######## block 1 ########
### config.mk
export PLATFORM = sky130hd
export DESIGN_NAME = subtractor_koggestone_pipe
export DESIGN_NICKNAME = d
export VERILOG_FILES = /design/src/rtl/prefix_pkg.sv /design/src/rtl/ks_prefix_level.sv /design/src/rtl/subtractor_koggestone_pipe.sv
export SDC_FILE = /design/constraint.sdc
export NUM_CORES = 1
export LEC_CHECK = 0
export CELL_PAD_IN_SITES_DETAIL_PLACEMENT = 0
export CELL_PAD_IN_SITES_GLOBAL_PLACEMENT = 1
export CORE_ASPECT_RATIO = 1.5
export CORE_UTILIZATION = 36
export DETAILED_ROUTE_END_ITERATION = 12
export GPL_TIMING_DRIVEN = 0
export PLACE_DENSITY_LB_ADDON = 0.1
export SLEW_MARGIN = 20
export SYNTH_ARGS = -nofsm -noshare
export SYNTH_HDL_FRONTEND = slang
export SYNTH_SLANG_ARGS = --single-unit
### constraint.sdc
create_clock -name clk -period 1.2 [get_ports clk]
set_input_delay 0.24 -clock clk [delete_from_list [all_inputs] [get_ports clk]]
set_output_delay 0.24 -clock clk [all_outputs]
set_load 0.005 [all_outputs]
### src/rtl/prefix_pkg.sv
// Shared Kogge-Stone prefix types and helpers for the pipelined subtractor.
package prefix_pkg;

   typedef struct packed {
      logic p;
      logic g;
   } pg_t;

   function automatic pg_t pg_black(input pg_t hi, input pg_t lo);
      pg_t r;
      r.p = hi.p & lo.p;
      r.g = hi.g | (hi.p & lo.g);
      return r;
   endfunction

   function automatic int levels(input int w);
      return $clog2(w);
   endfunction

endpackage

### src/rtl/ks_prefix_level.sv
// One combinational Kogge-Stone level: bit i merges with bit i-DIST, lower bits pass through.
module ks_prefix_level
   import prefix_pkg::*;
#(
   parameter int W    = 16,
   parameter int DIST = 1
) (
   input  pg_t [W-1:0] pg_in,
   output pg_t [W-1:0] pg_out
);

   for (genvar i = 0; i < W; i++) begin : g_bit
      if (i >= DIST) begin : g_black
         assign pg_out[i] = pg_black(pg_in[i], pg_in[i-DIST]);
      end else begin : g_pass
         assign pg_out[i] = pg_in[i];
      end
   end

endmodule

### src/rtl/subtractor_koggestone_pipe.sv
// Three-stage Kogge-Stone subtractor (a + ~b + 1) with valid/ready streaming on both sides.
// Define SUBTRACTOR_SAT_EN to enable signed-overflow detection and saturation of out_diff.
module subtractor_koggestone_pipe
   import prefix_pkg::*;
#(
   parameter int W     = 16,
   parameter int SPLIT = levels(W) / 2,
   parameter int TAG_W = 4
) (
   input  logic             clk,
   input  logic             rst,
   input  logic             in_valid,
   output logic             in_ready,
   input  logic [W-1:0]     in_a,
   input  logic [W-1:0]     in_b,
   input  logic [TAG_W-1:0] in_tag,
   output logic             out_valid,
   input  logic             out_ready,
   output logic [W-1:0]     out_diff,
   output logic             out_bout,
   output logic             out_ovf,
   output logic [TAG_W-1:0] out_tag
);

   localparam int L = levels(W);

   logic             v1_q, v1_d, v2_q, v2_d, v3_q, v3_d;
   logic             rdy1, rdy2, rdy3;
   logic             load1, load2, load3;

   pg_t  [W-1:0]     in_pg;
   pg_t  [W-1:0]     r1_pg_q, r1_pg_d;
   logic [TAG_W-1:0] r1_tag_q, r1_tag_d;
   pg_t  [W-1:0]     r2_pg_q, r2_pg_d;
   logic [W-1:0]     r2_p_q, r2_p_d;
   logic [TAG_W-1:0] r2_tag_q, r2_tag_d;
`ifdef SUBTRACTOR_SAT_EN
   logic             r1_amsb_q, r1_amsb_d, r1_bmsb_q, r1_bmsb_d;
   logic             r2_amsb_q, r2_amsb_d, r2_bmsb_q, r2_bmsb_d;
`endif

   logic [W-1:0]     out_diff_q, out_diff_d;
   logic             out_bout_q, out_bout_d;
   logic             out_ovf_q, out_ovf_d;
   logic [TAG_W-1:0] out_tag_q, out_tag_d;

   pg_t  [W-1:0]     lvl [0:L];
   pg_t  [W-1:0]     grp;
   logic [W-1:0]     diff_raw, diff_fin;
   logic             bout_raw, ovf_raw;
   logic             unused_grp_p;

   // Prefix chain: levels below SPLIT feed R2, levels from SPLIT onward start from R2.
   assign lvl[0] = r1_pg_q;
   for (genvar k = 0; k < L; k++) begin : g_level
      if (k == SPLIT) begin : g_after_reg
         ks_prefix_level #(.W(W), .DIST(1 << k)) u_level (
            .pg_in  (r2_pg_q),
            .pg_out (lvl[k+1])
         );
      end else begin : g_chain
         ks_prefix_level #(.W(W), .DIST(1 << k)) u_level (
            .pg_in  (lvl[k]),
            .pg_out (lvl[k+1])
         );
      end
   end

   if (SPLIT == L) begin : g_grp_reg
      assign grp = r2_pg_q;
   end else begin : g_grp_comb
      assign grp = lvl[L];
   end

   always_comb begin
      // Ready ripples back from the output; an empty stage always accepts.
      rdy3  = !v3_q | out_ready;
      rdy2  = !v2_q | rdy3;
      rdy1  = !v1_q | rdy2;
      load1 = rdy1 & in_valid;
      load2 = rdy2 & v1_q;
      load3 = rdy3 & v2_q;
      v1_d  = rdy1 ? in_valid : v1_q;
      v2_d  = rdy2 ? v1_q : v2_q;
      v3_d  = rdy3 ? v2_q : v3_q;

      // The +1 carry-in is absorbed into bit 0's generate term.
      for (int i = 0; i < W; i++) begin
         in_pg[i].p = in_a[i] ^ ~in_b[i];
         in_pg[i].g = in_a[i] & ~in_b[i];
      end
      in_pg[0].g = in_a[0] | ~in_b[0];

      diff_raw[0] = r2_p_q[0] ^ 1'b1;
      for (int i = 1; i < W; i++) begin
         diff_raw[i] = r2_p_q[i] ^ grp[i-1].g;
      end
      bout_raw = ~grp[W-1].g;

      unused_grp_p = 1'b0;
      for (int i = 0; i < W; i++) begin
         unused_grp_p = unused_grp_p ^ grp[i].p;
      end

`ifdef SUBTRACTOR_SAT_EN
      ovf_raw  = (r2_amsb_q != r2_bmsb_q) & (diff_raw[W-1] != r2_amsb_q);
      diff_fin = diff_raw;
      if (ovf_raw) begin
         diff_fin = r2_amsb_q ? {1'b1, {(W-1){1'b0}}} : {1'b0, {(W-1){1'b1}}};
      end
`else
      ovf_raw  = 1'b0;
      diff_fin = diff_raw;
`endif

      r1_pg_d    = r1_pg_q;
      r1_tag_d   = r1_tag_q;
      r2_pg_d    = r2_pg_q;
      r2_p_d     = r2_p_q;
      r2_tag_d   = r2_tag_q;
      out_diff_d = out_diff_q;
      out_bout_d = out_bout_q;
      out_ovf_d  = out_ovf_q;
      out_tag_d  = out_tag_q;
`ifdef SUBTRACTOR_SAT_EN
      r1_amsb_d  = r1_amsb_q;
      r1_bmsb_d  = r1_bmsb_q;
      r2_amsb_d  = r2_amsb_q;
      r2_bmsb_d  = r2_bmsb_q;
`endif

      if (load1) begin
         r1_pg_d  = in_pg;
         r1_tag_d = in_tag;
`ifdef SUBTRACTOR_SAT_EN
         r1_amsb_d = in_a[W-1];
         r1_bmsb_d = in_b[W-1];
`endif
      end
      if (load2) begin
         r2_pg_d  = lvl[SPLIT];
         for (int i = 0; i < W; i++) begin
            r2_p_d[i] = r1_pg_q[i].p;
         end
         r2_tag_d = r1_tag_q;
`ifdef SUBTRACTOR_SAT_EN
         r2_amsb_d = r1_amsb_q;
         r2_bmsb_d = r1_bmsb_q;
`endif
      end
      if (load3) begin
         out_diff_d = diff_fin;
         out_bout_d = bout_raw;
         out_ovf_d  = ovf_raw;
         out_tag_d  = r2_tag_q;
      end
   end

   always_ff @(posedge clk) begin
      if (rst) begin
         v1_q       <= 1'b0;
         v2_q       <= 1'b0;
         v3_q       <= 1'b0;
         r1_pg_q    <= '0;
         r1_tag_q   <= '0;
         r2_pg_q    <= '0;
         r2_p_q     <= '0;
         r2_tag_q   <= '0;
         out_diff_q <= '0;
         out_bout_q <= 1'b0;
         out_ovf_q  <= 1'b0;
         out_tag_q  <= '0;
`ifdef SUBTRACTOR_SAT_EN
         r1_amsb_q  <= 1'b0;
         r1_bmsb_q  <= 1'b0;
         r2_amsb_q  <= 1'b0;
         r2_bmsb_q  <= 1'b0;
`endif
      end else begin
         v1_q       <= v1_d;
         v2_q       <= v2_d;
         v3_q       <= v3_d;
         r1_pg_q    <= r1_pg_d;
         r1_tag_q   <= r1_tag_d;
         r2_pg_q    <= r2_pg_d;
         r2_p_q     <= r2_p_d;
         r2_tag_q   <= r2_tag_d;
         out_diff_q <= out_diff_d;
         out_bout_q <= out_bout_d;
         out_ovf_q  <= out_ovf_d;
         out_tag_q  <= out_tag_d;
`ifdef SUBTRACTOR_SAT_EN
         r1_amsb_q  <= r1_amsb_d;
         r1_bmsb_q  <= r1_bmsb_d;
         r2_amsb_q  <= r2_amsb_d;
         r2_bmsb_q  <= r2_bmsb_d;
`endif
      end
   end

   assign in_ready  = rdy1;
   assign out_valid = v3_q;
   assign out_diff  = out_diff_q;
   assign out_bout  = out_bout_q;
   assign out_ovf   = out_ovf_q;
   assign out_tag   = out_tag_q;

endmodule
######## block 2 ########
**src/rtl/dmem_arbiter_pkg.sv**
```systemverilog
// Shared constants and types for the data-memory arbiter: state encoding,
// port indices and datapath widths.
package dmem_arbiter_pkg;

  localparam int ADDR_W      = 8;
  localparam int DATA_W      = 8;
  localparam int BURST_W_DEF = 4;

  localparam int PORT0 = 0;
  localparam int PORT1 = 1;

  localparam logic [0:0] ST_IDLE  = 1'b0;
  localparam logic [0:0] ST_BURST = 1'b1;

  typedef logic [ADDR_W-1:0] addr_t;
  typedef logic [DATA_W-1:0] data_t;

endpackage

```
**src/rtl/dmem_arbiter_rr_pick2.sv**
```systemverilog
// Two-request round-robin picker: combinational pick, registered pointer
// remembering which port won most recently.
module rr_pick2
  import dmem_arbiter_pkg::*;
(
  input  logic       clk,
  input  logic       rst,
  input  logic [1:0] req,
  input  logic       en,
  output logic [1:0] pick
);

  logic last_q, last_d;

  always_comb begin
    pick   = 2'b00;
    last_d = last_q;
    if (en) begin
      // On a tie, the port that did not win last time goes first.
      if (req[PORT0] && req[PORT1]) pick = last_q ? 2'b01 : 2'b10;
      else                          pick = req;
      if (pick[PORT0])      last_d = 1'b0;
      else if (pick[PORT1]) last_d = 1'b1;
    end
  end

  always_ff @(posedge clk or negedge rst) begin
    if (!rst) last_q <= 1'b1;
    else      last_q <= last_d;
  end

endmodule

```
**src/rtl/dmem_arbiter.sv**
```systemverilog
// Shares the single data-memory port between the MEM stage (port 0, single
// beats) and a DMA/debug master (port 1, auto-incrementing bursts).
//
// state    | meaning
// ST_IDLE  | arbitrate; port 0 beat, port 1 single beat or burst beat 0
// ST_BURST | port 1 beats 1..N at incrementing addresses, port 0 held off
module dmem_arbiter
  import dmem_arbiter_pkg::*;
#(
  parameter int BURST_W = BURST_W_DEF
) (
  input  logic               clk,
  input  logic               rst,
  input  logic               req0,
  input  logic               we0,
  input  logic [ADDR_W-1:0]  addr0,
  input  logic [DATA_W-1:0]  wdata0,
  output logic               gnt0,
  output logic               rvalid0,
  output logic [DATA_W-1:0]  rdata0,
  input  logic               req1,
  input  logic               we1,
  input  logic [ADDR_W-1:0]  addr1,
  input  logic [DATA_W-1:0]  wdata1,
  input  logic [BURST_W-1:0] len1,
  output logic               gnt1,
  output logic               rvalid1,
  output logic [DATA_W-1:0]  rdata1,
  output logic               busy1,
  output logic [ADDR_W-1:0]  mem_address,
  output logic [DATA_W-1:0]  mem_write_data,
  output logic               mem_read_write,
  input  logic [DATA_W-1:0]  mem_read_data
);

  logic [0:0]         state_q, state_d;
  addr_t              bst_addr_q, bst_addr_d;
  logic               bst_we_q, bst_we_d;
  logic [BURST_W-1:0] rem_q, rem_d;
  addr_t              mem_addr_q, mem_addr_d;
  logic               rvalid0_q, rvalid0_d, rvalid1_q, rvalid1_d;
  data_t              rdata0_q, rdata0_d, rdata1_q, rdata1_d;
  logic               arb_en;
  logic [1:0]         pick;

  // Grants are suppressed while reset is held so nothing reaches memory.
  assign arb_en = rst && (state_q == ST_IDLE);

  rr_pick2 u_pick (
    .clk  (clk),
    .rst  (rst),
    .req  ({req1, req0}),
    .en   (arb_en),
    .pick (pick)
  );

  always_comb begin
    state_d        = state_q;
    bst_addr_d     = bst_addr_q;
    bst_we_d       = bst_we_q;
    rem_d          = rem_q;
    mem_addr_d     = mem_addr_q;
    rvalid0_d      = 1'b0;
    rvalid1_d      = 1'b0;
    rdata0_d       = rdata0_q;
    rdata1_d       = rdata1_q;
    gnt0           = 1'b0;
    gnt1           = 1'b0;
    busy1          = 1'b0;
    mem_address    = mem_addr_q;
    mem_write_data = wdata0;
    mem_read_write = 1'b0;
    if (state_q == ST_IDLE) begin
      if (pick[PORT0]) begin
        gnt0           = 1'b1;
        mem_address    = addr0;
        mem_write_data = wdata0;
        mem_read_write = we0;
        rvalid0_d      = !we0;
      end else if (pick[PORT1]) begin
        gnt1           = 1'b1;
        mem_address    = addr1;
        mem_write_data = wdata1;
        mem_read_write = we1;
        rvalid1_d      = !we1;
        if (len1 != '0) begin
          busy1      = 1'b1;
          state_d    = ST_BURST;
          bst_addr_d = addr1 + 8'd1;
          bst_we_d   = we1;
          rem_d      = len1;
        end
      end
    end else begin
      busy1 = 1'b1;
      if (req1) begin
        gnt1           = 1'b1;
        mem_address    = bst_addr_q;
        mem_write_data = wdata1;
        mem_read_write = bst_we_q;
        rvalid1_d      = !bst_we_q;
        bst_addr_d     = bst_addr_q + 8'd1;
        rem_d          = rem_q - 1'b1;
        if (rem_d == '0) state_d = ST_IDLE;
      end else begin
        state_d = ST_IDLE;
        rem_d   = '0;
      end
    end
    if (gnt0 || gnt1) mem_addr_d = mem_address;
    if (rvalid0_d)    rdata0_d   = mem_read_data;
    if (rvalid1_d)    rdata1_d   = mem_read_data;
  end

  always_ff @(posedge clk or negedge rst) begin
    if (!rst) begin
      state_q    <= ST_IDLE;
      bst_addr_q <= '0;
      bst_we_q   <= 1'b0;
      rem_q      <= '0;
      mem_addr_q <= '0;
      rvalid0_q  <= 1'b0;
      rvalid1_q  <= 1'b0;
      rdata0_q   <= '0;
      rdata1_q   <= '0;
    end else begin
      state_q    <= state_d;
      bst_addr_q <= bst_addr_d;
      bst_we_q   <= bst_we_d;
      rem_q      <= rem_d;
      mem_addr_q <= mem_addr_d;
      rvalid0_q  <= rvalid0_d;
      rvalid1_q  <= rvalid1_d;
      rdata0_q   <= rdata0_d;
      rdata1_q   <= rdata1_d;
    end
  end

  assign rvalid0 = rvalid0_q;
  assign rvalid1 = rvalid1_q;
  assign rdata0  = rdata0_q;
  assign rdata1  = rdata1_q;

endmodule

```
**config.mk**
```make
export PLATFORM = sky130hd
export DESIGN_NAME = dmem_arbiter
export DESIGN_NICKNAME = d
export VERILOG_FILES = /design/src/rtl/dmem_arbiter_pkg.sv /design/src/rtl/dmem_arbiter_rr_pick2.sv /design/src/rtl/dmem_arbiter.sv
export SDC_FILE = /design/constraint.sdc
export NUM_CORES = 1
export LEC_CHECK = 0
export CAP_MARGIN = 20
export CELL_PAD_IN_SITES_DETAIL_PLACEMENT = 1
export CELL_PAD_IN_SITES_GLOBAL_PLACEMENT = 2
export CORE_ASPECT_RATIO = 1.5
export CORE_MARGIN = 5
export CORE_UTILIZATION = 29
export CTS_CLUSTER_SIZE = 14
export DETAILED_ROUTE_END_ITERATION = 8
export PLACE_DENSITY = 0.87
export SYNTH_ARGS = -nofsm -noshare
export SYNTH_HDL_FRONTEND = slang
export SYNTH_HIERARCHICAL = 1
export SYNTH_SLANG_ARGS = --single-unit
```
**constraint.sdc**
```tcl
create_clock -name clk -period 5.6 [get_ports clk]
set_input_delay 1.12 -clock clk [delete_from_list [all_inputs] [get_ports clk]]
set_output_delay 1.12 -clock clk [all_outputs]
set_load 0.03 [all_outputs]
```

==> screenshots <==
Routing congestion.
shot_01.png
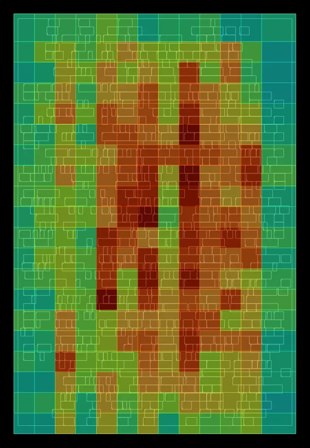
shot_02.png
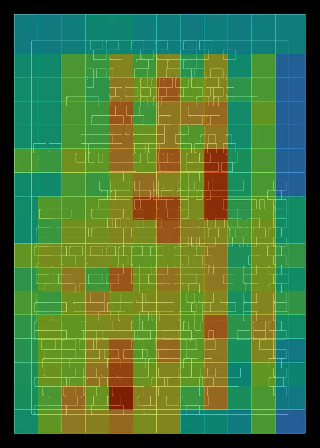
shot_01.png: block 1
shot_02.png: block 2

block_2/gate_families.png
Bar = 20 µm.
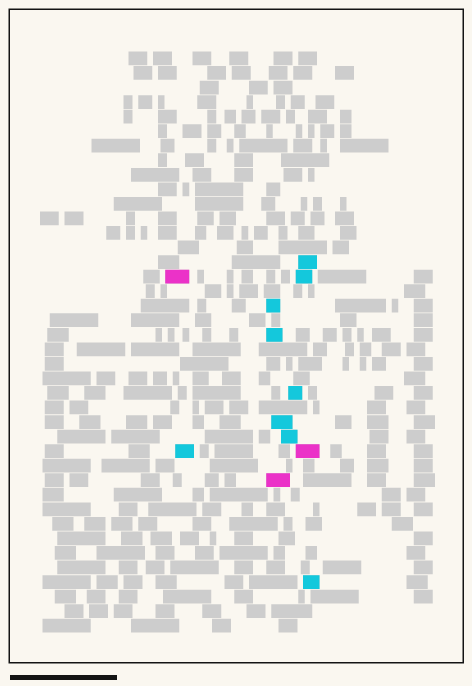
colour	family	cells
magenta	adder and majority cells	3
cyan	AND-OR and OR-AND gates	9
final non-filler cell total: 422
multi-input combinational area share: 36.4%

==> run notes, block 2 <==
Numbers from the implementation run.

The run finished with clean final reports. The number of CTS-inserted buffers is 5. The post-layout total power is 1.96 mW. The cell type with the largest total area after synthesis is dfrtp_1. Of the available clock period, the critical path in the final layout requires 84.6%. The share of synthesized registers carrying an async set or reset is 100%. The stage-log warning count is 27. The critical path endpoint category is an output pin. The clock-cell share of area is 4.80%. The maximum fanout encountered on the critical timing path is 9.

The capturing point of the worst reg2reg path is rdata0[7]. The share of total power in combinational logic is 54.8%. As logged by OpenROAD, the buffers inserted on ports number 87. The buffer count excluding the clock tree in the final layout is 92. The mapped netlist covers 2420 µm². The cell area reported after detailed placement is 3400 µm². Setup repair after global routing left no endpoint under its margin. The power group with the largest share is combinational logic.

The met1 routing resource usage after global routing is 16.6%. The final core utilization is 44.1%. For this run, the chip area from Yosys synthesis comes to 2420 µm².
-- block 2: tightest hold or removal path, delay by kind of cell (launching register included) --
family	cells	cell delay, ps
AND-OR/OR-AND	1	50
flip-flops	1	370
buffers and inverters	1	70
-- block 2: state kept, by name, summed over array words and instances (netlist names) --
register	count
mem_addr_q	8
rem_q	4
rdata0	8
rvalid1	1
u_pick/last_q	1
bst_we_q	1
rdata1	8
bst_addr_q	8
rvalid0	1
state_q	1
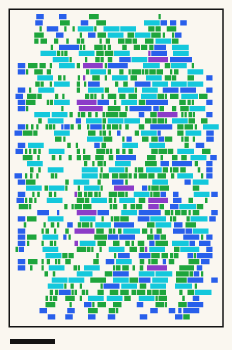
block_1/cell_classes.png
Bar = 20 µm.
colour	class	cells
purple	clock drivers and dummy loads	16
cyan	flip-flops	108
blue	other buffers and delay cells	132
green	all other logic	435

==> run notes, block 1 <==
Numbers from the implementation run.

The final core utilization is 57.2%. The post-synth area from yosys stat is 4590 µm². The clock network burns 36.8% of the power. The final sum of negative setup slack is -16520 ps. CTS saw 108 sinks. The design internal power is 6.05 mW. The number of buffers added to fix hold violations after cts is 0. The net total in the final layout is 742. The H-tree was split into 3 levels. OpenSTA, run right after detailed placement, puts the worst setup slack at -988 ps. For hold timing, the worst endpoint is out_tag[2]. The fraction of final cell area spent on clock buffers and inverters in this run is 4.06%. In this run the worst setup path terminates at r2_pg_q[11].

After floorplanning, the die was sized to cover 13200 µm². The script logs the mean routed wire length per placed instance as 16.4 µm. The top achievable clock speed is 0.693 GHz. The number of pins exceeding their max-slew limit in the final report is 0. Per the synthesis report, the number of distinct cell types is 37. The multi-input gate area in the final layout is 2800 µm². The highest-delay cell along the critical path is dfxtp_4. The worst setup path is launched from a flop. The report counts max-capacitance violations totalling 0. The checks that failed: negative setup slack.

The last timing report of the flow puts the setup violation total at 103. The run finished, with violations left. The worst setup margin is -244 ps. The total non-filler cell area in the finished layout is 7120 µm². The static leakage power is 2.84 nW. By count the netlist is led by nand2_1, dfxtp_1, a21oi_1. The count of antenna-violating nets left after detailed routing is 0.

The cell total in the yosys stat output is 578.
block 1: per-layer routing:
layer | part of all wire [%] | wire length, µm | track usage (%) | up-vias
met5 | 0 | 0 | 0 | -
met2 | 54 | 7470 | 36.9 | 80
met1 | 40 | 5600 | 25.4 | 2032
li1 | - | - | - | 2141
met4 | 3.2 | 447 | 11.7 | 0
met3 | 2.8 | 395 | 3.64 | 24
block 1: flip-flops by register name (all words and copies together), names as in the netlist:
name       flops
lvl           32
out_bout       1
out_diff      16
out_tag        4
out_valid      1
r1_tag_q       4
r2_p_q        16
r2_pg_q       28
r2_tag_q       4
v1_q           1
v2_q           1

######## block 3 ########
===== src/rtl/bit_serializer.sv =====
// Parallel-to-serial shifter: WIDTH-bit words in over valid/ready, one bit out per enabled clock.
// Latency: first bit on sout one cycle after accept; each word holds sout_valid for WIDTH enabled cycles.
// Backpressure: din_ready only when idle or on a word's last bit; enable=0 stalls everything.
module bit_serializer #(
    parameter int   WIDTH     = 8,
    parameter bit   MSB_FIRST = 1'b1,
    parameter logic IDLE_BIT  = 1'b0
) (
    input  logic             clk,
    input  logic             rst,
    input  logic             enable,
    input  logic [WIDTH-1:0] din,
    input  logic             din_valid,
    output logic             din_ready,
    output logic             sout,
    output logic             sout_valid,
    output logic             last_bit,
    output logic             busy
);

    localparam int              CW       = $clog2(WIDTH);
    localparam logic [CW-1:0]   CNT_LAST = CW'(WIDTH - 1);

    typedef enum logic {
        S_IDLE  = 1'b0,
        S_SHIFT = 1'b1
    } state_t;

    state_t           r_state;
    state_t           w_state_nxt;
    logic [CW-1:0]    r_cnt;
    logic [CW-1:0]    w_cnt_nxt;
    logic [WIDTH-1:0] r_shreg;
    logic [WIDTH-1:0] w_shreg_nxt;
    logic             r_sout;
    logic             w_sout_nxt;
    logic             r_sout_valid;
    logic             w_sout_valid_nxt;
    logic             w_at_last;
    logic             w_accept;

    assign w_at_last = (r_state == S_SHIFT) && (r_cnt == CNT_LAST);
    assign din_ready = !rst && enable && ((r_state == S_IDLE) || w_at_last);
    assign w_accept  = din_valid && din_ready;

    // The shift register rotates so the bit after the one on sout always sits at a fixed index.
    always_comb begin
        w_state_nxt      = r_state;
        w_cnt_nxt        = r_cnt;
        w_shreg_nxt      = r_shreg;
        w_sout_nxt       = r_sout;
        w_sout_valid_nxt = r_sout_valid;
        if (enable) begin
            if (w_accept) begin
                w_state_nxt      = S_SHIFT;
                w_shreg_nxt      = din;
                w_cnt_nxt        = '0;
                w_sout_nxt       = MSB_FIRST ? din[WIDTH-1] : din[0];
                w_sout_valid_nxt = 1'b1;
            end else if (r_state == S_SHIFT && !w_at_last) begin
                w_cnt_nxt = r_cnt + CW'(1);
                if (MSB_FIRST) begin
                    w_shreg_nxt = {r_shreg[WIDTH-2:0], r_shreg[WIDTH-1]};
                    w_sout_nxt  = r_shreg[WIDTH-2];
                end else begin
                    w_shreg_nxt = {r_shreg[0], r_shreg[WIDTH-1:1]};
                    w_sout_nxt  = r_shreg[1];
                end
            end else begin
                w_state_nxt      = S_IDLE;
                w_cnt_nxt        = '0;
                w_sout_nxt       = IDLE_BIT;
                w_sout_valid_nxt = 1'b0;
            end
        end
    end

    always_ff @(posedge clk) begin
        if (rst) begin
            r_state      <= S_IDLE;
            r_cnt        <= '0;
            r_shreg      <= '0;
            r_sout       <= IDLE_BIT;
            r_sout_valid <= 1'b0;
        end else begin
            r_state      <= w_state_nxt;
            r_cnt        <= w_cnt_nxt;
            r_shreg      <= w_shreg_nxt;
            r_sout       <= w_sout_nxt;
            r_sout_valid <= w_sout_valid_nxt;
        end
    end

    assign sout       = r_sout;
    assign sout_valid = r_sout_valid;
    assign last_bit   = w_at_last;
    assign busy       = (r_state == S_SHIFT);

endmodule


===== config.mk =====
export PLATFORM = sky130hd
export DESIGN_NAME = bit_serializer
export DESIGN_NICKNAME = d
export VERILOG_FILES = /design/src/rtl/bit_serializer.sv
export SDC_FILE = /design/constraint.sdc
export NUM_CORES = 1
export LEC_CHECK = 0
export CAP_MARGIN = 20
export CORE_MARGIN = 4
export CORE_UTILIZATION = 45
export DETAILED_ROUTE_END_ITERATION = 8
export DONT_BUFFER_PORTS = 1
export SETUP_SLACK_MARGIN = 0.15
export SYNTH_ARGS = -nofsm -noshare
export SYNTH_HDL_FRONTEND = slang
export SYNTH_SLANG_ARGS = --single-unit

===== constraint.sdc =====
create_clock -name clk -period 2.5 [get_ports clk]
set_clock_uncertainty 0.2 [all_clocks]
set_input_delay 0.375 -clock clk [delete_from_list [all_inputs] [get_ports clk]]
set_output_delay 0.375 -clock clk [all_outputs]
set_load 0.1 [all_outputs]

######## block 4 ########
<file path="src/rtl/fifo_rd_stream_adapter_if.sv">
// -----------------------------------------------------------------------------
// fifo_rd_stream_adapter_if
// Bundles the FIFO read-port signals and the outgoing valid/ready stream of
// fifo_rd_stream_adapter.
//   master : the adapter side (drives fifo_rd_en, m_valid, m_data, level, err)
//   slave  : the surrounding logic (FIFO read controller + stream consumer)
// Signals:
//   fifo_empty     FIFO empty flag
//   fifo_rd_en     read request to the FIFO
//   fifo_rd_data   FIFO read data, meaningful only with fifo_rd_valid
//   fifo_rd_valid  FIFO read-data valid (fixed latency after fifo_rd_en)
//   m_valid/m_ready/m_data  output stream
//   level          words held in the skid buffer
//   err            sticky protocol-error flag
// -----------------------------------------------------------------------------
interface fifo_rd_stream_adapter_if #(
    parameter int DATA_WIDTH = 36,
    parameter int CNT_WIDTH  = 5
);
    logic                  fifo_empty;
    logic                  fifo_rd_en;
    logic [DATA_WIDTH-1:0] fifo_rd_data;
    logic                  fifo_rd_valid;
    logic                  m_valid;
    logic                  m_ready;
    logic [DATA_WIDTH-1:0] m_data;
    logic [CNT_WIDTH-1:0]  level;
    logic                  err;

    modport master (
        input  fifo_empty, fifo_rd_data, fifo_rd_valid, m_ready,
        output fifo_rd_en, m_valid, m_data, level, err
    );

    modport slave (
        output fifo_empty, fifo_rd_data, fifo_rd_valid, m_ready,
        input  fifo_rd_en, m_valid, m_data, level, err
    );
endinterface

</file>
<file path="src/rtl/fifo_rd_stream_adapter.sv">
// -----------------------------------------------------------------------------
// fifo_rd_stream_adapter
// Turns the fixed-latency read port of the async FIFO (rd_en -> rd_valid after
// READ_LATENCY cycles) into a valid/ready stream with full throughput.
// Reads are issued only while the skid buffer has room for every word already
// requested, so words in the RAM output pipeline always have a slot when the
// consumer stalls.
// Ports:
//   clk  read-domain clock
//   rst  asynchronous active-high reset
//   bus  fifo_rd_stream_adapter_if.master (FIFO read port + output stream,
//        level and err)
// -----------------------------------------------------------------------------
module fifo_rd_stream_adapter #(
    parameter int DATA_WIDTH   = 36,
    parameter int READ_LATENCY = 10,
    parameter int SKID_DEPTH   = 16,
    parameter int CNT_WIDTH    = $clog2(SKID_DEPTH) + 1
) (
    input  logic                     clk,
    input  logic                     rst,
    fifo_rd_stream_adapter_if.master bus
);
    localparam int PTR_WIDTH = $clog2(SKID_DEPTH);
    localparam logic [CNT_WIDTH-1:0] FULL_CNT     = CNT_WIDTH'(SKID_DEPTH);
    localparam logic [CNT_WIDTH:0]   CREDIT_LIMIT = (CNT_WIDTH + 1)'(SKID_DEPTH);

    // Configuration guard: pointers wrap naturally only for a power-of-two
    // depth, and the buffer must cover the whole read pipeline plus one.
    generate
        if (READ_LATENCY < 1 || SKID_DEPTH < READ_LATENCY + 1 ||
            (SKID_DEPTH & (SKID_DEPTH - 1)) != 0) begin : g_bad_cfg
            $error("fifo_rd_stream_adapter: illegal READ_LATENCY/SKID_DEPTH");
        end
    endgenerate

    logic [CNT_WIDTH-1:0]  inflight;
    logic [CNT_WIDTH-1:0]  count;
    logic [PTR_WIDTH-1:0]  rd_ptr;
    logic [PTR_WIDTH-1:0]  wr_ptr;
    logic                  err_q;
    logic [DATA_WIDTH-1:0] mem [SKID_DEPTH];

    logic [CNT_WIDTH:0]    credit_sum;
    logic                  rd_en;
    logic                  pop;
    logic                  push;
    logic                  unexpected;
    logic                  overflow;

    always_comb begin
        // One extra bit so inflight+count cannot wrap below the limit.
        credit_sum = {1'b0, inflight} + {1'b0, count};
        rd_en      = !rst && !bus.fifo_empty && (credit_sum < CREDIT_LIMIT);
        pop        = (count != '0) && bus.m_ready;
        unexpected = bus.fifo_rd_valid && (inflight == '0);
        // A word arriving on a full buffer is only safe if a pop frees the
        // slot in the same cycle; otherwise it is dropped.
        overflow   = bus.fifo_rd_valid && (count == FULL_CNT) && !pop;
        push       = bus.fifo_rd_valid && !overflow;
    end

    assign bus.fifo_rd_en = rd_en;
    assign bus.m_valid    = (count != '0);
    assign bus.m_data     = mem[rd_ptr];
    assign bus.level      = count;
    assign bus.err        = err_q;

    always_ff @(posedge clk or posedge rst) begin
        if (rst) begin
            inflight <= '0;
            count    <= '0;
            rd_ptr   <= '0;
            wr_ptr   <= '0;
            err_q    <= 1'b0;
        end else begin
            case ({rd_en, bus.fifo_rd_valid})
                2'b10:   inflight <= inflight + CNT_WIDTH'(1);
                // Unexpected data leaves inflight parked at zero.
                2'b01:   if (inflight != '0) inflight <= inflight - CNT_WIDTH'(1);
                default: ;
            endcase

            case ({push, pop})
                2'b10:   count <= count + CNT_WIDTH'(1);
                2'b01:   count <= count - CNT_WIDTH'(1);
                default: ;
            endcase

            if (push) wr_ptr <= wr_ptr + PTR_WIDTH'(1);
            if (pop)  rd_ptr <= rd_ptr + PTR_WIDTH'(1);

            if (unexpected || overflow) err_q <= 1'b1;
        end
    end

    // Storage is not reset; only occupancy decides what is visible.
    always_ff @(posedge clk) begin
        if (push) mem[wr_ptr] <= bus.fifo_rd_data;
    end
endmodule

</file>
<file path="src/flat_wrapper.sv">
// flat-port wrapper written by rule: the top's interface ports become plain ports
module fifo_rd_stream_adapter_flat 
#(
    parameter int DATA_WIDTH   = 36,
    parameter int READ_LATENCY = 10,
    parameter int SKID_DEPTH   = 16,
    parameter int CNT_WIDTH    = $clog2(SKID_DEPTH) + 1
)
  (clk, rst, bus_fifo_empty, bus_fifo_rd_data, bus_fifo_rd_valid, bus_m_ready, bus_fifo_rd_en, bus_m_valid, bus_m_data, bus_level, bus_err);
  fifo_rd_stream_adapter_if #(.DATA_WIDTH(DATA_WIDTH), .CNT_WIDTH(CNT_WIDTH)) bus_i ();
  input  logic clk;
  input  logic rst;
  input wire logic [$bits(bus_i.fifo_empty)-1:0] bus_fifo_empty;
  input wire logic [$bits(bus_i.fifo_rd_data)-1:0] bus_fifo_rd_data;
  input wire logic [$bits(bus_i.fifo_rd_valid)-1:0] bus_fifo_rd_valid;
  input wire logic [$bits(bus_i.m_ready)-1:0] bus_m_ready;
  output wire logic [$bits(bus_i.fifo_rd_en)-1:0] bus_fifo_rd_en;
  output wire logic [$bits(bus_i.m_valid)-1:0] bus_m_valid;
  output wire logic [$bits(bus_i.m_data)-1:0] bus_m_data;
  output wire logic [$bits(bus_i.level)-1:0] bus_level;
  output wire logic [$bits(bus_i.err)-1:0] bus_err;
  assign bus_i.fifo_empty = bus_fifo_empty;
  assign bus_i.fifo_rd_data = bus_fifo_rd_data;
  assign bus_i.fifo_rd_valid = bus_fifo_rd_valid;
  assign bus_i.m_ready = bus_m_ready;
  assign bus_fifo_rd_en = bus_i.fifo_rd_en;
  assign bus_m_valid = bus_i.m_valid;
  assign bus_m_data = bus_i.m_data;
  assign bus_level = bus_i.level;
  assign bus_err = bus_i.err;
  fifo_rd_stream_adapter #(.DATA_WIDTH(DATA_WIDTH), .READ_LATENCY(READ_LATENCY), .SKID_DEPTH(SKID_DEPTH), .CNT_WIDTH(CNT_WIDTH)) u_core (.clk(clk), .rst(rst), .bus(bus_i));
endmodule
</file>
<file path="config.mk">
export PLATFORM = sky130hd
export DESIGN_NAME = fifo_rd_stream_adapter_flat
export DESIGN_NICKNAME = d
export VERILOG_FILES = /design/src/rtl/fifo_rd_stream_adapter_if.sv /design/src/rtl/fifo_rd_stream_adapter.sv /design/src/flat_wrapper.sv
export SDC_FILE = /design/constraint.sdc
export NUM_CORES = 1
export LEC_CHECK = 0
export ABC_AREA = 1
export CORE_MARGIN = 5
export CORE_UTILIZATION = 30
export CTS_BUF_LIST = sky130_fd_sc_hd__clkbuf_16
export DETAILED_ROUTE_END_ITERATION = 10
export PLACE_DENSITY = 0.5
export SYNTH_ARGS = -nofsm -noshare
export SYNTH_HDL_FRONTEND = slang
export SYNTH_SLANG_ARGS = --single-unit
</file>
<file path="constraint.sdc">
create_clock -name clk -period 4 [get_ports clk]
set_input_delay 0.8 -clock clk [delete_from_list [all_inputs] [get_ports clk]]
set_output_delay 0.8 -clock clk [all_outputs]
set_load 0.03 [all_outputs]
</file>
block_3/drive_strength.png
Bar = 10 µm.
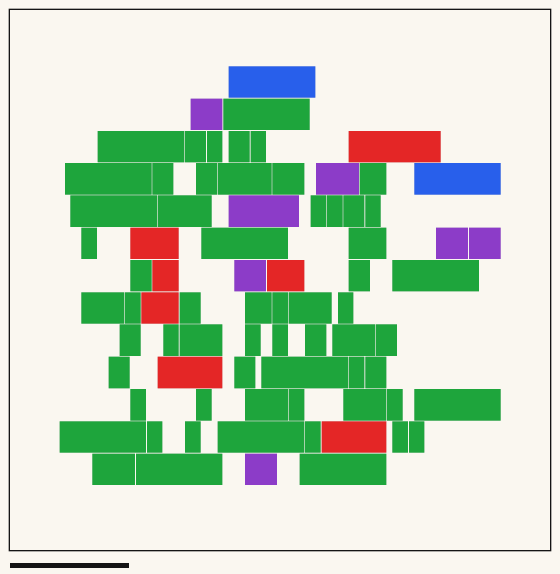
colour	size	cells	share	most used
blue	drive 6 and up	2	2.6%	buf_12
green	drive 1 or less	61	79%	dfxtp_1
purple	drive 3 to 4	7	9.1%	clkbuf_4
red	drive 2	7	9.1%	a2111oi_2
Non-CTS buffers: 5
Layout Area Growth over Synthesis: 14.6%
least setup slack across all paths after layout: 283 ps

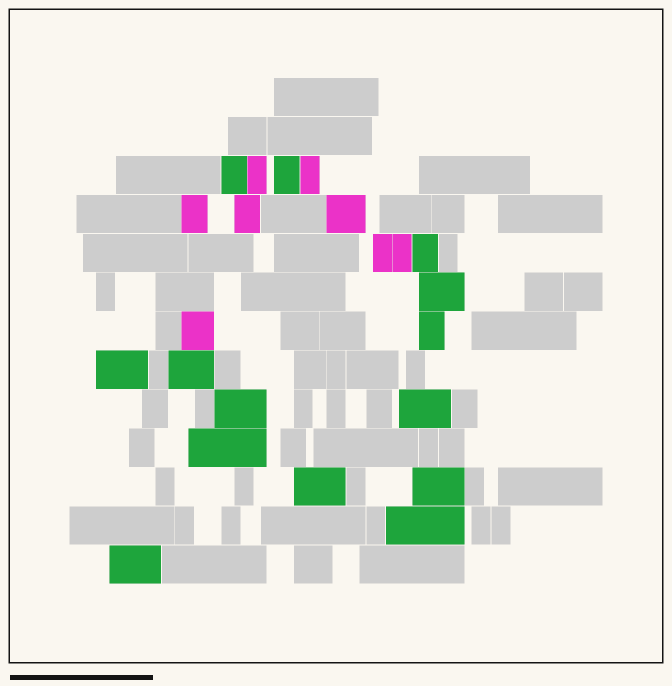
block_3/gate_families.png
Bar = 10 µm.
colour	family	cells
magenta	NAND gates	8
green	inverting AOI/OAI gates	14

==> run notes, block 3 <==
Numbers from the implementation run.

The number of H-tree branching levels is 1. The cell count after placement is 87. Sorting the synthesized cells by how often they occur yields dfxtp_1, inv_1, nor3_1.

The start-to-end type of the worst setup path is flop to output pin. The cell type taking the most area is combinational gates. The finished layout holds 92 standard cells, fillers aside. The combinational power reported by the tool is 83.3 µW. The number of logic inverters in the finished layout is 9. The cell type with the largest total area after synthesis is dfxtp_1. The dominant cell by count in the synthesized netlist is dfxtp_1. The final core utilization is 55.1%. After the last flow step, the layout net total stands at 92. Nets still carrying antenna violations after routing amount to 0. The launch point of the critical path was reported as r_cnt[0]. Global routing consumed, on the met2 layer, 20.1% of the routing resources. The routed design shows a via density per instance of 5.66.

Of the post-synthesis cell area, the part taken by muxes is 1.78%. The via count of the first global-routing pass was 476. The first-pass GRT wire length is 2100 µm. The share of synthesized registers carrying an async set or reset is 0%.

The pin closest to its max-slew limit shows a slew of 545 ps. The library cell used most frequently in the layout, excluding fill and tap cells, is dfxtp_1. The worst-case IR drop observed on VDD is 409 µV. The report lists the cells along the critical path as ha_1, ha_1, and2b_4, nor3_4, buf_12. The final hold violation count recorded for this run is 0. The cell total in the yosys stat output is 72. The multi-input gate area in the final layout is 320 µm². The run finished with clean final reports. The capture point of the critical path was reported as din_ready.

The synthesis report lists the Yosys warning total as 0. TritonCTS built the clock tree. The power per cell area is 609 nW/µm².

In the detailed route, the total length drawn on met2 is 533 µm.
block 3: state kept, by name (all words and copies together) (netlist names):
register / cells
r_shreg: 8
sout_valid: 1
r_cnt: 3
sout: 1
block 3: worst max-delay path: cells and delay by family, from the launching register on:
| family | cells | cell delay [ps] |
|---|---|---|
| simple gates | 2 | 490 |
| flops | 1 | 340 |
| fa+ha+maj | 2 | 330 |
| buf+inv | 1 | 200 |
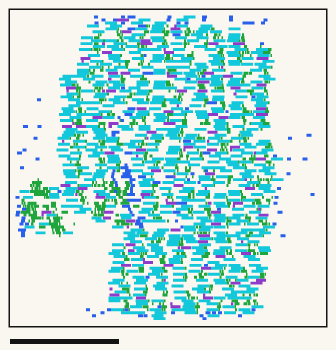
block_4/cell_classes.png
Bar = 100 µm.
colour	class	cells
cyan	flip-flops	595
blue	other buffers and delay cells	138
green	all other logic	989
purple	clock drivers and dummy loads	119

==> run notes, block 4 <==
Numbers from the implementation run.

Summing the areas of all fa, ha and maj instances in the mapped netlist gives 1.02% of the synthesized area. The max-slew check reports its worst relative slack as 45.4%. The highest routed metal layer is met5. The setup path with the least slack is of type flop to output pin.

The combinational power is 7.98 mW. The launching element of the worst setup path is u_core.rd_ptr[1]. After routing, the total negative slack on setup checks comes to 0 ps. The placer's final routability congestion estimate is 0.754. TritonCTS built the clock tree. The setup slack of the most critical reg-to-reg path is 1200 ps.

The floorplan die height is 291 µm. The number of design rule violations left after detail routing is 0. The power group with the largest share is combinational logic.

Before placement the cells fill 30.1% of the core. The flip-flop and latch count after synthesis is 595. The most used flip-flop cell after synthesis is edfxtp_1. The post-synthesis instance area is 23600 µm². The flow ran to the end, and the final reports show no timing, DRC or antenna violations. The core outline area is 78600 µm².

The number of enable flip-flop cells is 576. The share of total power in combinational logic is 36.4%. The area fraction in mux cells is 0%. The power per cell area is 776 nW/µm². The synthesized area per cell is 13.9 µm².

The violation tally recorded at the end of detailed-routing iteration 0 is 1079. The insertion delay to the later sink of the worst-skew pair is 600 ps. The worst setup margin is 162 ps. Global routing used 24.0% of the available met2 tracks.

In this run the horizontal extent of the chip is 291 µm. The post-route clock period utilization is 95.9%. STA classifies the critical path startpoint as a flop. The end point of the critical path is bus_m_data[33]. The and-or/or-and share of the synthesized area is 12.7%.
## block 4: worst max-delay path, delay by kind of cell (launching register included)
| family | cells | cell delay, ps |
|---|---|---|
| buffers and inverters | 3 | 1180 |
| AND/OR/NAND/NOR | 1 | 140 |
| flip-flops | 1 | 670 |
| AND-OR/OR-AND | 3 | 430 |
## block 4: layout make-up
type	instances	area [µm²]
fillers	7505	50400
inverters	31	136
multi-input cells	958	5210
clock inverters	51	479
well taps	1050	1310
clock buffers	68	1700
repair buffers	138	1610
flip-flops and latches	595	17800
## block 4: what timing repair did
action,in CTS,in global routing
endpoints found under the setup margin,0,23
hold buffers,0,0
gates resized,0,16

######## block 5 ########
block_5/final_congestion.png
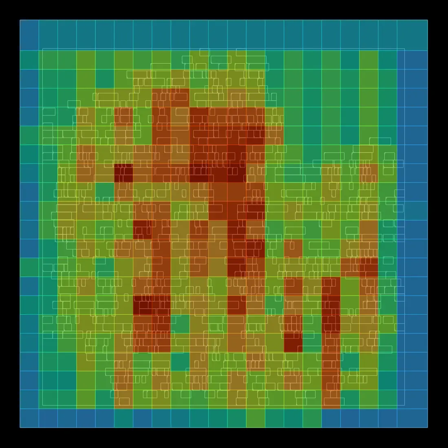

===== config.mk =====
export PLATFORM = sky130hd
export DESIGN_NAME = pulse_train_gen
export DESIGN_NICKNAME = d
export VERILOG_FILES = /design/src/rtl/pulse_train_gen.sv
export SDC_FILE = /design/constraint.sdc
export NUM_CORES = 1
export LEC_CHECK = 0
export ABC_AREA = 0
export ABC_CLOCK_PERIOD_IN_PS = 2700
export CORE_MARGIN = 8
export CORE_UTILIZATION = 31
export DETAILED_ROUTE_END_ITERATION = 12
export GPL_TIMING_DRIVEN = 0
export PLACE_DENSITY_LB_ADDON = 0.12
export SLEW_MARGIN = 25
export SYNTH_ARGS = -nofsm -noshare
export SYNTH_HDL_FRONTEND = slang
export SYNTH_SLANG_ARGS = --single-unit

===== constraint.sdc =====
create_clock -name clk -period 2.7 [get_ports clk]
set_clock_uncertainty 0.15 [all_clocks]
set_input_delay 0.54 -clock clk [delete_from_list [all_inputs] [get_ports clk]]
set_output_delay 0.54 -clock clk [all_outputs]
set_load 0.01 [all_outputs]

===== src/rtl/pulse_train_gen.sv =====
// pulse_train_gen: generates a train of pulse_count pulses. Each pulse holds the
// active level for max(high_cycles,1) cycles and is followed by max(low_cycles,1)
// idle cycles. Configuration is latched when a train starts. All outputs are
// registered.
//
// state  | meaning
// -------+-----------------------------------------------------------
// IDLE   | waiting for start; signal_out at SIGNAL_INIT
// ACTIVE | driving the active level for the current pulse
// GAP    | idle-level gap after a pulse; decides repeat or finish
module pulse_train_gen #(
    parameter int   COUNTER_WIDTH = 16,
    parameter int   PERIOD_WIDTH  = 16,
    parameter logic SIGNAL_INIT   = 1'b0
) (
    input  logic                     clk,
    input  logic                     rst_n,
    input  logic                     start,
    input  logic                     abort,
    input  logic [COUNTER_WIDTH-1:0] pulse_count,
    input  logic [PERIOD_WIDTH-1:0]  high_cycles,
    input  logic [PERIOD_WIDTH-1:0]  low_cycles,
    output logic                     signal_out,
    output logic                     busy,
    output logic                     done,
    output logic [COUNTER_WIDTH-1:0] pulses_sent
);

    typedef enum logic [1:0] {
        IDLE   = 2'd0,
        ACTIVE = 2'd1,
        GAP    = 2'd2
    } state_t;

    localparam logic [PERIOD_WIDTH-1:0]  P_ONE = PERIOD_WIDTH'(1);
    localparam logic [COUNTER_WIDTH-1:0] C_ONE = COUNTER_WIDTH'(1);

    state_t                   state;
    logic [COUNTER_WIDTH-1:0] count_q;
    logic [PERIOD_WIDTH-1:0]  high_q;
    logic [PERIOD_WIDTH-1:0]  low_q;
    logic [PERIOD_WIDTH-1:0]  phase_cnt;

    // Phase timers count down to zero, so the load value is length-1. A
    // programmed length of zero is treated as one cycle, which also keeps the
    // down-counter from ever wrapping.
    function automatic logic [PERIOD_WIDTH-1:0] phase_load(input logic [PERIOD_WIDTH-1:0] len);
        return (len == '0) ? '0 : len - P_ONE;
    endfunction

    // Sequencer: state, phase timer, pulse counter and all registered outputs.
    always_ff @(posedge clk) begin
        if (!rst_n) begin
            state       <= IDLE;
            count_q     <= '0;
            high_q      <= '0;
            low_q       <= '0;
            phase_cnt   <= '0;
            signal_out  <= SIGNAL_INIT;
            busy        <= 1'b0;
            done        <= 1'b0;
            pulses_sent <= '0;
        end else begin
            done <= 1'b0;
            case (state)
                IDLE: begin
                    if (start && !abort) begin
                        count_q     <= pulse_count;
                        high_q      <= high_cycles;
                        low_q       <= low_cycles;
                        if (pulse_count == '0) begin
                            // Empty train: finish immediately without any pulse.
                            pulses_sent <= '0;
                            done        <= 1'b1;
                        end else begin
                            state       <= ACTIVE;
                            signal_out  <= ~SIGNAL_INIT;
                            busy        <= 1'b1;
                            pulses_sent <= C_ONE;
                            phase_cnt   <= phase_load(high_cycles);
                        end
                    end
                end
                ACTIVE: begin
                    if (abort) begin
                        state      <= IDLE;
                        signal_out <= SIGNAL_INIT;
                        busy       <= 1'b0;
                    end else if (phase_cnt == '0) begin
                        state      <= GAP;
                        signal_out <= SIGNAL_INIT;
                        phase_cnt  <= phase_load(low_q);
                    end else begin
                        phase_cnt <= phase_cnt - P_ONE;
                    end
                end
                GAP: begin
                    if (abort) begin
                        state      <= IDLE;
                        signal_out <= SIGNAL_INIT;
                        busy       <= 1'b0;
                    end else if (phase_cnt == '0) begin
                        // pulses_sent never exceeds count_q, so the increment
                        // cannot overflow even at the maximum pulse count.
                        if (pulses_sent < count_q) begin
                            state       <= ACTIVE;
                            signal_out  <= ~SIGNAL_INIT;
                            pulses_sent <= pulses_sent + C_ONE;
                            phase_cnt   <= phase_load(high_q);
                        end else begin
                            state <= IDLE;
                            busy  <= 1'b0;
                            done  <= 1'b1;
                        end
                    end else begin
                        phase_cnt <= phase_cnt - P_ONE;
                    end
                end
                default: begin
                    state      <= IDLE;
                    signal_out <= SIGNAL_INIT;
                    busy       <= 1'b0;
                end
            endcase
        end
    end

endmodule

######## block 6 ########
`src/rtl/stopwatch_pkg.sv`:
```
// Shared types and defaults for the stopwatch control front end.
// Lap support is enabled by defining STOPWATCH_LAP_EN.
package stopwatch_pkg;

  typedef enum logic [1:0] {
    ST_IDLE  = 2'd0,
    ST_RUN   = 2'd1,
    ST_PAUSE = 2'd2,
    ST_LAP   = 2'd3
  } sw_state_e;

  localparam int CLK_FREQ_DEF = 100_000_000;
  localparam int DEBOUNCE_MS  = 10;

  typedef struct packed {
    logic start;
    logic clear;
    logic lap;
  } btn_evt_t;

  function automatic int db_cycles(
    input int freq,
    input int ms
  );
    return freq / 1000 * ms;
  endfunction

endpackage

```
`src/rtl/stopwatch_ctrl_debounce.sv`:
```
// Button input path: 2-FF synchroniser, stability counter, press strobe.
// Press is suppressed until the button has been seen released after reset.
module btn_debounce #(
  parameter int DEBOUNCE_CYCLES = 4
) (
  input  logic clk,
  input  logic rst,
  input  logic btn_raw,
  output logic level,
  output logic press
);

  localparam int CW = $clog2(DEBOUNCE_CYCLES + 1);
  localparam logic [CW-1:0] CNT_LAST =
    CW'(DEBOUNCE_CYCLES - 1);

  logic [1:0]    sync_q;
  logic [1:0]    vld_q;
  logic [CW-1:0] cnt_q;
  logic          lvl_q;
  logic          lvl_d_q;
  logic          armed_q;
  logic          synced;

  assign synced = sync_q[1];

  always_ff @(posedge clk or posedge rst) begin
    if (rst) begin
      sync_q  <= '0;
      vld_q   <= '0;
      cnt_q   <= '0;
      lvl_q   <= 1'b0;
      lvl_d_q <= 1'b0;
      armed_q <= 1'b0;
    end else begin
      sync_q  <= {sync_q[0], btn_raw};
      vld_q   <= {vld_q[0], 1'b1};
      lvl_d_q <= lvl_q;
      if (synced == lvl_q) begin
        cnt_q <= '0;
      end else if (cnt_q == CNT_LAST) begin
        cnt_q <= '0;
        lvl_q <= ~lvl_q;
      end else begin
        cnt_q <= cnt_q + CW'(1);
      end
      // vld_q[1] means synced now reflects a real post-reset sample
      if (vld_q[1] && !lvl_q && !synced) begin
        armed_q <= 1'b1;
      end
    end
  end

  assign level = lvl_q;
  assign press = lvl_q & ~lvl_d_q & armed_q;

endmodule

```
`src/rtl/stopwatch_ctrl.sv`:
```
// Stopwatch start/pause/clear control with debounced buttons.
// Define STOPWATCH_LAP_EN to build the lap debouncer and LAP state.
module stopwatch_ctrl
  import stopwatch_pkg::*;
#(
  parameter int CLK_FREQ        = CLK_FREQ_DEF,
  parameter int DEBOUNCE_CYCLES = db_cycles(CLK_FREQ, DEBOUNCE_MS)
) (
  input  logic       clk,
  input  logic       rst,
  input  logic       btn_start_stop,
  input  logic       btn_clear,
  input  logic       btn_lap,
  output logic       run_en,
  output logic       clr_pulse,
  output logic       disp_freeze,
  output logic [1:0] state
);

  btn_evt_t  evt;
  sw_state_e cur_q;
  sw_state_e nxt;
  logic      clr_nxt;
  logic      clr_q;
  logic      run_q;
  logic      start_p;
  logic      clear_p;
  logic      lap_p;
  logic      lvl_s;
  logic      lvl_c;

  btn_debounce #(
    .DEBOUNCE_CYCLES(DEBOUNCE_CYCLES)
  ) u_db_start (
    .clk    (clk),
    .rst    (rst),
    .btn_raw(btn_start_stop),
    .level  (lvl_s),
    .press  (start_p)
  );

  btn_debounce #(
    .DEBOUNCE_CYCLES(DEBOUNCE_CYCLES)
  ) u_db_clear (
    .clk    (clk),
    .rst    (rst),
    .btn_raw(btn_clear),
    .level  (lvl_c),
    .press  (clear_p)
  );

`ifdef STOPWATCH_LAP_EN
  logic lvl_l;
  logic lvl_unused;

  btn_debounce #(
    .DEBOUNCE_CYCLES(DEBOUNCE_CYCLES)
  ) u_db_lap (
    .clk    (clk),
    .rst    (rst),
    .btn_raw(btn_lap),
    .level  (lvl_l),
    .press  (lap_p)
  );

  assign lvl_unused = ^{lvl_s, lvl_c, lvl_l};
`else
  logic lvl_unused;

  assign lap_p      = 1'b0;
  assign lvl_unused = ^{lvl_s, lvl_c, btn_lap, evt.lap};
`endif

  assign evt = '{start: start_p, clear: clear_p, lap: lap_p};

  always_comb begin
    nxt     = cur_q;
    clr_nxt = 1'b0;
    case (cur_q)
      ST_IDLE: begin
        if (evt.clear) begin
          clr_nxt = 1'b1;
        end else if (evt.start) begin
          nxt = ST_RUN;
        end
      end
      ST_RUN: begin
        if (evt.start) begin
          nxt = ST_PAUSE;
        end
`ifdef STOPWATCH_LAP_EN
        else if (evt.lap) begin
          nxt = ST_LAP;
        end
`endif
      end
      ST_PAUSE: begin
        if (evt.clear) begin
          clr_nxt = 1'b1;
          nxt     = ST_IDLE;
        end else if (evt.start) begin
          nxt = ST_RUN;
        end
      end
`ifdef STOPWATCH_LAP_EN
      ST_LAP: begin
        if (evt.start) begin
          nxt = ST_PAUSE;
        end else if (evt.lap) begin
          nxt = ST_RUN;
        end
      end
`endif
      default: nxt = ST_IDLE;
    endcase
  end

  always_ff @(posedge clk or posedge rst) begin
    if (rst) begin
      cur_q <= ST_IDLE;
      clr_q <= 1'b0;
      run_q <= 1'b0;
    end else begin
      cur_q <= nxt;
      clr_q <= clr_nxt;
      run_q <= (nxt == ST_RUN) || (nxt == ST_LAP);
    end
  end

`ifdef STOPWATCH_LAP_EN
  logic frz_q;

  always_ff @(posedge clk or posedge rst) begin
    if (rst) begin
      frz_q <= 1'b0;
    end else begin
      frz_q <= (nxt == ST_LAP);
    end
  end

  assign disp_freeze = frz_q;
`else
  assign disp_freeze = 1'b0;
`endif

  assign run_en    = run_q;
  assign clr_pulse = clr_q;
  assign state     = cur_q;

endmodule

```
`config.mk`:
```
export PLATFORM = sky130hd
export DESIGN_NAME = stopwatch_ctrl
export DESIGN_NICKNAME = d
export VERILOG_FILES = /design/src/rtl/stopwatch_pkg.sv /design/src/rtl/stopwatch_ctrl_debounce.sv /design/src/rtl/stopwatch_ctrl.sv
export SDC_FILE = /design/constraint.sdc
export NUM_CORES = 1
export LEC_CHECK = 0
export ABC_AREA = 1
export CORE_MARGIN = 2
export CORE_UTILIZATION = 58
export CTS_CLUSTER_SIZE = 8
export DETAILED_ROUTE_END_ITERATION = 10
export PLACE_DENSITY = 0.76
export SYNTH_ARGS = -nofsm -noshare
export SYNTH_HDL_FRONTEND = slang
export SYNTH_SLANG_ARGS = --single-unit
```
`constraint.sdc`:
```
create_clock -name clk -period 2.1 [get_ports clk]
set_input_delay 0.42 -clock clk [delete_from_list [all_inputs] [get_ports clk]]
set_output_delay 0.42 -clock clk [all_outputs]
set_load 0.02 [all_outputs]
```
block_6/final_congestion.png
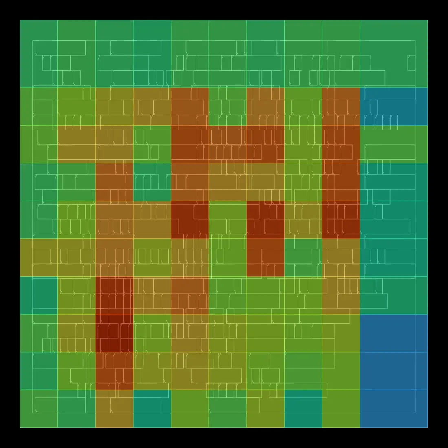
M1 GR Usage: 30.0%
met2 routing resource usage after global routing: 37.6%

==> run notes, block 6 <==
Numbers from the implementation run.

The worst setup margin is 320 ps. Setup repair after global routing left no endpoint under its margin. The most common logic cell in the final layout is nor2_1. The share of synthesized registers carrying an async set or reset is 100%.

The final critical path takes up 84.7% of the cycle. The I/O pin count is 10. The launch point of the worst min-delay path is recorded as u_db_clear.sync_q[0].

The iteration count recorded for the first detailed-route pass is 4. Of the cells placed in the final design, the portion with a size suffix greater than 1 is 11.4%. Per the synthesis report, the simple-gate share of the synthesized area is 35.2%. Max-cap violations in this run came to 0. The number of H-tree branching levels is 2. The initial antenna violation count is 0. The sum of buffers and inverters on the critical path is 1. The cell chosen for the clock root is clkbuf_8.

The stage-log warning count is 27. The number of cells traversed by the worst hold path is 0. The flip-flop and latch count after synthesis is 55. The met1 wire length is 2590 µm. The multi-input gate area in the final layout is 1340 µm². The via count of the first global-routing pass is 2196. Per the timing report, the most critical flop-to-flop path originates at u_db_clear.cnt_q[0].

The placer's final routability congestion estimate is 0.895. The highest routed metal layer is met4. The layout overhead on the synthesized area is 8.56%. The cell type with the largest total area after synthesis is dfrtp_1. In the synthesis report, Yosys lists the chip area as 2880 µm². According to the floorplan report, the total die area is 5550 µm². The number of failing hold endpoints at the final stage is 0. The initial core utilization is 60.6%. Counting pins that exceed their max-slew limit in the final report gives 0. The post-layout total power is 1.76 mW. The end point of the critical path is state[0]. The met3 global-route usage is 3.25%. In the post-synthesis netlist, the biggest area contributors are dfrtp_1, nor2_1, nand2_1, inv_1, nand3_1.

The main logic family after synthesis is simple AND/OR/NAND/NOR gates. The run finished with clean final reports. Clock-pin slew was measured on the worst setup and hold paths at 110 ps. The insertion delay to the later sink of the worst-skew pair is 310 ps.
==> block 6: final cells by class <==
class | count | area share (%)
clock buffers | 5 | 2.20
clock inverters | 3 | 0.760
inverters | 38 | 4.56
multi-input cells | 259 | 42.9
flip-flops and latches | 55 | 44.0
well taps | 67 | 2.68
repair buffers | 8 | 2.88
==> block 6: where the power goes <==
group / total (mW) / internal (mW) / switching (mW)
Clock: 0.605 / 0.239 / 0.365
Combinational: 0.0742 / 0.0230 / 0.0512
Sequential: 1.08 / 1.07 / 0.0105
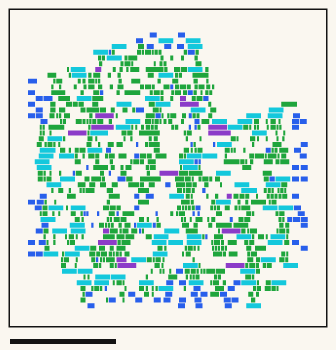
block_5/cell_classes.png
Bar = 50 µm.
colour	class	cells
cyan	flip-flops	85
purple	clock drivers and dummy loads	16
green	all other logic	593
blue	other buffers and delay cells	115

Notes on block_5/final_congestion.png above:
met2 routing resource usage after global routing: 27.3%
DR WL/cell: 17.8 µm

==> run notes, block 5 <==
Numbers from the implementation run.

The cell total in the yosys stat output is 717. The design internal power is 3.00 mW. For this design the ratio of total power to cell area is 661 nW/µm².

Endpoints failing hold in the final report were tallied at 0. The number of violations of the max-capacitance limit is 0. met1 track demand over resource after global routing is 20.4%. Clock tree synthesis selected as its root buffer the cell clkbuf_16. Detailed routing inserted a total of 5451 vias.

The switching part of the total is 37.5%. Leaving out filler cells and counting taps, the final layout contains 1034. The capturing point of the worst reg2reg path is phase_cnt[13]. The layout cell share with drive strength beyond 1 is 11.5%. The maximum ir drop on the vdd rail is 375 µV.

In the synthesized netlist the async set-or-reset flop fraction comes to 0%. The number of design rule violations left after detail routing is 0. Among cell families on the critical path, the largest total delay comes from simple AND/OR/NAND/NOR gates. The net total in the final layout is 883.

The most common logic cells in the final layout are nand2_1, dfxtp_1, clkdlybuf4s50_1, a21boi_0, a21oi_1. The class of the most critical hold timing path is flop to flop. Registers take 1710 µm².

In the global route stage, met3 resource usage came out at 3.85%. From synthesis to final layout, the design area changed by 31.9%. The post-synthesis instance area is 5500 µm². After synthesis, the chip area reported by Yosys is 5500 µm². Detailed placement reports a standard cell area of 6480 µm². The number of cells traversed by the worst hold path is 2. The slew at the pin closest to its max-slew limit is 768 ps. The initial antenna violation count is 0. The run finished with clean final reports. The worst-case hold slack is 314 ps. The timing report shows that the slowest cell on the worst path is or4_4.

The multi-input gate area in the final layout is 3830 µm². Post-synth the commonest register cell is dfxtp_1. The initial core utilization is 31.8%.
## block 5: worst max path at each step
stage | slack, ps | start | cells past startpoint | endpoint
finish | 50 | high_q[7] | 7 | phase_cnt[13]
global route | -60 | phase_cnt[7] | 6 | phase_cnt[13]
CTS | 3 | pulses_sent[11] | 9 | phase_cnt[3]
detailed placement | -1120 | high_cycles[0] | 10 | phase_cnt[9]
global placement | -1110 | high_cycles[0] | 10 | phase_cnt[9]
floorplan | 20 | pulses_sent[2] | 8 | pulses_sent[12]

==> screenshots <==
Cells by drive strength.
image #1
Bar = 20 µm.
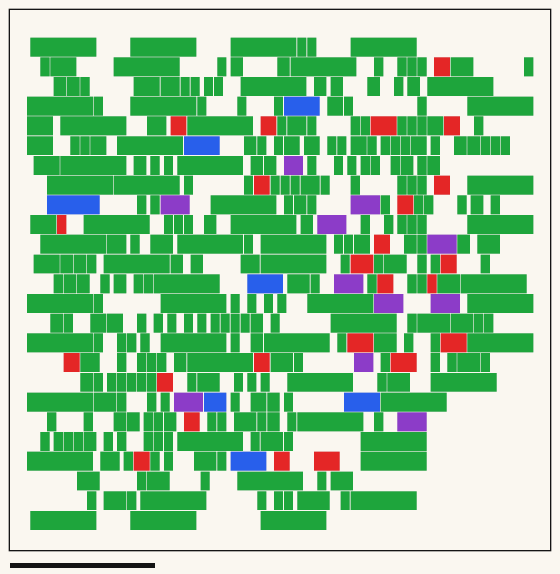
image #2
Bar = 50 µm.
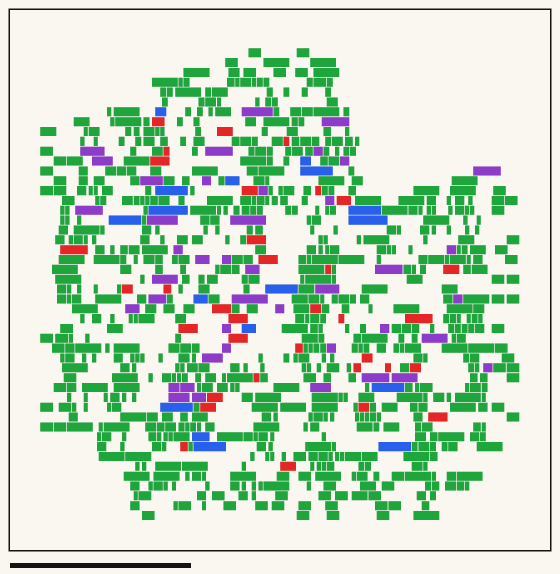
The one with the largest die is image #2.
The one with the most cells is image #2.
| picture | from |
|---|---|
| image #2 | block 5 |
| image #1 | block 6 |

Key to image #1:
colour	size	cells	share	most used
purple	drive 3 to 4	11	3.0%	nor2_4
red	drive 2	24	6.5%	nand2_2
blue	drive 6 and up	7	1.9%	clkbuf_8
green	drive 1 or less	326	89%	nor2_1


######## block 7 ########
$ cat src/rtl/lc3b_pkg.sv
// Shared types for the LC-3b memory interface: FSM state encoding, size/direction codes and
// the byte sign-extension helper.
package lc3b_pkg;

   typedef enum logic [1:0] {
      StIdle   = 2'b00,
      StAccess = 2'b01,
      StDone   = 2'b10
   } state_e;

   localparam logic SizeByte = 1'b0;
   localparam logic SizeWord = 1'b1;
   localparam logic RwRead   = 1'b0;
   localparam logic RwWrite  = 1'b1;

   function automatic logic [15:0] sext8(input logic [7:0] b);
      return {{8{b[7]}}, b};
   endfunction

endpackage

$ cat src/rtl/lc3b_byte_lane.sv
// Combinational byte-lane steering: byte enables, byte-write replication of the bus value,
// and byte-read selection with sign extension of the MDR.
module lc3b_byte_lane
   import lc3b_pkg::*;
(
   input  logic        be_size_i,
   input  logic        be_addr0_i,
   input  logic        sel_size_i,
   input  logic        sel_addr0_i,
   input  logic [15:0] bus_i,
   input  logic [15:0] mdr_i,
   output logic [1:0]  be_o,
   output logic [15:0] wdata_o,
   output logic [15:0] rdata_o
);

   always_comb begin
      be_o = 2'b11;
      if (be_size_i == SizeByte) begin
         be_o = be_addr0_i ? 2'b10 : 2'b01;
      end
   end

   // A byte store drives the same byte on both lanes; the enables pick the real one.
   always_comb begin
      wdata_o = bus_i;
      if (sel_size_i == SizeByte) begin
         wdata_o = {bus_i[7:0], bus_i[7:0]};
      end
   end

   always_comb begin
      rdata_o = mdr_i;
      if (sel_size_i == SizeByte) begin
         rdata_o = sel_addr0_i ? sext8(mdr_i[15:8]) : sext8(mdr_i[7:0]);
      end
   end

endmodule

$ cat src/rtl/lc3b_mem_if.sv
// LC-3b memory interface: MAR/MDR, fixed-wait-state access FSM and one-cycle ready pulse.
// Define LC3B_UNALIGNED_TRAP_EN to trap misaligned word accesses instead of issuing them.
module lc3b_mem_if
   import lc3b_pkg::*;
#(
   parameter int unsigned MEM_WAIT = 4
) (
   input  logic        clk_50,
   input  logic        rst_n,
   input  logic [15:0] bus_in,
   input  logic        ld_mar,
   input  logic        ld_mdr,
   input  logic        mio_en,
   input  logic        rw,
   input  logic        data_size,
   output logic        r,
   output logic [15:0] mdr_out,
   output logic [15:0] mar_out,
   output logic        unaligned,
   output logic        mem_req,
   output logic        mem_we,
   output logic [1:0]  mem_be,
   output logic [15:0] mem_addr,
   output logic [15:0] mem_wdata,
   input  logic [15:0] mem_rdata
);

   localparam logic [3:0] CntLast = 4'(MEM_WAIT - 1);

   state_e      state_q, state_d;
   logic [3:0]  cnt_q, cnt_d;
   logic [15:0] mar_q, mar_d;
   logic [15:0] mdr_q, mdr_d;
   logic        rw_q, rw_d;
   logic        size_q, size_d;
   logic        r_q, r_d;
   logic        mem_req_q, mem_req_d;
   logic        mem_we_q, mem_we_d;
   logic [1:0]  mem_be_q, mem_be_d;
   logic        trap;
   logic [1:0]  lane_be;
   logic [15:0] lane_wdata;
   logic [15:0] lane_rdata;

   // MAR only moves in IDLE, so the address an access starts with stays put until it ends.
   assign mar_d = (state_q == StIdle && ld_mar) ? bus_in : mar_q;

`ifdef LC3B_UNALIGNED_TRAP_EN
   logic unaligned_q, unaligned_d;

   assign trap = (data_size == SizeWord) && mar_d[0];

   always_comb begin
      unaligned_d = unaligned_q;
      if (state_q == StIdle && mio_en) begin
         unaligned_d = trap;
      end
   end

   always_ff @(posedge clk_50) begin
      if (!rst_n) begin
         unaligned_q <= 1'b0;
      end else begin
         unaligned_q <= unaligned_d;
      end
   end

   assign unaligned = unaligned_q;
`else
   assign trap      = 1'b0;
   assign unaligned = 1'b0;
`endif

   lc3b_byte_lane u_byte_lane (
      .be_size_i   (size_d),
      .be_addr0_i  (mar_d[0]),
      .sel_size_i  (data_size),
      .sel_addr0_i (mar_q[0]),
      .bus_i       (bus_in),
      .mdr_i       (mdr_q),
      .be_o        (lane_be),
      .wdata_o     (lane_wdata),
      .rdata_o     (lane_rdata)
   );

   always_comb begin
      state_d = state_q;
      cnt_d   = cnt_q;
      mdr_d   = mdr_q;
      rw_d    = rw_q;
      size_d  = size_q;
      unique case (state_q)
         StIdle: begin
            if (mio_en) begin
               rw_d    = rw;
               size_d  = data_size;
               cnt_d   = 4'd0;
               state_d = trap ? StDone : StAccess;
            end else if (ld_mdr) begin
               mdr_d = lane_wdata;
            end
         end
         StAccess: begin
            if (cnt_q == CntLast) begin
               cnt_d   = 4'd0;
               state_d = StDone;
               if (ld_mdr) begin
                  mdr_d = mem_rdata;
               end
            end else begin
               cnt_d = cnt_q + 4'd1;
            end
         end
         StDone: begin
            // mio_en is not looked at here, guaranteeing an idle cycle between accesses.
            state_d = StIdle;
         end
         default: begin
            state_d = StIdle;
         end
      endcase
   end

   always_comb begin
      r_d       = (state_d == StDone);
      mem_req_d = (state_d == StAccess);
      mem_we_d  = (state_d == StAccess) && (rw_d == RwWrite);
      mem_be_d  = (state_d == StAccess) ? lane_be : 2'b00;
   end

   always_ff @(posedge clk_50) begin
      if (!rst_n) begin
         state_q   <= StIdle;
         cnt_q     <= 4'd0;
         mar_q     <= 16'h0000;
         mdr_q     <= 16'h0000;
         rw_q      <= RwRead;
         size_q    <= SizeByte;
         r_q       <= 1'b0;
         mem_req_q <= 1'b0;
         mem_we_q  <= 1'b0;
         mem_be_q  <= 2'b00;
      end else begin
         state_q   <= state_d;
         cnt_q     <= cnt_d;
         mar_q     <= mar_d;
         mdr_q     <= mdr_d;
         rw_q      <= rw_d;
         size_q    <= size_d;
         r_q       <= r_d;
         mem_req_q <= mem_req_d;
         mem_we_q  <= mem_we_d;
         mem_be_q  <= mem_be_d;
      end
   end

   assign r         = r_q;
   assign mem_req   = mem_req_q;
   assign mem_we    = mem_we_q;
   assign mem_be    = mem_be_q;
   assign mar_out   = mar_q;
   assign mdr_out   = lane_rdata;
   assign mem_addr  = {mar_q[15:1], 1'b0};
   assign mem_wdata = mdr_q;

endmodule

$ cat config.mk
export PLATFORM = sky130hd
export DESIGN_NAME = lc3b_mem_if
export DESIGN_NICKNAME = d
export VERILOG_FILES = /design/src/rtl/lc3b_pkg.sv /design/src/rtl/lc3b_byte_lane.sv /design/src/rtl/lc3b_mem_if.sv
export SDC_FILE = /design/constraint.sdc
export NUM_CORES = 1
export LEC_CHECK = 0
export ABC_AREA = 1
export CAP_MARGIN = 30
export CORE_MARGIN = 4
export CORE_UTILIZATION = 30
export CTS_CLUSTER_SIZE = 24
export DETAILED_ROUTE_END_ITERATION = 10
export PLACE_DENSITY = 0.69
export SETUP_SLACK_MARGIN = 0.1
export SLEW_MARGIN = 20
export SYNTH_ARGS = -nofsm -noshare
export SYNTH_HDL_FRONTEND = slang
export SYNTH_SLANG_ARGS = --single-unit
$ cat constraint.sdc
create_clock -name clk_50 -period 1.3 [get_ports clk_50]
set_input_delay 0.13 -clock clk_50 [delete_from_list [all_inputs] [get_ports clk_50]]
set_output_delay 0.13 -clock clk_50 [all_outputs]
set_load 0.02 [all_outputs]
######## block 8 ########
File: src/rtl/pwm_decoder_pkg.sv
// Shared types and constants for the PWM decoder.
package pwm_decoder_pkg;

  typedef enum logic [1:0] {
    WAIT_RISE = 2'd0,
    HIGH      = 2'd1,
    LOW       = 2'd2
  } state_e;

  localparam int SYNC_STAGES = 2;

  // Saturation value of the period counter; reaching it means no edge was seen.
  function automatic longint unsigned timeout_val(input int cnt_width);
    return (64'd1 << cnt_width) - 64'd1;
  endfunction

endpackage

File: src/rtl/pwm_duty_div.sv
// Restoring divider, one quotient bit per cycle; quotient is presented
// combinationally in the final iteration cycle alongside done.
module pwm_duty_div
  import pwm_decoder_pkg::*;
#(
  parameter int CNT_WIDTH  = 16,
  parameter int DUTY_WIDTH = 8
) (
  input  logic                          clk,
  input  logic                          rst,
  input  logic                          start,
  input  logic [CNT_WIDTH+DUTY_WIDTH-1:0] dividend,
  input  logic [CNT_WIDTH-1:0]          divisor,
  output logic                          busy,
  output logic                          done,
  output logic [DUTY_WIDTH-1:0]         quotient
);

  localparam int IT_W = $clog2(DUTY_WIDTH + 1);

  logic [CNT_WIDTH-1:0]  r_rem;
  logic [CNT_WIDTH-1:0]  r_dsr;
  logic [DUTY_WIDTH-1:0] r_q;
  logic [IT_W-1:0]       r_it;
  logic                  r_busy;

  logic [CNT_WIDTH:0]    w_sh;
  logic [CNT_WIDTH:0]    w_diff;
  logic                  w_ge;
  logic [CNT_WIDTH-1:0]  w_rem_nxt;
  logic [DUTY_WIDTH-1:0] w_q_nxt;

  // Upper dividend part is below the divisor, so only DUTY_WIDTH steps are needed
  // and the remainder always fits CNT_WIDTH bits.
  assign w_sh      = {r_rem, r_q[DUTY_WIDTH-1]};
  assign w_diff    = w_sh - {1'b0, r_dsr};
  assign w_ge      = (w_sh >= {1'b0, r_dsr});
  assign w_rem_nxt = w_ge ? w_diff[CNT_WIDTH-1:0] : w_sh[CNT_WIDTH-1:0];
  assign w_q_nxt   = {r_q[DUTY_WIDTH-2:0], w_ge};

  assign busy     = r_busy;
  assign done     = r_busy & (r_it == IT_W'(1));
  assign quotient = w_q_nxt;

  always_ff @(posedge clk) begin
    if (rst) begin
      r_rem  <= '0;
      r_dsr  <= '0;
      r_q    <= '0;
      r_it   <= '0;
      r_busy <= 1'b0;
    end else if (start) begin
      r_rem  <= dividend[CNT_WIDTH+DUTY_WIDTH-1:DUTY_WIDTH];
      r_q    <= dividend[DUTY_WIDTH-1:0];
      r_dsr  <= divisor;
      r_it   <= IT_W'(DUTY_WIDTH);
      r_busy <= 1'b1;
    end else if (r_busy) begin
      r_rem <= w_rem_nxt;
      r_q   <= w_q_nxt;
      r_it  <= r_it - IT_W'(1);
      if (r_it == IT_W'(1)) r_busy <= 1'b0;
    end
  end

endmodule

File: src/rtl/pwm_decoder.sv
// Measures period and high time of an asynchronous PWM input and reports a
// normalised duty value, with overrun and no-edge timeout signalling.
module pwm_decoder
  import pwm_decoder_pkg::*;
#(
  parameter int CNT_WIDTH  = 16,
  parameter int DUTY_WIDTH = 8
) (
  input  logic                  clk,
  input  logic                  rst,
  input  logic                  pwm_in,
  output logic [CNT_WIDTH-1:0]  period,
  output logic [CNT_WIDTH-1:0]  high_time,
  output logic [DUTY_WIDTH-1:0] duty,
  output logic                  valid,
  output logic                  overrun,
  output logic                  timeout
);

  localparam logic [CNT_WIDTH-1:0] CNT_MAX = CNT_WIDTH'(timeout_val(CNT_WIDTH));

  logic [SYNC_STAGES-1:0] r_sync;
  logic                   r_prev;
  logic [CNT_WIDTH-1:0]   r_cnt;
  logic [CNT_WIDTH-1:0]   r_hcap;
  logic [CNT_WIDTH-1:0]   r_div_h;
  logic [CNT_WIDTH-1:0]   r_div_p;
  logic [CNT_WIDTH-1:0]   r_period;
  logic [CNT_WIDTH-1:0]   r_high;
  logic [DUTY_WIDTH-1:0]  r_duty;
  logic                   r_valid;
  logic                   r_ovr;
  logic                   r_timeout;
  state_e                 r_state;

  state_e                 w_state_nxt;
  logic                   w_sync;
  logic                   w_rise;
  logic                   w_fall;
  logic                   w_start;
  logic                   w_ovr;
  logic                   w_hcap_ld;
  logic                   w_to_fire;
  logic                   w_div_busy;
  logic                   w_div_done;
  logic                   w_div_idle;
  logic [DUTY_WIDTH-1:0]  w_quot;

  assign w_sync = r_sync[SYNC_STAGES-1];
  assign w_rise = w_sync & ~r_prev;
  assign w_fall = ~w_sync & r_prev;

  always_ff @(posedge clk) begin
    if (rst) begin
      r_sync <= '0;
      r_prev <= 1'b0;
    end else begin
      r_sync <= {r_sync[SYNC_STAGES-2:0], pwm_in};
      r_prev <= w_sync;
    end
  end

  always_ff @(posedge clk) begin
    if (rst)                 r_cnt <= '0;
    else if (w_rise)         r_cnt <= CNT_WIDTH'(1);
    else if (r_cnt != CNT_MAX) r_cnt <= r_cnt + 1'b1;
  end

  // A divider finishing this cycle is free for a new sample.
  assign w_div_idle = ~w_div_busy | w_div_done;
  // A busy divider defers the timeout; the saturated counter keeps it pending.
  assign w_to_fire  = (r_cnt == CNT_MAX) & ~r_timeout & ~w_rise & ~w_div_busy;

  always_ff @(posedge clk) begin
    if (rst) r_state <= WAIT_RISE;
    else     r_state <= w_state_nxt;
  end

  always_comb begin
    w_state_nxt = r_state;
    w_start     = 1'b0;
    w_ovr       = 1'b0;
    w_hcap_ld   = 1'b0;
    case (r_state)
      WAIT_RISE: if (w_rise) w_state_nxt = HIGH;
      HIGH: if (w_fall) begin
        w_hcap_ld   = 1'b1;
        w_state_nxt = LOW;
      end
      LOW: if (w_rise) begin
        w_state_nxt = HIGH;
        if (w_div_idle) w_start = 1'b1;
        else            w_ovr   = 1'b1;
      end
      default: w_state_nxt = WAIT_RISE;
    endcase
    if (w_to_fire) w_state_nxt = WAIT_RISE;
  end

  always_ff @(posedge clk) begin
    if (rst) begin
      r_hcap  <= '0;
      r_div_h <= '0;
      r_div_p <= '0;
    end else begin
      if (w_hcap_ld) r_hcap <= r_cnt;
      if (w_start) begin
        r_div_h <= r_hcap;
        r_div_p <= r_cnt;
      end
    end
  end

  pwm_duty_div #(
    .CNT_WIDTH (CNT_WIDTH),
    .DUTY_WIDTH(DUTY_WIDTH)
  ) u_div (
    .clk     (clk),
    .rst     (rst),
    .start   (w_start),
    .dividend({r_hcap, DUTY_WIDTH'(0)}),
    .divisor (r_cnt),
    .busy    (w_div_busy),
    .done    (w_div_done),
    .quotient(w_quot)
  );

  always_ff @(posedge clk) begin
    if (rst) begin
      r_period  <= '0;
      r_high    <= '0;
      r_duty    <= '0;
      r_valid   <= 1'b0;
      r_ovr     <= 1'b0;
      r_timeout <= 1'b0;
    end else begin
      r_valid <= 1'b0;
      r_ovr   <= w_ovr;
      if (w_div_done) begin
        r_valid  <= 1'b1;
        r_period <= r_div_p;
        r_high   <= r_div_h;
        r_duty   <= w_quot;
      end else if (w_to_fire) begin
        r_valid  <= 1'b1;
        r_period <= '0;
        r_high   <= '0;
        r_duty   <= {DUTY_WIDTH{w_sync}};
      end
      if (w_to_fire)   r_timeout <= 1'b1;
      else if (w_rise) r_timeout <= 1'b0;
    end
  end

  assign period    = r_period;
  assign high_time = r_high;
  assign duty      = r_duty;
  assign valid     = r_valid;
  assign overrun   = r_ovr;
  assign timeout   = r_timeout;

endmodule

File: config.mk
export PLATFORM = sky130hd
export DESIGN_NAME = pwm_decoder
export DESIGN_NICKNAME = d
export VERILOG_FILES = /design/src/rtl/pwm_decoder_pkg.sv /design/src/rtl/pwm_duty_div.sv /design/src/rtl/pwm_decoder.sv
export SDC_FILE = /design/constraint.sdc
export NUM_CORES = 1
export LEC_CHECK = 0
export ABC_CLOCK_PERIOD_IN_PS = 2300
export CELL_PAD_IN_SITES_DETAIL_PLACEMENT = 0
export CELL_PAD_IN_SITES_GLOBAL_PLACEMENT = 1
export CORE_MARGIN = 2
export CORE_UTILIZATION = 44
export DETAILED_ROUTE_END_ITERATION = 10
export DONT_BUFFER_PORTS = 1
export GPL_TIMING_DRIVEN = 1
export MAX_ROUTING_LAYER = met4
export PLACE_DENSITY_LB_ADDON = 0.1
export SYNTH_ARGS = -nofsm -noshare
export SYNTH_HDL_FRONTEND = slang
export SYNTH_SLANG_ARGS = --single-unit
File: constraint.sdc
create_clock -name clk -period 2.3 [get_ports clk]
set_input_delay 0.46 -clock clk [delete_from_list [all_inputs] [get_ports clk]]
set_output_delay 0.46 -clock clk [all_outputs]
set_load 0.1 [all_outputs]
block_7/drive_strength.png
Bar = 20 µm.
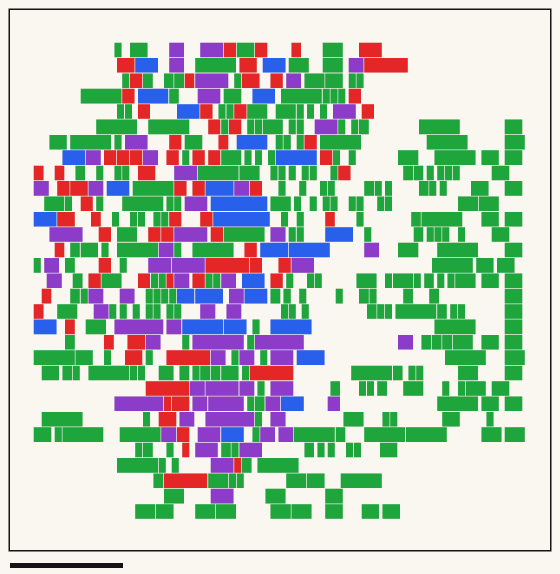
colour	size	cells	share	most used
green	drive 1 or less	315	65%	nand2_1
purple	drive 3 to 4	64	13%	buf_4
red	drive 2	75	16%	nand2_2
blue	drive 6 and up	27	5.6%	buf_6
Final Instance Area: 4020 µm²
Layout Area Growth over Synthesis: 75.2%

==> run notes, block 7 <==
Numbers from the implementation run.

The static leakage power is 2.00 nW. The flow ran to the end, but the final reports show violations. Setup violations remaining at the end of the flow were counted as 25. For the finished layout, the period the worst path requires is 1420 ps. The total global routing overflow is 0. The x dimension of the die is 95.5 µm.

The power per cell area is 967 nW/µm². The largest net degree at the start of global routing is 18. The cell chosen for the clock root is clkbuf_8. The first-pass GRT wire length is 12700 µm.

The buffer count excluding the clock tree in the final layout is 150. Of the cells placed in the final design, the portion with a size suffix greater than 1 is 34.5%. According to the report, the first pass of detailed routing completed in 4 iterations. The final timing report gives a worst setup slack of -121 ps. The maximum ir drop on the vdd rail is 438 µV. The count of cells resized by post-cts repair is 237. Cells fill 54.8% of the core in the end. The number of DRC violations after detailed-routing iteration 0 is 101. The share of the yosys chip area belonging to registers is 39.3%.

In this run the tool buffered the top-level ports with 106 buffer cells. The met2 layer wire length in the routed design is 3920 µm. The flow reports power dissipated in the clock network as 815 µW.

The main logic family after synthesis is simple AND/OR/NAND/NOR gates. For this run the detailed placement stage logged an HPWL of 5660 µm. Per the layout area report, the register area comes to 923 µm². In the routed design, unresolved DRC markers number 0.

The signal arrival time at the worst endpoint is 1290 ps. The checks that failed: negative setup slack. The startpoint of the lowest-slack hold path is bus_in[2]. After detailed placement, the total cell area comes to 3490 µm².
block 7: Yosys cell counts, drive strengths merged:
| master | instances | area share (%) |
|---|---|---|
| nor3 | 3 | 0.65 |
| a21oi | 10 | 2.2 |
| xor2 | 1 | 0.38 |
| clkinv | 1 | 0.16 |
| nor2 | 67 | 11 |
| o21ai | 40 | 8.7 |
| conb | 1 | 0.16 |
| clkbuf | 6 | 0.98 |
| nand3 | 3 | 1.2 |
| dfxtp | 45 | 39 |
| inv | 31 | 5.2 |
| o21a | 1 | 0.33 |
| ha | 1 | 0.55 |
| buf | 26 | 8.4 |
| nand2 | 119 | 21 |
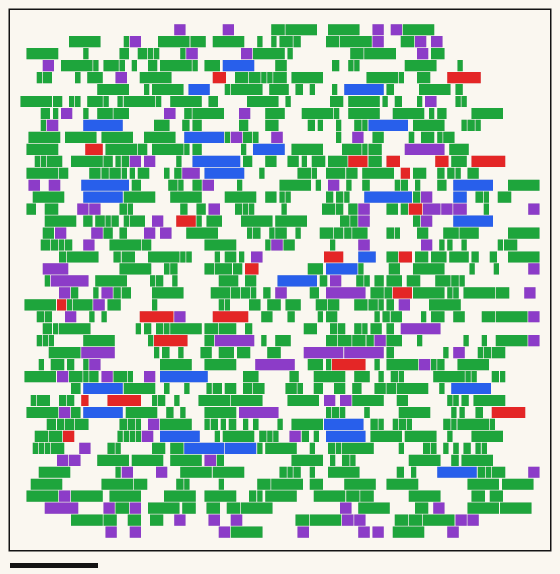
block_8/drive_strength.png
Bar = 20 µm.
colour	size	cells	share	most used
green	drive 1 or less	633	80%	nand2_1
purple	drive 3 to 4	112	14%	buf_4
red	drive 2	23	2.9%	dfxtp_2
blue	drive 6 and up	28	3.5%	clkbuf_16

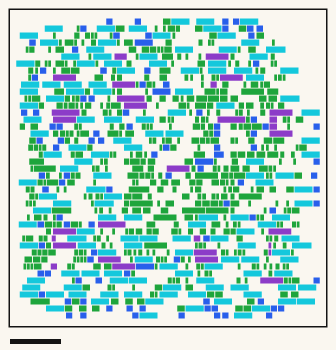
block_8/cell_classes.png
Bar = 20 µm.
colour	class	cells
cyan	flip-flops	141
purple	clock drivers and dummy loads	30
green	all other logic	526
blue	other buffers and delay cells	99
Final Instance Area: 7790 µm²
Core Box Area: 13800 µm²
sequential portion of the cell area: 36.3%
Row Count: 43
Final Util: 56.3%

==> run notes, block 8 <==
Numbers from the implementation run.

The run finished with clean final reports. Per STA, the startpoint of the critical path is u_div.r_dsr[2]. Derived from the worst setup path, the maximum achievable clock frequency is 0.450 GHz. At the end of the flow, the number of nets in the layout was 808.

The yosys synthesis warning count is 0. The number of violations of the max-capacitance limit is 0. The clock arrives with 6.53 ps of skew. Synthesis handed over a netlist of 711 instances.

The synthesized netlist net count is 734. Of the total power, combinational logic draws 1.2%. The share of synthesized registers carrying an async set or reset is 0%.

The end point of the critical path is u_div.r_rem[12]. The total met3 wirelength after detailed routing is 538 µm. The power group with the largest share is clock.

For this block, the via count after detailed routing is 5332. After the flow finishes, the layout carries non-filler instances totaling 976. Along the worst path, the maximum fanout reaches 5.

The count of cells resized by post-cts repair is 2. Of the synthesized area, sequential elements account for 45.4%. The simple-gate area share of the yosys netlist is 19.6%. The count of inserted antenna diode cells is 0. The dominant cell by count in the synthesized netlist is dfxtp_1. The layout summary lists the proportion of cells stronger than drive strength 1 as 20.5%. The most used flip-flop cell is dfxtp_1.

The part of the total power dissipated in the clock network is 53.4%.
## block 8: final cells by class
class                           instances  area (µm²)
Fill cell                            1268        6040
Multi-Input combinational cell        505        3250
Sequential cell                       141        2830
Timing Repair Buffer                   99         797
Clock buffer                           20         447
Tap cell                              180         225
Clock inverter                         10         165
Inverter                               21        78.8
## block 8: placed cells by master, fill, tap and decap left out, types with 10 or more instances in the layout
master	count
inv_1	21
nor2_1	43
nand3_1	12
xnor2_1	12
mux2i_1	19
xor2_1	12
nand2_1	140
dfxtp_1	134
ha_1	11
a22oi_1	11
a22o_1	32
clkbuf_16	17
a21o_1	10
a21oi_1	72
buf_4	94

==> gallery <==
Selected gate families.
Bar = 20 µm.
(a)
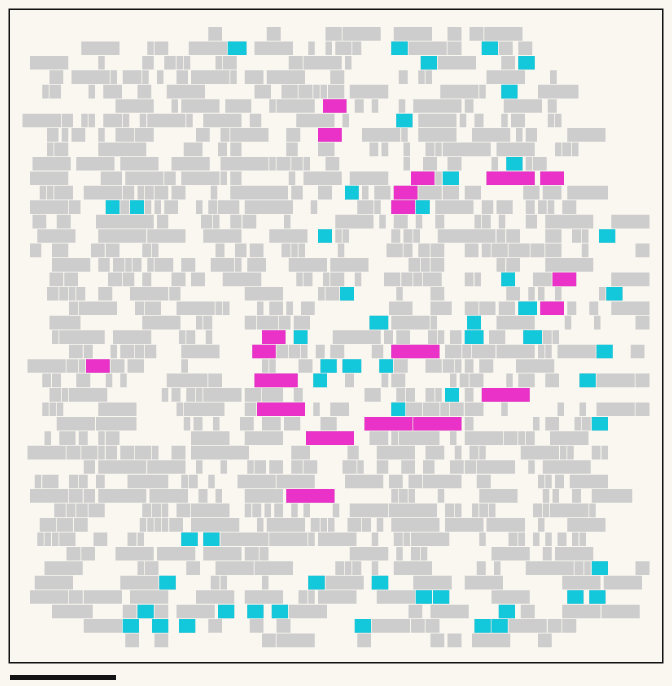
(b)
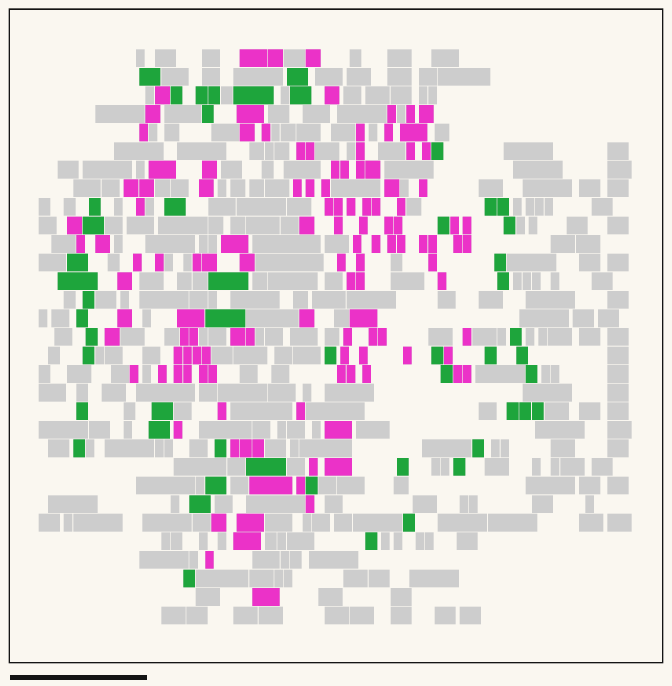
(b): block 7
(a): block 8


######## block 9 ########
block_9/drive_strength.png
Bar = 20 µm.
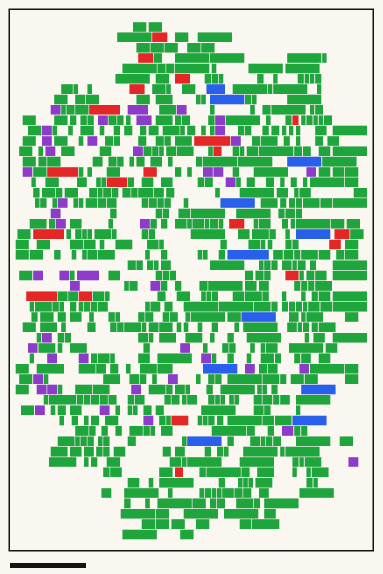

--- src/rtl/exec_stage.sv ---
// exec_stage: single-cycle ALU ops plus an iterative shift-add multiplier feeding reg_file write strobes
module exec_stage #(
  parameter int reg_width = 8,
  parameter int num_regs = 12,
  localparam int AW = $clog2(num_regs)
) (
  input  logic                 clk,
  input  logic                 rst_n,
  input  logic                 in_valid,
  output logic                 in_ready,
  input  logic [3:0]           op,
  input  logic [reg_width-1:0] rs_val,
  input  logic [reg_width-1:0] rt_val,
  input  logic [reg_width-1:0] car_val,
  input  logic [AW-1:0]        rd_addr_in,
  output logic [AW-1:0]        rd_addr,
  output logic [reg_width-1:0] rd_in,
  output logic                 reg_write,
  output logic [reg_width-1:0] car_in,
  output logic                 car_write
);
  localparam int W = reg_width;
  localparam int CW = $clog2(W);
  typedef enum logic {IDLE, MUL} state_t;
  state_t state;
  logic [CW-1:0] cnt;
  logic [2*W-1:0] mc, acc, acc_nx, shl_w, shr_w;
  logic [W-1:0] mp, res;
  logic [W:0] sum, dif;
  logic c, res_car, wr_rd, wr_car, unused;
  assign in_ready = state == IDLE;
  assign unused = ^car_val[W-1:1];
  assign acc_nx = acc + (mp[0] ? mc : '0);
  always_comb begin
    c = car_write ? car_in[0] : car_val[0];
    sum = {1'b0, rs_val} + {1'b0, rt_val} + {{W{1'b0}}, op == 4'd1 && c};
    dif = {1'b0, rs_val} - {1'b0, rt_val};
    shl_w = {{W{1'b0}}, rs_val} << rt_val[2:0];
    shr_w = {rs_val, {W{1'b0}}} >> rt_val[2:0];
    res = '0;
    res_car = 1'b0;
    wr_rd = 1'b1;
    wr_car = 1'b1;
    case (op)
      4'd0, 4'd1: {res_car, res} = sum;
      4'd2: {res_car, res} = dif;
      4'd3: begin res = rs_val & rt_val; wr_car = 1'b0; end
      4'd4: begin res = rs_val | rt_val; wr_car = 1'b0; end
      4'd5: begin res = rs_val ^ rt_val; wr_car = 1'b0; end
      4'd6: begin res = shl_w[W-1:0]; res_car = shl_w[W]; end
      4'd7: begin res = shr_w[2*W-1:W]; res_car = shr_w[W-1]; end
      4'd9: begin res = rs_val; wr_car = 1'b0; end
      default: begin wr_rd = 1'b0; wr_car = 1'b0; end
    endcase
  end
  always_ff @(posedge clk or negedge rst_n) begin
    if (!rst_n) begin
      state <= IDLE;
      cnt <= '0;
      mc <= '0;
      mp <= '0;
      acc <= '0;
      rd_addr <= '0;
      rd_in <= '0;
      car_in <= '0;
      reg_write <= 1'b0;
      car_write <= 1'b0;
    end else begin
      reg_write <= 1'b0;
      car_write <= 1'b0;
      if (state == IDLE) begin
        if (in_valid) begin
          rd_addr <= rd_addr_in;
          if (op == 4'd8) begin
            state <= MUL;
            cnt <= '0;
            mc <= {{W{1'b0}}, rs_val};
            mp <= rt_val;
            acc <= '0;
          end else begin
            if (wr_rd) rd_in <= res;
            if (wr_car) car_in <= {{(W-1){1'b0}}, res_car};
            reg_write <= wr_rd && rd_addr_in != '0;
            car_write <= wr_car;
          end
        end
      end else begin
        acc <= acc_nx;
        mc <= mc << 1;
        mp <= mp >> 1;
        cnt <= cnt + 1'b1;
        if (cnt == CW'(W-1)) begin
          state <= IDLE;
          rd_in <= acc_nx[W-1:0];
          car_in <= acc_nx[2*W-1:W];
          reg_write <= rd_addr != '0;
          car_write <= 1'b1;
        end
      end
    end
  end
endmodule

--- config.mk ---
export PLATFORM = sky130hd
export DESIGN_NAME = exec_stage
export DESIGN_NICKNAME = d
export VERILOG_FILES = /design/src/rtl/exec_stage.sv
export SDC_FILE = /design/constraint.sdc
export NUM_CORES = 1
export LEC_CHECK = 0
export CORE_ASPECT_RATIO = 1.5
export CORE_UTILIZATION = 42
export DETAILED_ROUTE_END_ITERATION = 10
export PLACE_DENSITY = 0.7
export SLEW_MARGIN = 20
export SYNTH_ARGS = -nofsm -noshare
export SYNTH_HDL_FRONTEND = slang
export SYNTH_SLANG_ARGS = --single-unit
--- constraint.sdc ---
create_clock -name clk -period 3.1 [get_ports clk]
set_input_delay 0.31 -clock clk [delete_from_list [all_inputs] [get_ports clk]]
set_output_delay 0.31 -clock clk [all_outputs]
set_load 0.02 [all_outputs]
######## block 10 ########
<file path="config.mk">
export PLATFORM = sky130hd
export DESIGN_NAME = vga_fb_ctrl
export DESIGN_NICKNAME = d
export VERILOG_FILES = /design/src/rtl/vga_fb_pkg.sv /design/src/rtl/vga_fb_rmw.sv /design/src/rtl/vga_fb_ctrl.sv
export SDC_FILE = /design/constraint.sdc
export NUM_CORES = 1
export LEC_CHECK = 0
export CORE_MARGIN = 8
export CORE_UTILIZATION = 30
export CTS_CLUSTER_SIZE = 24
export DETAILED_ROUTE_END_ITERATION = 8
export HOLD_SLACK_MARGIN = 0.15
export SYNTH_ARGS = -nofsm -noshare
export SYNTH_HDL_FRONTEND = slang
export SYNTH_SLANG_ARGS = --single-unit
</file>
<file path="constraint.sdc">
create_clock -name clk -period 3.15 [get_ports clk]
set_input_delay 0.315 -clock clk [delete_from_list [all_inputs] [get_ports clk]]
set_output_delay 0.315 -clock clk [all_outputs]
set_load 0.03 [all_outputs]
</file>
<file path="src/rtl/vga_fb_pkg.sv">
// Shared types and helpers for the VGA framebuffer controller: write FSM states,
// mode bit positions and pixel/lane sizing helpers.
package vga_fb_pkg;

  typedef enum logic [2:0] {IDLE, RD, MERGE, WR, DONE} wr_state_e;

  localparam int MODE_ORIENT = 0;
  localparam int MODE_LANE   = 1;

  function automatic int calc_ppw(input int word_w, input int pix_w);
    return word_w / pix_w;
  endfunction

  // Lane index width; a single-lane word still needs a 1-bit select.
  function automatic int lane_w(input int ppw);
    return (ppw > 1) ? $clog2(ppw) : 1;
  endfunction

endpackage

</file>
<file path="src/rtl/vga_fb_rmw.sv">
// Pixel write engine: read-modify-write of one lane inside a memory word.
// Exposes its FSM state for checkers.
module vga_fb_rmw import vga_fb_pkg::*; #(
  parameter int PIX_W  = 8,
  parameter int WORD_W = 32,
  parameter int AW     = 18,
  parameter int RD_LAT = 1,
  localparam int PPW   = calc_ppw(WORD_W, PIX_W),
  localparam int LW    = lane_w(PPW),
  localparam int MW    = AW - $clog2(PPW)
) (
  input  logic              clk,
  input  logic              rst_n,
  input  logic              wr_valid,
  input  logic [AW-1:0]     wr_addr,
  input  logic [PIX_W-1:0]  wr_data,
  input  logic              lane_big,
  input  logic [WORD_W-1:0] mem_rdata,
  output logic              wr_ready,
  output logic              done,
  output logic              mem_we,
  output logic [WORD_W-1:0] mem_wdata,
  output logic [MW-1:0]     wr_word,
  output wr_state_e         state
);

  // wr_valid/wr_ready: a request transfers on a cycle where both are high;
  // wr_ready is high only in IDLE, so exactly one request is taken per write.
  localparam int LS = $clog2(PPW);

  wr_state_e         state_next;
  logic [AW-1:0]     addr_q;
  logic [PIX_W-1:0]  data_q;
  logic              big_q;
  logic [1:0]        rd_cnt;
  logic [LW-1:0]     lane_k;
  logic [LW-1:0]     lane_pos;
  logic [WORD_W-1:0] merged;

  assign wr_word  = MW'(addr_q >> LS);
  assign lane_k   = LW'(addr_q % AW'(PPW));
  assign lane_pos = big_q ? (LW'(PPW - 1) - lane_k) : lane_k;

  always_comb begin
    merged = mem_rdata;
    merged[lane_pos*PIX_W +: PIX_W] = data_q;
  end

  always_ff @(posedge clk or negedge rst_n) begin
    if (!rst_n) begin
      state     <= IDLE;
      rd_cnt    <= '0;
      addr_q    <= '0;
      data_q    <= '0;
      big_q     <= 1'b0;
      mem_wdata <= '0;
    end else begin
      state  <= state_next;
      rd_cnt <= (state == RD) ? rd_cnt + 2'd1 : 2'd0;
      if (state == IDLE && wr_valid) begin
        addr_q <= wr_addr;
        data_q <= wr_data;
        big_q  <= lane_big;
      end
      if (state == MERGE) mem_wdata <= merged;
    end
  end

  always_comb begin
    state_next = state;
    wr_ready   = 1'b0;
    mem_we     = 1'b0;
    done       = 1'b0;
    case (state)
      IDLE: begin
        wr_ready = 1'b1;
        if (wr_valid) state_next = RD;
      end
      RD:    if (rd_cnt == 2'(RD_LAT - 1)) state_next = MERGE;
      MERGE: state_next = WR;
      WR: begin
        mem_we     = 1'b1;
        state_next = DONE;
      end
      DONE: begin
        done       = 1'b1;
        state_next = IDLE;
      end
      default: state_next = IDLE;
    endcase
  end

endmodule

</file>
<file path="src/rtl/vga_fb_ctrl.sv">
// VGA framebuffer controller: display-side word fetch and lane extraction plus
// pixel read-modify-write. Optional test pattern behind VGA_FB_CTRL_TESTPAT_EN.
module vga_fb_ctrl import vga_fb_pkg::*; #(
  parameter int PIX_W   = 8,
  parameter int WORD_W  = 32,
  parameter int IMG_W   = 512,
  parameter int IMG_H   = 512,
  parameter int RD_LAT  = 1,
  parameter int CLK_DIV = 2,
  localparam int PPW    = calc_ppw(WORD_W, PIX_W),
  localparam int AW     = $clog2(IMG_W * IMG_H),
  localparam int MW     = $clog2(IMG_W * IMG_H / PPW)
) (
  input  logic              clk,
  input  logic              rst_n,
`ifdef VGA_FB_CTRL_TESTPAT_EN
  input  logic              testpat_on,
`endif
  input  logic [1:0]        mode,
  input  logic [9:0]        x,
  input  logic [9:0]        y,
  input  logic              wr_valid,
  input  logic [AW-1:0]     wr_addr,
  input  logic [PIX_W-1:0]  wr_data,
  output logic              wr_ready,
  output logic              done,
  output logic [MW-1:0]     mem_addr,
  output logic [WORD_W-1:0] mem_wdata,
  output logic              mem_we,
  input  logic [WORD_W-1:0] mem_rdata,
  output logic              pclk_en,
  output logic [PIX_W-1:0]  pix_color
);

  localparam int XW = $clog2(IMG_W);
  localparam int YW = $clog2(IMG_H);
  localparam int LW = lane_w(PPW);
  localparam int LS = $clog2(PPW);
  localparam int DW = (CLK_DIV > 1) ? $clog2(CLK_DIV) : 1;

  wr_state_e        state;
  logic [MW-1:0]    wr_word;
  logic [AW-1:0]    disp_idx;
  logic [MW-1:0]    disp_word;
  logic [LW-1:0]    disp_k;
  logic [LW-1:0]    disp_pos;
  logic             disp_oor;
  logic [LW-1:0]    pos_pipe [RD_LAT];
  logic             ok_pipe  [RD_LAT];
  logic [PIX_W-1:0] fb_pix;
  logic [DW-1:0]    div_cnt;

  vga_fb_rmw #(
    .PIX_W (PIX_W),
    .WORD_W(WORD_W),
    .AW    (AW),
    .RD_LAT(RD_LAT)
  ) u_rmw (
    .clk      (clk),
    .rst_n    (rst_n),
    .wr_valid (wr_valid),
    .wr_addr  (wr_addr),
    .wr_data  (wr_data),
    .lane_big (mode[MODE_LANE]),
    .mem_rdata(mem_rdata),
    .wr_ready (wr_ready),
    .done     (done),
    .mem_we   (mem_we),
    .mem_wdata(mem_wdata),
    .wr_word  (wr_word),
    .state    (state)
  );

  // Image sides are powers of two, so the linear index is a bit concatenation.
  assign disp_idx  = mode[MODE_ORIENT] ? {x[XW-1:0], y[YW-1:0]} : {y[YW-1:0], x[XW-1:0]};
  assign disp_oor  = (32'(x) >= IMG_W) || (32'(y) >= IMG_H);
  assign disp_word = MW'(disp_idx >> LS);
  assign disp_k    = LW'(disp_idx % AW'(PPW));
  assign disp_pos  = mode[MODE_LANE] ? (LW'(PPW - 1) - disp_k) : disp_k;
  assign mem_addr  = (state == IDLE) ? disp_word : wr_word;

  // Lane select and validity travel alongside the memory read latency.
  always_ff @(posedge clk or negedge rst_n) begin
    if (!rst_n) begin
      for (int i = 0; i < RD_LAT; i++) begin
        pos_pipe[i] <= '0;
        ok_pipe[i]  <= 1'b0;
      end
    end else begin
      pos_pipe[0] <= disp_pos;
      ok_pipe[0]  <= (state == IDLE) && !disp_oor;
      for (int i = 1; i < RD_LAT; i++) begin
        pos_pipe[i] <= pos_pipe[i-1];
        ok_pipe[i]  <= ok_pipe[i-1];
      end
    end
  end

  assign fb_pix = ok_pipe[RD_LAT-1] ? mem_rdata[pos_pipe[RD_LAT-1]*PIX_W +: PIX_W] : '0;

`ifdef VGA_FB_CTRL_TESTPAT_EN
  assign pix_color = testpat_on ? PIX_W'(x[7:0] ^ y[7:0]) : fb_pix;
`else
  assign pix_color = fb_pix;
`endif

  always_ff @(posedge clk or negedge rst_n) begin
    if (!rst_n) begin
      div_cnt <= '0;
      pclk_en <= 1'b0;
    end else begin
      pclk_en <= (div_cnt == DW'(CLK_DIV - 1));
      div_cnt <= (div_cnt == DW'(CLK_DIV - 1)) ? '0 : div_cnt + DW'(1);
    end
  end

endmodule

</file>
block_9/registers.png
Bar = 20 µm. Other sequential cells in the stronger grey, the rest of the logic in the fainter grey.
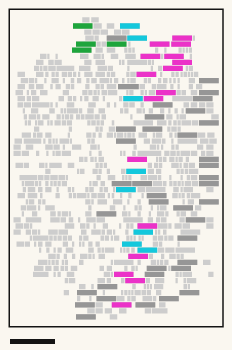
colour	netlist name	flops
magenta	`mc`	16
cyan	`mp`	8
green	`rd_addr`	4
not coloured	38
Final Util: 52.3%
sequential portion of the cell area: 25.1%
Flop area: 1650 µm²
power consumed by sequential cells: 1.37 mW

About block_9/drive_strength.png:
colour	size	cells	share	most used
purple	drive 3 to 4	45	6.2%	buf_4
blue	drive 6 and up	11	1.5%	clkbuf_16
red	drive 2	20	2.7%	mux2_2
green	drive 1 or less	652	90%	nand2_1

==> run notes, block 9 <==
Numbers from the implementation run.

The run finished, with violations left. The final reports fail on negative hold slack. The number of filler instances in the final layout is 1169. Endpoints failing hold in the final report were tallied at 13. The I/O pin count is 58. The final-layout non-clock buffer area share is 11.8%. The switching part of the total is 38.7%. The most common logic cell in the final layout is nand2_1.

The worst-case hold slack is -6.81 ps. The cell total in the yosys stat output is 663. Of the combinational cells, the family taking the most area is AND-OR/OR-AND gates. The met2 usage in global routing is 47.3%. The floorplan die height is 142 µm. The switching power is 1.61 mW.

The cell area reported after detailed placement is 6260 µm². Per the post-route antenna check, the number of violating nets is 0. The average vias per placed instance is 6.10. The worst register-to-register path has a depth of 10.
## block 9: cell usage after synthesis, types with 4 or more instances
cell and n:
nand2_1 93, dfrtp_1 66, o21ai_0 55, a21oi_1 53, ha_1 42, nor2_1 40, inv_1 28, nor3_1 22
clkbuf_1 21, and2_1 18, nand3_1 18, a22o_1 16, mux2i_1 16, buf_2 11, nor2b_1 10, o22ai_1 9
a22oi_1 7, a31oi_1 7, nand2b_1 7, xnor2_1 7, xor2_1 7, a21o_1 6, a211oi_1 5, mux2_2 5
nor4_1 5, o211ai_1 5, a2bb2oi_1 4, fa_1 4, mux4_2 4, nand3b_1 4
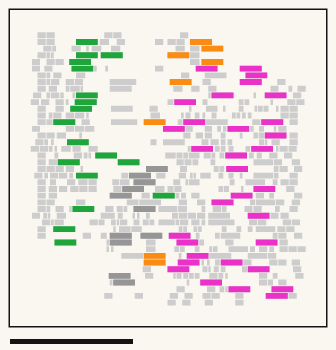
block_10/registers.png
Bar = 50 µm. Other sequential cells in the stronger grey, the rest of the logic in the fainter grey.
colour	netlist name	flops
green	`u_rmw.addr_q`	18
magenta	`u_rmw.mem_wdata`	32
orange	`u_rmw.data_q`	8

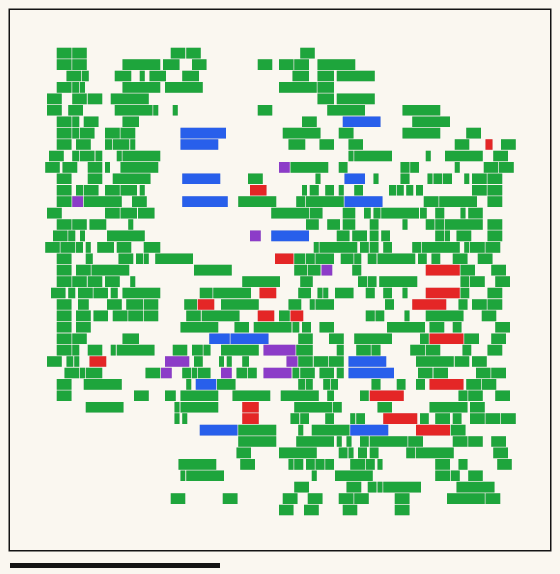
block_10/drive_strength.png
Bar = 50 µm.
colour	size	cells	share	most used
red	drive 2	18	3.7%	mux4_2
blue	drive 6 and up	15	3.1%	clkbuf_16
purple	drive 3 to 4	10	2.0%	buf_4
green	drive 1 or less	446	91%	clkdlybuf4s50_1
Final Instance Area: 5710 µm²
Layout Area Growth over Synthesis: 50.1%

==> run notes, block 10 <==
Numbers from the implementation run.

The start-to-end type of the worst setup path is flop to output pin. For the pin with the worst max-slew slack, the measured transition is 1080 ps. The number of cell instances on the worst register-to-register path is 7. The number of filler instances in the final layout is 1222. Per the synthesis report, the number of distinct cell types is 37. The flow ran to the end, and the final reports show no timing, DRC or antenna violations. The floorplan die height is 129 µm.

In the log, the iteration count for the first detailed-route pass is 5. Sorting the synthesized cells by area gives the leading types as dfrtp_1, mux2_1, mux2i_1, mux4_2, nor2_1. On met2, the global router reports a usage of 24.5%. The end point of the critical path is mem_addr[3]. There are 69 flip-flops and latches. Across the whole layout, storage elements make up 30.2% of the cell area. The capturing point of the worst reg2reg path is u_rmw.mem_wdata[12]. The main logic family after synthesis is simple AND/OR/NAND/NOR gates. The post-layout total power is 6.67 mW. The total global routing overflow is 0.

The count of antenna-violating nets left after detailed routing is 0. The cell chosen for the clock root is clkbuf_16.
==> block 10: per-stage QoR <==
| step | cells | setup WS (ps) | utilization, % | instance area, µm² |
|---|---|---|---|---|
| 2_1_floorplan | 352 | 868 | - | 3800 |
| 3_3_place_gp | 645 | 753 | 42.7 | 5350 |
| 3_5_place_dp | 645 | 716 | 42.7 | 5350 |
| 4_1_cts | 661 | 397 | 45.6 | 5710 |
| 5_1_grt | 661 | 311 | 45.6 | 5710 |
| 6_report | 661 | 463 | 45.6 | 5710 |

######## block 11 ########
block_11/final_congestion.png
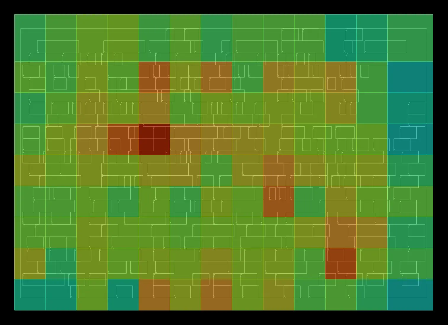

### config.mk
export PLATFORM = sky130hd
export DESIGN_NAME = dc_coef_fetch
export DESIGN_NICKNAME = d
export VERILOG_FILES = /design/src/rtl/dc_coef_fetch.sv
export SDC_FILE = /design/constraint.sdc
export NUM_CORES = 1
export LEC_CHECK = 0
export CELL_PAD_IN_SITES_DETAIL_PLACEMENT = 1
export CELL_PAD_IN_SITES_GLOBAL_PLACEMENT = 1
export CORE_ASPECT_RATIO = 0.7
export CORE_UTILIZATION = 36
export DETAILED_ROUTE_END_ITERATION = 16
export PLACE_DENSITY_LB_ADDON = 0.1
export SETUP_SLACK_MARGIN = 0.1
export SLEW_MARGIN = 15
export SYNTH_ARGS = -nofsm -noshare
export SYNTH_HDL_FRONTEND = slang
export SYNTH_SLANG_ARGS = --single-unit
export TNS_END_PERCENT = 20
### constraint.sdc
create_clock -name clock -period 6.4 [get_ports clock]
set_clock_uncertainty 0.05 [all_clocks]
set_input_delay 1.6 -clock clock [delete_from_list [all_inputs] [get_ports clock]]
set_output_delay 1.6 -clock clock [all_outputs]
set_load 0.01 [all_outputs]
### src/rtl/dc_coef_fetch.sv
// DC coefficient fetcher: reads word 0 of each 8x8 block of a slice component and streams it out.
// Optional DC_FETCH_DELTA_EN: emit differences between consecutive DC values instead of raw values.
module dc_coef_fetch #(
  parameter int COEF_W       = 16,
  parameter int MAX_BLOCKS   = 32,
  parameter int BLOCK_STRIDE = 64,
  parameter int ADDR_W       = 11,
  parameter int CNT_W        = 6
) (
  input  logic              clock,
  input  logic              reset_n,
  input  logic              start,
  input  logic [CNT_W-1:0]  block_num,
  input  logic [ADDR_W-1:0] base_addr,
  output logic              mem_rd_en,
  output logic [ADDR_W-1:0] mem_addr,
  input  logic [COEF_W-1:0] mem_rdata,
  output logic              dc_valid,
  output logic [COEF_W:0]   dc_data,
  input  logic              dc_ready,
  output logic [CNT_W-1:0]  dc_index,
  output logic              dc_last,
  output logic              busy,
  output logic              done
);

  typedef enum logic [2:0] {IDLE, READ, WAIT, OUT, DONE} state_t;

  localparam logic [CNT_W-1:0]  MAX_N  = CNT_W'(MAX_BLOCKS);
  localparam logic [ADDR_W-1:0] STRIDE = ADDR_W'(BLOCK_STRIDE);

  state_t            state_q, state_d;
  logic [CNT_W-1:0]  n_q, n_d;
  logic [CNT_W-1:0]  idx_q, idx_d;
  logic [ADDR_W-1:0] addr_q, addr_d;
  logic [COEF_W:0]   data_q, data_d;
  logic [COEF_W:0]   coef_word;
  logic              accept, handshake, is_last;

  assign accept    = (state_q == IDLE) && start;
  assign handshake = (state_q == OUT) && dc_ready;
  assign is_last   = (idx_q == n_q - CNT_W'(1));

  always_ff @(posedge clock or negedge reset_n) begin
    if (!reset_n) state_q <= IDLE;
    else          state_q <= state_d;
  end

  always_comb begin
    state_d = state_q;
    case (state_q)
      IDLE:    if (start) state_d = (block_num == '0) ? DONE : READ;
      READ:    state_d = WAIT;
      WAIT:    state_d = OUT;
      OUT:     if (dc_ready) state_d = is_last ? DONE : READ;
      DONE:    state_d = IDLE;
      default: state_d = IDLE;
    endcase
  end

  always_comb begin
    busy      = (state_q != IDLE);
    mem_rd_en = (state_q == READ);
    dc_valid  = (state_q == OUT);
    dc_last   = (state_q == OUT) && is_last;
    done      = (state_q == DONE);
    mem_addr  = addr_q;
    dc_data   = data_q;
    dc_index  = idx_q;
  end

`ifdef DC_FETCH_DELTA_EN
  logic [COEF_W-1:0] prev_q, prev_d;

  // prev + delta recovers the accepted coefficient exactly modulo 2^COEF_W,
  // so no separate raw-coefficient register is needed.
  always_comb begin
    prev_d = prev_q;
    if (accept)         prev_d = '0;
    else if (handshake) prev_d = prev_q + data_q[COEF_W-1:0];
    coef_word = {mem_rdata[COEF_W-1], mem_rdata} - {prev_q[COEF_W-1], prev_q};
  end

  always_ff @(posedge clock or negedge reset_n) begin
    if (!reset_n) prev_q <= '0;
    else          prev_q <= prev_d;
  end
`else
  assign coef_word = {mem_rdata[COEF_W-1], mem_rdata};
`endif

  // Address is an accumulator, loaded only when entering READ so it holds elsewhere.
  always_comb begin
    n_d    = n_q;
    idx_d  = idx_q;
    addr_d = addr_q;
    data_d = data_q;
    if (accept) begin
      n_d   = (block_num > MAX_N) ? MAX_N : block_num;
      idx_d = '0;
      if (block_num != '0) addr_d = base_addr;
    end
    if (state_q == WAIT) data_d = coef_word;
    if (handshake && !is_last) begin
      idx_d  = idx_q + CNT_W'(1);
      addr_d = addr_q + STRIDE;
    end
  end

  always_ff @(posedge clock or negedge reset_n) begin
    if (!reset_n) begin
      n_q    <= '0;
      idx_q  <= '0;
      addr_q <= '0;
      data_q <= '0;
    end else begin
      n_q    <= n_d;
      idx_q  <= idx_d;
      addr_q <= addr_d;
      data_q <= data_d;
    end
  end

endmodule

######## block 12 ########
**src/rtl/mcpu_ctrl.sv**
```systemverilog
// -----------------------------------------------------------------------------
// mcpu_ctrl -- multi-cycle MIPS control unit for the mcpu datapath.
//
// A Moore FSM steps each instruction through fetch, decode, execute, memory
// and writeback. It drives every datapath mux select, the write enables and
// the 3-bit ALU operation code. In IF, MEM_RD and MEM_WR it stalls until
// MIO_ready is high.
//
// Ports
//   clk, rst        rising-edge clock, asynchronous active-high reset
//   Inst_in[31:0]   IR contents (opcode [31:26], funct [5:0])
//   zero, overflow  ALU flags used for branches and the overflow trap
//   MIO_ready       the memory transfer completes this cycle
//   MemRead/MemWrite/IorD/IRWrite/RegWrite/RegDst/MemtoReg/ALUSrcA/ALUSrcB/
//   imm_zext/ALU_operation/PCSource/pc_en
//                   datapath controls
//   state_out[3:0]  current state code, for debug
//
// Configuration
//   OVERFLOW_TRAP_EN  when defined, R_WB and I_WB drop RegWrite if the
//                     add/sub in the preceding execute state overflowed.
// -----------------------------------------------------------------------------
module mcpu_ctrl (
    input  logic        clk,
    input  logic        rst,
    input  logic [31:0] Inst_in,
    input  logic        zero,
    input  logic        overflow,
    input  logic        MIO_ready,
    output logic        MemRead,
    output logic        MemWrite,
    output logic        IorD,
    output logic        IRWrite,
    output logic        RegWrite,
    output logic [1:0]  RegDst,
    output logic [1:0]  MemtoReg,
    output logic        ALUSrcA,
    output logic [1:0]  ALUSrcB,
    output logic        imm_zext,
    output logic [2:0]  ALU_operation,
    output logic [1:0]  PCSource,
    output logic        pc_en,
    output logic [3:0]  state_out
);

    typedef enum logic [3:0] {
        S_IF       = 4'd0,
        S_ID       = 4'd1,
        S_MEM_ADDR = 4'd2,
        S_MEM_RD   = 4'd3,
        S_LW_WB    = 4'd4,
        S_MEM_WR   = 4'd5,
        S_R_EXE    = 4'd6,
        S_R_WB     = 4'd7,
        S_BEQ      = 4'd8,
        S_BNE      = 4'd9,
        S_J        = 4'd10,
        S_JAL      = 4'd11,
        S_JR       = 4'd12,
        S_I_EXE    = 4'd13,
        S_I_WB     = 4'd14,
        S_LUI_WB   = 4'd15
    } state_t;

    state_t     state_q, state_d;
    logic [5:0] opcode, funct;
    logic [2:0] r_op, i_op;
    logic       r_legal, i_zext;
    logic       wb_en;

    assign opcode    = Inst_in[31:26];
    assign funct     = Inst_in[5:0];
    assign state_out = state_q;

    // R-type funct decode; an unknown funct abandons the instruction.
    // NOTE: every variable gets a default before the case so no latch is inferred.
    always_comb begin
        r_op    = 3'd2;
        r_legal = 1'b1;
        case (funct)
            6'b100000: r_op = 3'd2;
            6'b100010: r_op = 3'd6;
            6'b100100: r_op = 3'd0;
            6'b100101: r_op = 3'd1;
            6'b100110: r_op = 3'd3;
            6'b100111: r_op = 3'd4;
            6'b101010: r_op = 3'd7;
            6'b000010: r_op = 3'd5;
            default:   r_legal = 1'b0;
        endcase
    end

    // I-type opcode decode; logical immediates are zero-extended.
    always_comb begin
        i_op   = 3'd2;
        i_zext = 1'b0;
        case (opcode)
            6'b001100: begin i_op = 3'd0; i_zext = 1'b1; end
            6'b001101: begin i_op = 3'd1; i_zext = 1'b1; end
            6'b001110: begin i_op = 3'd3; i_zext = 1'b1; end
            6'b001010: i_op = 3'd7;
            default:   i_op = 3'd2;
        endcase
    end

`ifdef OVERFLOW_TRAP_EN
    logic ovf_q, ovf_d;

    // Only add/sub can trap; any other execute op clears the flag.
    always_comb begin
        ovf_d = ovf_q;
        if (state_q == S_R_EXE)
            ovf_d = overflow & ((r_op == 3'd2) | (r_op == 3'd6));
        else if (state_q == S_I_EXE)
            ovf_d = overflow & ((i_op == 3'd2) | (i_op == 3'd6));
    end

    always_ff @(posedge clk or posedge rst) begin
        if (rst) ovf_q <= 1'b0;
        else     ovf_q <= ovf_d;
    end

    assign wb_en = ~ovf_q;

    // Jump-target and register fields are consumed by the datapath, not here.
    logic unused_inst_bits;
    assign unused_inst_bits = ^Inst_in[25:6];
`else
    assign wb_en = 1'b1;

    logic unused_inst_bits;
    assign unused_inst_bits = ^{Inst_in[25:6], overflow};
`endif

    // NOTE: state flops use non-blocking assignment; all decode lives in always_comb.
    always_ff @(posedge clk or posedge rst) begin
        if (rst) state_q <= S_IF;
        else     state_q <= state_d;
    end

    always_comb begin
        state_d       = state_q;
        MemRead       = 1'b0;
        MemWrite      = 1'b0;
        IorD          = 1'b0;
        IRWrite       = 1'b0;
        RegWrite      = 1'b0;
        RegDst        = 2'b00;
        MemtoReg      = 2'b00;
        ALUSrcA       = 1'b0;
        ALUSrcB       = 2'b00;
        imm_zext      = 1'b0;
        ALU_operation = 3'd0;
        PCSource      = 2'b00;
        pc_en         = 1'b0;
        case (state_q)
            S_IF: begin
                MemRead       = 1'b1;
                ALUSrcB       = 2'b01;
                ALU_operation = 3'd2;
                IRWrite       = MIO_ready;
                pc_en         = MIO_ready;
                if (MIO_ready) state_d = S_ID;
            end
            S_ID: begin
                ALUSrcB       = 2'b11;
                ALU_operation = 3'd2;
                case (opcode)
                    6'b000000: state_d = (funct == 6'b001000) ? S_JR : S_R_EXE;
                    6'b100011,
                    6'b101011: state_d = S_MEM_ADDR;
                    6'b000100: state_d = S_BEQ;
                    6'b000101: state_d = S_BNE;
                    6'b000010: state_d = S_J;
                    6'b000011: state_d = S_JAL;
                    6'b001000, 6'b001100, 6'b001101,
                    6'b001110, 6'b001010: state_d = S_I_EXE;
                    6'b001111: state_d = S_LUI_WB;
                    default:   state_d = S_IF;
                endcase
            end
            S_MEM_ADDR: begin
                ALUSrcA       = 1'b1;
                ALUSrcB       = 2'b10;
                ALU_operation = 3'd2;
                state_d       = (opcode == 6'b101011) ? S_MEM_WR : S_MEM_RD;
            end
            S_MEM_RD: begin
                MemRead = 1'b1;
                IorD    = 1'b1;
                if (MIO_ready) state_d = S_LW_WB;
            end
            S_LW_WB: begin
                RegWrite = 1'b1;
                MemtoReg = 2'b01;
                state_d  = S_IF;
            end
            S_MEM_WR: begin
                MemWrite = 1'b1;
                IorD     = 1'b1;
                if (MIO_ready) state_d = S_IF;
            end
            S_R_EXE: begin
                ALUSrcA       = 1'b1;
                ALU_operation = r_op;
                state_d       = r_legal ? S_R_WB : S_IF;
            end
            S_R_WB: begin
                RegWrite = wb_en;
                RegDst   = 2'b01;
                state_d  = S_IF;
            end
            S_BEQ, S_BNE: begin
                ALUSrcA       = 1'b1;
                ALU_operation = 3'd6;
                PCSource      = 2'b01;
                pc_en         = (state_q == S_BEQ) ? zero : ~zero;
                state_d       = S_IF;
            end
            S_J: begin
                PCSource = 2'b10;
                pc_en    = 1'b1;
                state_d  = S_IF;
            end
            S_JAL: begin
                PCSource = 2'b10;
                pc_en    = 1'b1;
                RegWrite = 1'b1;
                RegDst   = 2'b10;
                MemtoReg = 2'b10;
                state_d  = S_IF;
            end
            S_JR: begin
                PCSource = 2'b11;
                pc_en    = 1'b1;
                state_d  = S_IF;
            end
            S_I_EXE: begin
                ALUSrcA       = 1'b1;
                ALUSrcB       = 2'b10;
                ALU_operation = i_op;
                imm_zext      = i_zext;
                state_d       = S_I_WB;
            end
            S_I_WB: begin
                RegWrite = wb_en;
                state_d  = S_IF;
            end
            S_LUI_WB: begin
                RegWrite = 1'b1;
                MemtoReg = 2'b11;
                state_d  = S_IF;
            end
            default: state_d = S_IF;
        endcase
    end

endmodule
```
**config.mk**
```make
export PLATFORM = sky130hd
export DESIGN_NAME = mcpu_ctrl
export DESIGN_NICKNAME = d
export VERILOG_FILES = /design/src/rtl/mcpu_ctrl.sv
export SDC_FILE = /design/constraint.sdc
export NUM_CORES = 1
export LEC_CHECK = 0
export CAP_MARGIN = 5
export CORE_MARGIN = 5
export CORE_UTILIZATION = 39
export DETAILED_ROUTE_END_ITERATION = 12
export HOLD_SLACK_MARGIN = 0.1
export PLACE_DENSITY = 0.94
export SKIP_CTS_REPAIR_TIMING = 1
export SLEW_MARGIN = 20
export SYNTH_ARGS = -nofsm -noshare
export SYNTH_HDL_FRONTEND = slang
export SYNTH_SLANG_ARGS = --single-unit
```
**constraint.sdc**
```tcl
create_clock -name clk -period 3.32 [get_ports clk]
set_input_delay 0.332 -clock clk [delete_from_list [all_inputs] [get_ports clk]]
set_output_delay 0.332 -clock clk [all_outputs]
set_load 0.05 [all_outputs]
```
block_11/cell_classes.png
Bar = 20 µm.
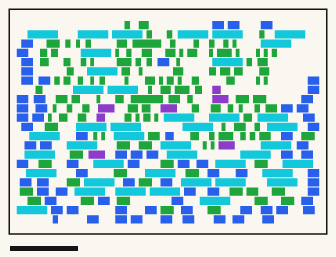
colour	class	cells
purple	clock drivers and dummy loads	7
green	all other logic	132
cyan	flip-flops	42
blue	other buffers and delay cells	76

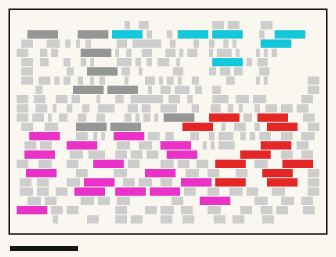
block_11/registers.png
Bar = 20 µm. Other sequential cells in the stronger grey, the rest of the logic in the fainter grey.
colour	netlist name	flops
cyan	`dc_index`	6
magenta	`dc_data`	16
red	`mem_addr`	11
Flop area: 1050 µm²
power consumed by sequential cells: 504 µW
sequential portion of the cell area: 35.5%

Notes on block_11/final_congestion.png above:
total routing resource utilization after global routing: 18.0%
Final Util: 54.8%
DR WL/cell: 15.1 µm

==> run notes, block 11 <==
Numbers from the implementation run.

Global routing consumed, on the met1 layer, 25.6% of the routing resources. The top cell types in the final layout, fill and taps aside, are clkdlybuf4s50_1, dfrtp_1, mux2_2, nand2_1. In the layout the tool counted multi-input logic cells amounting to 124. Clock-pin slew was measured on the worst setup and hold paths at 80 ps. The insertion delay to the later sink of the worst-skew pair is 290 ps. The average vias per placed instance is 5.01. The simple-gate area share of the yosys netlist is 16.4%. The setup slack of the most critical reg-to-reg path is 3690 ps. Summed over all nets, the switching power comes to 495 µW. The cell count after placement is 322.

The capture point of the critical path was reported as dc_last. For this run the aggregate overflow at the end of global routing stands at 0. The critical path's top delay family is buffers and inverters.

The share of synthesized registers carrying an async set or reset is 100%. The final cell count without fillers is 329. The startpoint of the lowest-slack hold path is mem_addr[0]. The worst setup path is launched from a flop. In the final layout, multi-input gates take up 32.1% of the cell area. Counting the clock-network buffers in the layout gives 5. The final wirelength is 4950 µm. The layout cell share with drive strength beyond 1 is 13.2%.

The layout overhead on the synthesized area is 42.0%. Counting buffers and inverters, the worst setup path is 8 cells deep. STA lists the maximum fanout along the critical path as 5. In the finished design the tool counted flip-flops and latches totalling 42.

The via count of the first global-routing pass is 1728. The run finished with clean final reports. The number of filler instances in the final layout is 592. OpenROAD reports that the post-layout worst path occupies 65.2% of the period. The repair_antennas step left the layout with diodes totalling 0.
==> block 11: Yosys cell counts, types with 2 or more instances <==
library cell,count,area share [%]
mux2_1,7,3.8
nand2_1,13,2.3
a221o_1,3,1.4
and2_1,3,0.90
nand3_1,9,2.2
nor3_2,2,0.96
mux2_2,18,9.7
a21oi_1,2,0.48
dfrtp_1,42,50
nor3_1,7,1.7
nand2b_1,7,2.1
clkbuf_1,5,0.90
buf_2,3,0.72
inv_1,8,1.4
nor3b_1,5,1.8
a211o_1,3,1.3
xor2_1,2,0.84
nor2_1,8,1.4
ha_1,3,1.8
xnor2_1,5,2.1
o21ai_0,9,2.2
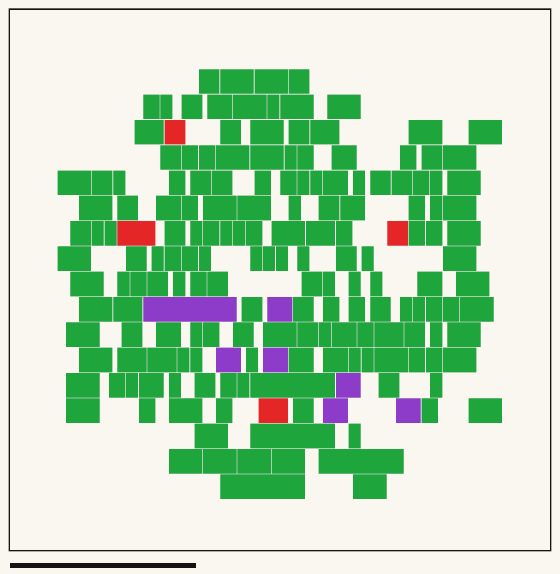
block_12/drive_strength.png
Bar = 20 µm.
colour	size	cells	share
red	drive 2	4	2.2%
purple	drive 3 to 4	7	3.9%
green	drive 1 or less	169	94%
Final Instance Area: 1310 µm²
Layout Area Growth over Synthesis: 46.0%

==> run notes, block 12 <==
Numbers from the implementation run.

The post-layout total power is 1.10 mW. Max fanout on the critical path was recorded as 16. After detailed routing, the average wire length per cell comes to 13.7 µm. The first global-routing pass estimated 4550 µm of wire. The synthesis run identifies the leading combinational cell family as simple AND/OR/NAND/NOR gates. The initial antenna violation count is 0.

The cell area reported after detailed placement is 1290 µm². Adding up every negative setup slack in the final design gives 0 ps. Per the OpenROAD power report, switching power amounts to 663 µW. The final core utilization is 59.3%. For this run, design rule violations remaining after detail routing come to 0. The run finished with clean final reports. The met2 layer wire length in the routed design is 1350 µm. The gate-level netlist out of Yosys references 38 unique cell types. The layout clock buffer count is 3.
-- block 12: worst paths after layout --
kind                              start                to  slack (ps)
setup / recovery           state_out[3]  ALU_operation[2]         450
hold / removal                      rst      state_out[3]         280
setup reg to reg           state_out[3]      state_out[0]        1360
hold reg to reg            state_out[1]      state_out[3]         750
max in group asynchronous           rst      state_out[1]        2880
min in group clk           state_out[1]      state_out[3]         750
-- block 12: worst reg2reg max path, stage by stage, from the launching register on --
cell and delay [ps]:
dfrtp_1 560, nand2b_2 330, a2111oi_4 380, nand3b_1 150, nor3_1 270, o31a_1 190

######## block 13 ########
block_13/drive_strength.png
Bar = 20 µm.
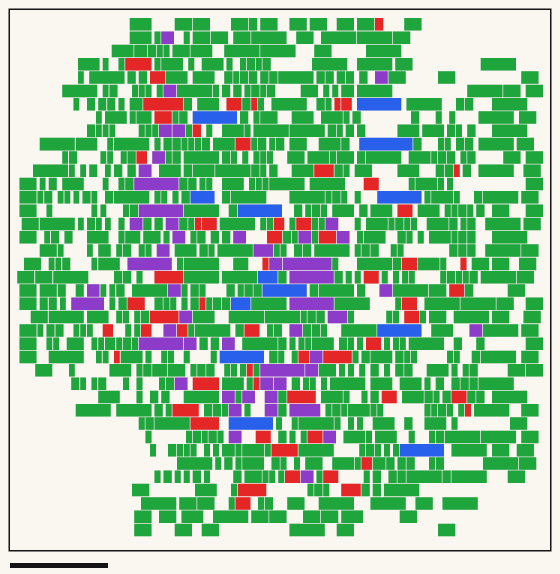

**src/rtl/bcd_score_keeper.sv**
```systemverilog
// N-digit BCD score accumulator with high-score latch and registered active-low 7-segment outputs.
// Optional build macro: LEADING_ZERO_BLANK_EN blanks display digits above the highest nonzero digit.
module bcd_score_keeper #(
  parameter int DIGITS = 6
) (
  input  logic                  clock,
  input  logic                  reset,
  input  logic                  clear,
  input  logic                  gameTick,
  input  logic                  enable,
  input  logic [3:0]            points,
  input  logic                  game_over,
  input  logic                  show_high,
  output logic [DIGITS*4-1:0]   score,
  output logic [DIGITS*4-1:0]   high_score,
  output logic                  saturated,
  output logic                  new_high,
  output logic [DIGITS*7-1:0]   HEX
);

  localparam int W  = DIGITS * 4;
  localparam int HW = DIGITS * 7;

  logic [W-1:0]  score_r;
  logic [W-1:0]  high_r;
  logic          sat_r;
  logic          new_high_r;
  logic [HW-1:0] hex_r;

  logic [3:0]    pts_s;
  logic          accept_s;
  logic [W-1:0]  sum_s;
  logic          cout_s;
  logic [W-1:0]  disp_s;
  logic          beat_high_s;

  // One BCD digit plus carry-in; returns {cout, digit}
  function automatic logic [4:0] bcd_digit_add(input logic [3:0] d, input logic [3:0] cin);
    logic [4:0] sum;
    logic [4:0] adj;
    sum = {1'b0, d} + {1'b0, cin};
    adj = sum - 5'd10;
    if (sum > 5'd9) begin
      return {1'b1, adj[3:0]};
    end else begin
      return {1'b0, sum[3:0]};
    end
  endfunction

  // Active-low segment pattern, bit 0 = a ... bit 6 = g; invalid codes blank
  function automatic logic [6:0] seg_of(input logic [3:0] d);
    case (d)
      4'd0:    return 7'b1000000;
      4'd1:    return 7'b1111001;
      4'd2:    return 7'b0100100;
      4'd3:    return 7'b0110000;
      4'd4:    return 7'b0011001;
      4'd5:    return 7'b0010010;
      4'd6:    return 7'b0000010;
      4'd7:    return 7'b1111000;
      4'd8:    return 7'b0000000;
      4'd9:    return 7'b0010000;
      default: return 7'b1111111;
    endcase
  endfunction

  // Full display encoding of a packed BCD value; digit 0 is never blanked
  function automatic logic [HW-1:0] encode_display(input logic [W-1:0] v);
    logic [HW-1:0] h;
    int            top;
    h   = {HW{1'b1}};
    top = 0;
    for (int k = 0; k < DIGITS; k++) begin
      if (v[k*4 +: 4] != 4'd0) begin
        top = k;
      end else begin
        top = top;
      end
    end
    for (int k = 0; k < DIGITS; k++) begin
`ifdef LEADING_ZERO_BLANK_EN
      if (k > top) begin
        h[k*7 +: 7] = 7'b1111111;
      end else begin
        h[k*7 +: 7] = seg_of(v[k*4 +: 4]);
      end
`else
      h[k*7 +: 7] = seg_of(v[k*4 +: 4]);
`endif
    end
    return h;
  endfunction

  // Clamp points, qualify the tick and ripple the add across all digits
  always_comb begin
    logic [3:0] cin_v;
    logic [4:0] r_v;
    pts_s    = (points > 4'd9) ? 4'd9 : points;
    accept_s = gameTick & enable & ~clear & ~reset;
    sum_s    = {W{1'b0}};
    cin_v    = pts_s;
    for (int k = 0; k < DIGITS; k++) begin
      r_v            = bcd_digit_add(score_r[k*4 +: 4], cin_v);
      sum_s[k*4 +: 4] = r_v[3:0];
      cin_v          = {3'b000, r_v[4]};
    end
    cout_s      = cin_v[0];
    beat_high_s = game_over & (score_r > high_r);
    disp_s      = show_high ? high_r : score_r;
  end

  // Score, high score and flags; game_over sees the pre-edge score
  always_ff @(posedge clock) begin
    if (reset) begin
      score_r    <= {W{1'b0}};
      high_r     <= {W{1'b0}};
      sat_r      <= 1'b0;
      new_high_r <= 1'b0;
    end else begin
      if (beat_high_s) begin
        high_r     <= score_r;
        new_high_r <= 1'b1;
      end else begin
        new_high_r <= 1'b0;
      end
      if (clear) begin
        score_r <= {W{1'b0}};
        sat_r   <= 1'b0;
      end else if (accept_s) begin
        if (cout_s) begin
          score_r <= {DIGITS{4'h9}};
          sat_r   <= 1'b1;
        end else begin
          score_r <= sum_s;
        end
      end
    end
  end

  // Display register follows the already-updated score/high_score by one cycle
  always_ff @(posedge clock) begin
    if (reset) begin
      hex_r <= encode_display({W{1'b0}});
    end else begin
      hex_r <= encode_display(disp_s);
    end
  end

  assign score      = score_r;
  assign high_score = high_r;
  assign saturated  = sat_r;
  assign new_high   = new_high_r;
  assign HEX        = hex_r;

endmodule

```
**config.mk**
```make
export PLATFORM = sky130hd
export DESIGN_NAME = bcd_score_keeper
export DESIGN_NICKNAME = d
export VERILOG_FILES = /design/src/rtl/bcd_score_keeper.sv
export SDC_FILE = /design/constraint.sdc
export NUM_CORES = 1
export LEC_CHECK = 0
export ABC_AREA = 1
export CORE_UTILIZATION = 48
export CTS_CLUSTER_SIZE = 20
export DETAILED_ROUTE_END_ITERATION = 10
export PLACE_DENSITY = 0.82
export SETUP_SLACK_MARGIN = 0.2
export SYNTH_ARGS = -nofsm -noshare
export SYNTH_HDL_FRONTEND = slang
export SYNTH_SLANG_ARGS = --single-unit
```
**constraint.sdc**
```tcl
create_clock -name clock -period 7.5 [get_ports clock]
set_clock_uncertainty 0.15 [all_clocks]
set_input_delay 1.125 -clock clock [delete_from_list [all_inputs] [get_ports clock]]
set_output_delay 1.125 -clock clock [all_outputs]
set_load 0.05 [all_outputs]
```
######## block 14 ########
===== src/rtl/mhp_link_ctrl.sv =====
`default_nettype none
// +----------------------------------------------------------------------------+
// | mhp_link_ctrl: PING/ACK/LINK handshake controller on the MHP byte interface |
// | Revision: 1.0                                                                |
// +----------------------------------------------------------------------------+
module mhp_link_ctrl #(
  parameter int                ADDR_W        = 16,
  parameter logic [ADDR_W-1:0] MY_ADDR       = 16'h0000,
  parameter int                PAYLOAD_BYTES = 4,
  parameter logic [6:0]        PING_TYPE     = 7'h03,
  parameter logic [6:0]        ACK_TYPE      = 7'h04,
  parameter logic [6:0]        LINK_TYPE     = 7'h05,
  parameter int                TIMEOUT       = 1000,
  parameter int                MAX_RETRY     = 3
) (
  input  logic                       i_clk,
  input  logic                       i_rst_n,
  input  logic                       i_enable,
  input  logic [8*PAYLOAD_BYTES-1:0] i_payload,
  input  logic [7:0]                 i_rdata,
  input  logic                       i_rready,
  output logic                       o_rreq,
  output logic [7:0]                 o_wdata,
  input  logic                       i_wready,
  output logic                       o_wvalid,
  output logic                       o_link,
  output logic                       o_busy,
  output logic                       o_fail
);

  localparam int c_AB    = ADDR_W / 8;
  localparam int c_HDR   = 2 * c_AB + 1;
  localparam int c_TXN   = 2 * c_AB + 2 + PAYLOAD_BYTES;
  localparam int c_CNT_W = $clog2(c_HDR + 1);
  localparam int c_IDX_W = $clog2(c_TXN + 1);
  localparam int c_TMR_W = $clog2(TIMEOUT + 1);
  localparam int c_RT_W  = (MAX_RETRY > 0) ? $clog2(MAX_RETRY + 1) : 1;
  localparam int c_PL_W  = (PAYLOAD_BYTES > 0) ? 8 * PAYLOAD_BYTES : 8;

  typedef enum logic [2:0] {
    S_IDLE      = 3'd0,
    S_RX_PING   = 3'd1,
    S_TX_ACK    = 3'd2,
    S_WAIT_LINK = 3'd3,
    S_RX_LINK   = 3'd4,
    S_LINK      = 3'd5
  } state_t;

  state_t               r_state;
  logic                 r_inflight;
  logic [c_CNT_W-1:0]   r_cnt;
  logic [ADDR_W-1:0]    r_dst;
  logic [ADDR_W-1:0]    r_src;
  logic [6:0]           r_type;
  logic [ADDR_W-1:0]    r_peer;
  logic [c_PL_W-1:0]    r_payload;
  logic [c_IDX_W-1:0]   r_tx_idx;
  logic [c_TMR_W-1:0]   r_timer;
  logic [c_RT_W-1:0]    r_retry;

  logic w_rx_end;
  logic w_hdr_ok;
  logic w_dst_ok;
  logic w_tmo;
  logic w_accept;
  logic w_last;

  // ACK byte at position idx; peer is passed in so the first byte can use the
  // source address being captured on the same edge
  function automatic logic [7:0] tx_byte(input logic [c_IDX_W-1:0] idx,
                                         input logic [ADDR_W-1:0]  peer,
                                         input logic [c_PL_W-1:0]  pl);
    int k;
    k = int'(idx);
    tx_byte = 8'h00;
    if (k < c_AB)                tx_byte = 8'(peer >> (8 * (c_AB - 1 - k)));
    else if (k < 2 * c_AB)       tx_byte = 8'(MY_ADDR >> (8 * (2 * c_AB - 1 - k)));
    else if (k == 2 * c_AB)      tx_byte = {1'b1, ACK_TYPE};
    else if (k == 2 * c_AB + 1)  tx_byte = 8'(PAYLOAD_BYTES);
    else                         tx_byte = 8'(pl >> (8 * (c_TXN - 1 - k)));
  endfunction

  assign o_rreq   = i_rready && (r_state == S_RX_PING || r_state == S_RX_LINK ||
                                 r_state == S_LINK);
  assign o_busy   = (r_state == S_RX_PING) || (r_state == S_TX_ACK) ||
                    (r_state == S_WAIT_LINK) || (r_state == S_RX_LINK);
  assign o_link   = (r_state == S_LINK);

  assign w_rx_end = (r_state == S_RX_PING || r_state == S_RX_LINK) &&
                    !i_rready && !r_inflight;
  assign w_hdr_ok = (r_cnt == c_CNT_W'(c_HDR));
  assign w_dst_ok = (r_dst == MY_ADDR) || (&r_dst);
  assign w_tmo    = (r_timer >= c_TMR_W'(TIMEOUT - 1));
  assign w_accept = o_wvalid && i_wready;
  assign w_last   = (r_tx_idx == c_IDX_W'(c_TXN - 1));

  always_ff @(posedge i_clk or negedge i_rst_n) begin
    if (!i_rst_n) begin
      r_state    <= S_IDLE;
      r_inflight <= 1'b0;
      r_cnt      <= '0;
      r_dst      <= '0;
      r_src      <= '0;
      r_type     <= '0;
      r_peer     <= '0;
      r_payload  <= '0;
      r_tx_idx   <= '0;
      r_timer    <= '0;
      r_retry    <= '0;
      o_wvalid   <= 1'b0;
      o_wdata    <= 8'h00;
      o_fail     <= 1'b0;
    end else begin
      r_inflight <= o_rreq;
      o_fail     <= 1'b0;

      // Header bytes land one cycle after their pop; trailing bytes are dropped
      if (r_inflight && r_cnt != c_CNT_W'(c_HDR)) begin
        if (r_cnt < c_CNT_W'(c_AB))
          r_dst <= (r_dst << 8) | ADDR_W'(i_rdata);
        else if (r_cnt < c_CNT_W'(2 * c_AB))
          r_src <= (r_src << 8) | ADDR_W'(i_rdata);
        else
          r_type <= i_rdata[6:0];
        r_cnt <= r_cnt + 1'b1;
      end

      if ((r_state == S_WAIT_LINK || r_state == S_RX_LINK) &&
          r_timer != c_TMR_W'(TIMEOUT))
        r_timer <= r_timer + 1'b1;

      case (r_state)
        S_IDLE: begin
          if (i_enable && i_rready) begin
            r_state <= S_RX_PING;
            r_cnt   <= '0;
          end
        end

        S_RX_PING: begin
          if (w_rx_end) begin
            if (i_enable && w_hdr_ok && w_dst_ok && r_type == PING_TYPE) begin
              r_peer    <= r_src;
              r_retry   <= '0;
              r_payload <= c_PL_W'(i_payload);
              r_tx_idx  <= '0;
              o_wvalid  <= 1'b1;
              o_wdata   <= tx_byte(c_IDX_W'(0), r_src, r_payload);
              r_state   <= S_TX_ACK;
            end else begin
              r_state <= S_IDLE;
            end
          end
        end

        S_TX_ACK: begin
          if (w_accept) begin
            if (w_last || !i_enable) begin
              o_wvalid <= 1'b0;
              r_timer  <= '0;
              r_state  <= i_enable ? S_WAIT_LINK : S_IDLE;
            end else begin
              r_tx_idx <= r_tx_idx + 1'b1;
              o_wdata  <= tx_byte(r_tx_idx + 1'b1, r_peer, r_payload);
            end
          end
        end

        S_WAIT_LINK: begin
          if (!i_enable) begin
            r_state <= S_IDLE;
          end else if (w_tmo) begin
            if (r_retry < c_RT_W'(MAX_RETRY)) begin
              r_retry   <= r_retry + 1'b1;
              r_payload <= c_PL_W'(i_payload);
              r_tx_idx  <= '0;
              o_wvalid  <= 1'b1;
              o_wdata   <= tx_byte(c_IDX_W'(0), r_peer, r_payload);
              r_state   <= S_TX_ACK;
            end else begin
              o_fail  <= 1'b1;
              r_state <= S_IDLE;
            end
          end else if (i_rready) begin
            r_cnt   <= '0;
            r_state <= S_RX_LINK;
          end
        end

        S_RX_LINK: begin
          // A timeout reached here is serviced back in WAIT_LINK (timer >= limit)
          if (w_rx_end) begin
            if (!i_enable)
              r_state <= S_IDLE;
            else if (w_hdr_ok && r_src == r_peer && r_type == LINK_TYPE &&
                     r_dst == MY_ADDR)
              r_state <= S_LINK;
            else
              r_state <= S_WAIT_LINK;
          end
        end

        S_LINK: begin
          if (!i_enable) r_state <= S_IDLE;
        end

        default: r_state <= S_IDLE;
      endcase
    end
  end

endmodule
`default_nettype wire


===== config.mk =====
export PLATFORM = sky130hd
export DESIGN_NAME = mhp_link_ctrl
export DESIGN_NICKNAME = d
export VERILOG_FILES = /design/src/rtl/mhp_link_ctrl.sv
export SDC_FILE = /design/constraint.sdc
export NUM_CORES = 1
export LEC_CHECK = 0
export CORE_MARGIN = 3
export CORE_UTILIZATION = 38
export DETAILED_ROUTE_END_ITERATION = 10
export GPL_TIMING_DRIVEN = 0
export PLACE_DENSITY = 0.64
export SYNTH_ARGS = -nofsm -noshare
export SYNTH_HDL_FRONTEND = slang
export SYNTH_SLANG_ARGS = --single-unit

===== constraint.sdc =====
create_clock -name i_clk -period 3 [get_ports i_clk]
set_input_delay 0.45 -clock i_clk [delete_from_list [all_inputs] [get_ports i_clk]]
set_output_delay 0.45 -clock i_clk [all_outputs]
set_load 0.005 [all_outputs]

######## block 15 ########
$ cat src/rtl/pc_pkg.sv
// Shared definitions for the program-counter unit: FSM states,
// default vectors and the alignment helper.
package pc_pkg;

    typedef enum logic [1:0] {
        BOOT = 2'd0,
        RUN  = 2'd1,
        HALT = 2'd2
    } pc_state_e;

    localparam logic [31:0] DEFAULT_RESET_VECTOR = 32'h0000_0000;
    localparam logic [31:0] DEFAULT_TRAP_VECTOR  = 32'h0000_0010;

    // True when the two low address bits respect the instruction alignment.
    // Only IALIGN values of 2 and 4 are meaningful.
    function automatic logic is_aligned(input logic [1:0] addr, input int unsigned ialign);
        if (ialign == 2) begin
            return (addr[0] == 1'b0);
        end
        return (addr == 2'b00);
    endfunction

endpackage

$ cat src/rtl/pc_unit_if.sv
// Bus between the PC unit and its fetch / execute-control neighbours.
// master: the pipeline side that issues requests; slave: the PC unit.
interface pc_unit_if #(
    parameter int XLEN = 32
);
    logic            fetch_ready;
    logic            advance;
    logic            redirect_valid;
    logic [XLEN-1:0] redirect_target;
    logic            trap;
    logic            mret;
    logic            halt_req;
    logic            resume;

    logic [XLEN-1:0] current_pc;
    logic            pc_valid;
    logic [XLEN-1:0] epc;
    logic [XLEN-1:0] bad_addr;
    logic            misaligned;
    logic            halted;

    modport master (
        output fetch_ready, advance, redirect_valid, redirect_target,
               trap, mret, halt_req, resume,
        input  current_pc, pc_valid, epc, bad_addr, misaligned, halted
    );

    modport slave (
        input  fetch_ready, advance, redirect_valid, redirect_target,
               trap, mret, halt_req, resume,
        output current_pc, pc_valid, epc, bad_addr, misaligned, halted
    );
endinterface

$ cat src/rtl/pc_next_sel.sv
// Combinational priority selector for the next fetch address.
// Produces next_pc plus the epc / bad_addr write enables and the
// misaligned-redirect event for the current state and requests.
module pc_next_sel
    import pc_pkg::*;
#(
    parameter int              XLEN        = 32,
    parameter logic [XLEN-1:0] TRAP_VECTOR = XLEN'(DEFAULT_TRAP_VECTOR),
    parameter int unsigned     IALIGN      = 4
) (
    input  pc_state_e       state,
    input  logic [XLEN-1:0] current_pc,
    input  logic [XLEN-1:0] epc,
    input  logic            trap,
    input  logic            mret,
    input  logic            redirect_valid,
    input  logic [XLEN-1:0] redirect_target,
    input  logic            halt_req,
    input  logic            advance,
    input  logic            fetch_ready,
    output logic [XLEN-1:0] next_pc,
    output logic            epc_we,
    output logic            bad_addr_we,
    output logic            misaligned
);

    localparam logic [XLEN-1:0] STEP = XLEN'(IALIGN);

    logic target_ok;
    assign target_ok = is_aligned(redirect_target[1:0], IALIGN);

    // Priority mux: trap > mret > misaligned redirect > redirect > halt > advance > hold.
    always_comb begin
        // NOTE: every output gets a default first so no path leaves one unassigned (no latch).
        next_pc     = current_pc;
        epc_we      = 1'b0;
        bad_addr_we = 1'b0;
        misaligned  = 1'b0;
        unique case (state)
            RUN: begin
                if (trap) begin
                    next_pc = TRAP_VECTOR;
                    epc_we  = 1'b1;
                end else if (mret) begin
                    next_pc = epc;
                end else if (redirect_valid && !target_ok) begin
                    next_pc     = TRAP_VECTOR;
                    epc_we      = 1'b1;
                    bad_addr_we = 1'b1;
                    misaligned  = 1'b1;
                end else if (redirect_valid) begin
                    next_pc = redirect_target;
                end else if (halt_req) begin
                    // Entering HALT freezes the address even if advance is set.
                    next_pc = current_pc;
                end else if (advance && fetch_ready) begin
                    next_pc = current_pc + STEP;
                end
            end
            HALT: begin
                if (trap) begin
                    next_pc = TRAP_VECTOR;
                    epc_we  = 1'b1;
                end
            end
            default: begin
                next_pc = current_pc;
            end
        endcase
    end

endmodule

$ cat src/rtl/pc_unit.sv
// Program-counter unit: BOOT/RUN/HALT sequencing, registered fetch
// address, exception PC and misaligned-target capture.
module pc_unit
    import pc_pkg::*;
#(
    parameter int              XLEN         = 32,
    parameter logic [XLEN-1:0] RESET_VECTOR = XLEN'(DEFAULT_RESET_VECTOR),
    parameter logic [XLEN-1:0] TRAP_VECTOR  = XLEN'(DEFAULT_TRAP_VECTOR),
    parameter int unsigned     IALIGN       = 4
) (
    input logic       clock,
    input logic       reset,
    pc_unit_if.slave  bus
);

    pc_state_e       state_q, state_d;
    logic [XLEN-1:0] pc_q, epc_q, bad_addr_q;
    logic            misaligned_q;

    logic [XLEN-1:0] next_pc;
    logic            epc_we, bad_addr_we, misaligned_evt;

    pc_next_sel #(
        .XLEN        (XLEN),
        .TRAP_VECTOR (TRAP_VECTOR),
        .IALIGN      (IALIGN)
    ) u_next_sel (
        .state           (state_q),
        .current_pc      (pc_q),
        .epc             (epc_q),
        .trap            (bus.trap),
        .mret            (bus.mret),
        .redirect_valid  (bus.redirect_valid),
        .redirect_target (bus.redirect_target),
        .halt_req        (bus.halt_req),
        .advance         (bus.advance),
        .fetch_ready     (bus.fetch_ready),
        .next_pc         (next_pc),
        .epc_we          (epc_we),
        .bad_addr_we     (bad_addr_we),
        .misaligned      (misaligned_evt)
    );

    // Next-state logic: BOOT lasts one cycle; halt only when no control transfer is pending.
    always_comb begin
        state_d = state_q;
        unique case (state_q)
            BOOT: state_d = RUN;
            RUN: begin
                if (bus.halt_req && !bus.trap && !bus.mret && !bus.redirect_valid) begin
                    state_d = HALT;
                end
            end
            HALT: begin
                // resume wins over a still-asserted halt_req.
                if (bus.trap || bus.resume) begin
                    state_d = RUN;
                end
            end
            default: state_d = BOOT;
        endcase
    end

    // State and datapath registers; synchronous reset overrides any pending event.
    always_ff @(posedge clock) begin
        // NOTE: non-blocking assignments so every register samples pre-edge values.
        if (reset) begin
            state_q      <= BOOT;
            pc_q         <= RESET_VECTOR;
            epc_q        <= '0;
            bad_addr_q   <= '0;
            misaligned_q <= 1'b0;
        end else begin
            state_q      <= state_d;
            pc_q         <= next_pc;
            misaligned_q <= misaligned_evt;
            if (epc_we) begin
                epc_q <= pc_q;
            end
            if (bad_addr_we) begin
                bad_addr_q <= bus.redirect_target;
            end
        end
    end

    assign bus.current_pc = pc_q;
    assign bus.epc        = epc_q;
    assign bus.bad_addr   = bad_addr_q;
    assign bus.misaligned = misaligned_q;
    assign bus.pc_valid   = (state_q == RUN);
    assign bus.halted     = (state_q == HALT);

endmodule
$ cat src/flat_wrapper.sv
// flat-port wrapper written by rule: the top's interface ports become plain ports
module pc_unit_flat import pc_pkg::*;
#(
    parameter int              XLEN         = 32,
    parameter logic [XLEN-1:0] RESET_VECTOR = XLEN'(DEFAULT_RESET_VECTOR),
    parameter logic [XLEN-1:0] TRAP_VECTOR  = XLEN'(DEFAULT_TRAP_VECTOR),
    parameter int unsigned     IALIGN       = 4
)
  (clock, reset, bus_fetch_ready, bus_advance, bus_redirect_valid, bus_redirect_target, bus_trap, bus_mret, bus_halt_req, bus_resume, bus_current_pc, bus_pc_valid, bus_epc, bus_bad_addr, bus_misaligned, bus_halted);
  pc_unit_if #(.XLEN(XLEN)) bus_i ();
  input logic clock;
  input logic reset;
  input wire logic [$bits(bus_i.fetch_ready)-1:0] bus_fetch_ready;
  input wire logic [$bits(bus_i.advance)-1:0] bus_advance;
  input wire logic [$bits(bus_i.redirect_valid)-1:0] bus_redirect_valid;
  input wire logic [$bits(bus_i.redirect_target)-1:0] bus_redirect_target;
  input wire logic [$bits(bus_i.trap)-1:0] bus_trap;
  input wire logic [$bits(bus_i.mret)-1:0] bus_mret;
  input wire logic [$bits(bus_i.halt_req)-1:0] bus_halt_req;
  input wire logic [$bits(bus_i.resume)-1:0] bus_resume;
  output wire logic [$bits(bus_i.current_pc)-1:0] bus_current_pc;
  output wire logic [$bits(bus_i.pc_valid)-1:0] bus_pc_valid;
  output wire logic [$bits(bus_i.epc)-1:0] bus_epc;
  output wire logic [$bits(bus_i.bad_addr)-1:0] bus_bad_addr;
  output wire logic [$bits(bus_i.misaligned)-1:0] bus_misaligned;
  output wire logic [$bits(bus_i.halted)-1:0] bus_halted;
  assign bus_i.fetch_ready = bus_fetch_ready;
  assign bus_i.advance = bus_advance;
  assign bus_i.redirect_valid = bus_redirect_valid;
  assign bus_i.redirect_target = bus_redirect_target;
  assign bus_i.trap = bus_trap;
  assign bus_i.mret = bus_mret;
  assign bus_i.halt_req = bus_halt_req;
  assign bus_i.resume = bus_resume;
  assign bus_current_pc = bus_i.current_pc;
  assign bus_pc_valid = bus_i.pc_valid;
  assign bus_epc = bus_i.epc;
  assign bus_bad_addr = bus_i.bad_addr;
  assign bus_misaligned = bus_i.misaligned;
  assign bus_halted = bus_i.halted;
  pc_unit #(.XLEN(XLEN), .RESET_VECTOR(RESET_VECTOR), .TRAP_VECTOR(TRAP_VECTOR), .IALIGN(IALIGN)) u_core (.clock(clock), .reset(reset), .bus(bus_i));
endmodule
$ cat config.mk
export PLATFORM = sky130hd
export DESIGN_NAME = pc_unit_flat
export DESIGN_NICKNAME = d
export VERILOG_FILES = /design/src/rtl/pc_pkg.sv /design/src/rtl/pc_unit_if.sv /design/src/rtl/pc_next_sel.sv /design/src/rtl/pc_unit.sv /design/src/flat_wrapper.sv
export SDC_FILE = /design/constraint.sdc
export NUM_CORES = 1
export LEC_CHECK = 0
export ABC_CLOCK_PERIOD_IN_PS = 3400
export CAP_MARGIN = 25
export CORE_MARGIN = 2
export CORE_UTILIZATION = 48
export DETAILED_ROUTE_END_ITERATION = 6
export HOLD_SLACK_MARGIN = 0.1
export MAX_ROUTING_LAYER = met4
export PLACE_DENSITY_LB_ADDON = 0.12
export SLEW_MARGIN = 40
export SYNTH_ARGS = -nofsm -noshare
export SYNTH_HDL_FRONTEND = slang
export SYNTH_HIERARCHICAL = 1
export SYNTH_SLANG_ARGS = --single-unit
$ cat constraint.sdc
create_clock -name clock -period 3.4 [get_ports clock]
set_clock_uncertainty 0.1 [all_clocks]
set_input_delay 0.68 -clock clock [delete_from_list [all_inputs] [get_ports clock]]
set_output_delay 0.68 -clock clock [all_outputs]
set_load 0.005 [all_outputs]
block_13/registers.png
Bar = 20 µm. Other sequential cells in the stronger grey, the rest of the logic in the fainter grey.
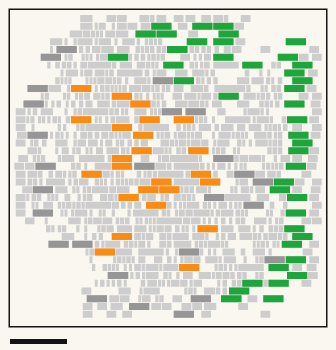
colour	netlist name	flops
orange	`score`	24
green	`HEX`	42
not coloured	26
power consumed by sequential cells: 653 µW
sequential portion of the cell area: 24.6%

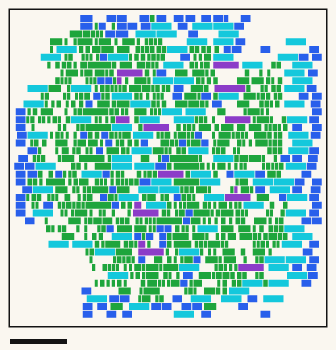
block_13/cell_classes.png
Bar = 20 µm.
colour	class	cells
green	all other logic	654
blue	other buffers and delay cells	140
purple	clock drivers and dummy loads	15
cyan	flip-flops	92

Notes on block_13/drive_strength.png above:
colour	size	cells	share	most used
purple	drive 3 to 4	50	5.5%	buf_4
blue	drive 6 and up	13	1.4%	clkbuf_16
red	drive 2	59	6.5%	o21ai_2
green	drive 1 or less	779	86%	nand2_1

==> run notes, block 13 <==
Numbers from the implementation run.

The run finished with clean final reports. The number of failing hold endpoints at the final stage is 0. In the final layout, the clock buffer count is 11. The cell chosen for the clock root is clkbuf_16.

Of the available clock period, the critical path in the final layout requires 93.8%. Clock tree buffers and inverters occupy 3.92% of the routed design's cell area. The yosys synthesis warning count is 0. TritonCTS created 9 clock buffers. The I/O pin count is 103. Yosys stat counts 774 cells in the synthesized netlist. In the final routed layout, each cell accounts on average for 13.8 µm. The share of the yosys chip area belonging to registers is 32.7%. The highest supply drop recorded on VDD is 225 µV.

The distinct cell type count after synthesis is 34. Per the layout report, the design carries 108 non-clock inverters. The sequential cell count of the final layout is 92. Summing all multiplexer cells gives an area fraction of 0.710%. The leakage power in the latest report is 3.38 nW. The most used flip-flop cell is dfxtp_1. With fillers left out, the area of the finished cells amounts to 7480 µm².

For this run, asynchronously set or reset flops after synthesis account for 0%. At the pin with the least slew margin, the transition time is 1080 ps. The logic depth of the worst setup path including buffers is 43. The post-synthesis share of cell area spent on xor and xnor gates is 1.55%.

The detail route stage leaves a number of antenna-violating nets equal to 0. The post-synthesis instance area is 5640 µm². Looking at the post-CTS report, the setup buffer insertion count equals 0. The most frequent cell on the critical path is nand2_1. STA puts the critical path data required time at 7610 ps.

The signal arrival time at the worst endpoint is 7150 ps. For this design the ratio of total power to cell area is 322 nW/µm². Leaving out the clock tree, the finished layout contains a buffer count of 140.

The worst setup path is of the input pin to flop kind. The first-pass GRT wire length is 22400 µm. Among the non-sequential cells, simple AND/OR/NAND/NOR gates take the most area. The initialized floorplan defines 39 standard-cell rows. The number of pins exceeding their max-slew limit in the final report is 0. Routability-driven placement finished with a final weighted congestion of 0.950. The register cell area after layout is 1840 µm². The kind of cell with the highest combined delay along the critical path is adder cells. The total met3 wirelength after detailed routing is 707 µm. The timing report gives the worst reg2reg path a setup slack of 1360 ps. The number of design rule violations left after detail routing is 0.
## block 13: report_power, final
group | total (mW) | switching, mW | internal [mW]
logic | 1.29 | 0.881 | 0.412
registers | 0.653 | 0.0641 | 0.589
clock network | 0.459 | 0.193 | 0.265
total | 2.40 | 1.14 | 1.27
## block 13: metrics by stage
step	setup slack, ps	utilization [%]	hold slack, ps	cells	power (mW)
global route	73.2	65.5	379	1044	2.57
finish	464	65.5	360	1044	2.40
floorplan	221	-	577	774	1.63
global placement	50.0	60.8	339	1023	1.93
CTS	209	63.6	365	1038	2.41
detailed placement	-209	60.8	348	1023	1.95
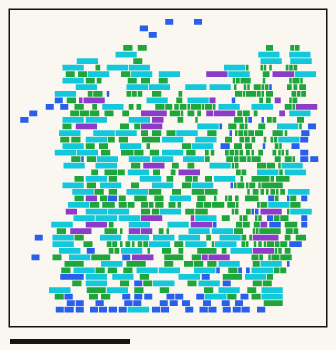
block_14/cell_classes.png
Bar = 50 µm.
colour	class	cells
purple	clock drivers and dummy loads	32
green	all other logic	349
blue	other buffers and delay cells	86
cyan	flip-flops	120
Core Box Area: 15300 µm²
Final Instance Area: 7590 µm²
sequential portion of the cell area: 39.6%
Final Util: 49.6%

==> run notes, block 14 <==
Numbers from the implementation run.

The worst slew margin relative to its limit is 33.3%. The layout has 22 clock buffers. In the final routing, the length of wire on met1 measures 6230 µm. More flip-flops sit in one register than any other, and that register is r_payload. After its last routability iteration, the placer logged a weighted congestion of 0.795. The placement-stage worst setup slack is -869 ps. Fill cells in the final layout number 1362. Along the critical path, the tally of buffer and inverter instances is 4. The share of the yosys chip area belonging to registers is 50.3%. The total clock sinks is 120.

The signal arrival time at the worst endpoint is 3260 ps. In this run the top signal layer used is met4. The dominant cell by count in the synthesized netlist is dfrtp_1.

The I/O pin count is 58. The global-route total usage across every layer is 16.8%. STA classifies the critical path startpoint as a flop. The number of DRC violations after detailed-routing iteration 0 is 374. The x dimension of the die is 131 µm. The most used flip-flop cell is dfrtp_1. The critical path endpoint category is a flop. 335 cells are multi-input combinational gates.

In this run the cell area measured after placement is 6840 µm². Dividing total power by cell area gives a power density of 940 nW/µm². The end point of the critical path is o_wdata[3]. The clock-cell share of area is 8.06%. Timing would allow up to 0.342 GHz. The flow ran to the end, and the final reports show no timing, DRC or antenna violations. The stage-log warning count is 31.

Per the detail_route report, routed wire per instance is 17.7 µm. The met2 layer wire length in the routed design is 7060 µm. The slowest stage of the critical path belongs to the cell or3_4.
==> block 14: worst min path at each step <==
stage	end	depth (start not counted)
finish	r_payload[22]	2
global placement	r_payload[30]	1
CTS	r_payload[22]	2
global route	r_payload[19]	2
detailed placement	r_payload[11]	1
floorplan	o_fail	0
==> block 14: cells by family (layout without fill, tap and decap cells) <==
group           Yosys count  count (layout)  share of synthesized area (%)
flops                   120             120                           50.3
mux                     100             100                           20.9
buf+inv                  37             132                           2.72
xor+xnor                 27              27                           3.96
simple gates            131             131                           12.1
compound gates           66              66                           7.73
fa+ha+maj                11              11                           2.26
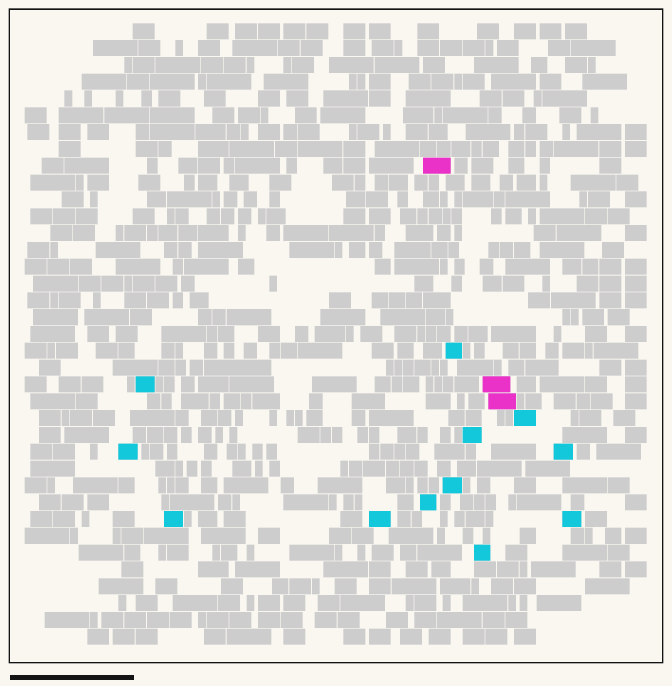
block_15/gate_families.png
Bar = 20 µm.
colour	family	cells
magenta	adder and majority cells	3
cyan	AND-OR and OR-AND gates	12

==> run notes, block 15 <==
Numbers from the implementation run.

The flow ran to the end, and the final reports show no timing, DRC or antenna violations. The largest total area in the synthesized netlist belongs to dfxtp_1. Looking at the reg2reg group, the worst path starts from u_core/state_q[0]. Sorting the synthesis cell report by count puts at the top dfxtp_1. The initial antenna violation count is 0.

The tree is rooted in a clkbuf_8. Dividing the synthesized area by the synthesized cell count gives 9.18 µm². The switching power is 562 µW. The layout clock buffer count is 10. The report lists the number of cells resized after CTS as 0.

The clock transition at the registers of the reported paths is 100 ps. The layout contains a multi-input combinational cell count of 397. The cell type taking the most area is combinational gates.

The critical path runs through a total of 7 cells. Setup repair after global routing left no endpoint under its margin. The post-route clock period utilization is 81.4%. Entering global routing, the biggest net connects 57 pins.

Per the breakdown, switching nets consume 25.5% of all power. Once detail routing completed, the nets flagged for antenna violations numbered 0. The cell total in the yosys stat output is 538. Registers represent a cell area share of 30.0%. The endpoint identified for the worst register-to-register timing path is u_core/bus.current_pc[26]. TritonCTS built the clock tree. The pin closest to its max-slew limit shows a slew of 783 ps. The worst setup path is launched from a flop.

The top achievable clock speed is 0.361 GHz. The critical path data required time is 3630 ps. In this run the vertical extent of the chip is 105 µm. Routing resource usage on met2 recorded by global route was 38.5%. The end point of the critical path is u_core/bus.current_pc[26]. The met1 routing resource usage after global routing is 32.9%.
[block 15: layer usage]
metal	wire length, µm	vias up	share of wire, %
li1	-	2193	-
met1	6090	2140	46
met2	6270	155	47
met3	783	16	5.9
met4	204	0	1.5
met5	0	-	0
[block 15: metrics by stage]
stage          instances  area, µm²  setup WS [ps]  utilization [%]  hold slack (ps)
3_3_place_gp         798       6390            497             63.1              372
3_5_place_dp         798       6390            447             63.1              383
5_1_grt              814       6600            530             65.1              439
2_1_floorplan        538       4940            983                -              385
4_1_cts              814       6600            642             65.1              409
6_report             814       6600            633             65.1              401

######## block 16 ########
[src/rtl/muldiv_pkg.sv]
// Shared types and constants for the iterative RV32M multiply/divide unit.
package muldiv_pkg;

  typedef enum logic [2:0] {
    OP_MUL    = 3'd0,
    OP_MULH   = 3'd1,
    OP_MULHSU = 3'd2,
    OP_MULHU  = 3'd3,
    OP_DIV    = 3'd4,
    OP_DIVU   = 3'd5,
    OP_REM    = 3'd6,
    OP_REMU   = 3'd7
  } muldiv_op_e;

  typedef enum logic [1:0] {
    S_IDLE,
    S_CALC,
    S_DONE
  } muldiv_state_e;

  localparam int unsigned MULDIV_ITER = 32;
  localparam logic [31:0] DIV_OVF_A   = 32'h8000_0000;

  // Operand A (dividend / multiplicand) is signed for everything but the unsigned ops.
  function automatic logic a_is_signed(input muldiv_op_e op);
    return (op == OP_MUL) || (op == OP_MULH) || (op == OP_MULHSU) ||
           (op == OP_DIV) || (op == OP_REM);
  endfunction

  // Operand B is signed only for the fully signed ops (MULHSU treats it as unsigned).
  function automatic logic b_is_signed(input muldiv_op_e op);
    return (op == OP_MUL) || (op == OP_MULH) || (op == OP_DIV) || (op == OP_REM);
  endfunction

endpackage

[src/rtl/muldiv_unit.sv]
// Iterative RV32M multiply/divide unit: one bit per cycle over 32 cycles,
// with a single-cycle fast path for divide-by-zero and signed overflow.
module muldiv_unit
  import muldiv_pkg::*;
#(
  parameter int unsigned XLEN = 32
) (
  input  logic            clk_i,
  input  logic            rstn_i,
  input  logic            start_i,
  input  logic [2:0]      op_i,
  input  logic [XLEN-1:0] rs1_data_i,
  input  logic [XLEN-1:0] rs2_data_i,
  input  logic [4:0]      rd_i,
  input  logic            kill_i,
  output logic            busy_o,
  output logic            done_o,
  output logic [4:0]      rd_o,
  output logic [XLEN-1:0] wr_data_o,
  output logic            wr_en_o
);

  muldiv_state_e state;
  muldiv_op_e    op_q;
  logic [4:0]    cnt;
  logic [XLEN-1:0]   a_q, b_q;
  logic              a_neg, b_neg;
  logic [2*XLEN-1:0] prod;
  logic [XLEN-1:0]   quo, rem;
  logic              busy_q, done_q;
  logic [4:0]        rd_q;
  logic [XLEN-1:0]   wr_data_q;

  // Accept-time decode
  muldiv_op_e      op_in;
  logic            a_neg_in, b_neg_in;
  logic [XLEN-1:0] a_abs_in, b_abs_in;
  logic            div_zero, div_ovf, fast;
  logic [XLEN-1:0] fast_res;

  // Iteration datapath
  logic [XLEN:0]     add_sum, addend;
  logic [2*XLEN-1:0] prod_nx;
  logic [XLEN:0]     rem_sh, rem_diff;
  logic [XLEN-1:0]   rem_nx, quo_nx;
  logic [2*XLEN-1:0] prod_s;
  logic [XLEN-1:0]   quo_s, rem_s, result;

  // Decode operands at accept: sign flags, magnitudes and fast-path special cases
  always_comb begin
    op_in    = muldiv_op_e'(op_i);
    a_neg_in = a_is_signed(op_in) & rs1_data_i[XLEN-1];
    b_neg_in = b_is_signed(op_in) & rs2_data_i[XLEN-1];
    a_abs_in = a_neg_in ? -rs1_data_i : rs1_data_i;
    b_abs_in = b_neg_in ? -rs2_data_i : rs2_data_i;
    div_zero = op_i[2] && (rs2_data_i == '0);
    div_ovf  = ((op_in == OP_DIV) || (op_in == OP_REM)) &&
               (rs1_data_i == DIV_OVF_A) && (rs2_data_i == '1);
    fast     = div_zero | div_ovf;
    fast_res = '0;
    if (div_zero) begin
      fast_res = op_i[1] ? rs1_data_i : '1;
    end else if (div_ovf) begin
      fast_res = op_i[1] ? '0 : DIV_OVF_A;
    end
  end

  // One shift-add multiply step and one restoring divide step, plus sign fix-up of the final values
  always_comb begin
    addend   = prod[0] ? {1'b0, a_q} : '0;
    add_sum  = {1'b0, prod[2*XLEN-1:XLEN]} + addend;
    prod_nx  = {add_sum, prod[XLEN-1:1]};

    rem_sh   = {rem, quo[XLEN-1]};
    rem_diff = rem_sh - {1'b0, b_q};
    if (rem_diff[XLEN]) begin
      rem_nx = rem_sh[XLEN-1:0];
      quo_nx = {quo[XLEN-2:0], 1'b0};
    end else begin
      rem_nx = rem_diff[XLEN-1:0];
      quo_nx = {quo[XLEN-2:0], 1'b1};
    end

    prod_s = (a_neg ^ b_neg) ? -prod_nx : prod_nx;
    quo_s  = (a_neg ^ b_neg) ? -quo_nx : quo_nx;
    rem_s  = a_neg ? -rem_nx : rem_nx;

    case (op_q)
      OP_MUL:                       result = prod_s[XLEN-1:0];
      OP_MULH, OP_MULHSU, OP_MULHU: result = prod_s[2*XLEN-1:XLEN];
      OP_DIV, OP_DIVU:              result = quo_s;
      OP_REM, OP_REMU:              result = rem_s;
      default:                      result = '0;
    endcase
  end

  // Control FSM with registered busy/done/rd/result
  always_ff @(posedge clk_i or negedge rstn_i) begin
    if (!rstn_i) begin
      state     <= S_IDLE;
      op_q      <= OP_MUL;
      cnt       <= '0;
      a_q       <= '0;
      b_q       <= '0;
      a_neg     <= 1'b0;
      b_neg     <= 1'b0;
      prod      <= '0;
      quo       <= '0;
      rem       <= '0;
      busy_q    <= 1'b0;
      done_q    <= 1'b0;
      rd_q      <= '0;
      wr_data_q <= '0;
    end else begin
      case (state)
        S_IDLE: begin
          done_q <= 1'b0;
          if (start_i) begin
            op_q   <= op_in;
            rd_q   <= rd_i;
            a_neg  <= a_neg_in;
            b_neg  <= b_neg_in;
            busy_q <= 1'b1;
            if (fast) begin
              wr_data_q <= fast_res;
              done_q    <= 1'b1;
              state     <= S_DONE;
            end else begin
              a_q   <= a_abs_in;
              b_q   <= b_abs_in;
              prod  <= {{XLEN{1'b0}}, b_abs_in};
              quo   <= a_abs_in;
              rem   <= '0;
              cnt   <= 5'(MULDIV_ITER - 1);
              state <= S_CALC;
            end
          end
        end
        S_CALC: begin
          if (kill_i) begin
            busy_q <= 1'b0;
            state  <= S_IDLE;
          end else begin
            prod <= prod_nx;
            quo  <= quo_nx;
            rem  <= rem_nx;
            // The last step's result is sign-fixed from the next-state values so it lands on the DONE edge
            if (cnt == '0) begin
              wr_data_q <= result;
              done_q    <= 1'b1;
              state     <= S_DONE;
            end else begin
              cnt <= cnt - 5'd1;
            end
          end
        end
        S_DONE: begin
          busy_q <= 1'b0;
          done_q <= 1'b0;
          state  <= S_IDLE;
        end
        default: begin
          busy_q <= 1'b0;
          done_q <= 1'b0;
          state  <= S_IDLE;
        end
      endcase
    end
  end

  // A flush in the completion cycle suppresses the pulse and the write
  assign done_o    = done_q & ~kill_i;
  assign wr_en_o   = done_o & (rd_q != '0);
  assign busy_o    = busy_q;
  assign rd_o      = rd_q;
  assign wr_data_o = wr_data_q;

endmodule
[config.mk]
export PLATFORM = sky130hd
export DESIGN_NAME = muldiv_unit
export DESIGN_NICKNAME = d
export VERILOG_FILES = /design/src/rtl/muldiv_pkg.sv /design/src/rtl/muldiv_unit.sv
export SDC_FILE = /design/constraint.sdc
export NUM_CORES = 1
export LEC_CHECK = 0
export CAP_MARGIN = 15
export CORE_MARGIN = 2
export CORE_UTILIZATION = 65
export CTS_CLUSTER_DIAMETER = 80
export CTS_CLUSTER_SIZE = 20
export DETAILED_ROUTE_END_ITERATION = 6
export PLACE_DENSITY_LB_ADDON = 0.15
export SYNTH_ARGS = -nofsm -noshare
export SYNTH_HDL_FRONTEND = slang
export SYNTH_SLANG_ARGS = --single-unit
export TNS_END_PERCENT = 20
[constraint.sdc]
create_clock -name clk_i -period 8.5 [get_ports clk_i]
set_clock_uncertainty 0.1 [all_clocks]
set_input_delay 1.7 -clock clk_i [delete_from_list [all_inputs] [get_ports clk_i]]
set_output_delay 1.7 -clock clk_i [all_outputs]
set_load 0.02 [all_outputs]
######## block 17 ########
$ cat src/rtl/mem_access_pkg.sv
// ----------------------------------------------------------------------------
// mem_access_pkg
//   Shared defaults and types for the memory access controller and its
//   response FIFO.
//   Contents:
//     MEM_ADDR_W / MEM_DATA_W / MEM_LATENCY / MEM_RSP_DEPTH : default widths,
//                                        read latency and response depth
//     mem_req_t  : one request beat (write enable, address, write data)
//     mem_rsp_t  : one read response beat
//     cnt_width  : width of a counter able to hold 0..depth inclusive
// ----------------------------------------------------------------------------
package mem_access_pkg;

   localparam int MEM_ADDR_W    = 2;
   localparam int MEM_DATA_W    = 5;
   localparam int MEM_LATENCY   = 2;
   localparam int MEM_RSP_DEPTH = 4;

   typedef struct packed {
      logic                  we;
      logic [MEM_ADDR_W-1:0] addr;
      logic [MEM_DATA_W-1:0] wdata;
   } mem_req_t;

   typedef struct packed {
      logic [MEM_DATA_W-1:0] data;
   } mem_rsp_t;

   // A counter that must represent both "empty" and "full" needs one more
   // code point than the depth itself.
   function automatic int cnt_width(input int depth);
      return $clog2(depth + 1);
   endfunction

endpackage

$ cat src/rtl/mem_rsp_fifo.sv
// ----------------------------------------------------------------------------
// mem_rsp_fifo
//   Synchronous FIFO buffering read responses. Output data comes straight
//   from storage, so it is registered and stable while not popped.
//   Ports:
//     CLK          in   clock, all state on posedge
//     RESET        in   synchronous active-high reset (empties the FIFO)
//     push_i       in   write push_data_i into the tail
//     push_data_i  in   data to store
//     pop_i        in   remove the head entry (ignored when empty)
//     pop_data_o   out  head entry, don't-care when valid_o=0
//     valid_o      out  FIFO holds at least one entry
//     count_o      out  number of stored entries, 0..DEPTH
// ----------------------------------------------------------------------------
module mem_rsp_fifo
   import mem_access_pkg::*;
#(
   parameter int DEPTH  = MEM_RSP_DEPTH,
   parameter int DATA_W = MEM_DATA_W
) (
   input  logic                        CLK,
   input  logic                        RESET,
   input  logic                        push_i,
   input  logic [DATA_W-1:0]           push_data_i,
   input  logic                        pop_i,
   output logic [DATA_W-1:0]           pop_data_o,
   output logic                        valid_o,
   output logic [cnt_width(DEPTH)-1:0] count_o
);

   localparam int CNT_W = cnt_width(DEPTH);
   localparam int PTR_W = (DEPTH > 1) ? $clog2(DEPTH) : 1;

   logic [DATA_W-1:0] mem_q [DEPTH];
   logic [PTR_W-1:0]  wptr_q, wptr_d;
   logic [PTR_W-1:0]  rptr_q, rptr_d;
   logic [CNT_W-1:0]  count_q, count_d;
   logic              pop;

   // Pointers wrap modulo DEPTH, which need not be a power of two.
   function automatic logic [PTR_W-1:0] ptr_inc(input logic [PTR_W-1:0] p);
      if (p == PTR_W'(DEPTH - 1)) return '0;
      return p + PTR_W'(1);
   endfunction

   assign pop        = pop_i & (count_q != '0);
   assign valid_o    = (count_q != '0);
   assign count_o    = count_q;
   assign pop_data_o = mem_q[rptr_q];

   always_comb begin
      // NOTE: every signal assigned in this block gets a default first, so no
      // path leaves it unassigned and no latch is inferred.
      wptr_d  = wptr_q;
      rptr_d  = rptr_q;
      count_d = count_q;
      if (push_i) wptr_d = ptr_inc(wptr_q);
      if (pop)    rptr_d = ptr_inc(rptr_q);
      unique case ({push_i, pop})
         2'b10:   count_d = count_q + CNT_W'(1);
         2'b01:   count_d = count_q - CNT_W'(1);
         default: count_d = count_q;   // idle, or push and pop cancel out
      endcase
   end

   // NOTE: sequential state uses non-blocking assignments so every register
   // samples the pre-edge value of the others, independent of block order.
   always_ff @(posedge CLK) begin
      if (RESET) begin
         wptr_q  <= '0;
         rptr_q  <= '0;
         count_q <= '0;
      end else begin
         wptr_q  <= wptr_d;
         rptr_q  <= rptr_d;
         count_q <= count_d;
      end
   end

   // NOTE: the storage array has no reset; count_q alone decides which
   // entries are meaningful, and leaving the array unreset keeps it mappable
   // to plain RAM or flop arrays without reset fan-out.
   always_ff @(posedge CLK) begin
      if (push_i) mem_q[wptr_q] <= push_data_i;
   end

endmodule

$ cat src/rtl/mem_access_ctrl.sv
// ----------------------------------------------------------------------------
// mem_access_ctrl
//   Initiator-side controller for a fixed-latency Memory (sync-read array plus
//   output register). Takes one valid/ready request stream (reads and
//   writes), drives the Memory ports, and returns read data in order on a
//   valid/ready response stream. Reads are only issued while a response slot
//   is guaranteed, so backpressure never drops data.
//   Ports:
//     CLK, RESET            clock; synchronous active-high reset
//     req_valid/req_ready   request handshake (fire = valid & ready)
//     req_we                1 = write, 0 = read
//     req_addr, req_wdata   request address / write data
//     rsp_valid/rsp_ready   response handshake (pop = valid & ready)
//     rsp_data              read data, in request order
//     idle                  nothing in flight and no buffered responses
//     RADDR, WADDR, WDATA,  Memory port drive
//     WE
//     RDATA                 Memory read data, LATENCY cycles after RADDR
// ----------------------------------------------------------------------------
module mem_access_ctrl
   import mem_access_pkg::*;
#(
   parameter int ADDR_W    = MEM_ADDR_W,
   parameter int DATA_W    = MEM_DATA_W,
   parameter int LATENCY   = MEM_LATENCY,
   parameter int RSP_DEPTH = MEM_RSP_DEPTH
) (
   input  logic              CLK,
   input  logic              RESET,
   input  logic              req_valid,
   output logic              req_ready,
   input  logic              req_we,
   input  logic [ADDR_W-1:0] req_addr,
   input  logic [DATA_W-1:0] req_wdata,
   output logic              rsp_valid,
   input  logic              rsp_ready,
   output logic [DATA_W-1:0] rsp_data,
   output logic              idle,
   output logic [ADDR_W-1:0] RADDR,
   output logic [ADDR_W-1:0] WADDR,
   output logic [DATA_W-1:0] WDATA,
   output logic              WE,
   input  logic [DATA_W-1:0] RDATA
);

   localparam int CNT_W = cnt_width(RSP_DEPTH);

   // Every read in flight must already own a FIFO slot, so the FIFO has to
   // cover at least the full memory pipeline.
   if (RSP_DEPTH < LATENCY) begin : g_depth_check
      $error("mem_access_ctrl: RSP_DEPTH must be >= LATENCY");
   end

   logic [LATENCY-1:0] inflight_q, inflight_d;
   logic [CNT_W-1:0]   inflight_cnt;
   logic [CNT_W-1:0]   fifo_count;
   logic [CNT_W-1:0]   credits;
   logic               req_fire;
   logic               rd_fire;
   logic               rsp_pop;

   // Memory ports are pure pass-through; the handshake only gates WE.
   assign RADDR = req_addr;
   assign WADDR = req_addr;
   assign WDATA = req_wdata;

   assign req_fire = req_valid & req_ready;
   assign rd_fire  = req_fire & ~req_we;
   assign WE       = req_fire & req_we & ~RESET;

   // Credits are derived from registered state only: a pop this cycle frees
   // its slot next cycle, keeping rsp_ready off the req_ready path.
   always_comb begin
      inflight_cnt = '0;
      for (int i = 0; i < LATENCY; i++) begin
         inflight_cnt = inflight_cnt + CNT_W'(inflight_q[i]);
      end
   end

   assign credits   = CNT_W'(RSP_DEPTH) - fifo_count - inflight_cnt;
   assign req_ready = ~RESET & (credits != '0);
   assign idle      = (inflight_q == '0) & (fifo_count == '0);

   // One bit per memory pipeline stage; the last stage marks RDATA valid.
   always_comb begin
      inflight_d[0] = rd_fire;
      for (int i = 1; i < LATENCY; i++) begin
         inflight_d[i] = inflight_q[i-1];
      end
   end

   always_ff @(posedge CLK) begin
      if (RESET) inflight_q <= '0;
      else       inflight_q <= inflight_d;
   end

   assign rsp_pop = rsp_valid & rsp_ready;

   mem_rsp_fifo #(
      .DEPTH  (RSP_DEPTH),
      .DATA_W (DATA_W)
   ) u_rsp_fifo (
      .CLK         (CLK),
      .RESET       (RESET),
      .push_i      (inflight_q[LATENCY-1]),
      .push_data_i (RDATA),
      .pop_i       (rsp_pop),
      .pop_data_o  (rsp_data),
      .valid_o     (rsp_valid),
      .count_o     (fifo_count)
   );

endmodule

$ cat config.mk
export PLATFORM = sky130hd
export DESIGN_NAME = mem_access_ctrl
export DESIGN_NICKNAME = d
export VERILOG_FILES = /design/src/rtl/mem_access_pkg.sv /design/src/rtl/mem_rsp_fifo.sv /design/src/rtl/mem_access_ctrl.sv
export SDC_FILE = /design/constraint.sdc
export NUM_CORES = 1
export LEC_CHECK = 0
export CELL_PAD_IN_SITES_DETAIL_PLACEMENT = 0
export CELL_PAD_IN_SITES_GLOBAL_PLACEMENT = 1
export CORE_MARGIN = 2
export CORE_UTILIZATION = 35
export DETAILED_ROUTE_END_ITERATION = 6
export GPL_TIMING_DRIVEN = 0
export MAX_ROUTING_LAYER = met4
export PLACE_DENSITY_LB_ADDON = 0.1
export SLEW_MARGIN = 10
export SYNTH_ARGS = -nofsm -noshare
export SYNTH_HDL_FRONTEND = slang
export SYNTH_SLANG_ARGS = --single-unit
$ cat constraint.sdc
create_clock -name CLK -period 2.01 [get_ports CLK]
set_input_delay 0.402 -clock CLK [delete_from_list [all_inputs] [get_ports CLK]]
set_output_delay 0.402 -clock CLK [all_outputs]
set_load 0.1 [all_outputs]
block_17/gate_families.png
Bar = 20 µm.
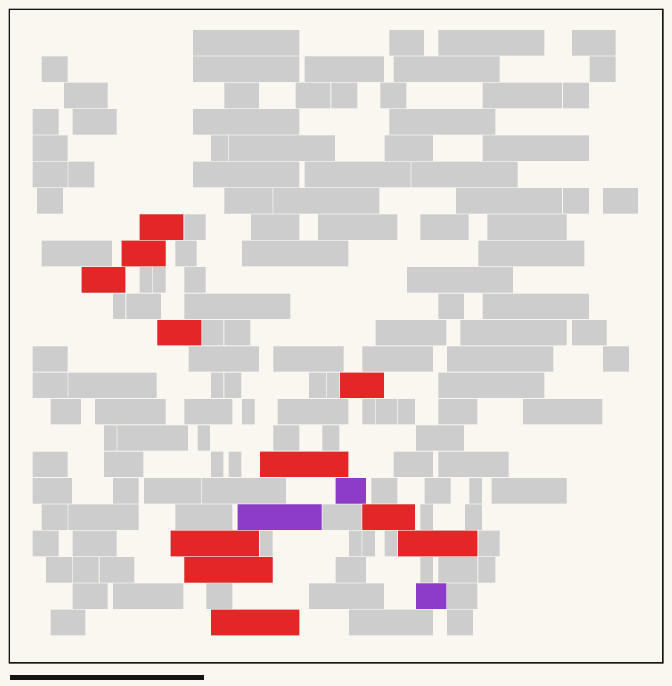
colour	family	cells
purple	XOR/XNOR gates	3
red	adder and majority cells	11
final non-filler cell total: 194
multi-input combinational area share: 28.5%

==> run notes, block 17 <==
Numbers from the implementation run.

The final reports fail on negative setup slack. The layout cell share with drive strength beyond 1 is 41.7%. The initial antenna violation count was 0. The layout has 351 filler cells.

The insertion delay to the later sink of the worst-skew pair is 270 ps. The report lists the power per cell area as 1120 nW/µm². The worst setup margin is -477 ps. Looking at the critical path, the single cell with the biggest stage delay is dfxtp_4. The number of H-tree branching levels is 2. The critical path contains buffers and inverters numbering 2 combined.

For reference, the final report shows the max-slew violation count at 0. Global routing finished with a remaining overflow of 0. The layer carrying the most global-route usage is met2.

The total setup violations reported at the end of the flow is 4. The switching power is 833 µW. For reference, the clock transition at the flip-flops on the worst setup and hold paths is 70 ps. TritonCTS built the clock tree.

At the floorplan stage, the core utilization is reported as 35.8%. The run finished, with violations left. After synthesis, the chip area reported by Yosys is 1400 µm².
block 17: flip-flops by register name, summed over array words and instances, names as in the netlist, named ones only:
name,flops
inflight_q,2
u_rsp_fifo.count_o,3
u_rsp_fifo.mem_q,20
u_rsp_fifo.rptr_q,2
u_rsp_fifo.wptr_q,2
block 17: cell type report:
class	instances	area share, %
inverters	10	1.80
clock buffers	6	3.96
flip-flops and latches	31	39.7
repair buffers	35	17.5
plain buffers	11	3.78
clock inverters	2	1.68
multi-input cells	49	28.5
well taps	50	3.00
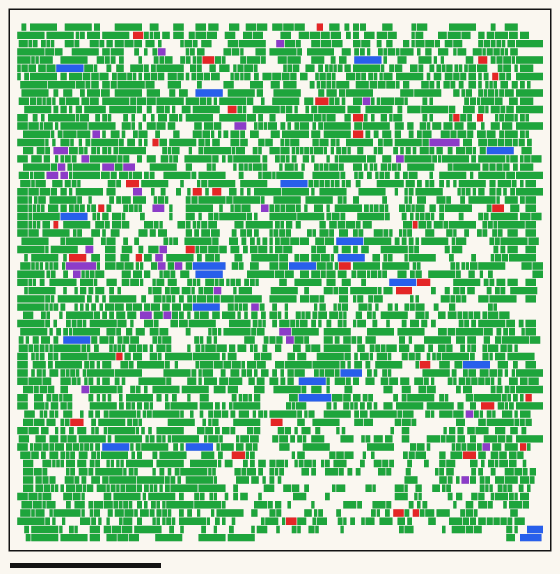
block_16/drive_strength.png
Bar = 50 µm.
colour	size	cells	share	most used
green	drive 1 or less	2476	96%	nand2_1
blue	drive 6 and up	22	0.86%	clkbuf_16
red	drive 2	37	1.4%	or2_2
purple	drive 3 to 4	34	1.3%	buf_4

==> run notes, block 16 <==
Numbers from the implementation run.

The run finished, with violations left. The final reports fail on design-rule violations. The sequential share of cell area is 28.1%. The flow reports that the clock network draws 11.6% of the design power. The yosys synthesis warning count is 0.

The internal power of the cells totals 3.53 mW. Setup repair after global routing left no endpoint under its margin. From left edge to right edge, the die measures 178 µm. After layout, the clock buffer instance count stands at 18. The slew at the pin closest to its max-slew limit is 1200 ps.

The number of H-tree branching levels is 1. The slowest stage of the critical path belongs to the cell o31a_1. The insertion delay to the later sink of the worst-skew pair is 520 ps. Relative to the synthesized area, the layout overhead comes to 9.38%. According to the timing report, the critical path is launched from rem[17]. The most used flip-flop cell is dfrtp_1.

Looking at the post-CTS report, the setup buffer insertion count equals 0. The commonest cells after synthesis are nand2_1, o21ai_0, dfrtp_1. The global-route total usage across every layer is 42.9%. The number of CTS-inserted buffers is 16. Of the total synthesized cell area, the portion taken by full adders, half adders and majority gates is 4.76%. The largest single stage delay on the critical path is 710 ps.

The sequential power reported by the tool is 1.87 mW. The number of design rule violations left after detail routing is 17. The most frequent cell on the critical path is a21oi_1. The worst setup path is captured at a flop.

The start-to-end type of the worst setup path is flop to flop. The count of inserted antenna diode cells is 2. Of all the cell area in the finished design, the clock network holds 2.32%. The post-synthesis share of cell area spent on xor and xnor gates is 8.95%. In this run the biggest area consumer among cell types represents 30.8% of the synthesized area. The cell type with the largest total area after synthesis is dfrtp_1.
==> block 16: routing by layer <==
metal | GRT usage (%) | wire (µm) | part of all wire (%) | vias up
met5 | 0 | 0 | 0 | -
met4 | 19.1 | 3720 | 5.4 | 0
met3 | 10.8 | 7910 | 12 | 251
met2 | 65.0 | 29900 | 44 | 1349
met1 | 57.9 | 27100 | 40 | 9908
li1 | - | - | - | 9325
==> block 16: flip-flops by register name, indices dropped and copies added, names as in the netlist <==
register and flops:
rd_o 5, cnt 5, rem 32, done_q 1
wr_data_o 32, quo 32, b_q 32, busy_o 1
op_q 3, state 2, prod 64, a_neg 1
b_neg 1, a_q 32

######## block 18 ########
block_18/met1.png
Bar = 20 µm. Supply wires on this layer in grey. Cells faint in the background.
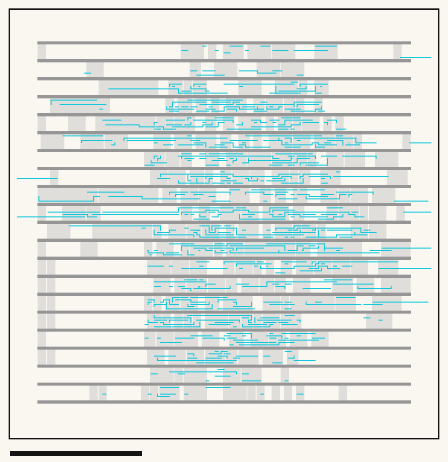

===== src/rtl/mips_ctrl_pkg.sv =====
// mips_ctrl_pkg: shared encodings for the multi-cycle MIPS control sequencer.
// Holds the FSM state enum, opcode/funct values, the datapath select encodings,
// and the ID-stage dispatch helper.
package mips_ctrl_pkg;

    typedef enum logic [3:0] {
        S_IDLE   = 4'd0,
        S_IF     = 4'd1,
        S_ID     = 4'd2,
        S_EX_R   = 4'd3,
        S_EX_I   = 4'd4,
        S_EX_M   = 4'd5,
        S_MEM_RD = 4'd6,
        S_MEM_WR = 4'd7,
        S_WB_R   = 4'd8,
        S_WB_I   = 4'd9,
        S_WB_LW  = 4'd10,
        S_BR     = 4'd11,
        S_JMP    = 4'd12,
        S_ILL    = 4'd13
    } state_e;

    localparam logic [5:0] OP_RTYPE = 6'b000000;
    localparam logic [5:0] OP_ADDI  = 6'b001000;
    localparam logic [5:0] OP_SLTI  = 6'b001010;
    localparam logic [5:0] OP_ANDI  = 6'b001100;
    localparam logic [5:0] OP_ORI   = 6'b001101;
    localparam logic [5:0] OP_XORI  = 6'b001110;
    localparam logic [5:0] OP_LW    = 6'b100011;
    localparam logic [5:0] OP_SW    = 6'b101011;
    localparam logic [5:0] OP_BEQ   = 6'b000100;
    localparam logic [5:0] OP_BNE   = 6'b000101;
    localparam logic [5:0] OP_J     = 6'b000010;
    localparam logic [5:0] OP_JAL   = 6'b000011;

    localparam logic [5:0] FN_ADD  = 6'b100000;
    localparam logic [5:0] FN_SUB  = 6'b100010;
    localparam logic [5:0] FN_AND  = 6'b100100;
    localparam logic [5:0] FN_OR   = 6'b100101;
    localparam logic [5:0] FN_XOR  = 6'b100110;
    localparam logic [5:0] FN_NOR  = 6'b100111;
    localparam logic [5:0] FN_SLT  = 6'b101010;
    localparam logic [5:0] FN_SLLV = 6'b000100;

    localparam logic [2:0] ALU_AND = 3'b000;
    localparam logic [2:0] ALU_OR  = 3'b001;
    localparam logic [2:0] ALU_XOR = 3'b010;
    localparam logic [2:0] ALU_NOR = 3'b011;
    localparam logic [2:0] ALU_ADD = 3'b100;
    localparam logic [2:0] ALU_SUB = 3'b101;
    localparam logic [2:0] ALU_SLT = 3'b110;
    localparam logic [2:0] ALU_SLL = 3'b111;

    localparam logic [1:0] PCS_INC = 2'b00;
    localparam logic [1:0] PCS_BR  = 2'b01;
    localparam logic [1:0] PCS_JMP = 2'b10;

    localparam logic [1:0] WRS_RT = 2'b00;
    localparam logic [1:0] WRS_RD = 2'b01;
    localparam logic [1:0] WRS_RA = 2'b10;

    localparam logic [1:0] WDS_ALU = 2'b00;
    localparam logic [1:0] WDS_MEM = 2'b01;
    localparam logic [1:0] WDS_PC  = 2'b10;

    // Dispatch from ID: which execute-class state an instruction enters.
    function automatic state_e decode_next(input logic [5:0] op, input logic [5:0] fn);
        state_e nxt;
        nxt = S_ILL;
        case (op)
            OP_RTYPE: begin
                case (fn)
                    FN_ADD, FN_SUB, FN_AND, FN_OR,
                    FN_XOR, FN_NOR, FN_SLT, FN_SLLV: nxt = S_EX_R;
                    default:                         nxt = S_ILL;
                endcase
            end
            OP_ADDI, OP_SLTI, OP_ANDI, OP_ORI, OP_XORI: nxt = S_EX_I;
            OP_LW, OP_SW:                               nxt = S_EX_M;
            OP_BEQ, OP_BNE:                             nxt = S_BR;
            OP_J, OP_JAL:                               nxt = S_JMP;
            default:                                    nxt = S_ILL;
        endcase
        return nxt;
    endfunction

endpackage


===== src/rtl/mips_mc_ctrl_if.sv =====
// mips_mc_ctrl_if: bundle between the IR/ALU flags and the datapath controls.
// There is no valid/ready pair here: run is a level request sampled only at
// instruction boundaries, Inst_code/ZF/OF are held stable by the datapath
// while an instruction is in flight, and every control output is Moore.
interface mips_mc_ctrl_if #(
    parameter int STATE_W = 4
);
    logic               run;
    logic [31:0]        Inst_code;
    logic               ZF;
    logic               OF;
    logic               PC_Write;
    logic [1:0]         PC_s;
    logic               IR_Write;
    logic               Mem_Write;
    logic               Write_Reg;
    logic [1:0]         w_r_s;
    logic [1:0]         wr_data_s;
    logic               imm_s;
    logic               rt_imm_s;
    logic [2:0]         ALU_OP;
    logic               illegal;
    logic               ovf;
    logic [31:0]        retired;
    logic [STATE_W-1:0] dbg_state;

    // Datapath side: supplies instruction and flags, consumes controls.
    modport master (
        output run, Inst_code, ZF, OF,
        input  PC_Write, PC_s, IR_Write, Mem_Write, Write_Reg, w_r_s, wr_data_s,
               imm_s, rt_imm_s, ALU_OP, illegal, ovf, retired, dbg_state
    );

    // Controller side.
    modport slave (
        input  run, Inst_code, ZF, OF,
        output PC_Write, PC_s, IR_Write, Mem_Write, Write_Reg, w_r_s, wr_data_s,
               imm_s, rt_imm_s, ALU_OP, illegal, ovf, retired, dbg_state
    );
endinterface


===== src/rtl/mips_alu_dec.sv =====
// mips_alu_dec: combinational opcode/funct -> ALU_OP and immediate-extension decode.
// Shared by the R-type execute, I-type execute and branch-compare states.
module mips_alu_dec
    import mips_ctrl_pkg::*;
(
    input  logic [5:0] opcode_i,
    input  logic [5:0] funct_i,
    output logic [2:0] alu_op_o,
    output logic       imm_s_o
);

    // Table lookup; unsupported codes fall back to ADD with zero-extension.
    always_comb begin
        alu_op_o = ALU_ADD;
        imm_s_o  = 1'b0;
        case (opcode_i)
            OP_RTYPE: begin
                case (funct_i)
                    FN_ADD:  alu_op_o = ALU_ADD;
                    FN_SUB:  alu_op_o = ALU_SUB;
                    FN_AND:  alu_op_o = ALU_AND;
                    FN_OR:   alu_op_o = ALU_OR;
                    FN_XOR:  alu_op_o = ALU_XOR;
                    FN_NOR:  alu_op_o = ALU_NOR;
                    FN_SLT:  alu_op_o = ALU_SLT;
                    FN_SLLV: alu_op_o = ALU_SLL;
                    default: alu_op_o = ALU_ADD;
                endcase
            end
            OP_ADDI:        begin alu_op_o = ALU_ADD; imm_s_o = 1'b1; end
            OP_SLTI:        begin alu_op_o = ALU_SLT; imm_s_o = 1'b1; end
            OP_ANDI:        alu_op_o = ALU_AND;
            OP_ORI:         alu_op_o = ALU_OR;
            OP_XORI:        alu_op_o = ALU_XOR;
            OP_BEQ, OP_BNE: begin alu_op_o = ALU_SUB; imm_s_o = 1'b1; end
            OP_LW, OP_SW:   begin alu_op_o = ALU_ADD; imm_s_o = 1'b1; end
            default:        ;
        endcase
    end

endmodule


===== src/rtl/mips_mc_ctrl.sv =====
// mips_mc_ctrl: multi-cycle control sequencer for the MIPS R/I/J datapath.
// Walks each instruction through IF/ID/EX/MEM/WB on a single clock and drives
// every datapath enable and select as a Moore function of state + Inst_code.
// Optional macro MIPS_CTRL_RETIRE_CNT_EN: when defined, `retired` counts
// retired instructions; when undefined it is tied to zero with no flops.
module mips_mc_ctrl
    import mips_ctrl_pkg::*;
#(
    parameter int STATE_W      = 4,
    parameter bit OVF_SUPPRESS = 1'b1
) (
    input  logic          clk,
    input  logic          rst,
    mips_mc_ctrl_if.slave bus
);

    state_e     state_q, state_d;
    logic       illegal_q, ovf_q;
    logic [5:0] opcode, funct;
    logic [2:0] dec_alu_op;
    logic       dec_imm_s;
    logic       retire_st, is_addsub_r, is_addi, ovf_hit;
    logic       pc_write, ir_write, mem_write, write_reg, imm_s, rt_imm_s;
    logic [1:0] pc_s, w_r_s, wr_data_s;
    logic [2:0] alu_op;

    assign opcode = bus.Inst_code[31:26];
    assign funct  = bus.Inst_code[5:0];

    mips_alu_dec u_alu_dec (
        .opcode_i (opcode),
        .funct_i  (funct),
        .alu_op_o (dec_alu_op),
        .imm_s_o  (dec_imm_s)
    );

    // States whose exit completes an instruction.
    assign retire_st = (state_q inside {S_MEM_WR, S_WB_R, S_WB_I, S_WB_LW, S_BR, S_JMP});

    // Signed-overflow write suppression only applies to add/sub/addi.
    assign is_addsub_r = (opcode == OP_RTYPE) && ((funct == FN_ADD) || (funct == FN_SUB));
    assign is_addi     = (opcode == OP_ADDI);
    assign ovf_hit     = OVF_SUPPRESS && bus.OF &&
                         (((state_q == S_WB_R) && is_addsub_r) ||
                          ((state_q == S_WB_I) && is_addi));

    // State register; reset parks the sequencer in IDLE.
    always_ff @(posedge clk or negedge rst) begin
        if (!rst) state_q <= S_IDLE;
        else      state_q <= state_d;
    end

    // Sticky status: illegal is raised on entry to ILL, ovf when a write is dropped.
    always_ff @(posedge clk or negedge rst) begin
        if (!rst) begin
            illegal_q <= 1'b0;
            ovf_q     <= 1'b0;
        end else begin
            illegal_q <= illegal_q | (state_d == S_ILL);
            ovf_q     <= ovf_q | ovf_hit;
        end
    end

    // Next-state and Moore control outputs.
    always_comb begin
        state_d   = state_q;
        pc_write  = 1'b0;
        pc_s      = PCS_INC;
        ir_write  = 1'b0;
        mem_write = 1'b0;
        write_reg = 1'b0;
        w_r_s     = WRS_RT;
        wr_data_s = WDS_ALU;
        imm_s     = 1'b0;
        rt_imm_s  = 1'b0;
        alu_op    = ALU_ADD;
        case (state_q)
            S_IDLE:   if (bus.run) state_d = S_IF;
            S_IF: begin
                ir_write = 1'b1;
                pc_write = 1'b1;
                state_d  = S_ID;
            end
            S_ID:     state_d = decode_next(opcode, funct);
            S_EX_R: begin
                alu_op  = dec_alu_op;
                state_d = S_WB_R;
            end
            S_EX_I: begin
                rt_imm_s = 1'b1;
                imm_s    = dec_imm_s;
                alu_op   = dec_alu_op;
                state_d  = S_WB_I;
            end
            S_EX_M: begin
                rt_imm_s = 1'b1;
                imm_s    = 1'b1;
                alu_op   = ALU_ADD;
                state_d  = (opcode == OP_LW) ? S_MEM_RD : S_MEM_WR;
            end
            S_MEM_RD: state_d = S_WB_LW;
            S_MEM_WR: mem_write = 1'b1;
            S_WB_R: begin
                write_reg = ~ovf_hit;
                w_r_s     = WRS_RD;
            end
            S_WB_I:   write_reg = ~ovf_hit;
            S_WB_LW: begin
                write_reg = 1'b1;
                wr_data_s = WDS_MEM;
            end
            S_BR: begin
                alu_op   = dec_alu_op;
                imm_s    = dec_imm_s;
                pc_s     = PCS_BR;
                pc_write = (opcode == OP_BEQ) ? bus.ZF : ~bus.ZF;
            end
            S_JMP: begin
                pc_write = 1'b1;
                pc_s     = PCS_JMP;
                if (opcode == OP_JAL) begin
                    write_reg = 1'b1;
                    w_r_s     = WRS_RA;
                    wr_data_s = WDS_PC;
                end
            end
            S_ILL:    state_d = S_ILL;
            default:  state_d = S_IDLE;
        endcase
        if (retire_st) state_d = bus.run ? S_IF : S_IDLE;
    end

`ifdef MIPS_CTRL_RETIRE_CNT_EN
    logic [31:0] retired_q;

    // Retired-instruction counter; wraps naturally at 2^32.
    always_ff @(posedge clk or negedge rst) begin
        if (!rst)           retired_q <= 32'd0;
        else if (retire_st) retired_q <= retired_q + 32'd1;
    end

    assign bus.retired = retired_q;
`else
    assign bus.retired = 32'd0;
`endif

    assign bus.PC_Write  = pc_write;
    assign bus.PC_s      = pc_s;
    assign bus.IR_Write  = ir_write;
    assign bus.Mem_Write = mem_write;
    assign bus.Write_Reg = write_reg;
    assign bus.w_r_s     = w_r_s;
    assign bus.wr_data_s = wr_data_s;
    assign bus.imm_s     = imm_s;
    assign bus.rt_imm_s  = rt_imm_s;
    assign bus.ALU_OP    = alu_op;
    assign bus.illegal   = illegal_q;
    assign bus.ovf       = ovf_q;
    assign bus.dbg_state = STATE_W'(state_q);

endmodule


===== src/flat_wrapper.sv =====
// flat-port wrapper written by rule: the top's interface ports become plain ports
module mips_mc_ctrl_flat import mips_ctrl_pkg::*;
#(
    parameter int STATE_W      = 4,
    parameter bit OVF_SUPPRESS = 1'b1
)
  (clk, rst, bus_run, bus_Inst_code, bus_ZF, bus_OF, bus_PC_Write, bus_PC_s, bus_IR_Write, bus_Mem_Write, bus_Write_Reg, bus_w_r_s, bus_wr_data_s, bus_imm_s, bus_rt_imm_s, bus_ALU_OP, bus_illegal, bus_ovf, bus_retired, bus_dbg_state);
  mips_mc_ctrl_if #(.STATE_W(STATE_W)) bus_i ();
  input  logic clk;
  input  logic rst;
  input wire logic [$bits(bus_i.run)-1:0] bus_run;
  input wire logic [$bits(bus_i.Inst_code)-1:0] bus_Inst_code;
  input wire logic [$bits(bus_i.ZF)-1:0] bus_ZF;
  input wire logic [$bits(bus_i.OF)-1:0] bus_OF;
  output wire logic [$bits(bus_i.PC_Write)-1:0] bus_PC_Write;
  output wire logic [$bits(bus_i.PC_s)-1:0] bus_PC_s;
  output wire logic [$bits(bus_i.IR_Write)-1:0] bus_IR_Write;
  output wire logic [$bits(bus_i.Mem_Write)-1:0] bus_Mem_Write;
  output wire logic [$bits(bus_i.Write_Reg)-1:0] bus_Write_Reg;
  output wire logic [$bits(bus_i.w_r_s)-1:0] bus_w_r_s;
  output wire logic [$bits(bus_i.wr_data_s)-1:0] bus_wr_data_s;
  output wire logic [$bits(bus_i.imm_s)-1:0] bus_imm_s;
  output wire logic [$bits(bus_i.rt_imm_s)-1:0] bus_rt_imm_s;
  output wire logic [$bits(bus_i.ALU_OP)-1:0] bus_ALU_OP;
  output wire logic [$bits(bus_i.illegal)-1:0] bus_illegal;
  output wire logic [$bits(bus_i.ovf)-1:0] bus_ovf;
  output wire logic [$bits(bus_i.retired)-1:0] bus_retired;
  output wire logic [$bits(bus_i.dbg_state)-1:0] bus_dbg_state;
  assign bus_i.run = bus_run;
  assign bus_i.Inst_code = bus_Inst_code;
  assign bus_i.ZF = bus_ZF;
  assign bus_i.OF = bus_OF;
  assign bus_PC_Write = bus_i.PC_Write;
  assign bus_PC_s = bus_i.PC_s;
  assign bus_IR_Write = bus_i.IR_Write;
  assign bus_Mem_Write = bus_i.Mem_Write;
  assign bus_Write_Reg = bus_i.Write_Reg;
  assign bus_w_r_s = bus_i.w_r_s;
  assign bus_wr_data_s = bus_i.wr_data_s;
  assign bus_imm_s = bus_i.imm_s;
  assign bus_rt_imm_s = bus_i.rt_imm_s;
  assign bus_ALU_OP = bus_i.ALU_OP;
  assign bus_illegal = bus_i.illegal;
  assign bus_ovf = bus_i.ovf;
  assign bus_retired = bus_i.retired;
  assign bus_dbg_state = bus_i.dbg_state;
  mips_mc_ctrl #(.STATE_W(STATE_W), .OVF_SUPPRESS(OVF_SUPPRESS)) u_core (.clk(clk), .rst(rst), .bus(bus_i));
endmodule

===== config.mk =====
export PLATFORM = sky130hd
export DESIGN_NAME = mips_mc_ctrl_flat
export DESIGN_NICKNAME = d
export VERILOG_FILES = /design/src/rtl/mips_ctrl_pkg.sv /design/src/rtl/mips_mc_ctrl_if.sv /design/src/rtl/mips_alu_dec.sv /design/src/rtl/mips_mc_ctrl.sv /design/src/flat_wrapper.sv
export SDC_FILE = /design/constraint.sdc
export NUM_CORES = 1
export LEC_CHECK = 0
export CAP_MARGIN = 20
export CORE_MARGIN = 4
export CORE_UTILIZATION = 37
export DETAILED_ROUTE_END_ITERATION = 7
export HOLD_SLACK_MARGIN = 0.12
export PLACE_DENSITY = 0.87
export REMOVE_ABC_BUFFERS = 1
export SYNTH_ARGS = -nofsm -noshare
export SYNTH_HDL_FRONTEND = slang
export SYNTH_SLANG_ARGS = --single-unit

===== constraint.sdc =====
create_clock -name clk -period 2.4 [get_ports clk]
set_input_delay 0.36 -clock clk [delete_from_list [all_inputs] [get_ports clk]]
set_output_delay 0.36 -clock clk [all_outputs]
set_load 0.01 [all_outputs]

######## block 19 ########
**src/rtl/montgomery_modexp_if.sv**
```systemverilog
// Host-side bundle for the Montgomery modular exponentiation engine:
// operand load, start request, and the busy/done/result status returned to the host.
interface montgomery_modexp_if #(
    parameter int DATA_WIDTH = 8
);
    logic                  start;
    logic [DATA_WIDTH-1:0] base;
    logic [DATA_WIDTH-1:0] exponent;
    logic [DATA_WIDTH-1:0] modulant;
    logic [DATA_WIDTH-1:0] r_mod;
    logic [DATA_WIDTH-1:0] r2_mod;
    logic                  busy;
    logic                  done;
    logic [DATA_WIDTH-1:0] result;

    modport master (
        output start, base, exponent, modulant, r_mod, r2_mod,
        input  busy, done, result
    );

    modport slave (
        input  start, base, exponent, modulant, r_mod, r2_mod,
        output busy, done, result
    );
endinterface

```
**src/rtl/montgomery_modexp.sv**
```systemverilog
// Sequential base^exponent mod n in the Montgomery domain, one REDC per clock,
// together with the combinational montgomery_reduce block that it drives.
module montgomery_reduce #(
    parameter int DATA_WIDTH = 8
) (
    input  logic [2*DATA_WIDTH-1:0] t,
    input  logic [DATA_WIDTH-1:0]   modulant,
    input  logic [DATA_WIDTH-1:0]   R_div_two,
    output logic [DATA_WIDTH-1:0]   out
);
    localparam int SW = 2*DATA_WIDTH + 1;

    logic [SW-1:0]       w_sum;
    logic [DATA_WIDTH:0] w_quot;
    logic                w_unusedRDivTwo;

    // Bit-serial REDC: clear the low DATA_WIDTH bits by adding shifted copies of n,
    // so the upper half is t*R^-1 mod n up to one final subtract.
    always_comb begin
        w_sum = {1'b0, t};
        for (int i = 0; i < DATA_WIDTH; i++) begin
            if (w_sum[i]) begin
                w_sum = w_sum + (SW'(modulant) << i);
            end
        end
        w_quot = w_sum[SW-1:DATA_WIDTH];
        if (w_quot >= {1'b0, modulant}) begin
            out = DATA_WIDTH'(w_quot - {1'b0, modulant});
        end else begin
            out = DATA_WIDTH'(w_quot);
        end
    end

    assign w_unusedRDivTwo = ^R_div_two;
endmodule

module montgomery_modexp #(
    parameter int DATA_WIDTH = 8
) (
    input logic               clk,
    input logic               rst_n,
    montgomery_modexp_if.slave bus
);
    localparam int TW   = 2*DATA_WIDTH;
    localparam int IDXW = $clog2(DATA_WIDTH);
    localparam logic [DATA_WIDTH-1:0] R_DIV_TWO = DATA_WIDTH'(1) << (DATA_WIDTH-1);

    typedef enum logic [2:0] {
        S_IDLE,
        S_CONV,
        S_SQ,
        S_MUL,
        S_OUT,
        S_DONE
    } state_t;

    state_t                r_state;
    logic [DATA_WIDTH-1:0] r_base;
    logic [DATA_WIDTH-1:0] r_exp;
    logic [DATA_WIDTH-1:0] r_n;
    logic [DATA_WIDTH-1:0] r_r2Mod;
    logic [DATA_WIDTH-1:0] r_acc;
    logic [DATA_WIDTH-1:0] r_baseM;
    logic [IDXW-1:0]       r_bitIdx;
    logic                  r_busy;
    logic                  r_done;
    logic [DATA_WIDTH-1:0] r_result;

    logic [DATA_WIDTH-1:0] w_x;
    logic [DATA_WIDTH-1:0] w_y;
    logic [TW-1:0]         w_t;
    logic [DATA_WIDTH-1:0] w_red;

    // Operand selection for the single shared reducer.
    always_comb begin
        w_x = '0;
        w_y = '0;
        case (r_state)
            S_CONV: begin w_x = r_base; w_y = r_r2Mod; end
            S_SQ:   begin w_x = r_acc;  w_y = r_acc;   end
            S_MUL:  begin w_x = r_acc;  w_y = r_baseM; end
            S_OUT:  begin w_x = r_acc;  w_y = DATA_WIDTH'(1); end
            default: begin w_x = '0; w_y = '0; end
        endcase
    end

    assign w_t = TW'(w_x) * TW'(w_y);

    montgomery_reduce #(
        .DATA_WIDTH(DATA_WIDTH)
    ) u_reduce (
        .t        (w_t),
        .modulant (r_n),
        .R_div_two(R_DIV_TWO),
        .out      (w_red)
    );

    // Leading exponent zeros are still squared so latency depends only on popcount.
    always_ff @(posedge clk) begin
        if (!rst_n) begin
            r_state  <= S_IDLE;
            r_base   <= '0;
            r_exp    <= '0;
            r_n      <= '0;
            r_r2Mod  <= '0;
            r_acc    <= '0;
            r_baseM  <= '0;
            r_bitIdx <= '0;
            r_busy   <= 1'b0;
            r_done   <= 1'b0;
            r_result <= '0;
        end else begin
            r_done <= 1'b0;
            case (r_state)
                S_IDLE: begin
                    if (bus.start) begin
                        r_base   <= bus.base;
                        r_exp    <= bus.exponent;
                        r_n      <= bus.modulant;
                        r_r2Mod  <= bus.r2_mod;
                        r_acc    <= bus.r_mod;
                        r_bitIdx <= IDXW'(DATA_WIDTH-1);
                        r_busy   <= 1'b1;
                        r_state  <= S_CONV;
                    end
                end
                S_CONV: begin
                    r_baseM <= w_red;
                    r_state <= S_SQ;
                end
                S_SQ: begin
                    r_acc <= w_red;
                    if (r_exp[r_bitIdx]) begin
                        r_state <= S_MUL;
                    end else if (r_bitIdx == '0) begin
                        r_state <= S_OUT;
                    end else begin
                        r_bitIdx <= r_bitIdx - 1'b1;
                    end
                end
                S_MUL: begin
                    r_acc <= w_red;
                    if (r_bitIdx == '0) begin
                        r_state <= S_OUT;
                    end else begin
                        r_bitIdx <= r_bitIdx - 1'b1;
                        r_state  <= S_SQ;
                    end
                end
                S_OUT: begin
                    r_result <= w_red;
                    r_done   <= 1'b1;
                    r_state  <= S_DONE;
                end
                S_DONE: begin
                    r_busy  <= 1'b0;
                    r_state <= S_IDLE;
                end
                default: begin
                    r_busy  <= 1'b0;
                    r_state <= S_IDLE;
                end
            endcase
        end
    end

    assign bus.busy   = r_busy;
    assign bus.done   = r_done;
    assign bus.result = r_result;
endmodule

```
**src/flat_wrapper.sv**
```systemverilog
// flat-port wrapper written by rule: the top's interface ports become plain ports
module montgomery_modexp_flat 
#(
    parameter int DATA_WIDTH = 8
)
  (clk, rst_n, bus_start, bus_base, bus_exponent, bus_modulant, bus_r_mod, bus_r2_mod, bus_busy, bus_done, bus_result);
  montgomery_modexp_if #(.DATA_WIDTH(DATA_WIDTH)) bus_i ();
  input logic clk;
  input logic rst_n;
  input wire logic [$bits(bus_i.start)-1:0] bus_start;
  input wire logic [$bits(bus_i.base)-1:0] bus_base;
  input wire logic [$bits(bus_i.exponent)-1:0] bus_exponent;
  input wire logic [$bits(bus_i.modulant)-1:0] bus_modulant;
  input wire logic [$bits(bus_i.r_mod)-1:0] bus_r_mod;
  input wire logic [$bits(bus_i.r2_mod)-1:0] bus_r2_mod;
  output wire logic [$bits(bus_i.busy)-1:0] bus_busy;
  output wire logic [$bits(bus_i.done)-1:0] bus_done;
  output wire logic [$bits(bus_i.result)-1:0] bus_result;
  assign bus_i.start = bus_start;
  assign bus_i.base = bus_base;
  assign bus_i.exponent = bus_exponent;
  assign bus_i.modulant = bus_modulant;
  assign bus_i.r_mod = bus_r_mod;
  assign bus_i.r2_mod = bus_r2_mod;
  assign bus_busy = bus_i.busy;
  assign bus_done = bus_i.done;
  assign bus_result = bus_i.result;
  montgomery_modexp #(.DATA_WIDTH(DATA_WIDTH)) u_core (.clk(clk), .rst_n(rst_n), .bus(bus_i));
endmodule
```
**config.mk**
```make
export PLATFORM = sky130hd
export DESIGN_NAME = montgomery_modexp_flat
export DESIGN_NICKNAME = d
export VERILOG_FILES = /design/src/rtl/montgomery_modexp_if.sv /design/src/rtl/montgomery_modexp.sv /design/src/flat_wrapper.sv
export SDC_FILE = /design/constraint.sdc
export NUM_CORES = 1
export LEC_CHECK = 0
export CAP_MARGIN = 20
export CORE_AREA = 2 2 141 143
export DETAILED_ROUTE_END_ITERATION = 6
export DIE_AREA = 0 0 143 145
export PLACE_DENSITY = 0.73
export REMOVE_ABC_BUFFERS = 1
export SLEW_MARGIN = 20
export SYNTH_ARGS = -nofsm -noshare
export SYNTH_HDL_FRONTEND = slang
export SYNTH_SLANG_ARGS = --single-unit
```
**constraint.sdc**
```tcl
create_clock -name clk -period 18.84 [get_ports clk]
set_input_delay 5.652 -clock clk [delete_from_list [all_inputs] [get_ports clk]]
set_output_delay 5.652 -clock clk [all_outputs]
set_load 0.1 [all_outputs]
```
######## block 20 ########
$ cat config.mk
export PLATFORM = sky130hd
export DESIGN_NAME = dram_port_arbiter
export DESIGN_NICKNAME = d
export VERILOG_FILES = /design/src/rtl/dram_port_arbiter.sv
export SDC_FILE = /design/constraint.sdc
export NUM_CORES = 1
export LEC_CHECK = 0
export ABC_AREA = 0
export CAP_MARGIN = 20
export CORE_AREA = 2 2 450 452
export CTS_CLUSTER_DIAMETER = 200
export DETAILED_ROUTE_END_ITERATION = 6
export DIE_AREA = 0 0 452 454
export PLACE_DENSITY = 0.3
export SLEW_MARGIN = 20
export SYNTH_ARGS = -nofsm -noshare
export SYNTH_HDL_FRONTEND = slang
export SYNTH_SLANG_ARGS = --single-unit
$ cat constraint.sdc
create_clock -name clk -period 10.95 [get_ports clk]
set_input_delay 1.095 -clock clk [delete_from_list [all_inputs] [get_ports clk]]
set_output_delay 1.095 -clock clk [all_outputs]
set_load 0.01 [all_outputs]
$ cat src/rtl/dram_port_arbiter.sv
`default_nettype none
// ============================================================================
// Module   : dram_port_arbiter
// Purpose  : Shares one DRAM user interface among NUM_PORTS requesters.
//            Grants one command per cycle, bounds reads in flight with a
//            credit counter, and records the owner of each issued read in
//            an in-order tag FIFO so returned data is steered to its owner.
// Options  : DRAM_ARB_ROUND_ROBIN_EN -- defined: round-robin winner search
//            starting after the last winner; undefined: fixed priority,
//            lowest eligible port index wins.
// Revision : 1.0 - initial release
// ============================================================================
module dram_port_arbiter #(
   parameter int NUM_PORTS       = 4,
   parameter int ADDR_WIDTH      = 27,
   parameter int DATA_WIDTH      = 128,
   parameter int MASK_WIDTH      = 16,
   parameter int MAX_OUTSTANDING = 8
) (
   input  logic                               clk,
   input  logic                               rst,
   input  logic [NUM_PORTS-1:0]               i_req,
   input  logic [NUM_PORTS-1:0]               i_wen,
   input  logic [NUM_PORTS*ADDR_WIDTH-1:0]    i_addr,
   input  logic [NUM_PORTS*DATA_WIDTH-1:0]    i_data,
   input  logic [NUM_PORTS*MASK_WIDTH-1:0]    i_mask,
   output logic [NUM_PORTS-1:0]               o_gnt,
   output logic [DATA_WIDTH-1:0]              o_rdata,
   output logic [NUM_PORTS-1:0]               o_rvalid,
   output logic                               o_dram_ren,
   output logic                               o_dram_wen,
   output logic [ADDR_WIDTH-1:0]              o_dram_addr,
   output logic [DATA_WIDTH-1:0]              o_dram_data,
   output logic [MASK_WIDTH-1:0]              o_dram_mask,
   output logic                               o_dram_rbusy,
   input  logic                               i_dram_busy,
   input  logic [DATA_WIDTH-1:0]              i_dram_rdata,
   input  logic                               i_dram_rvalid,
   output logic [$clog2(MAX_OUTSTANDING):0]   o_outstanding,
   output logic                               o_err
);

   localparam int PW = (NUM_PORTS > 1) ? $clog2(NUM_PORTS) : 1;
   localparam int CW = $clog2(MAX_OUTSTANDING) + 1;

   typedef enum logic [0:0] {
      ST_INIT = 1'b0,
      ST_RUN  = 1'b1
   } state_t;

   state_t                state;
   state_t                state_next;
   logic [PW-1:0]         last;
   logic [PW-1:0]         winner;
   logic [PW-1:0]         cand;
   logic                  found;
   logic [NUM_PORTS-1:0]  eligible;
   logic                  credit_ok;
   logic                  issue;
   logic                  push;
   logic                  pop;
   logic                  tag_empty;
   logic [PW-1:0]         tag_mem [MAX_OUTSTANDING];
   logic [CW-1:0]         wr_ptr;
   logic [CW-1:0]         rd_ptr;

   // Writes never consume credit, so a credit-starved read cannot block them.
   assign credit_ok = (o_outstanding < CW'(MAX_OUTSTANDING));
   assign eligible  = i_req & (i_wen | {NUM_PORTS{credit_ok}});
   assign tag_empty = (wr_ptr == rd_ptr);
   assign issue     = (state == ST_RUN) && !i_dram_busy && found;
   assign push      = issue && !i_wen[winner];
   assign pop       = i_dram_rvalid && !tag_empty;

   // Winner search over eligible ports.
   always_comb begin
      winner = '0;
      cand   = '0;
      found  = 1'b0;
`ifdef DRAM_ARB_ROUND_ROBIN_EN
      for (int i = 1; i <= NUM_PORTS; i++) begin
         cand = PW'((int'(last) + i) % NUM_PORTS);
         if (!found && eligible[cand]) begin
            found  = 1'b1;
            winner = cand;
         end
      end
`else
      for (int i = 0; i < NUM_PORTS; i++) begin
         cand = PW'(i);
         if (!found && eligible[cand]) begin
            found  = 1'b1;
            winner = cand;
         end
      end
`endif
   end

`ifndef DRAM_ARB_ROUND_ROBIN_EN
   // Fixed priority keeps the last-winner register but never reads it.
   logic unused_last;
   assign unused_last = ^last;
`endif

   // Command fields always follow the current winner; strobes qualify them.
   assign o_dram_addr  = i_addr[winner*ADDR_WIDTH +: ADDR_WIDTH];
   assign o_dram_data  = i_data[winner*DATA_WIDTH +: DATA_WIDTH];
   assign o_dram_mask  = i_mask[winner*MASK_WIDTH +: MASK_WIDTH];
   assign o_dram_rbusy = 1'b0;

   // State register: stay in INIT until DRAM calibration finishes.
   always_ff @(posedge clk or posedge rst) begin
      if (rst) state <= ST_INIT;
      else     state <= state_next;
   end

   // Next-state and grant/command strobes; nothing issues in INIT.
   always_comb begin
      state_next = state;
      o_gnt      = '0;
      o_dram_ren = 1'b0;
      o_dram_wen = 1'b0;
      case (state)
         ST_INIT: begin
            if (!i_dram_busy) state_next = ST_RUN;
         end
         ST_RUN: begin
            if (issue) begin
               o_gnt[winner] = 1'b1;
               o_dram_wen    = i_wen[winner];
               o_dram_ren    = !i_wen[winner];
            end
         end
         default: state_next = ST_INIT;
      endcase
   end

   // Last winner; reset to the top port so port 0 is searched first.
   always_ff @(posedge clk or posedge rst) begin
      if (rst)        last <= PW'(NUM_PORTS - 1);
      else if (issue) last <= winner;
   end

   // Tag storage holds the owner of every read in issue order.
   always_ff @(posedge clk) begin
      if (push) tag_mem[wr_ptr[CW-2:0]] <= winner;
   end

   // Tag pointers, credit count, return steering and sticky error.
   always_ff @(posedge clk or posedge rst) begin
      if (rst) begin
         wr_ptr        <= '0;
         rd_ptr        <= '0;
         o_outstanding <= '0;
         o_rvalid      <= '0;
         o_rdata       <= '0;
         o_err         <= 1'b0;
      end else begin
         o_rvalid <= '0;
         if (push) wr_ptr <= wr_ptr + CW'(1);
         if (pop) begin
            rd_ptr                           <= rd_ptr + CW'(1);
            o_rvalid[tag_mem[rd_ptr[CW-2:0]]] <= 1'b1;
            o_rdata                          <= i_dram_rdata;
         end
         o_outstanding <= o_outstanding + CW'(push) - CW'(pop);
         if (i_dram_rvalid && tag_empty) o_err <= 1'b1;
      end
   end

endmodule
`default_nettype wire

block_20/cell_classes.png
Bar = 100 µm.
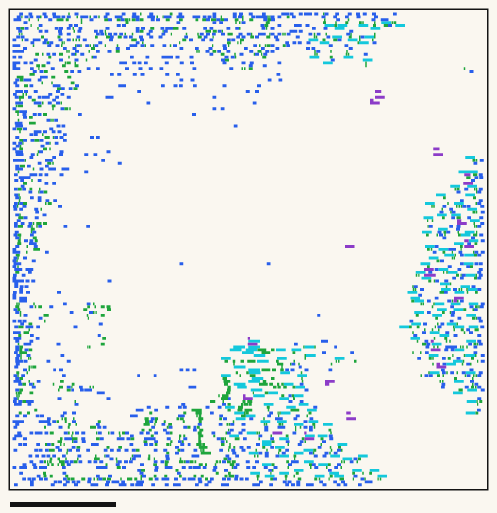
colour	class	cells
cyan	flip-flops	162
green	all other logic	1034
blue	other buffers and delay cells	1155
purple	clock drivers and dummy loads	32

==> run notes, block 20 <==
Numbers from the implementation run.

Post-CTS timing repair inserted 0 buffers for setup. For reference, the clock transition at the flip-flops on the worst setup and hold paths is 60 ps. The most common cell after layout, fill and taps aside is clkdlybuf4s50_1. The type of origin of the critical path is an input pin. The share of the yosys chip area belonging to registers is 40.8%. The detailed router placed 15.2k vias in this run. The total met3 wirelength after detailed routing is 9090 µm. Setup repair after global routing left no endpoint under its margin.

The final sum of negative setup slack is 0 ps. The signal arrival time at the worst endpoint is 5250 ps. In the routed layout, each cell is associated on average with a via count of 2.99. Synthesis instantiated 50 different standard cells from the library. The final report lists the setup-violating endpoint count as 0. The sum of buffers and inverters on the critical path is 3. Counting the clock-network buffers in the layout gives 18. Per the final report, the share of cell area in non-clock buffers is 46.0%. The first-pass GRT wire length is 168000 µm. Yosys reported that registers with async set or reset make up 90.1%. The area fraction in mux cells is 1.20%.

The power of the clock network is 646 µW. For the combinational group, total power comes out at 2.91 mW. The maximum fanout encountered on the critical timing path is 94. The flow ran to the end, but the final reports show violations.

The simple-gate area share of the yosys netlist is 28.1%. The buffer count excluding the clock tree in the final layout is 1155. CTS reports a maximum clock tree buffer depth of 2. The synthesized area per cell is 7.73 µm². The top achievable clock speed is 0.158 GHz.

The number of design rule violations left after detail routing is 9. The cell chosen for the clock root is clkbuf_16. The sequential share of cell area is 16.4%. In the power breakdown, the internal column shows 2.49 mW. Global routing used 24.8% of the available met2 tracks. The slowest stage of the critical path belongs to the cell clkdlybuf4s50_1. The post-route clock period utilization is 57.9%.

The logic depth of the worst setup path including buffers is 8. The final max-slew violation count recorded for this run is 0. The critical path's top delay family is buffers and inverters. The global-route total usage across every layer is 12.6%. STA on the placed design reports a worst setup slack of 4490 ps.

The switching part of the total is 45.4%. The power attributed to sequential cells is 1.01 mW. The checks that failed: design-rule violations. For this design the static power due to leakage is 9.66 nW.
==> block 20: registers in the layout, indices dropped and copies added (netlist names) <==
register / flops
o_err: 1
o_outstanding: 4
o_rdata: 128
o_rvalid: 4
rd_ptr: 4
state: 1
tag_mem: 16
wr_ptr: 4
==> block 20: cells by family (layout without fill, tap and decap cells) <==
| kind of cell | Yosys count | count (layout) |
|---|---|---|
| flops | 162 | 162 |
| fa+ha+maj | 7 | 7 |
| compound gates | 250 | 250 |
| other cells | 1 | 14 |
| xor+xnor | 13 | 13 |
| simple gates | 736 | 736 |
| buf+inv | 136 | 1207 |
| mux | 7 | 7 |
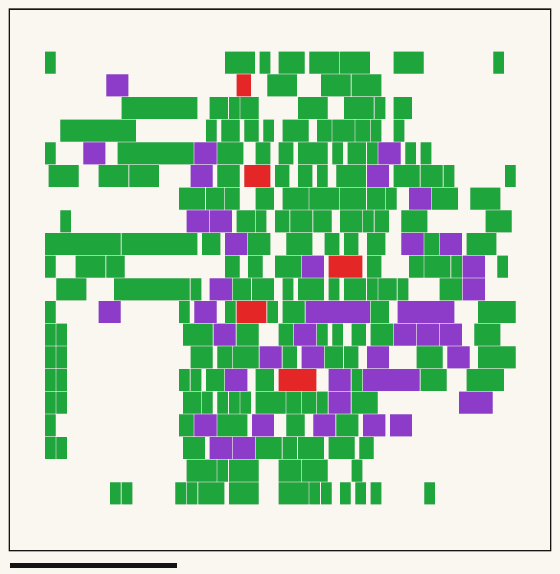
block_18/drive_strength.png
Bar = 20 µm.
colour	size	cells	share
red	drive 2	5	2.1%
purple	drive 3 to 4	41	17%
green	drive 1 or less	189	80%
Non-CTS buffers: 71
Layout Area Growth over Synthesis: 46.0%
Final Instance Area: 1740 µm²

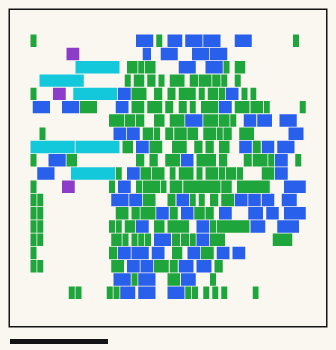
block_18/cell_classes.png
Bar = 20 µm.
colour	class	cells
purple	cells driving clock nets	3
green	all other logic	155
blue	other buffers and delay cells	71
cyan	flip-flops	6
Row Count: 20
Core Box Area: 3080 µm²
sequential portion of the cell area: 8.61%
Final Util: 56.6%

Notes on block_18/met1.png above:
share of all routed wire	40%
main direction	horizontal
detailed-route wire length: 3520 µm
via count: 1400
M1 GR Usage: 20.4%

==> run notes, block 18 <==
Numbers from the implementation run.

The detailed router used layers up to and including met4. The critical path data required time is 2040 ps. The share of total power in combinational logic is 76.8%. Net switching is 45.2% of the power.

In the final layout, the share of cells above drive strength 1 is 19.6%. The tap cell instance count is 44. Before any placement, the netlist area is recorded as 1190 µm². After detailed routing, the wire length on met1 is 1420 µm. The I/O pin count is 90. Yosys reports that the most numerous cell types are buf_4, nor2_1, a21oi_1.

The synth_stat.txt file lists the number of cells as 172. Across all hold checks on the routed design, the worst slack comes to 363 ps. The most used flip-flop cell is dfrtp_1. The total setup violations reported at the end of the flow is 0.

The type of origin of the critical path is an input pin. The post-synthesis share of cell area spent on xor and xnor gates is 0.734%. The power per cell area is 604 nW/µm². The power attributed to sequential cells is 156 µW. The synthesis report lists the most area-consuming cells as buf_4, dfrtp_1, nor2_1, a21oi_1, nor3b_1. For this design, the CTS-stage hold fixing added 0 buffers. The final timing report lists clock skew as 1.02 ps. The number of H-tree branching levels is 1. The timing report gives the worst reg2reg path a setup slack of 590 ps.

The sequential share of power is 14.8%. The number of buffer cells added on primary ports is 37. The TritonCTS clock tree is yes. The number of design rule violations left after detail routing is 0.

After detailed routing, the met2 layer carries 1820 µm of wire. The routed design could run at a clock period as short as 2320 ps. In the global route stage, met3 resource usage came out at 1.73%. As reported, the later end of the worst-skew pair has a clock insertion delay of 240 ps. In the final layout, multi-input gates take up 51.0% of the cell area.

In this run the remaining antenna-violating nets after routing total 0. Of the total power, the clock network draws 8.3%. Each instance of the synthesized netlist takes up on average 6.94 µm². The initial antenna violation count was 0. The share of the yosys chip area belonging to registers is 12.6%. The run finished with clean final reports. The most common cell after layout, fill and taps aside is buf_4. The origin of the critical flop-to-flop path is u_core.bus.dbg_state[1]. According to the cell report, the number of logic gates is 152. The stage logs contain a warning count of 46.

After filler insertion, the fill cell instance count of the layout stands at 293.
block 18: worst max-delay path, stage by stage:
cell and delay [ps]:
clkdlybuf4s50_1 540, buf_4 160, nor2b_1 170, nand2_1 60, o22ai_1 150, nand2_1 80, a21oi_1 150, dlygate4sd2_1 280
block 18: stage by stage:
step,setup TNS [ps],cells,utilization (%),worst slack [ps]
5_1_grt,0,279,56.6,7.66
4_1_cts,-153,278,55.7,-111
3_3_place_gp,-1790,275,54.8,-457
3_5_place_dp,-1880,275,54.8,-406
2_1_floorplan,0,161,-,239
6_report,0,279,56.6,84.7
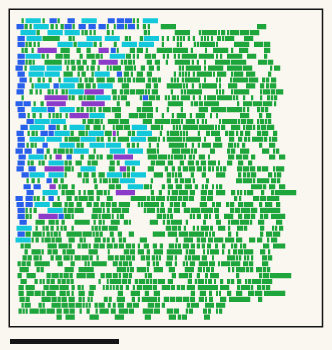
block_19/cell_classes.png
Bar = 50 µm.
colour	class	cells
green	all other logic	1237
blue	other buffers and delay cells	62
cyan	flip-flops	64
purple	clock drivers and dummy loads	16
Final Instance Area: 11400 µm²
sequential portion of the cell area: 11.3%
Row Count: 51

==> run notes, block 19 <==
Numbers from the implementation run.

The synthesized-area fraction occupied by adder cells is 21.4%. The cell total in the yosys stat output is 1354. After global routing, the most crowded layer is met2. On the worst setup and hold paths after CTS, the clock-pin slew comes to 60 ps. Endpoints with negative setup slack in the final report add up to 0. The number of cell instances on the worst register-to-register path is 67.

The number of DRC violations after detailed-routing iteration 0 is 723. Per the post-place timing report, worst setup slack is 1870 ps. Adding up every negative setup slack in the final design gives 0 ps. In this run, the synthesized area fraction spent on and/or/nand/nor cells is recorded as 23.4%. The routed wirelength on the met1 layer is recorded as 13000 µm. The cell count after placement is 1628.

Data arrives at the worst endpoint at 17470 ps. The maximum ir drop on the vdd rail is 169 µV. The script logs the ratio of routed vias to standard cells as 5.96.

The largest net degree at the start of global routing is 43. The combinational power is 1.07 mW. The number of pins exceeding their max-slew limit in the final report is 0. Counting I/O delays and the setup requirement, the final critical path takes 17280 ps. In this design, the stage delay of the slowest critical-path cell is 980 ps. The most used flip-flop cell is dfxtp_1. The final timing report lists a hold violation count of 0. The class of the most critical hold timing path is flop to flop. The met2 usage in global routing is 42.8%.

The synthesized area per cell is 7.65 µm². Combinational logic burns 72.6% of the power. Ranking logic cells in the layout by count gives the top entries nand2_1, a21oi_1, nor2_1, ha_1, inv_1.

Leaving out fill and tap cells, the most frequent cell in the layout is nand2_1. The origin of the critical flop-to-flop path is u_core.r_state[2]. The critical path endpoint category is a flop. The net total in the final layout is 1566.

The synthesized netlist devotes 26.0% of its cell area to compound gates. The flow ran to the end, and the final reports show no timing, DRC or antenna violations. The first TritonRoute pass finished after 6 iterations. The largest share of the power goes to combinational logic. The total overflow left after global routing is 0. The stage-log warning count is 28. The post-route clock period utilization is 91.7%. The capturing point of the worst reg2reg path is u_core.r_baseM[5].
[block 19: worst max-delay path, delay by kind of cell, from the launching register on]
kind / cells / cell delay (ps)
compound gates: 20 / 4490
xor+xnor: 7 / 1430
fa+ha+maj: 14 / 4890
buf+inv: 5 / 340
flops: 1 / 980
mux: 2 / 700
simple gates: 19 / 4250
[block 19: area by class of cell]
cell class	count	area, µm²
multi-input combinational	1132	8430
fill	1782	7850
sequential	64	1280
timing repair buffer	62	596
inverter	105	394
tap	265	332
clock buffer	10	239
clock inverter	6	91.3

==> screenshots <==
Selected gate families.
Plate I
Bar = 20 µm.
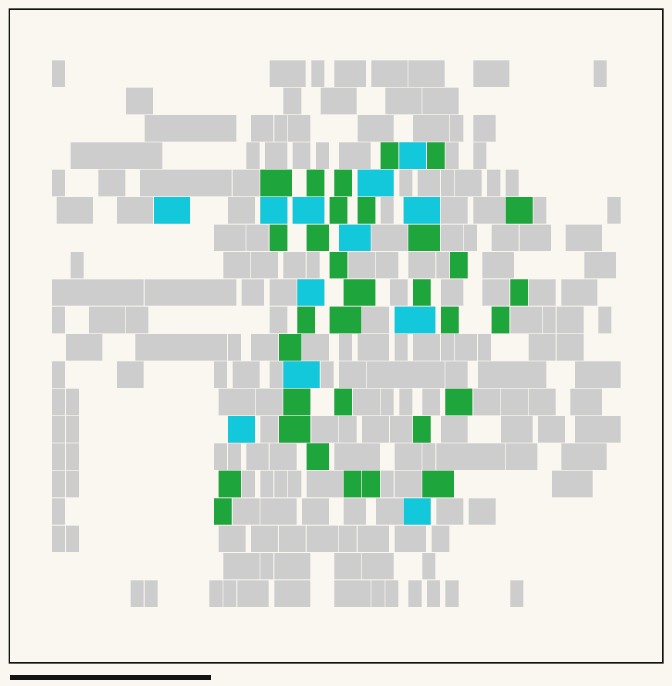
Plate II
Bar = 50 µm.
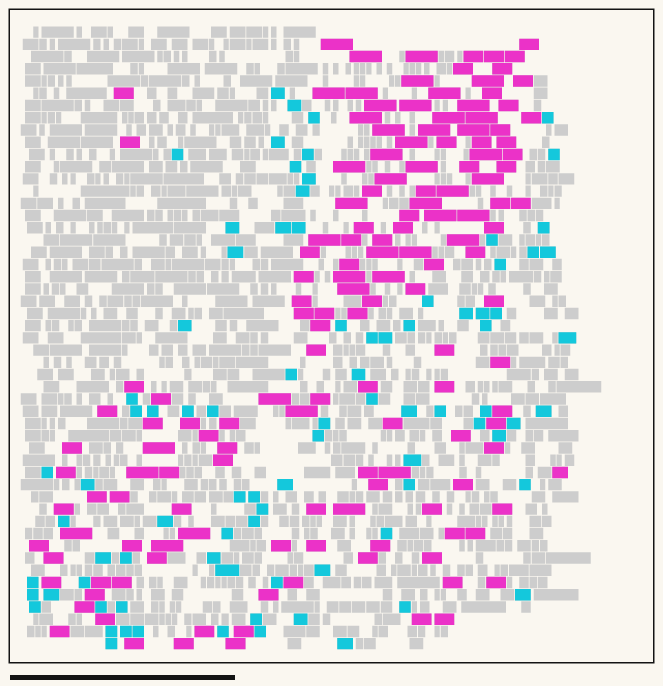
Plate III
Bar = 100 µm.
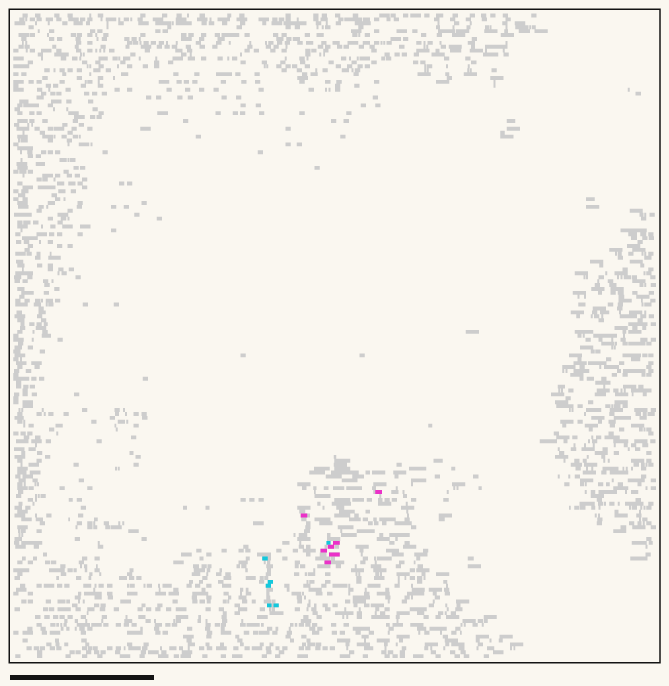
Of these, smallest die: Plate I
Of these, most cells: Plate III
Plate III: block 20
Plate II: block 19
Plate I: block 18


######## block 21 ########
block_21/registers.png
Bar = 20 µm. Other sequential cells in the stronger grey, the rest of the logic in the fainter grey.
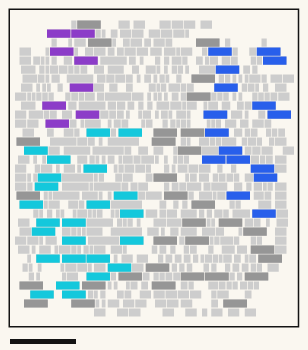

### src/rtl/msi_cache_ctrl_n.sv
// ============================================================================
// Module : msi_cache_ctrl_n
// Brief  : Direct-mapped MSI cache controller with snooping and bus arbitration
// Rev    : 1.0
// ============================================================================
`default_nettype none

module msi_cache_ctrl_n #(
  parameter int ADDR_W  = 8,
  parameter int INDEX_W = 2,
  parameter int CNT_W   = 16
) (
  input  logic              clk,
  input  logic              reset,
  input  logic              req,
  input  logic              pwrite,
  input  logic [ADDR_W-1:0] paddr,
  output logic              ready,
  output logic              done,
  output logic              hit,
  output logic [1:0]        stat_out,
  output logic              bus_req,
  input  logic              bus_gnt,
  output logic [1:0]        bus_cmd,
  output logic [ADDR_W-1:0] bus_addr,
  output logic [ADDR_W-1:0] wb_addr,
  output logic              mem_rd,
  output logic              mem_wr,
  output logic              mem_cs,
  input  logic              mem_ready,
  input  logic              snoop_valid,
  input  logic [1:0]        snoop_cmd,
  input  logic [ADDR_W-1:0] snoop_addr,
  output logic              snoop_flush,
  output logic [CNT_W-1:0]  hit_cnt,
  output logic [CNT_W-1:0]  miss_cnt
);

  localparam int TAG_W = ADDR_W - INDEX_W;
  localparam int LINES = 2 ** INDEX_W;

  localparam logic [1:0] ST_I = 2'b00;
  localparam logic [1:0] ST_S = 2'b10;
  localparam logic [1:0] ST_M = 2'b11;

  localparam logic [1:0] CMD_NONE = 2'b00;
  localparam logic [1:0] CMD_RD   = 2'b01;
  localparam logic [1:0] CMD_RDX  = 2'b10;
  localparam logic [1:0] CMD_UPGR = 2'b11;

  localparam logic [2:0] S_IDLE   = 3'd0;
  localparam logic [2:0] S_LOOKUP = 3'd1;
  localparam logic [2:0] S_WB_ARB = 3'd2;
  localparam logic [2:0] S_WB     = 3'd3;
  localparam logic [2:0] S_ARB    = 3'd4;
  localparam logic [2:0] S_MEM    = 3'd5;
  localparam logic [2:0] S_FILL   = 3'd6;
  localparam logic [2:0] S_DONE   = 3'd7;

  logic [2:0]        state_q, state_d;
  logic [TAG_W-1:0]  tag_q [LINES];
  logic [TAG_W-1:0]  tag_d [LINES];
  logic [1:0]        lst_q [LINES];
  logic [1:0]        lst_d [LINES];
  logic [ADDR_W-1:0] addr_q, addr_d;
  logic              write_q, write_d;
  logic [1:0]        cmd_q, cmd_d;
  logic              hit_q, hit_d;
  logic [CNT_W-1:0]  hit_cnt_q, hit_cnt_d;
  logic [CNT_W-1:0]  miss_cnt_q, miss_cnt_d;
  logic              flush_q, flush_d;

  logic [INDEX_W-1:0] w_idx;
  logic [TAG_W-1:0]   w_tag;
  logic [1:0]         w_line_st;
  logic [TAG_W-1:0]   w_line_tag;
  logic               w_hit;
  logic               w_done_hit;
  logic [1:0]         w_miss_cmd;
  logic [1:0]         w_arb_cmd;
  logic [INDEX_W-1:0] w_s_idx;
  logic [TAG_W-1:0]   w_s_tag;
  logic [1:0]         w_s_st;
  logic               w_s_match;

  assign w_idx      = addr_q[INDEX_W-1:0];
  assign w_tag      = addr_q[ADDR_W-1:INDEX_W];
  assign w_line_st  = lst_q[w_idx];
  assign w_line_tag = tag_q[w_idx];
  assign w_hit      = (w_line_tag == w_tag) && (w_line_st != ST_I);
  assign w_done_hit = w_hit && (!write_q || (w_line_st == ST_M));
  assign w_miss_cmd = write_q ? CMD_RDX : CMD_RD;
  // An upgrade is only legal while we still hold the line; otherwise fetch it.
  assign w_arb_cmd  = ((cmd_q == CMD_UPGR) && !w_hit) ? CMD_RDX : cmd_q;

  assign w_s_idx   = snoop_addr[INDEX_W-1:0];
  assign w_s_tag   = snoop_addr[ADDR_W-1:INDEX_W];
  assign w_s_st    = lst_q[w_s_idx];
  assign w_s_match = snoop_valid && (tag_q[w_s_idx] == w_s_tag) && (w_s_st != ST_I);

  always_ff @(posedge clk) begin
    if (reset) begin
      state_q    <= S_IDLE;
      addr_q     <= '0;
      write_q    <= 1'b0;
      cmd_q      <= CMD_NONE;
      hit_q      <= 1'b0;
      hit_cnt_q  <= '0;
      miss_cnt_q <= '0;
      flush_q    <= 1'b0;
      for (int i = 0; i < LINES; i++) begin
        tag_q[i] <= '0;
        lst_q[i] <= ST_I;
      end
    end else begin
      state_q    <= state_d;
      addr_q     <= addr_d;
      write_q    <= write_d;
      cmd_q      <= cmd_d;
      hit_q      <= hit_d;
      hit_cnt_q  <= hit_cnt_d;
      miss_cnt_q <= miss_cnt_d;
      flush_q    <= flush_d;
      tag_q      <= tag_d;
      lst_q      <= lst_d;
    end
  end

  always_comb begin
    state_d = state_q;
    case (state_q)
      S_IDLE:   if (req) state_d = S_LOOKUP;
      S_LOOKUP: begin
        if (w_done_hit)              state_d = S_DONE;
        else if (w_hit)              state_d = S_ARB;
        else if (w_line_st == ST_M)  state_d = S_WB_ARB;
        else                         state_d = S_ARB;
      end
      // A snoop may demote the victim while we wait; then nothing to write back.
      S_WB_ARB: begin
        if (w_line_st != ST_M) state_d = S_ARB;
        else if (bus_gnt)      state_d = S_WB;
      end
      S_WB:     if (mem_ready) state_d = S_ARB;
      S_ARB:    if (bus_gnt) state_d = (w_arb_cmd == CMD_UPGR) ? S_FILL : S_MEM;
      S_MEM:    if (mem_ready) state_d = S_FILL;
      S_FILL:   state_d = S_DONE;
      S_DONE:   state_d = S_IDLE;
      default:  state_d = S_IDLE;
    endcase
  end

  always_comb begin
    addr_d     = addr_q;
    write_d    = write_q;
    cmd_d      = cmd_q;
    hit_d      = hit_q;
    hit_cnt_d  = hit_cnt_q;
    miss_cnt_d = miss_cnt_q;
    flush_d    = 1'b0;
    tag_d      = tag_q;
    lst_d      = lst_q;

    if (w_s_match) begin
      case (snoop_cmd)
        CMD_RD: if (w_s_st == ST_M) begin
          lst_d[w_s_idx] = ST_S;
          flush_d        = 1'b1;
        end
        CMD_RDX: begin
          lst_d[w_s_idx] = ST_I;
          flush_d        = (w_s_st == ST_M);
        end
        CMD_UPGR: if (w_s_st == ST_S) lst_d[w_s_idx] = ST_I;
        default: ;
      endcase
    end

    // Own-transaction updates come after the snoop so they take priority.
    case (state_q)
      S_IDLE: if (req) begin
        addr_d  = paddr;
        write_d = pwrite;
      end
      S_LOOKUP: begin
        hit_d = w_done_hit;
        cmd_d = w_hit ? CMD_UPGR : w_miss_cmd;
        if (w_done_hit) begin
          if (hit_cnt_q != '1) hit_cnt_d = hit_cnt_q + 1'b1;
        end else begin
          if (miss_cnt_q != '1) miss_cnt_d = miss_cnt_q + 1'b1;
        end
      end
      S_WB:   if (mem_ready) lst_d[w_idx] = ST_I;
      S_ARB:  cmd_d = w_arb_cmd;
      S_FILL: begin
        tag_d[w_idx] = w_tag;
        lst_d[w_idx] = write_q ? ST_M : ST_S;
      end
      default: ;
    endcase
  end

  always_comb begin
    ready    = (state_q == S_IDLE);
    done     = (state_q == S_DONE);
    hit      = (state_q == S_DONE) && hit_q;
    stat_out = (state_q == S_DONE) ? w_line_st : ST_I;
    bus_req  = (state_q == S_WB_ARB) || (state_q == S_WB) ||
               (state_q == S_ARB)    || (state_q == S_MEM);
    bus_cmd  = CMD_NONE;
    bus_addr = '0;
    if (state_q == S_ARB) begin
      bus_cmd  = w_arb_cmd;
      bus_addr = addr_q;
    end else if (state_q == S_MEM) begin
      bus_cmd  = cmd_q;
      bus_addr = addr_q;
    end
    wb_addr  = (state_q == S_WB) ? {w_line_tag, w_idx} : '0;
    mem_wr   = (state_q == S_WB);
    mem_rd   = (state_q == S_MEM);
    mem_cs   = (state_q == S_WB) || (state_q == S_MEM);
  end

  assign snoop_flush = flush_q;
  assign hit_cnt     = hit_cnt_q;
  assign miss_cnt    = miss_cnt_q;

endmodule

`default_nettype wire
### config.mk
export PLATFORM = sky130hd
export DESIGN_NAME = msi_cache_ctrl_n
export DESIGN_NICKNAME = d
export VERILOG_FILES = /design/src/rtl/msi_cache_ctrl_n.sv
export SDC_FILE = /design/constraint.sdc
export NUM_CORES = 1
export LEC_CHECK = 0
export ABC_CLOCK_PERIOD_IN_PS = 6300
export CORE_ASPECT_RATIO = 1.1
export CORE_MARGIN = 1
export CORE_UTILIZATION = 57
export CTS_CLUSTER_SIZE = 30
export DETAILED_ROUTE_END_ITERATION = 10
export GPL_TIMING_DRIVEN = 1
export HOLD_SLACK_MARGIN = 0.08
export PLACE_DENSITY = 0.86
export SLEW_MARGIN = 20
export SYNTH_ARGS = -nofsm -noshare
export SYNTH_HDL_FRONTEND = slang
export SYNTH_SLANG_ARGS = --single-unit
### constraint.sdc
create_clock -name clk -period 6.3 [get_ports clk]
set_input_delay 0.945 -clock clk [delete_from_list [all_inputs] [get_ports clk]]
set_output_delay 0.945 -clock clk [all_outputs]
set_load 0.005 [all_outputs]
######## block 22 ########
==> src/rtl/mem_lsu_if.sv <==
`default_nettype none
// ============================================================================
//  Module      : mem_lsu_if
//  Description : Single-outstanding req/ack data bus between the MEM-stage
//                load/store unit (master) and the data memory (slave).
//  Revision    : 1.0  initial release
// ============================================================================

`ifndef RegBus
`define RegBus 31:0
`endif

interface mem_lsu_if;
  logic          dbus_req_o;
  logic          dbus_we_o;
  logic [`RegBus] dbus_addr_o;
  logic [3:0]    dbus_sel_o;
  logic [`RegBus] dbus_wdata_o;
  logic [`RegBus] dbus_rdata_i;
  logic          dbus_ack_i;

  // Load/store unit side
  modport master (
    output dbus_req_o, dbus_we_o, dbus_addr_o, dbus_sel_o, dbus_wdata_o,
    input  dbus_rdata_i, dbus_ack_i
  );

  // Memory side
  modport slave (
    input  dbus_req_o, dbus_we_o, dbus_addr_o, dbus_sel_o, dbus_wdata_o,
    output dbus_rdata_i, dbus_ack_i
  );
endinterface

`default_nettype wire

==> src/rtl/mem_lsu.sv <==
`default_nettype none
// ============================================================================
//  Module      : mem_lsu
//  Description : MEM-stage load/store unit. Passes non-memory results through
//                with one cycle of latency; runs loads/stores over a
//                single-outstanding req/ack bus with big-endian byte lanes,
//                stalling the pipeline until the ack (or an optional timeout).
//  Options     : MEM_ALIGN_CHK_EN - when defined, misaligned LH/LHU/SH/LW/SW
//                raise a one-cycle excp_align_o pulse instead of a bus access.
//  Revision    : 1.0  initial release
// ============================================================================

`ifndef AluOpBus
`define AluOpBus 7:0
`endif
`ifndef RegAddrBus
`define RegAddrBus 4:0
`endif
`ifndef RegBus
`define RegBus 31:0
`endif

module mem_lsu #(
  parameter int ACK_TIMEOUT = 255
) (
  input  wire logic              clk,
  input  wire logic              rst,
  input  wire logic              valid_i,
  input  wire logic [`AluOpBus]  aluop_i,
  input  wire logic [`RegAddrBus] wd_i,
  input  wire logic              wreg_i,
  input  wire logic [`RegBus]    wdata_i,
  input  wire logic [`RegBus]    mem_addr_i,
  input  wire logic [`RegBus]    reg2_i,
  output logic [`RegAddrBus]     wd_o,
  output logic                   wreg_o,
  output logic [`RegBus]         wdata_o,
  output logic                   stallreq_o,
  mem_lsu_if.master              dbus,
  output logic                   excp_align_o,
  output logic [`RegBus]         badvaddr_o
);

  // Operation encodings shared with the execute stage
  localparam logic [`AluOpBus] c_exe_lb_op  = 8'b1110_0000;
  localparam logic [`AluOpBus] c_exe_lbu_op = 8'b1110_0100;
  localparam logic [`AluOpBus] c_exe_lh_op  = 8'b1110_0001;
  localparam logic [`AluOpBus] c_exe_lhu_op = 8'b1110_0101;
  localparam logic [`AluOpBus] c_exe_lw_op  = 8'b1110_0011;
  localparam logic [`AluOpBus] c_exe_sb_op  = 8'b1110_1000;
  localparam logic [`AluOpBus] c_exe_sh_op  = 8'b1110_1001;
  localparam logic [`AluOpBus] c_exe_sw_op  = 8'b1110_1011;

  // The counter holds the number of ack-less BUSY cycles already elapsed; the
  // abort happens in the cycle where it equals ACK_TIMEOUT-1, i.e. on the edge
  // at which it would reach ACK_TIMEOUT.
  localparam int c_cw = (ACK_TIMEOUT > 1) ? $clog2(ACK_TIMEOUT) : 1;
  localparam logic [c_cw-1:0] c_tmo_last =
      (ACK_TIMEOUT > 0) ? c_cw'(ACK_TIMEOUT - 1) : '0;
  localparam logic [c_cw-1:0] c_cnt_one = c_cw'(1);

  typedef enum logic [0:0] {
    ST_IDLE = 1'b0,
    ST_BUSY = 1'b1
  } state_t;

  state_t            r_state;
  logic [`RegAddrBus] r_wd;
  logic              r_wreg;
  logic [`RegBus]    r_wdata;
  logic              r_req;
  logic              r_we;
  logic [`RegBus]    r_addr;
  logic [3:0]        r_sel;
  logic [`RegBus]    r_bwdata;
  logic [`AluOpBus]  r_op;
  logic [1:0]        r_off;
  logic [c_cw-1:0]   r_cnt;

  logic              w_is_load;
  logic              w_is_store;
  logic              w_is_half;
  logic              w_is_word;
  logic              w_is_mem;
  logic              w_start;
  logic [3:0]        w_sel;
  logic [`RegBus]    w_bwdata;
  logic [1:0]        w_off;
  logic [7:0]        w_byte;
  logic [15:0]       w_half;
  logic [`RegBus]    w_ld_data;
  logic              w_timeout;

  assign w_is_load  = (aluop_i == c_exe_lb_op)  || (aluop_i == c_exe_lbu_op) ||
                      (aluop_i == c_exe_lh_op)  || (aluop_i == c_exe_lhu_op) ||
                      (aluop_i == c_exe_lw_op);
  assign w_is_store = (aluop_i == c_exe_sb_op)  || (aluop_i == c_exe_sh_op) ||
                      (aluop_i == c_exe_sw_op);
  assign w_is_half  = (aluop_i == c_exe_lh_op)  || (aluop_i == c_exe_lhu_op) ||
                      (aluop_i == c_exe_sh_op);
  assign w_is_word  = (aluop_i == c_exe_lw_op)  || (aluop_i == c_exe_sw_op);
  assign w_is_mem   = valid_i & (w_is_load | w_is_store);

`ifdef MEM_ALIGN_CHK_EN
  logic              w_misalign;
  logic              r_excp;
  logic [`RegBus]    r_badv;

  assign w_misalign = w_is_mem & ((w_is_half & mem_addr_i[0]) |
                                  (w_is_word & (|mem_addr_i[1:0])));
  assign w_start    = w_is_mem & ~w_misalign;
  assign excp_align_o = r_excp;
  assign badvaddr_o   = r_badv;
`else
  assign w_start    = w_is_mem;
  assign excp_align_o = 1'b0;
  assign badvaddr_o   = '0;
`endif

  // Big-endian lane enables, replicated store data and effective lane offset
  always_comb begin
    w_sel    = 4'b0000;
    w_bwdata = '0;
    w_off    = mem_addr_i[1:0];
    if (w_is_word) begin
      w_sel    = 4'b1111;
      w_bwdata = reg2_i;
      w_off    = 2'b00;
    end else if (w_is_half) begin
      w_sel    = mem_addr_i[1] ? 4'b0011 : 4'b1100;
      w_bwdata = {2{reg2_i[15:0]}};
      w_off    = {mem_addr_i[1], 1'b0};
    end else begin
      case (mem_addr_i[1:0])
        2'b00:   w_sel = 4'b1000;
        2'b01:   w_sel = 4'b0100;
        2'b10:   w_sel = 4'b0010;
        default: w_sel = 4'b0001;
      endcase
      w_bwdata = {4{reg2_i[7:0]}};
    end
  end

  // Extract and extend the addressed lane(s) of the returned read data
  always_comb begin
    w_byte    = 8'h00;
    w_half    = r_off[1] ? dbus.dbus_rdata_i[15:0] : dbus.dbus_rdata_i[31:16];
    w_ld_data = '0;
    case (r_off)
      2'b00:   w_byte = dbus.dbus_rdata_i[31:24];
      2'b01:   w_byte = dbus.dbus_rdata_i[23:16];
      2'b10:   w_byte = dbus.dbus_rdata_i[15:8];
      default: w_byte = dbus.dbus_rdata_i[7:0];
    endcase
    case (r_op)
      c_exe_lb_op:  w_ld_data = {{24{w_byte[7]}}, w_byte};
      c_exe_lbu_op: w_ld_data = {24'h000000, w_byte};
      c_exe_lh_op:  w_ld_data = {{16{w_half[15]}}, w_half};
      c_exe_lhu_op: w_ld_data = {16'h0000, w_half};
      default:      w_ld_data = dbus.dbus_rdata_i;
    endcase
  end

  assign w_timeout = (ACK_TIMEOUT != 0) && (r_state == ST_BUSY) &&
                     !dbus.dbus_ack_i && (r_cnt == c_tmo_last);

  // Stall while a memory op is being launched or is waiting for its ack
  assign stallreq_o = rst & (((r_state == ST_IDLE) & w_start) |
                             ((r_state == ST_BUSY) & ~dbus.dbus_ack_i & ~w_timeout));

  // Access FSM with registered write-back and bus outputs
  always_ff @(posedge clk) begin
    if (!rst) begin
      r_state  <= ST_IDLE;
      r_wd     <= '0;
      r_wreg   <= 1'b0;
      r_wdata  <= '0;
      r_req    <= 1'b0;
      r_we     <= 1'b0;
      r_addr   <= '0;
      r_sel    <= 4'b0000;
      r_bwdata <= '0;
      r_op     <= '0;
      r_off    <= 2'b00;
      r_cnt    <= '0;
`ifdef MEM_ALIGN_CHK_EN
      r_excp   <= 1'b0;
      r_badv   <= '0;
`endif
    end else begin
`ifdef MEM_ALIGN_CHK_EN
      r_excp <= 1'b0;
`endif
      case (r_state)
        ST_IDLE: begin
          if (w_is_mem) begin
`ifdef MEM_ALIGN_CHK_EN
            if (w_misalign) begin
              r_excp <= 1'b1;
              r_badv <= mem_addr_i;
              r_wreg <= 1'b0;
            end else
`endif
            begin
              r_state  <= ST_BUSY;
              r_req    <= 1'b1;
              r_we     <= w_is_store;
              r_addr   <= {mem_addr_i[31:2], 2'b00};
              r_sel    <= w_sel;
              r_bwdata <= w_bwdata;
              r_op     <= aluop_i;
              r_off    <= w_off;
              r_cnt    <= '0;
              r_wreg   <= 1'b0;
            end
          end else begin
            r_wd    <= wd_i;
            r_wreg  <= wreg_i & valid_i;
            r_wdata <= wdata_i;
          end
        end
        ST_BUSY: begin
          if (dbus.dbus_ack_i) begin
            r_state <= ST_IDLE;
            r_req   <= 1'b0;
            r_cnt   <= '0;
            if (!r_we) begin
              r_wd    <= wd_i;
              r_wreg  <= wreg_i;
              r_wdata <= w_ld_data;
            end else begin
              r_wreg  <= 1'b0;
            end
          end else if (w_timeout) begin
            r_state <= ST_IDLE;
            r_req   <= 1'b0;
            r_wreg  <= 1'b0;
            r_cnt   <= '0;
          end else begin
            r_wreg  <= 1'b0;
            r_cnt   <= r_cnt + c_cnt_one;
          end
        end
        default: begin
          r_state <= ST_IDLE;
          r_req   <= 1'b0;
          r_wreg  <= 1'b0;
        end
      endcase
    end
  end

  assign wd_o    = r_wd;
  assign wreg_o  = r_wreg;
  assign wdata_o = r_wdata;

  assign dbus.dbus_req_o   = r_req;
  assign dbus.dbus_we_o    = r_we;
  assign dbus.dbus_addr_o  = r_addr;
  assign dbus.dbus_sel_o   = r_sel;
  assign dbus.dbus_wdata_o = r_bwdata;

endmodule

`default_nettype wire

==> src/flat_wrapper.sv <==
// flat-port wrapper written by rule: the top's interface ports become plain ports
module mem_lsu_flat 
#(
  parameter int ACK_TIMEOUT = 255
)
  (clk, rst, valid_i, aluop_i, wd_i, wreg_i, wdata_i, mem_addr_i, reg2_i, wd_o, wreg_o, wdata_o, stallreq_o, excp_align_o, badvaddr_o, dbus_dbus_req_o, dbus_dbus_we_o, dbus_dbus_addr_o, dbus_dbus_sel_o, dbus_dbus_wdata_o, dbus_dbus_rdata_i, dbus_dbus_ack_i);
  mem_lsu_if dbus_i ();
  input  wire logic clk;
  input  wire logic rst;
  input  wire logic valid_i;
  input  wire logic [`AluOpBus] aluop_i;
  input  wire logic [`RegAddrBus] wd_i;
  input  wire logic wreg_i;
  input  wire logic [`RegBus] wdata_i;
  input  wire logic [`RegBus] mem_addr_i;
  input  wire logic [`RegBus] reg2_i;
  output logic [`RegAddrBus] wd_o;
  output logic wreg_o;
  output logic [`RegBus] wdata_o;
  output logic stallreq_o;
  output logic excp_align_o;
  output logic [`RegBus] badvaddr_o;
  output wire logic [$bits(dbus_i.dbus_req_o)-1:0] dbus_dbus_req_o;
  output wire logic [$bits(dbus_i.dbus_we_o)-1:0] dbus_dbus_we_o;
  output wire logic [$bits(dbus_i.dbus_addr_o)-1:0] dbus_dbus_addr_o;
  output wire logic [$bits(dbus_i.dbus_sel_o)-1:0] dbus_dbus_sel_o;
  output wire logic [$bits(dbus_i.dbus_wdata_o)-1:0] dbus_dbus_wdata_o;
  input wire logic [$bits(dbus_i.dbus_rdata_i)-1:0] dbus_dbus_rdata_i;
  input wire logic [$bits(dbus_i.dbus_ack_i)-1:0] dbus_dbus_ack_i;
  assign dbus_dbus_req_o = dbus_i.dbus_req_o;
  assign dbus_dbus_we_o = dbus_i.dbus_we_o;
  assign dbus_dbus_addr_o = dbus_i.dbus_addr_o;
  assign dbus_dbus_sel_o = dbus_i.dbus_sel_o;
  assign dbus_dbus_wdata_o = dbus_i.dbus_wdata_o;
  assign dbus_i.dbus_rdata_i = dbus_dbus_rdata_i;
  assign dbus_i.dbus_ack_i = dbus_dbus_ack_i;
  mem_lsu #(.ACK_TIMEOUT(ACK_TIMEOUT)) u_core (.clk(clk), .rst(rst), .valid_i(valid_i), .aluop_i(aluop_i), .wd_i(wd_i), .wreg_i(wreg_i), .wdata_i(wdata_i), .mem_addr_i(mem_addr_i), .reg2_i(reg2_i), .wd_o(wd_o), .wreg_o(wreg_o), .wdata_o(wdata_o), .stallreq_o(stallreq_o), .dbus(dbus_i), .excp_align_o(excp_align_o), .badvaddr_o(badvaddr_o));
endmodule
==> config.mk <==
export PLATFORM = sky130hd
export DESIGN_NAME = mem_lsu_flat
export DESIGN_NICKNAME = d
export VERILOG_FILES = /design/src/rtl/mem_lsu_if.sv /design/src/rtl/mem_lsu.sv /design/src/flat_wrapper.sv
export SDC_FILE = /design/constraint.sdc
export NUM_CORES = 1
export LEC_CHECK = 0
export CAP_MARGIN = 0
export CORE_MARGIN = 8
export CORE_UTILIZATION = 44
export CTS_CLUSTER_SIZE = 24
export DETAILED_ROUTE_END_ITERATION = 7
export GPL_ROUTABILITY_DRIVEN = 0
export PLACE_DENSITY = 0.86
export SLEW_MARGIN = 10
export SYNTH_ARGS = -nofsm -noshare
export SYNTH_HDL_FRONTEND = slang
export SYNTH_SLANG_ARGS = --single-unit
==> constraint.sdc <==
create_clock -name clk -period 3 [get_ports clk]
set_input_delay 0.75 -clock clk [delete_from_list [all_inputs] [get_ports clk]]
set_output_delay 0.75 -clock clk [all_outputs]
set_load 0.03 [all_outputs]
block_22/gate_families.png
Bar = 50 µm.
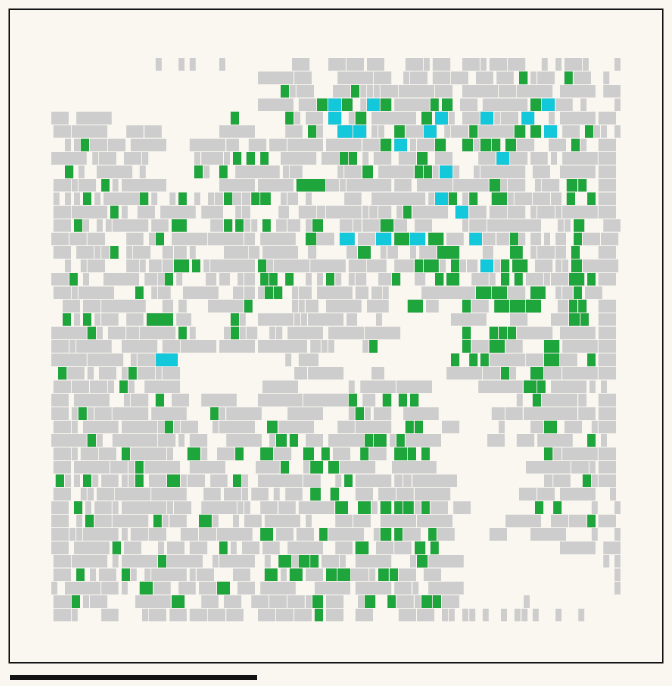
colour	family	cells
green	inverting AOI/OAI gates	234
cyan	AND-OR and OR-AND gates	22

==> run notes, block 22 <==
Numbers from the implementation run.

The number of antenna diodes in the final layout is 0. The setup skew after layout is 8.36 ps. Dividing total power by cell area gives a power density of 490 nW/µm². Clock buffers in the final layout number 22. The number of CTS-inserted buffers is 17. Among the non-sequential cells, AND-OR/OR-AND gates take the most area. In this run, synthesis inferred 0 flip-flops with an integrated enable. The initial core utilization is 44.9%. The number of DRC violations after detailed-routing iteration 0 is 568. The buffer levels on the longest clock path is 2.

The initial antenna violation count was 0. Setup slack closes at 55.4 ps. The vertical die dimension reported for this design is 132 µm. Among all cell types in the netlist, the one instantiated most often is nand2_1. The post-synthesis instance area is 5930 µm².

The biggest area contributor in the post-synthesis netlist is dfxtp_1. The floorplan report gives the top-level pin count as 288. The clock-cell share of area is 6.64%. The number of design rule violations left after detail routing is 0. The worst-case hold slack is 450 ps.

The critical path runs through a total of 6 cells. Registers take 2500 µm². The TritonCTS clock tree is yes. Gates resized during post-CTS repair numbered 1. Setup repair after global routing left no endpoint under its margin.

The number of violations of the max-capacitance limit is 0. The cell type taking the most area is combinational gates. The run finished with clean final reports. Of the total power, the clock network draws 47.9%. Setup total negative slack on the finished layout was measured at 0 ps. The core outline area is 13200 µm². For this run, the chip area from Yosys synthesis comes to 5930 µm². The synthesized area per cell is 7.86 µm².

The slowest stage of the critical path belongs to the cell clkdlybuf4s50_1. In this run, distinct cell masters in the synthesized netlist total 51. Counting instances, the worst hold path has a depth of 2. The number of logic inverters in the finished layout is 6. Setup slack on the worst path after placement came out at 26.4 ps. For reference, the critical path cell chain is clkdlybuf4s50_1, and4b_1, o2111a_2, nand2_2, a21oi_2, buf_12. By instance count after routing, the leading logic cell type is clkdlybuf4s50_1. Non-clock buffers make up 30.0% of the layout cell area. Counting endpoints that fail hold in the final report gives 0. The number of buffer cells added on primary ports is 252.
==> block 22: routing by layer <==
layer	vias to the layer above	track usage, %
met5	-	0
met4	0	9.57
met3	58	9.60
met2	336	39.8
met1	2898	27.6
li1	3047	-
==> block 22: power by group through the flow <==
stage | clock network [mW] | logic [mW] | registers, mW
floorplan | 0 | 0.220 | 1.83
finish | 2.13 | 0.601 | 1.72
detailed placement | 0 | 0.594 | 1.76
global route | 2.25 | 0.637 | 1.73
CTS | 2.16 | 0.599 | 1.72
global placement | 0 | 0.591 | 1.76
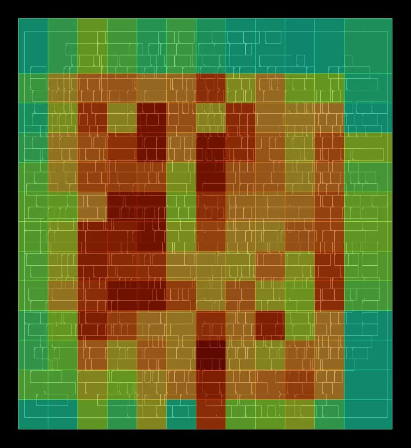
block_21/final_congestion.png
met2 routing resource usage after global routing: 53.3%
met3 track utilization from global routing: 6.93%
Top Usage Layer GRT: met2

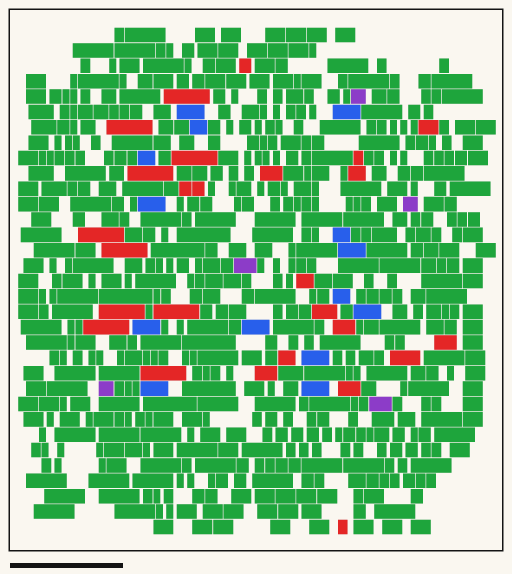
block_21/drive_strength.png
Bar = 20 µm.
colour	size	cells	share	most used
blue	drive 6 and up	14	2.3%	clkbuf_8
purple	drive 3 to 4	5	0.81%	buf_4
red	drive 2	26	4.2%	mux4_2
green	drive 1 or less	570	93%	clkdlybuf4s50_1
Final Instance Area: 5570 µm²
least setup slack across all paths after layout: 2110 ps
Layout Area Growth over Synthesis: 22.7%
Non-CTS buffers: 86

About block_21/registers.png:
colour	netlist name	flops
cyan	`tag_q`	24
blue	`hit_cnt`	16
purple	`lst_q`	8

==> run notes, block 21 <==
Numbers from the implementation run.

Based on the critical path, the design can be clocked at up to 0.239 GHz. In the global route stage, met1 resource usage came out at 36.4%. The sum of buffers and inverters on the critical path is 1.

The power attributed to sequential cells is 552 µW. Power spread over the standard cell area amounts to 192 nW/µm². The clock passes through at most 2 buffers. The final sum of negative setup slack is 0 ps. The power group with the largest share is registers. The count of cells resized by post-cts repair is 0. The logic depth of the worst setup path including buffers is 6.

The number of H-tree branching levels is 3. The initial antenna violation count is 0. The flow ran to the end, and the final reports show no timing, DRC or antenna violations. The post-route netlist has 7.32% of its cells at a drive strength greater than 1. The number of CTS-inserted buffers is 9.

Synthesis produced a netlist whose cell count is 545. The multi-input gate area in the final layout is 2740 µm². The static leakage power is 1.97 nW. Counting the fill cells in the layout gives 601.
-- block 21: cell usage after synthesis (all sizes together) (2+ instances only) --
master,instances
or2,4
nand3,26
o21ai,28
a221oi,2
a21o,2
o22ai,4
o211ai,3
buf,5
or3,21
nand4,10
mux2,4
a31oi,3
inv,14
o311ai,2
o21a,3
nand2,63
or4,7
nor2b,6
nor4,4
a21oi,58
and4,5
nor3,15
mux4,16
nand2b,4
and2,12
ha,6
clkbuf,27
dfxtp,80
or4b,2
and3,17
xor2,7
o31ai,9
a31o,2
mux2i,12
xnor2,6
nor2,41


==> notes/layouts.md <==
Pictures saved along the way, in no particular order.

Routing congestion.
picture 1
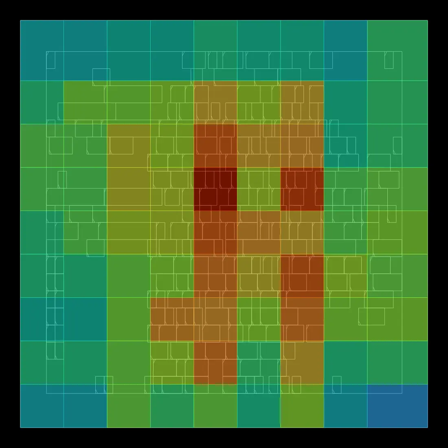
picture 2
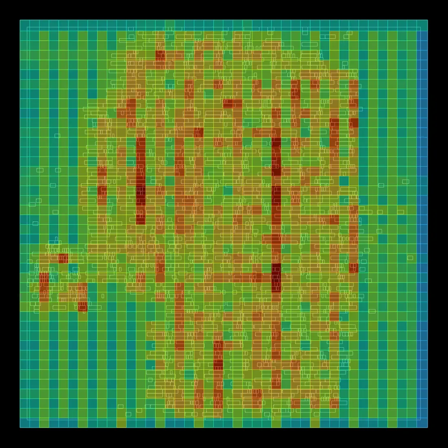
picture 3
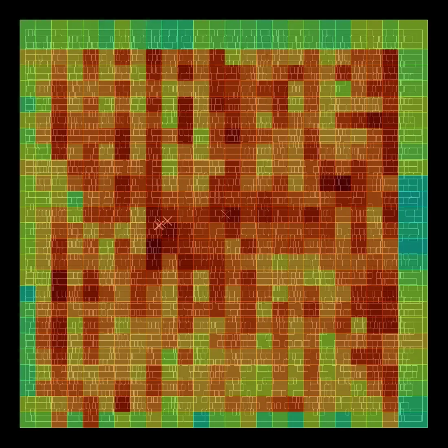
picture 4
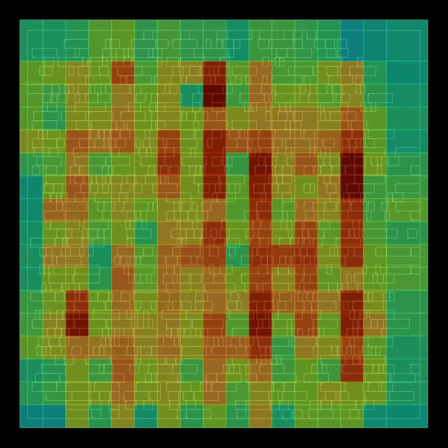
picture 5
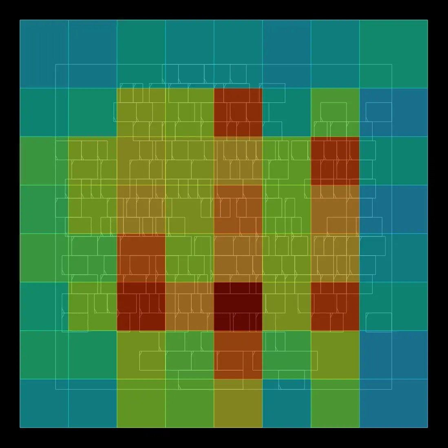
picture 6
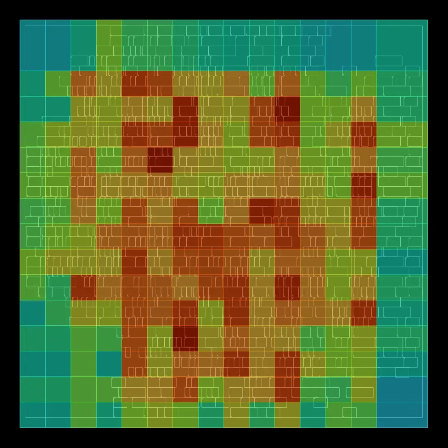
Block 13 is picture 6.
Block 4 is picture 2.
Block 16 is picture 3.
Block 8 is picture 4.
Block 12 is picture 5.
Block 18 is picture 1.


==> screenshots <==
Sequential cells grouped by signal name.
panel A
Bar = 50 µm. Other sequential cells in the stronger grey, the rest of the logic in the fainter grey.
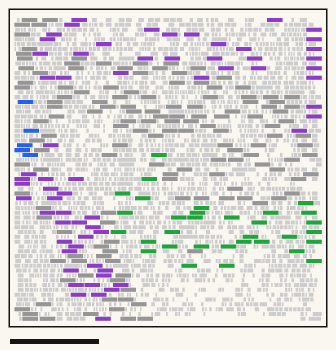
panel B
Bar = 20 µm. Other sequential cells in the stronger grey, the rest of the logic in the fainter grey.
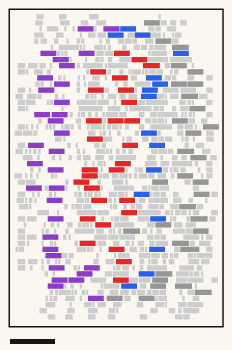
panel C
Bar = 20 µm. Other sequential cells in the stronger grey, the rest of the logic in the fainter grey.
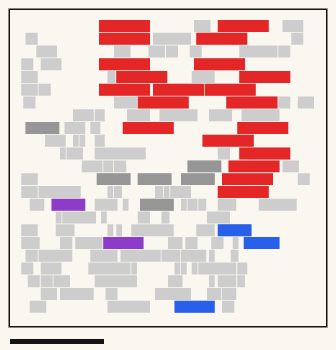
panel D
Bar = 20 µm. Other sequential cells in the stronger grey, the rest of the logic in the fainter grey.
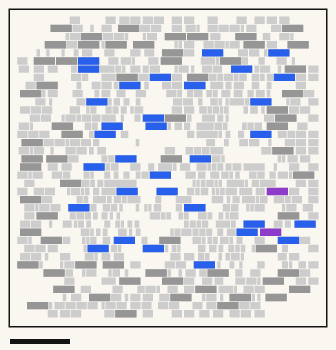
panel E
Bar = 20 µm. Other sequential cells in the stronger grey, the rest of the logic in the fainter grey.
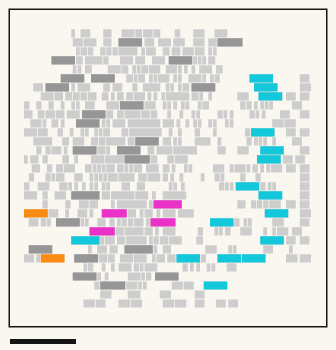
panel F
Bar = 50 µm. Other sequential cells in the stronger grey, the rest of the logic in the fainter grey.
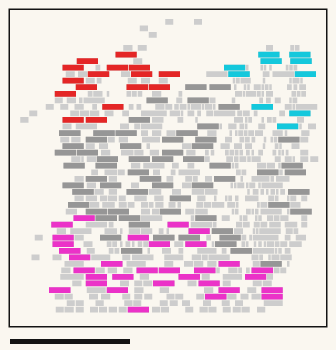
The one with the most sequential cells is panel A.
For block 7, see panel E.
For block 14, see panel F.
For block 16, see panel A.
For block 1, see panel B.
For block 17, see panel C.
For block 15, see panel D.

Key to panel D:
colour	netlist name	flops
purple	`u_core/state_q`	2
blue	`u_core/bus.current_pc`	32

No activity file was given, so power comes from the tool's default toggle rates.
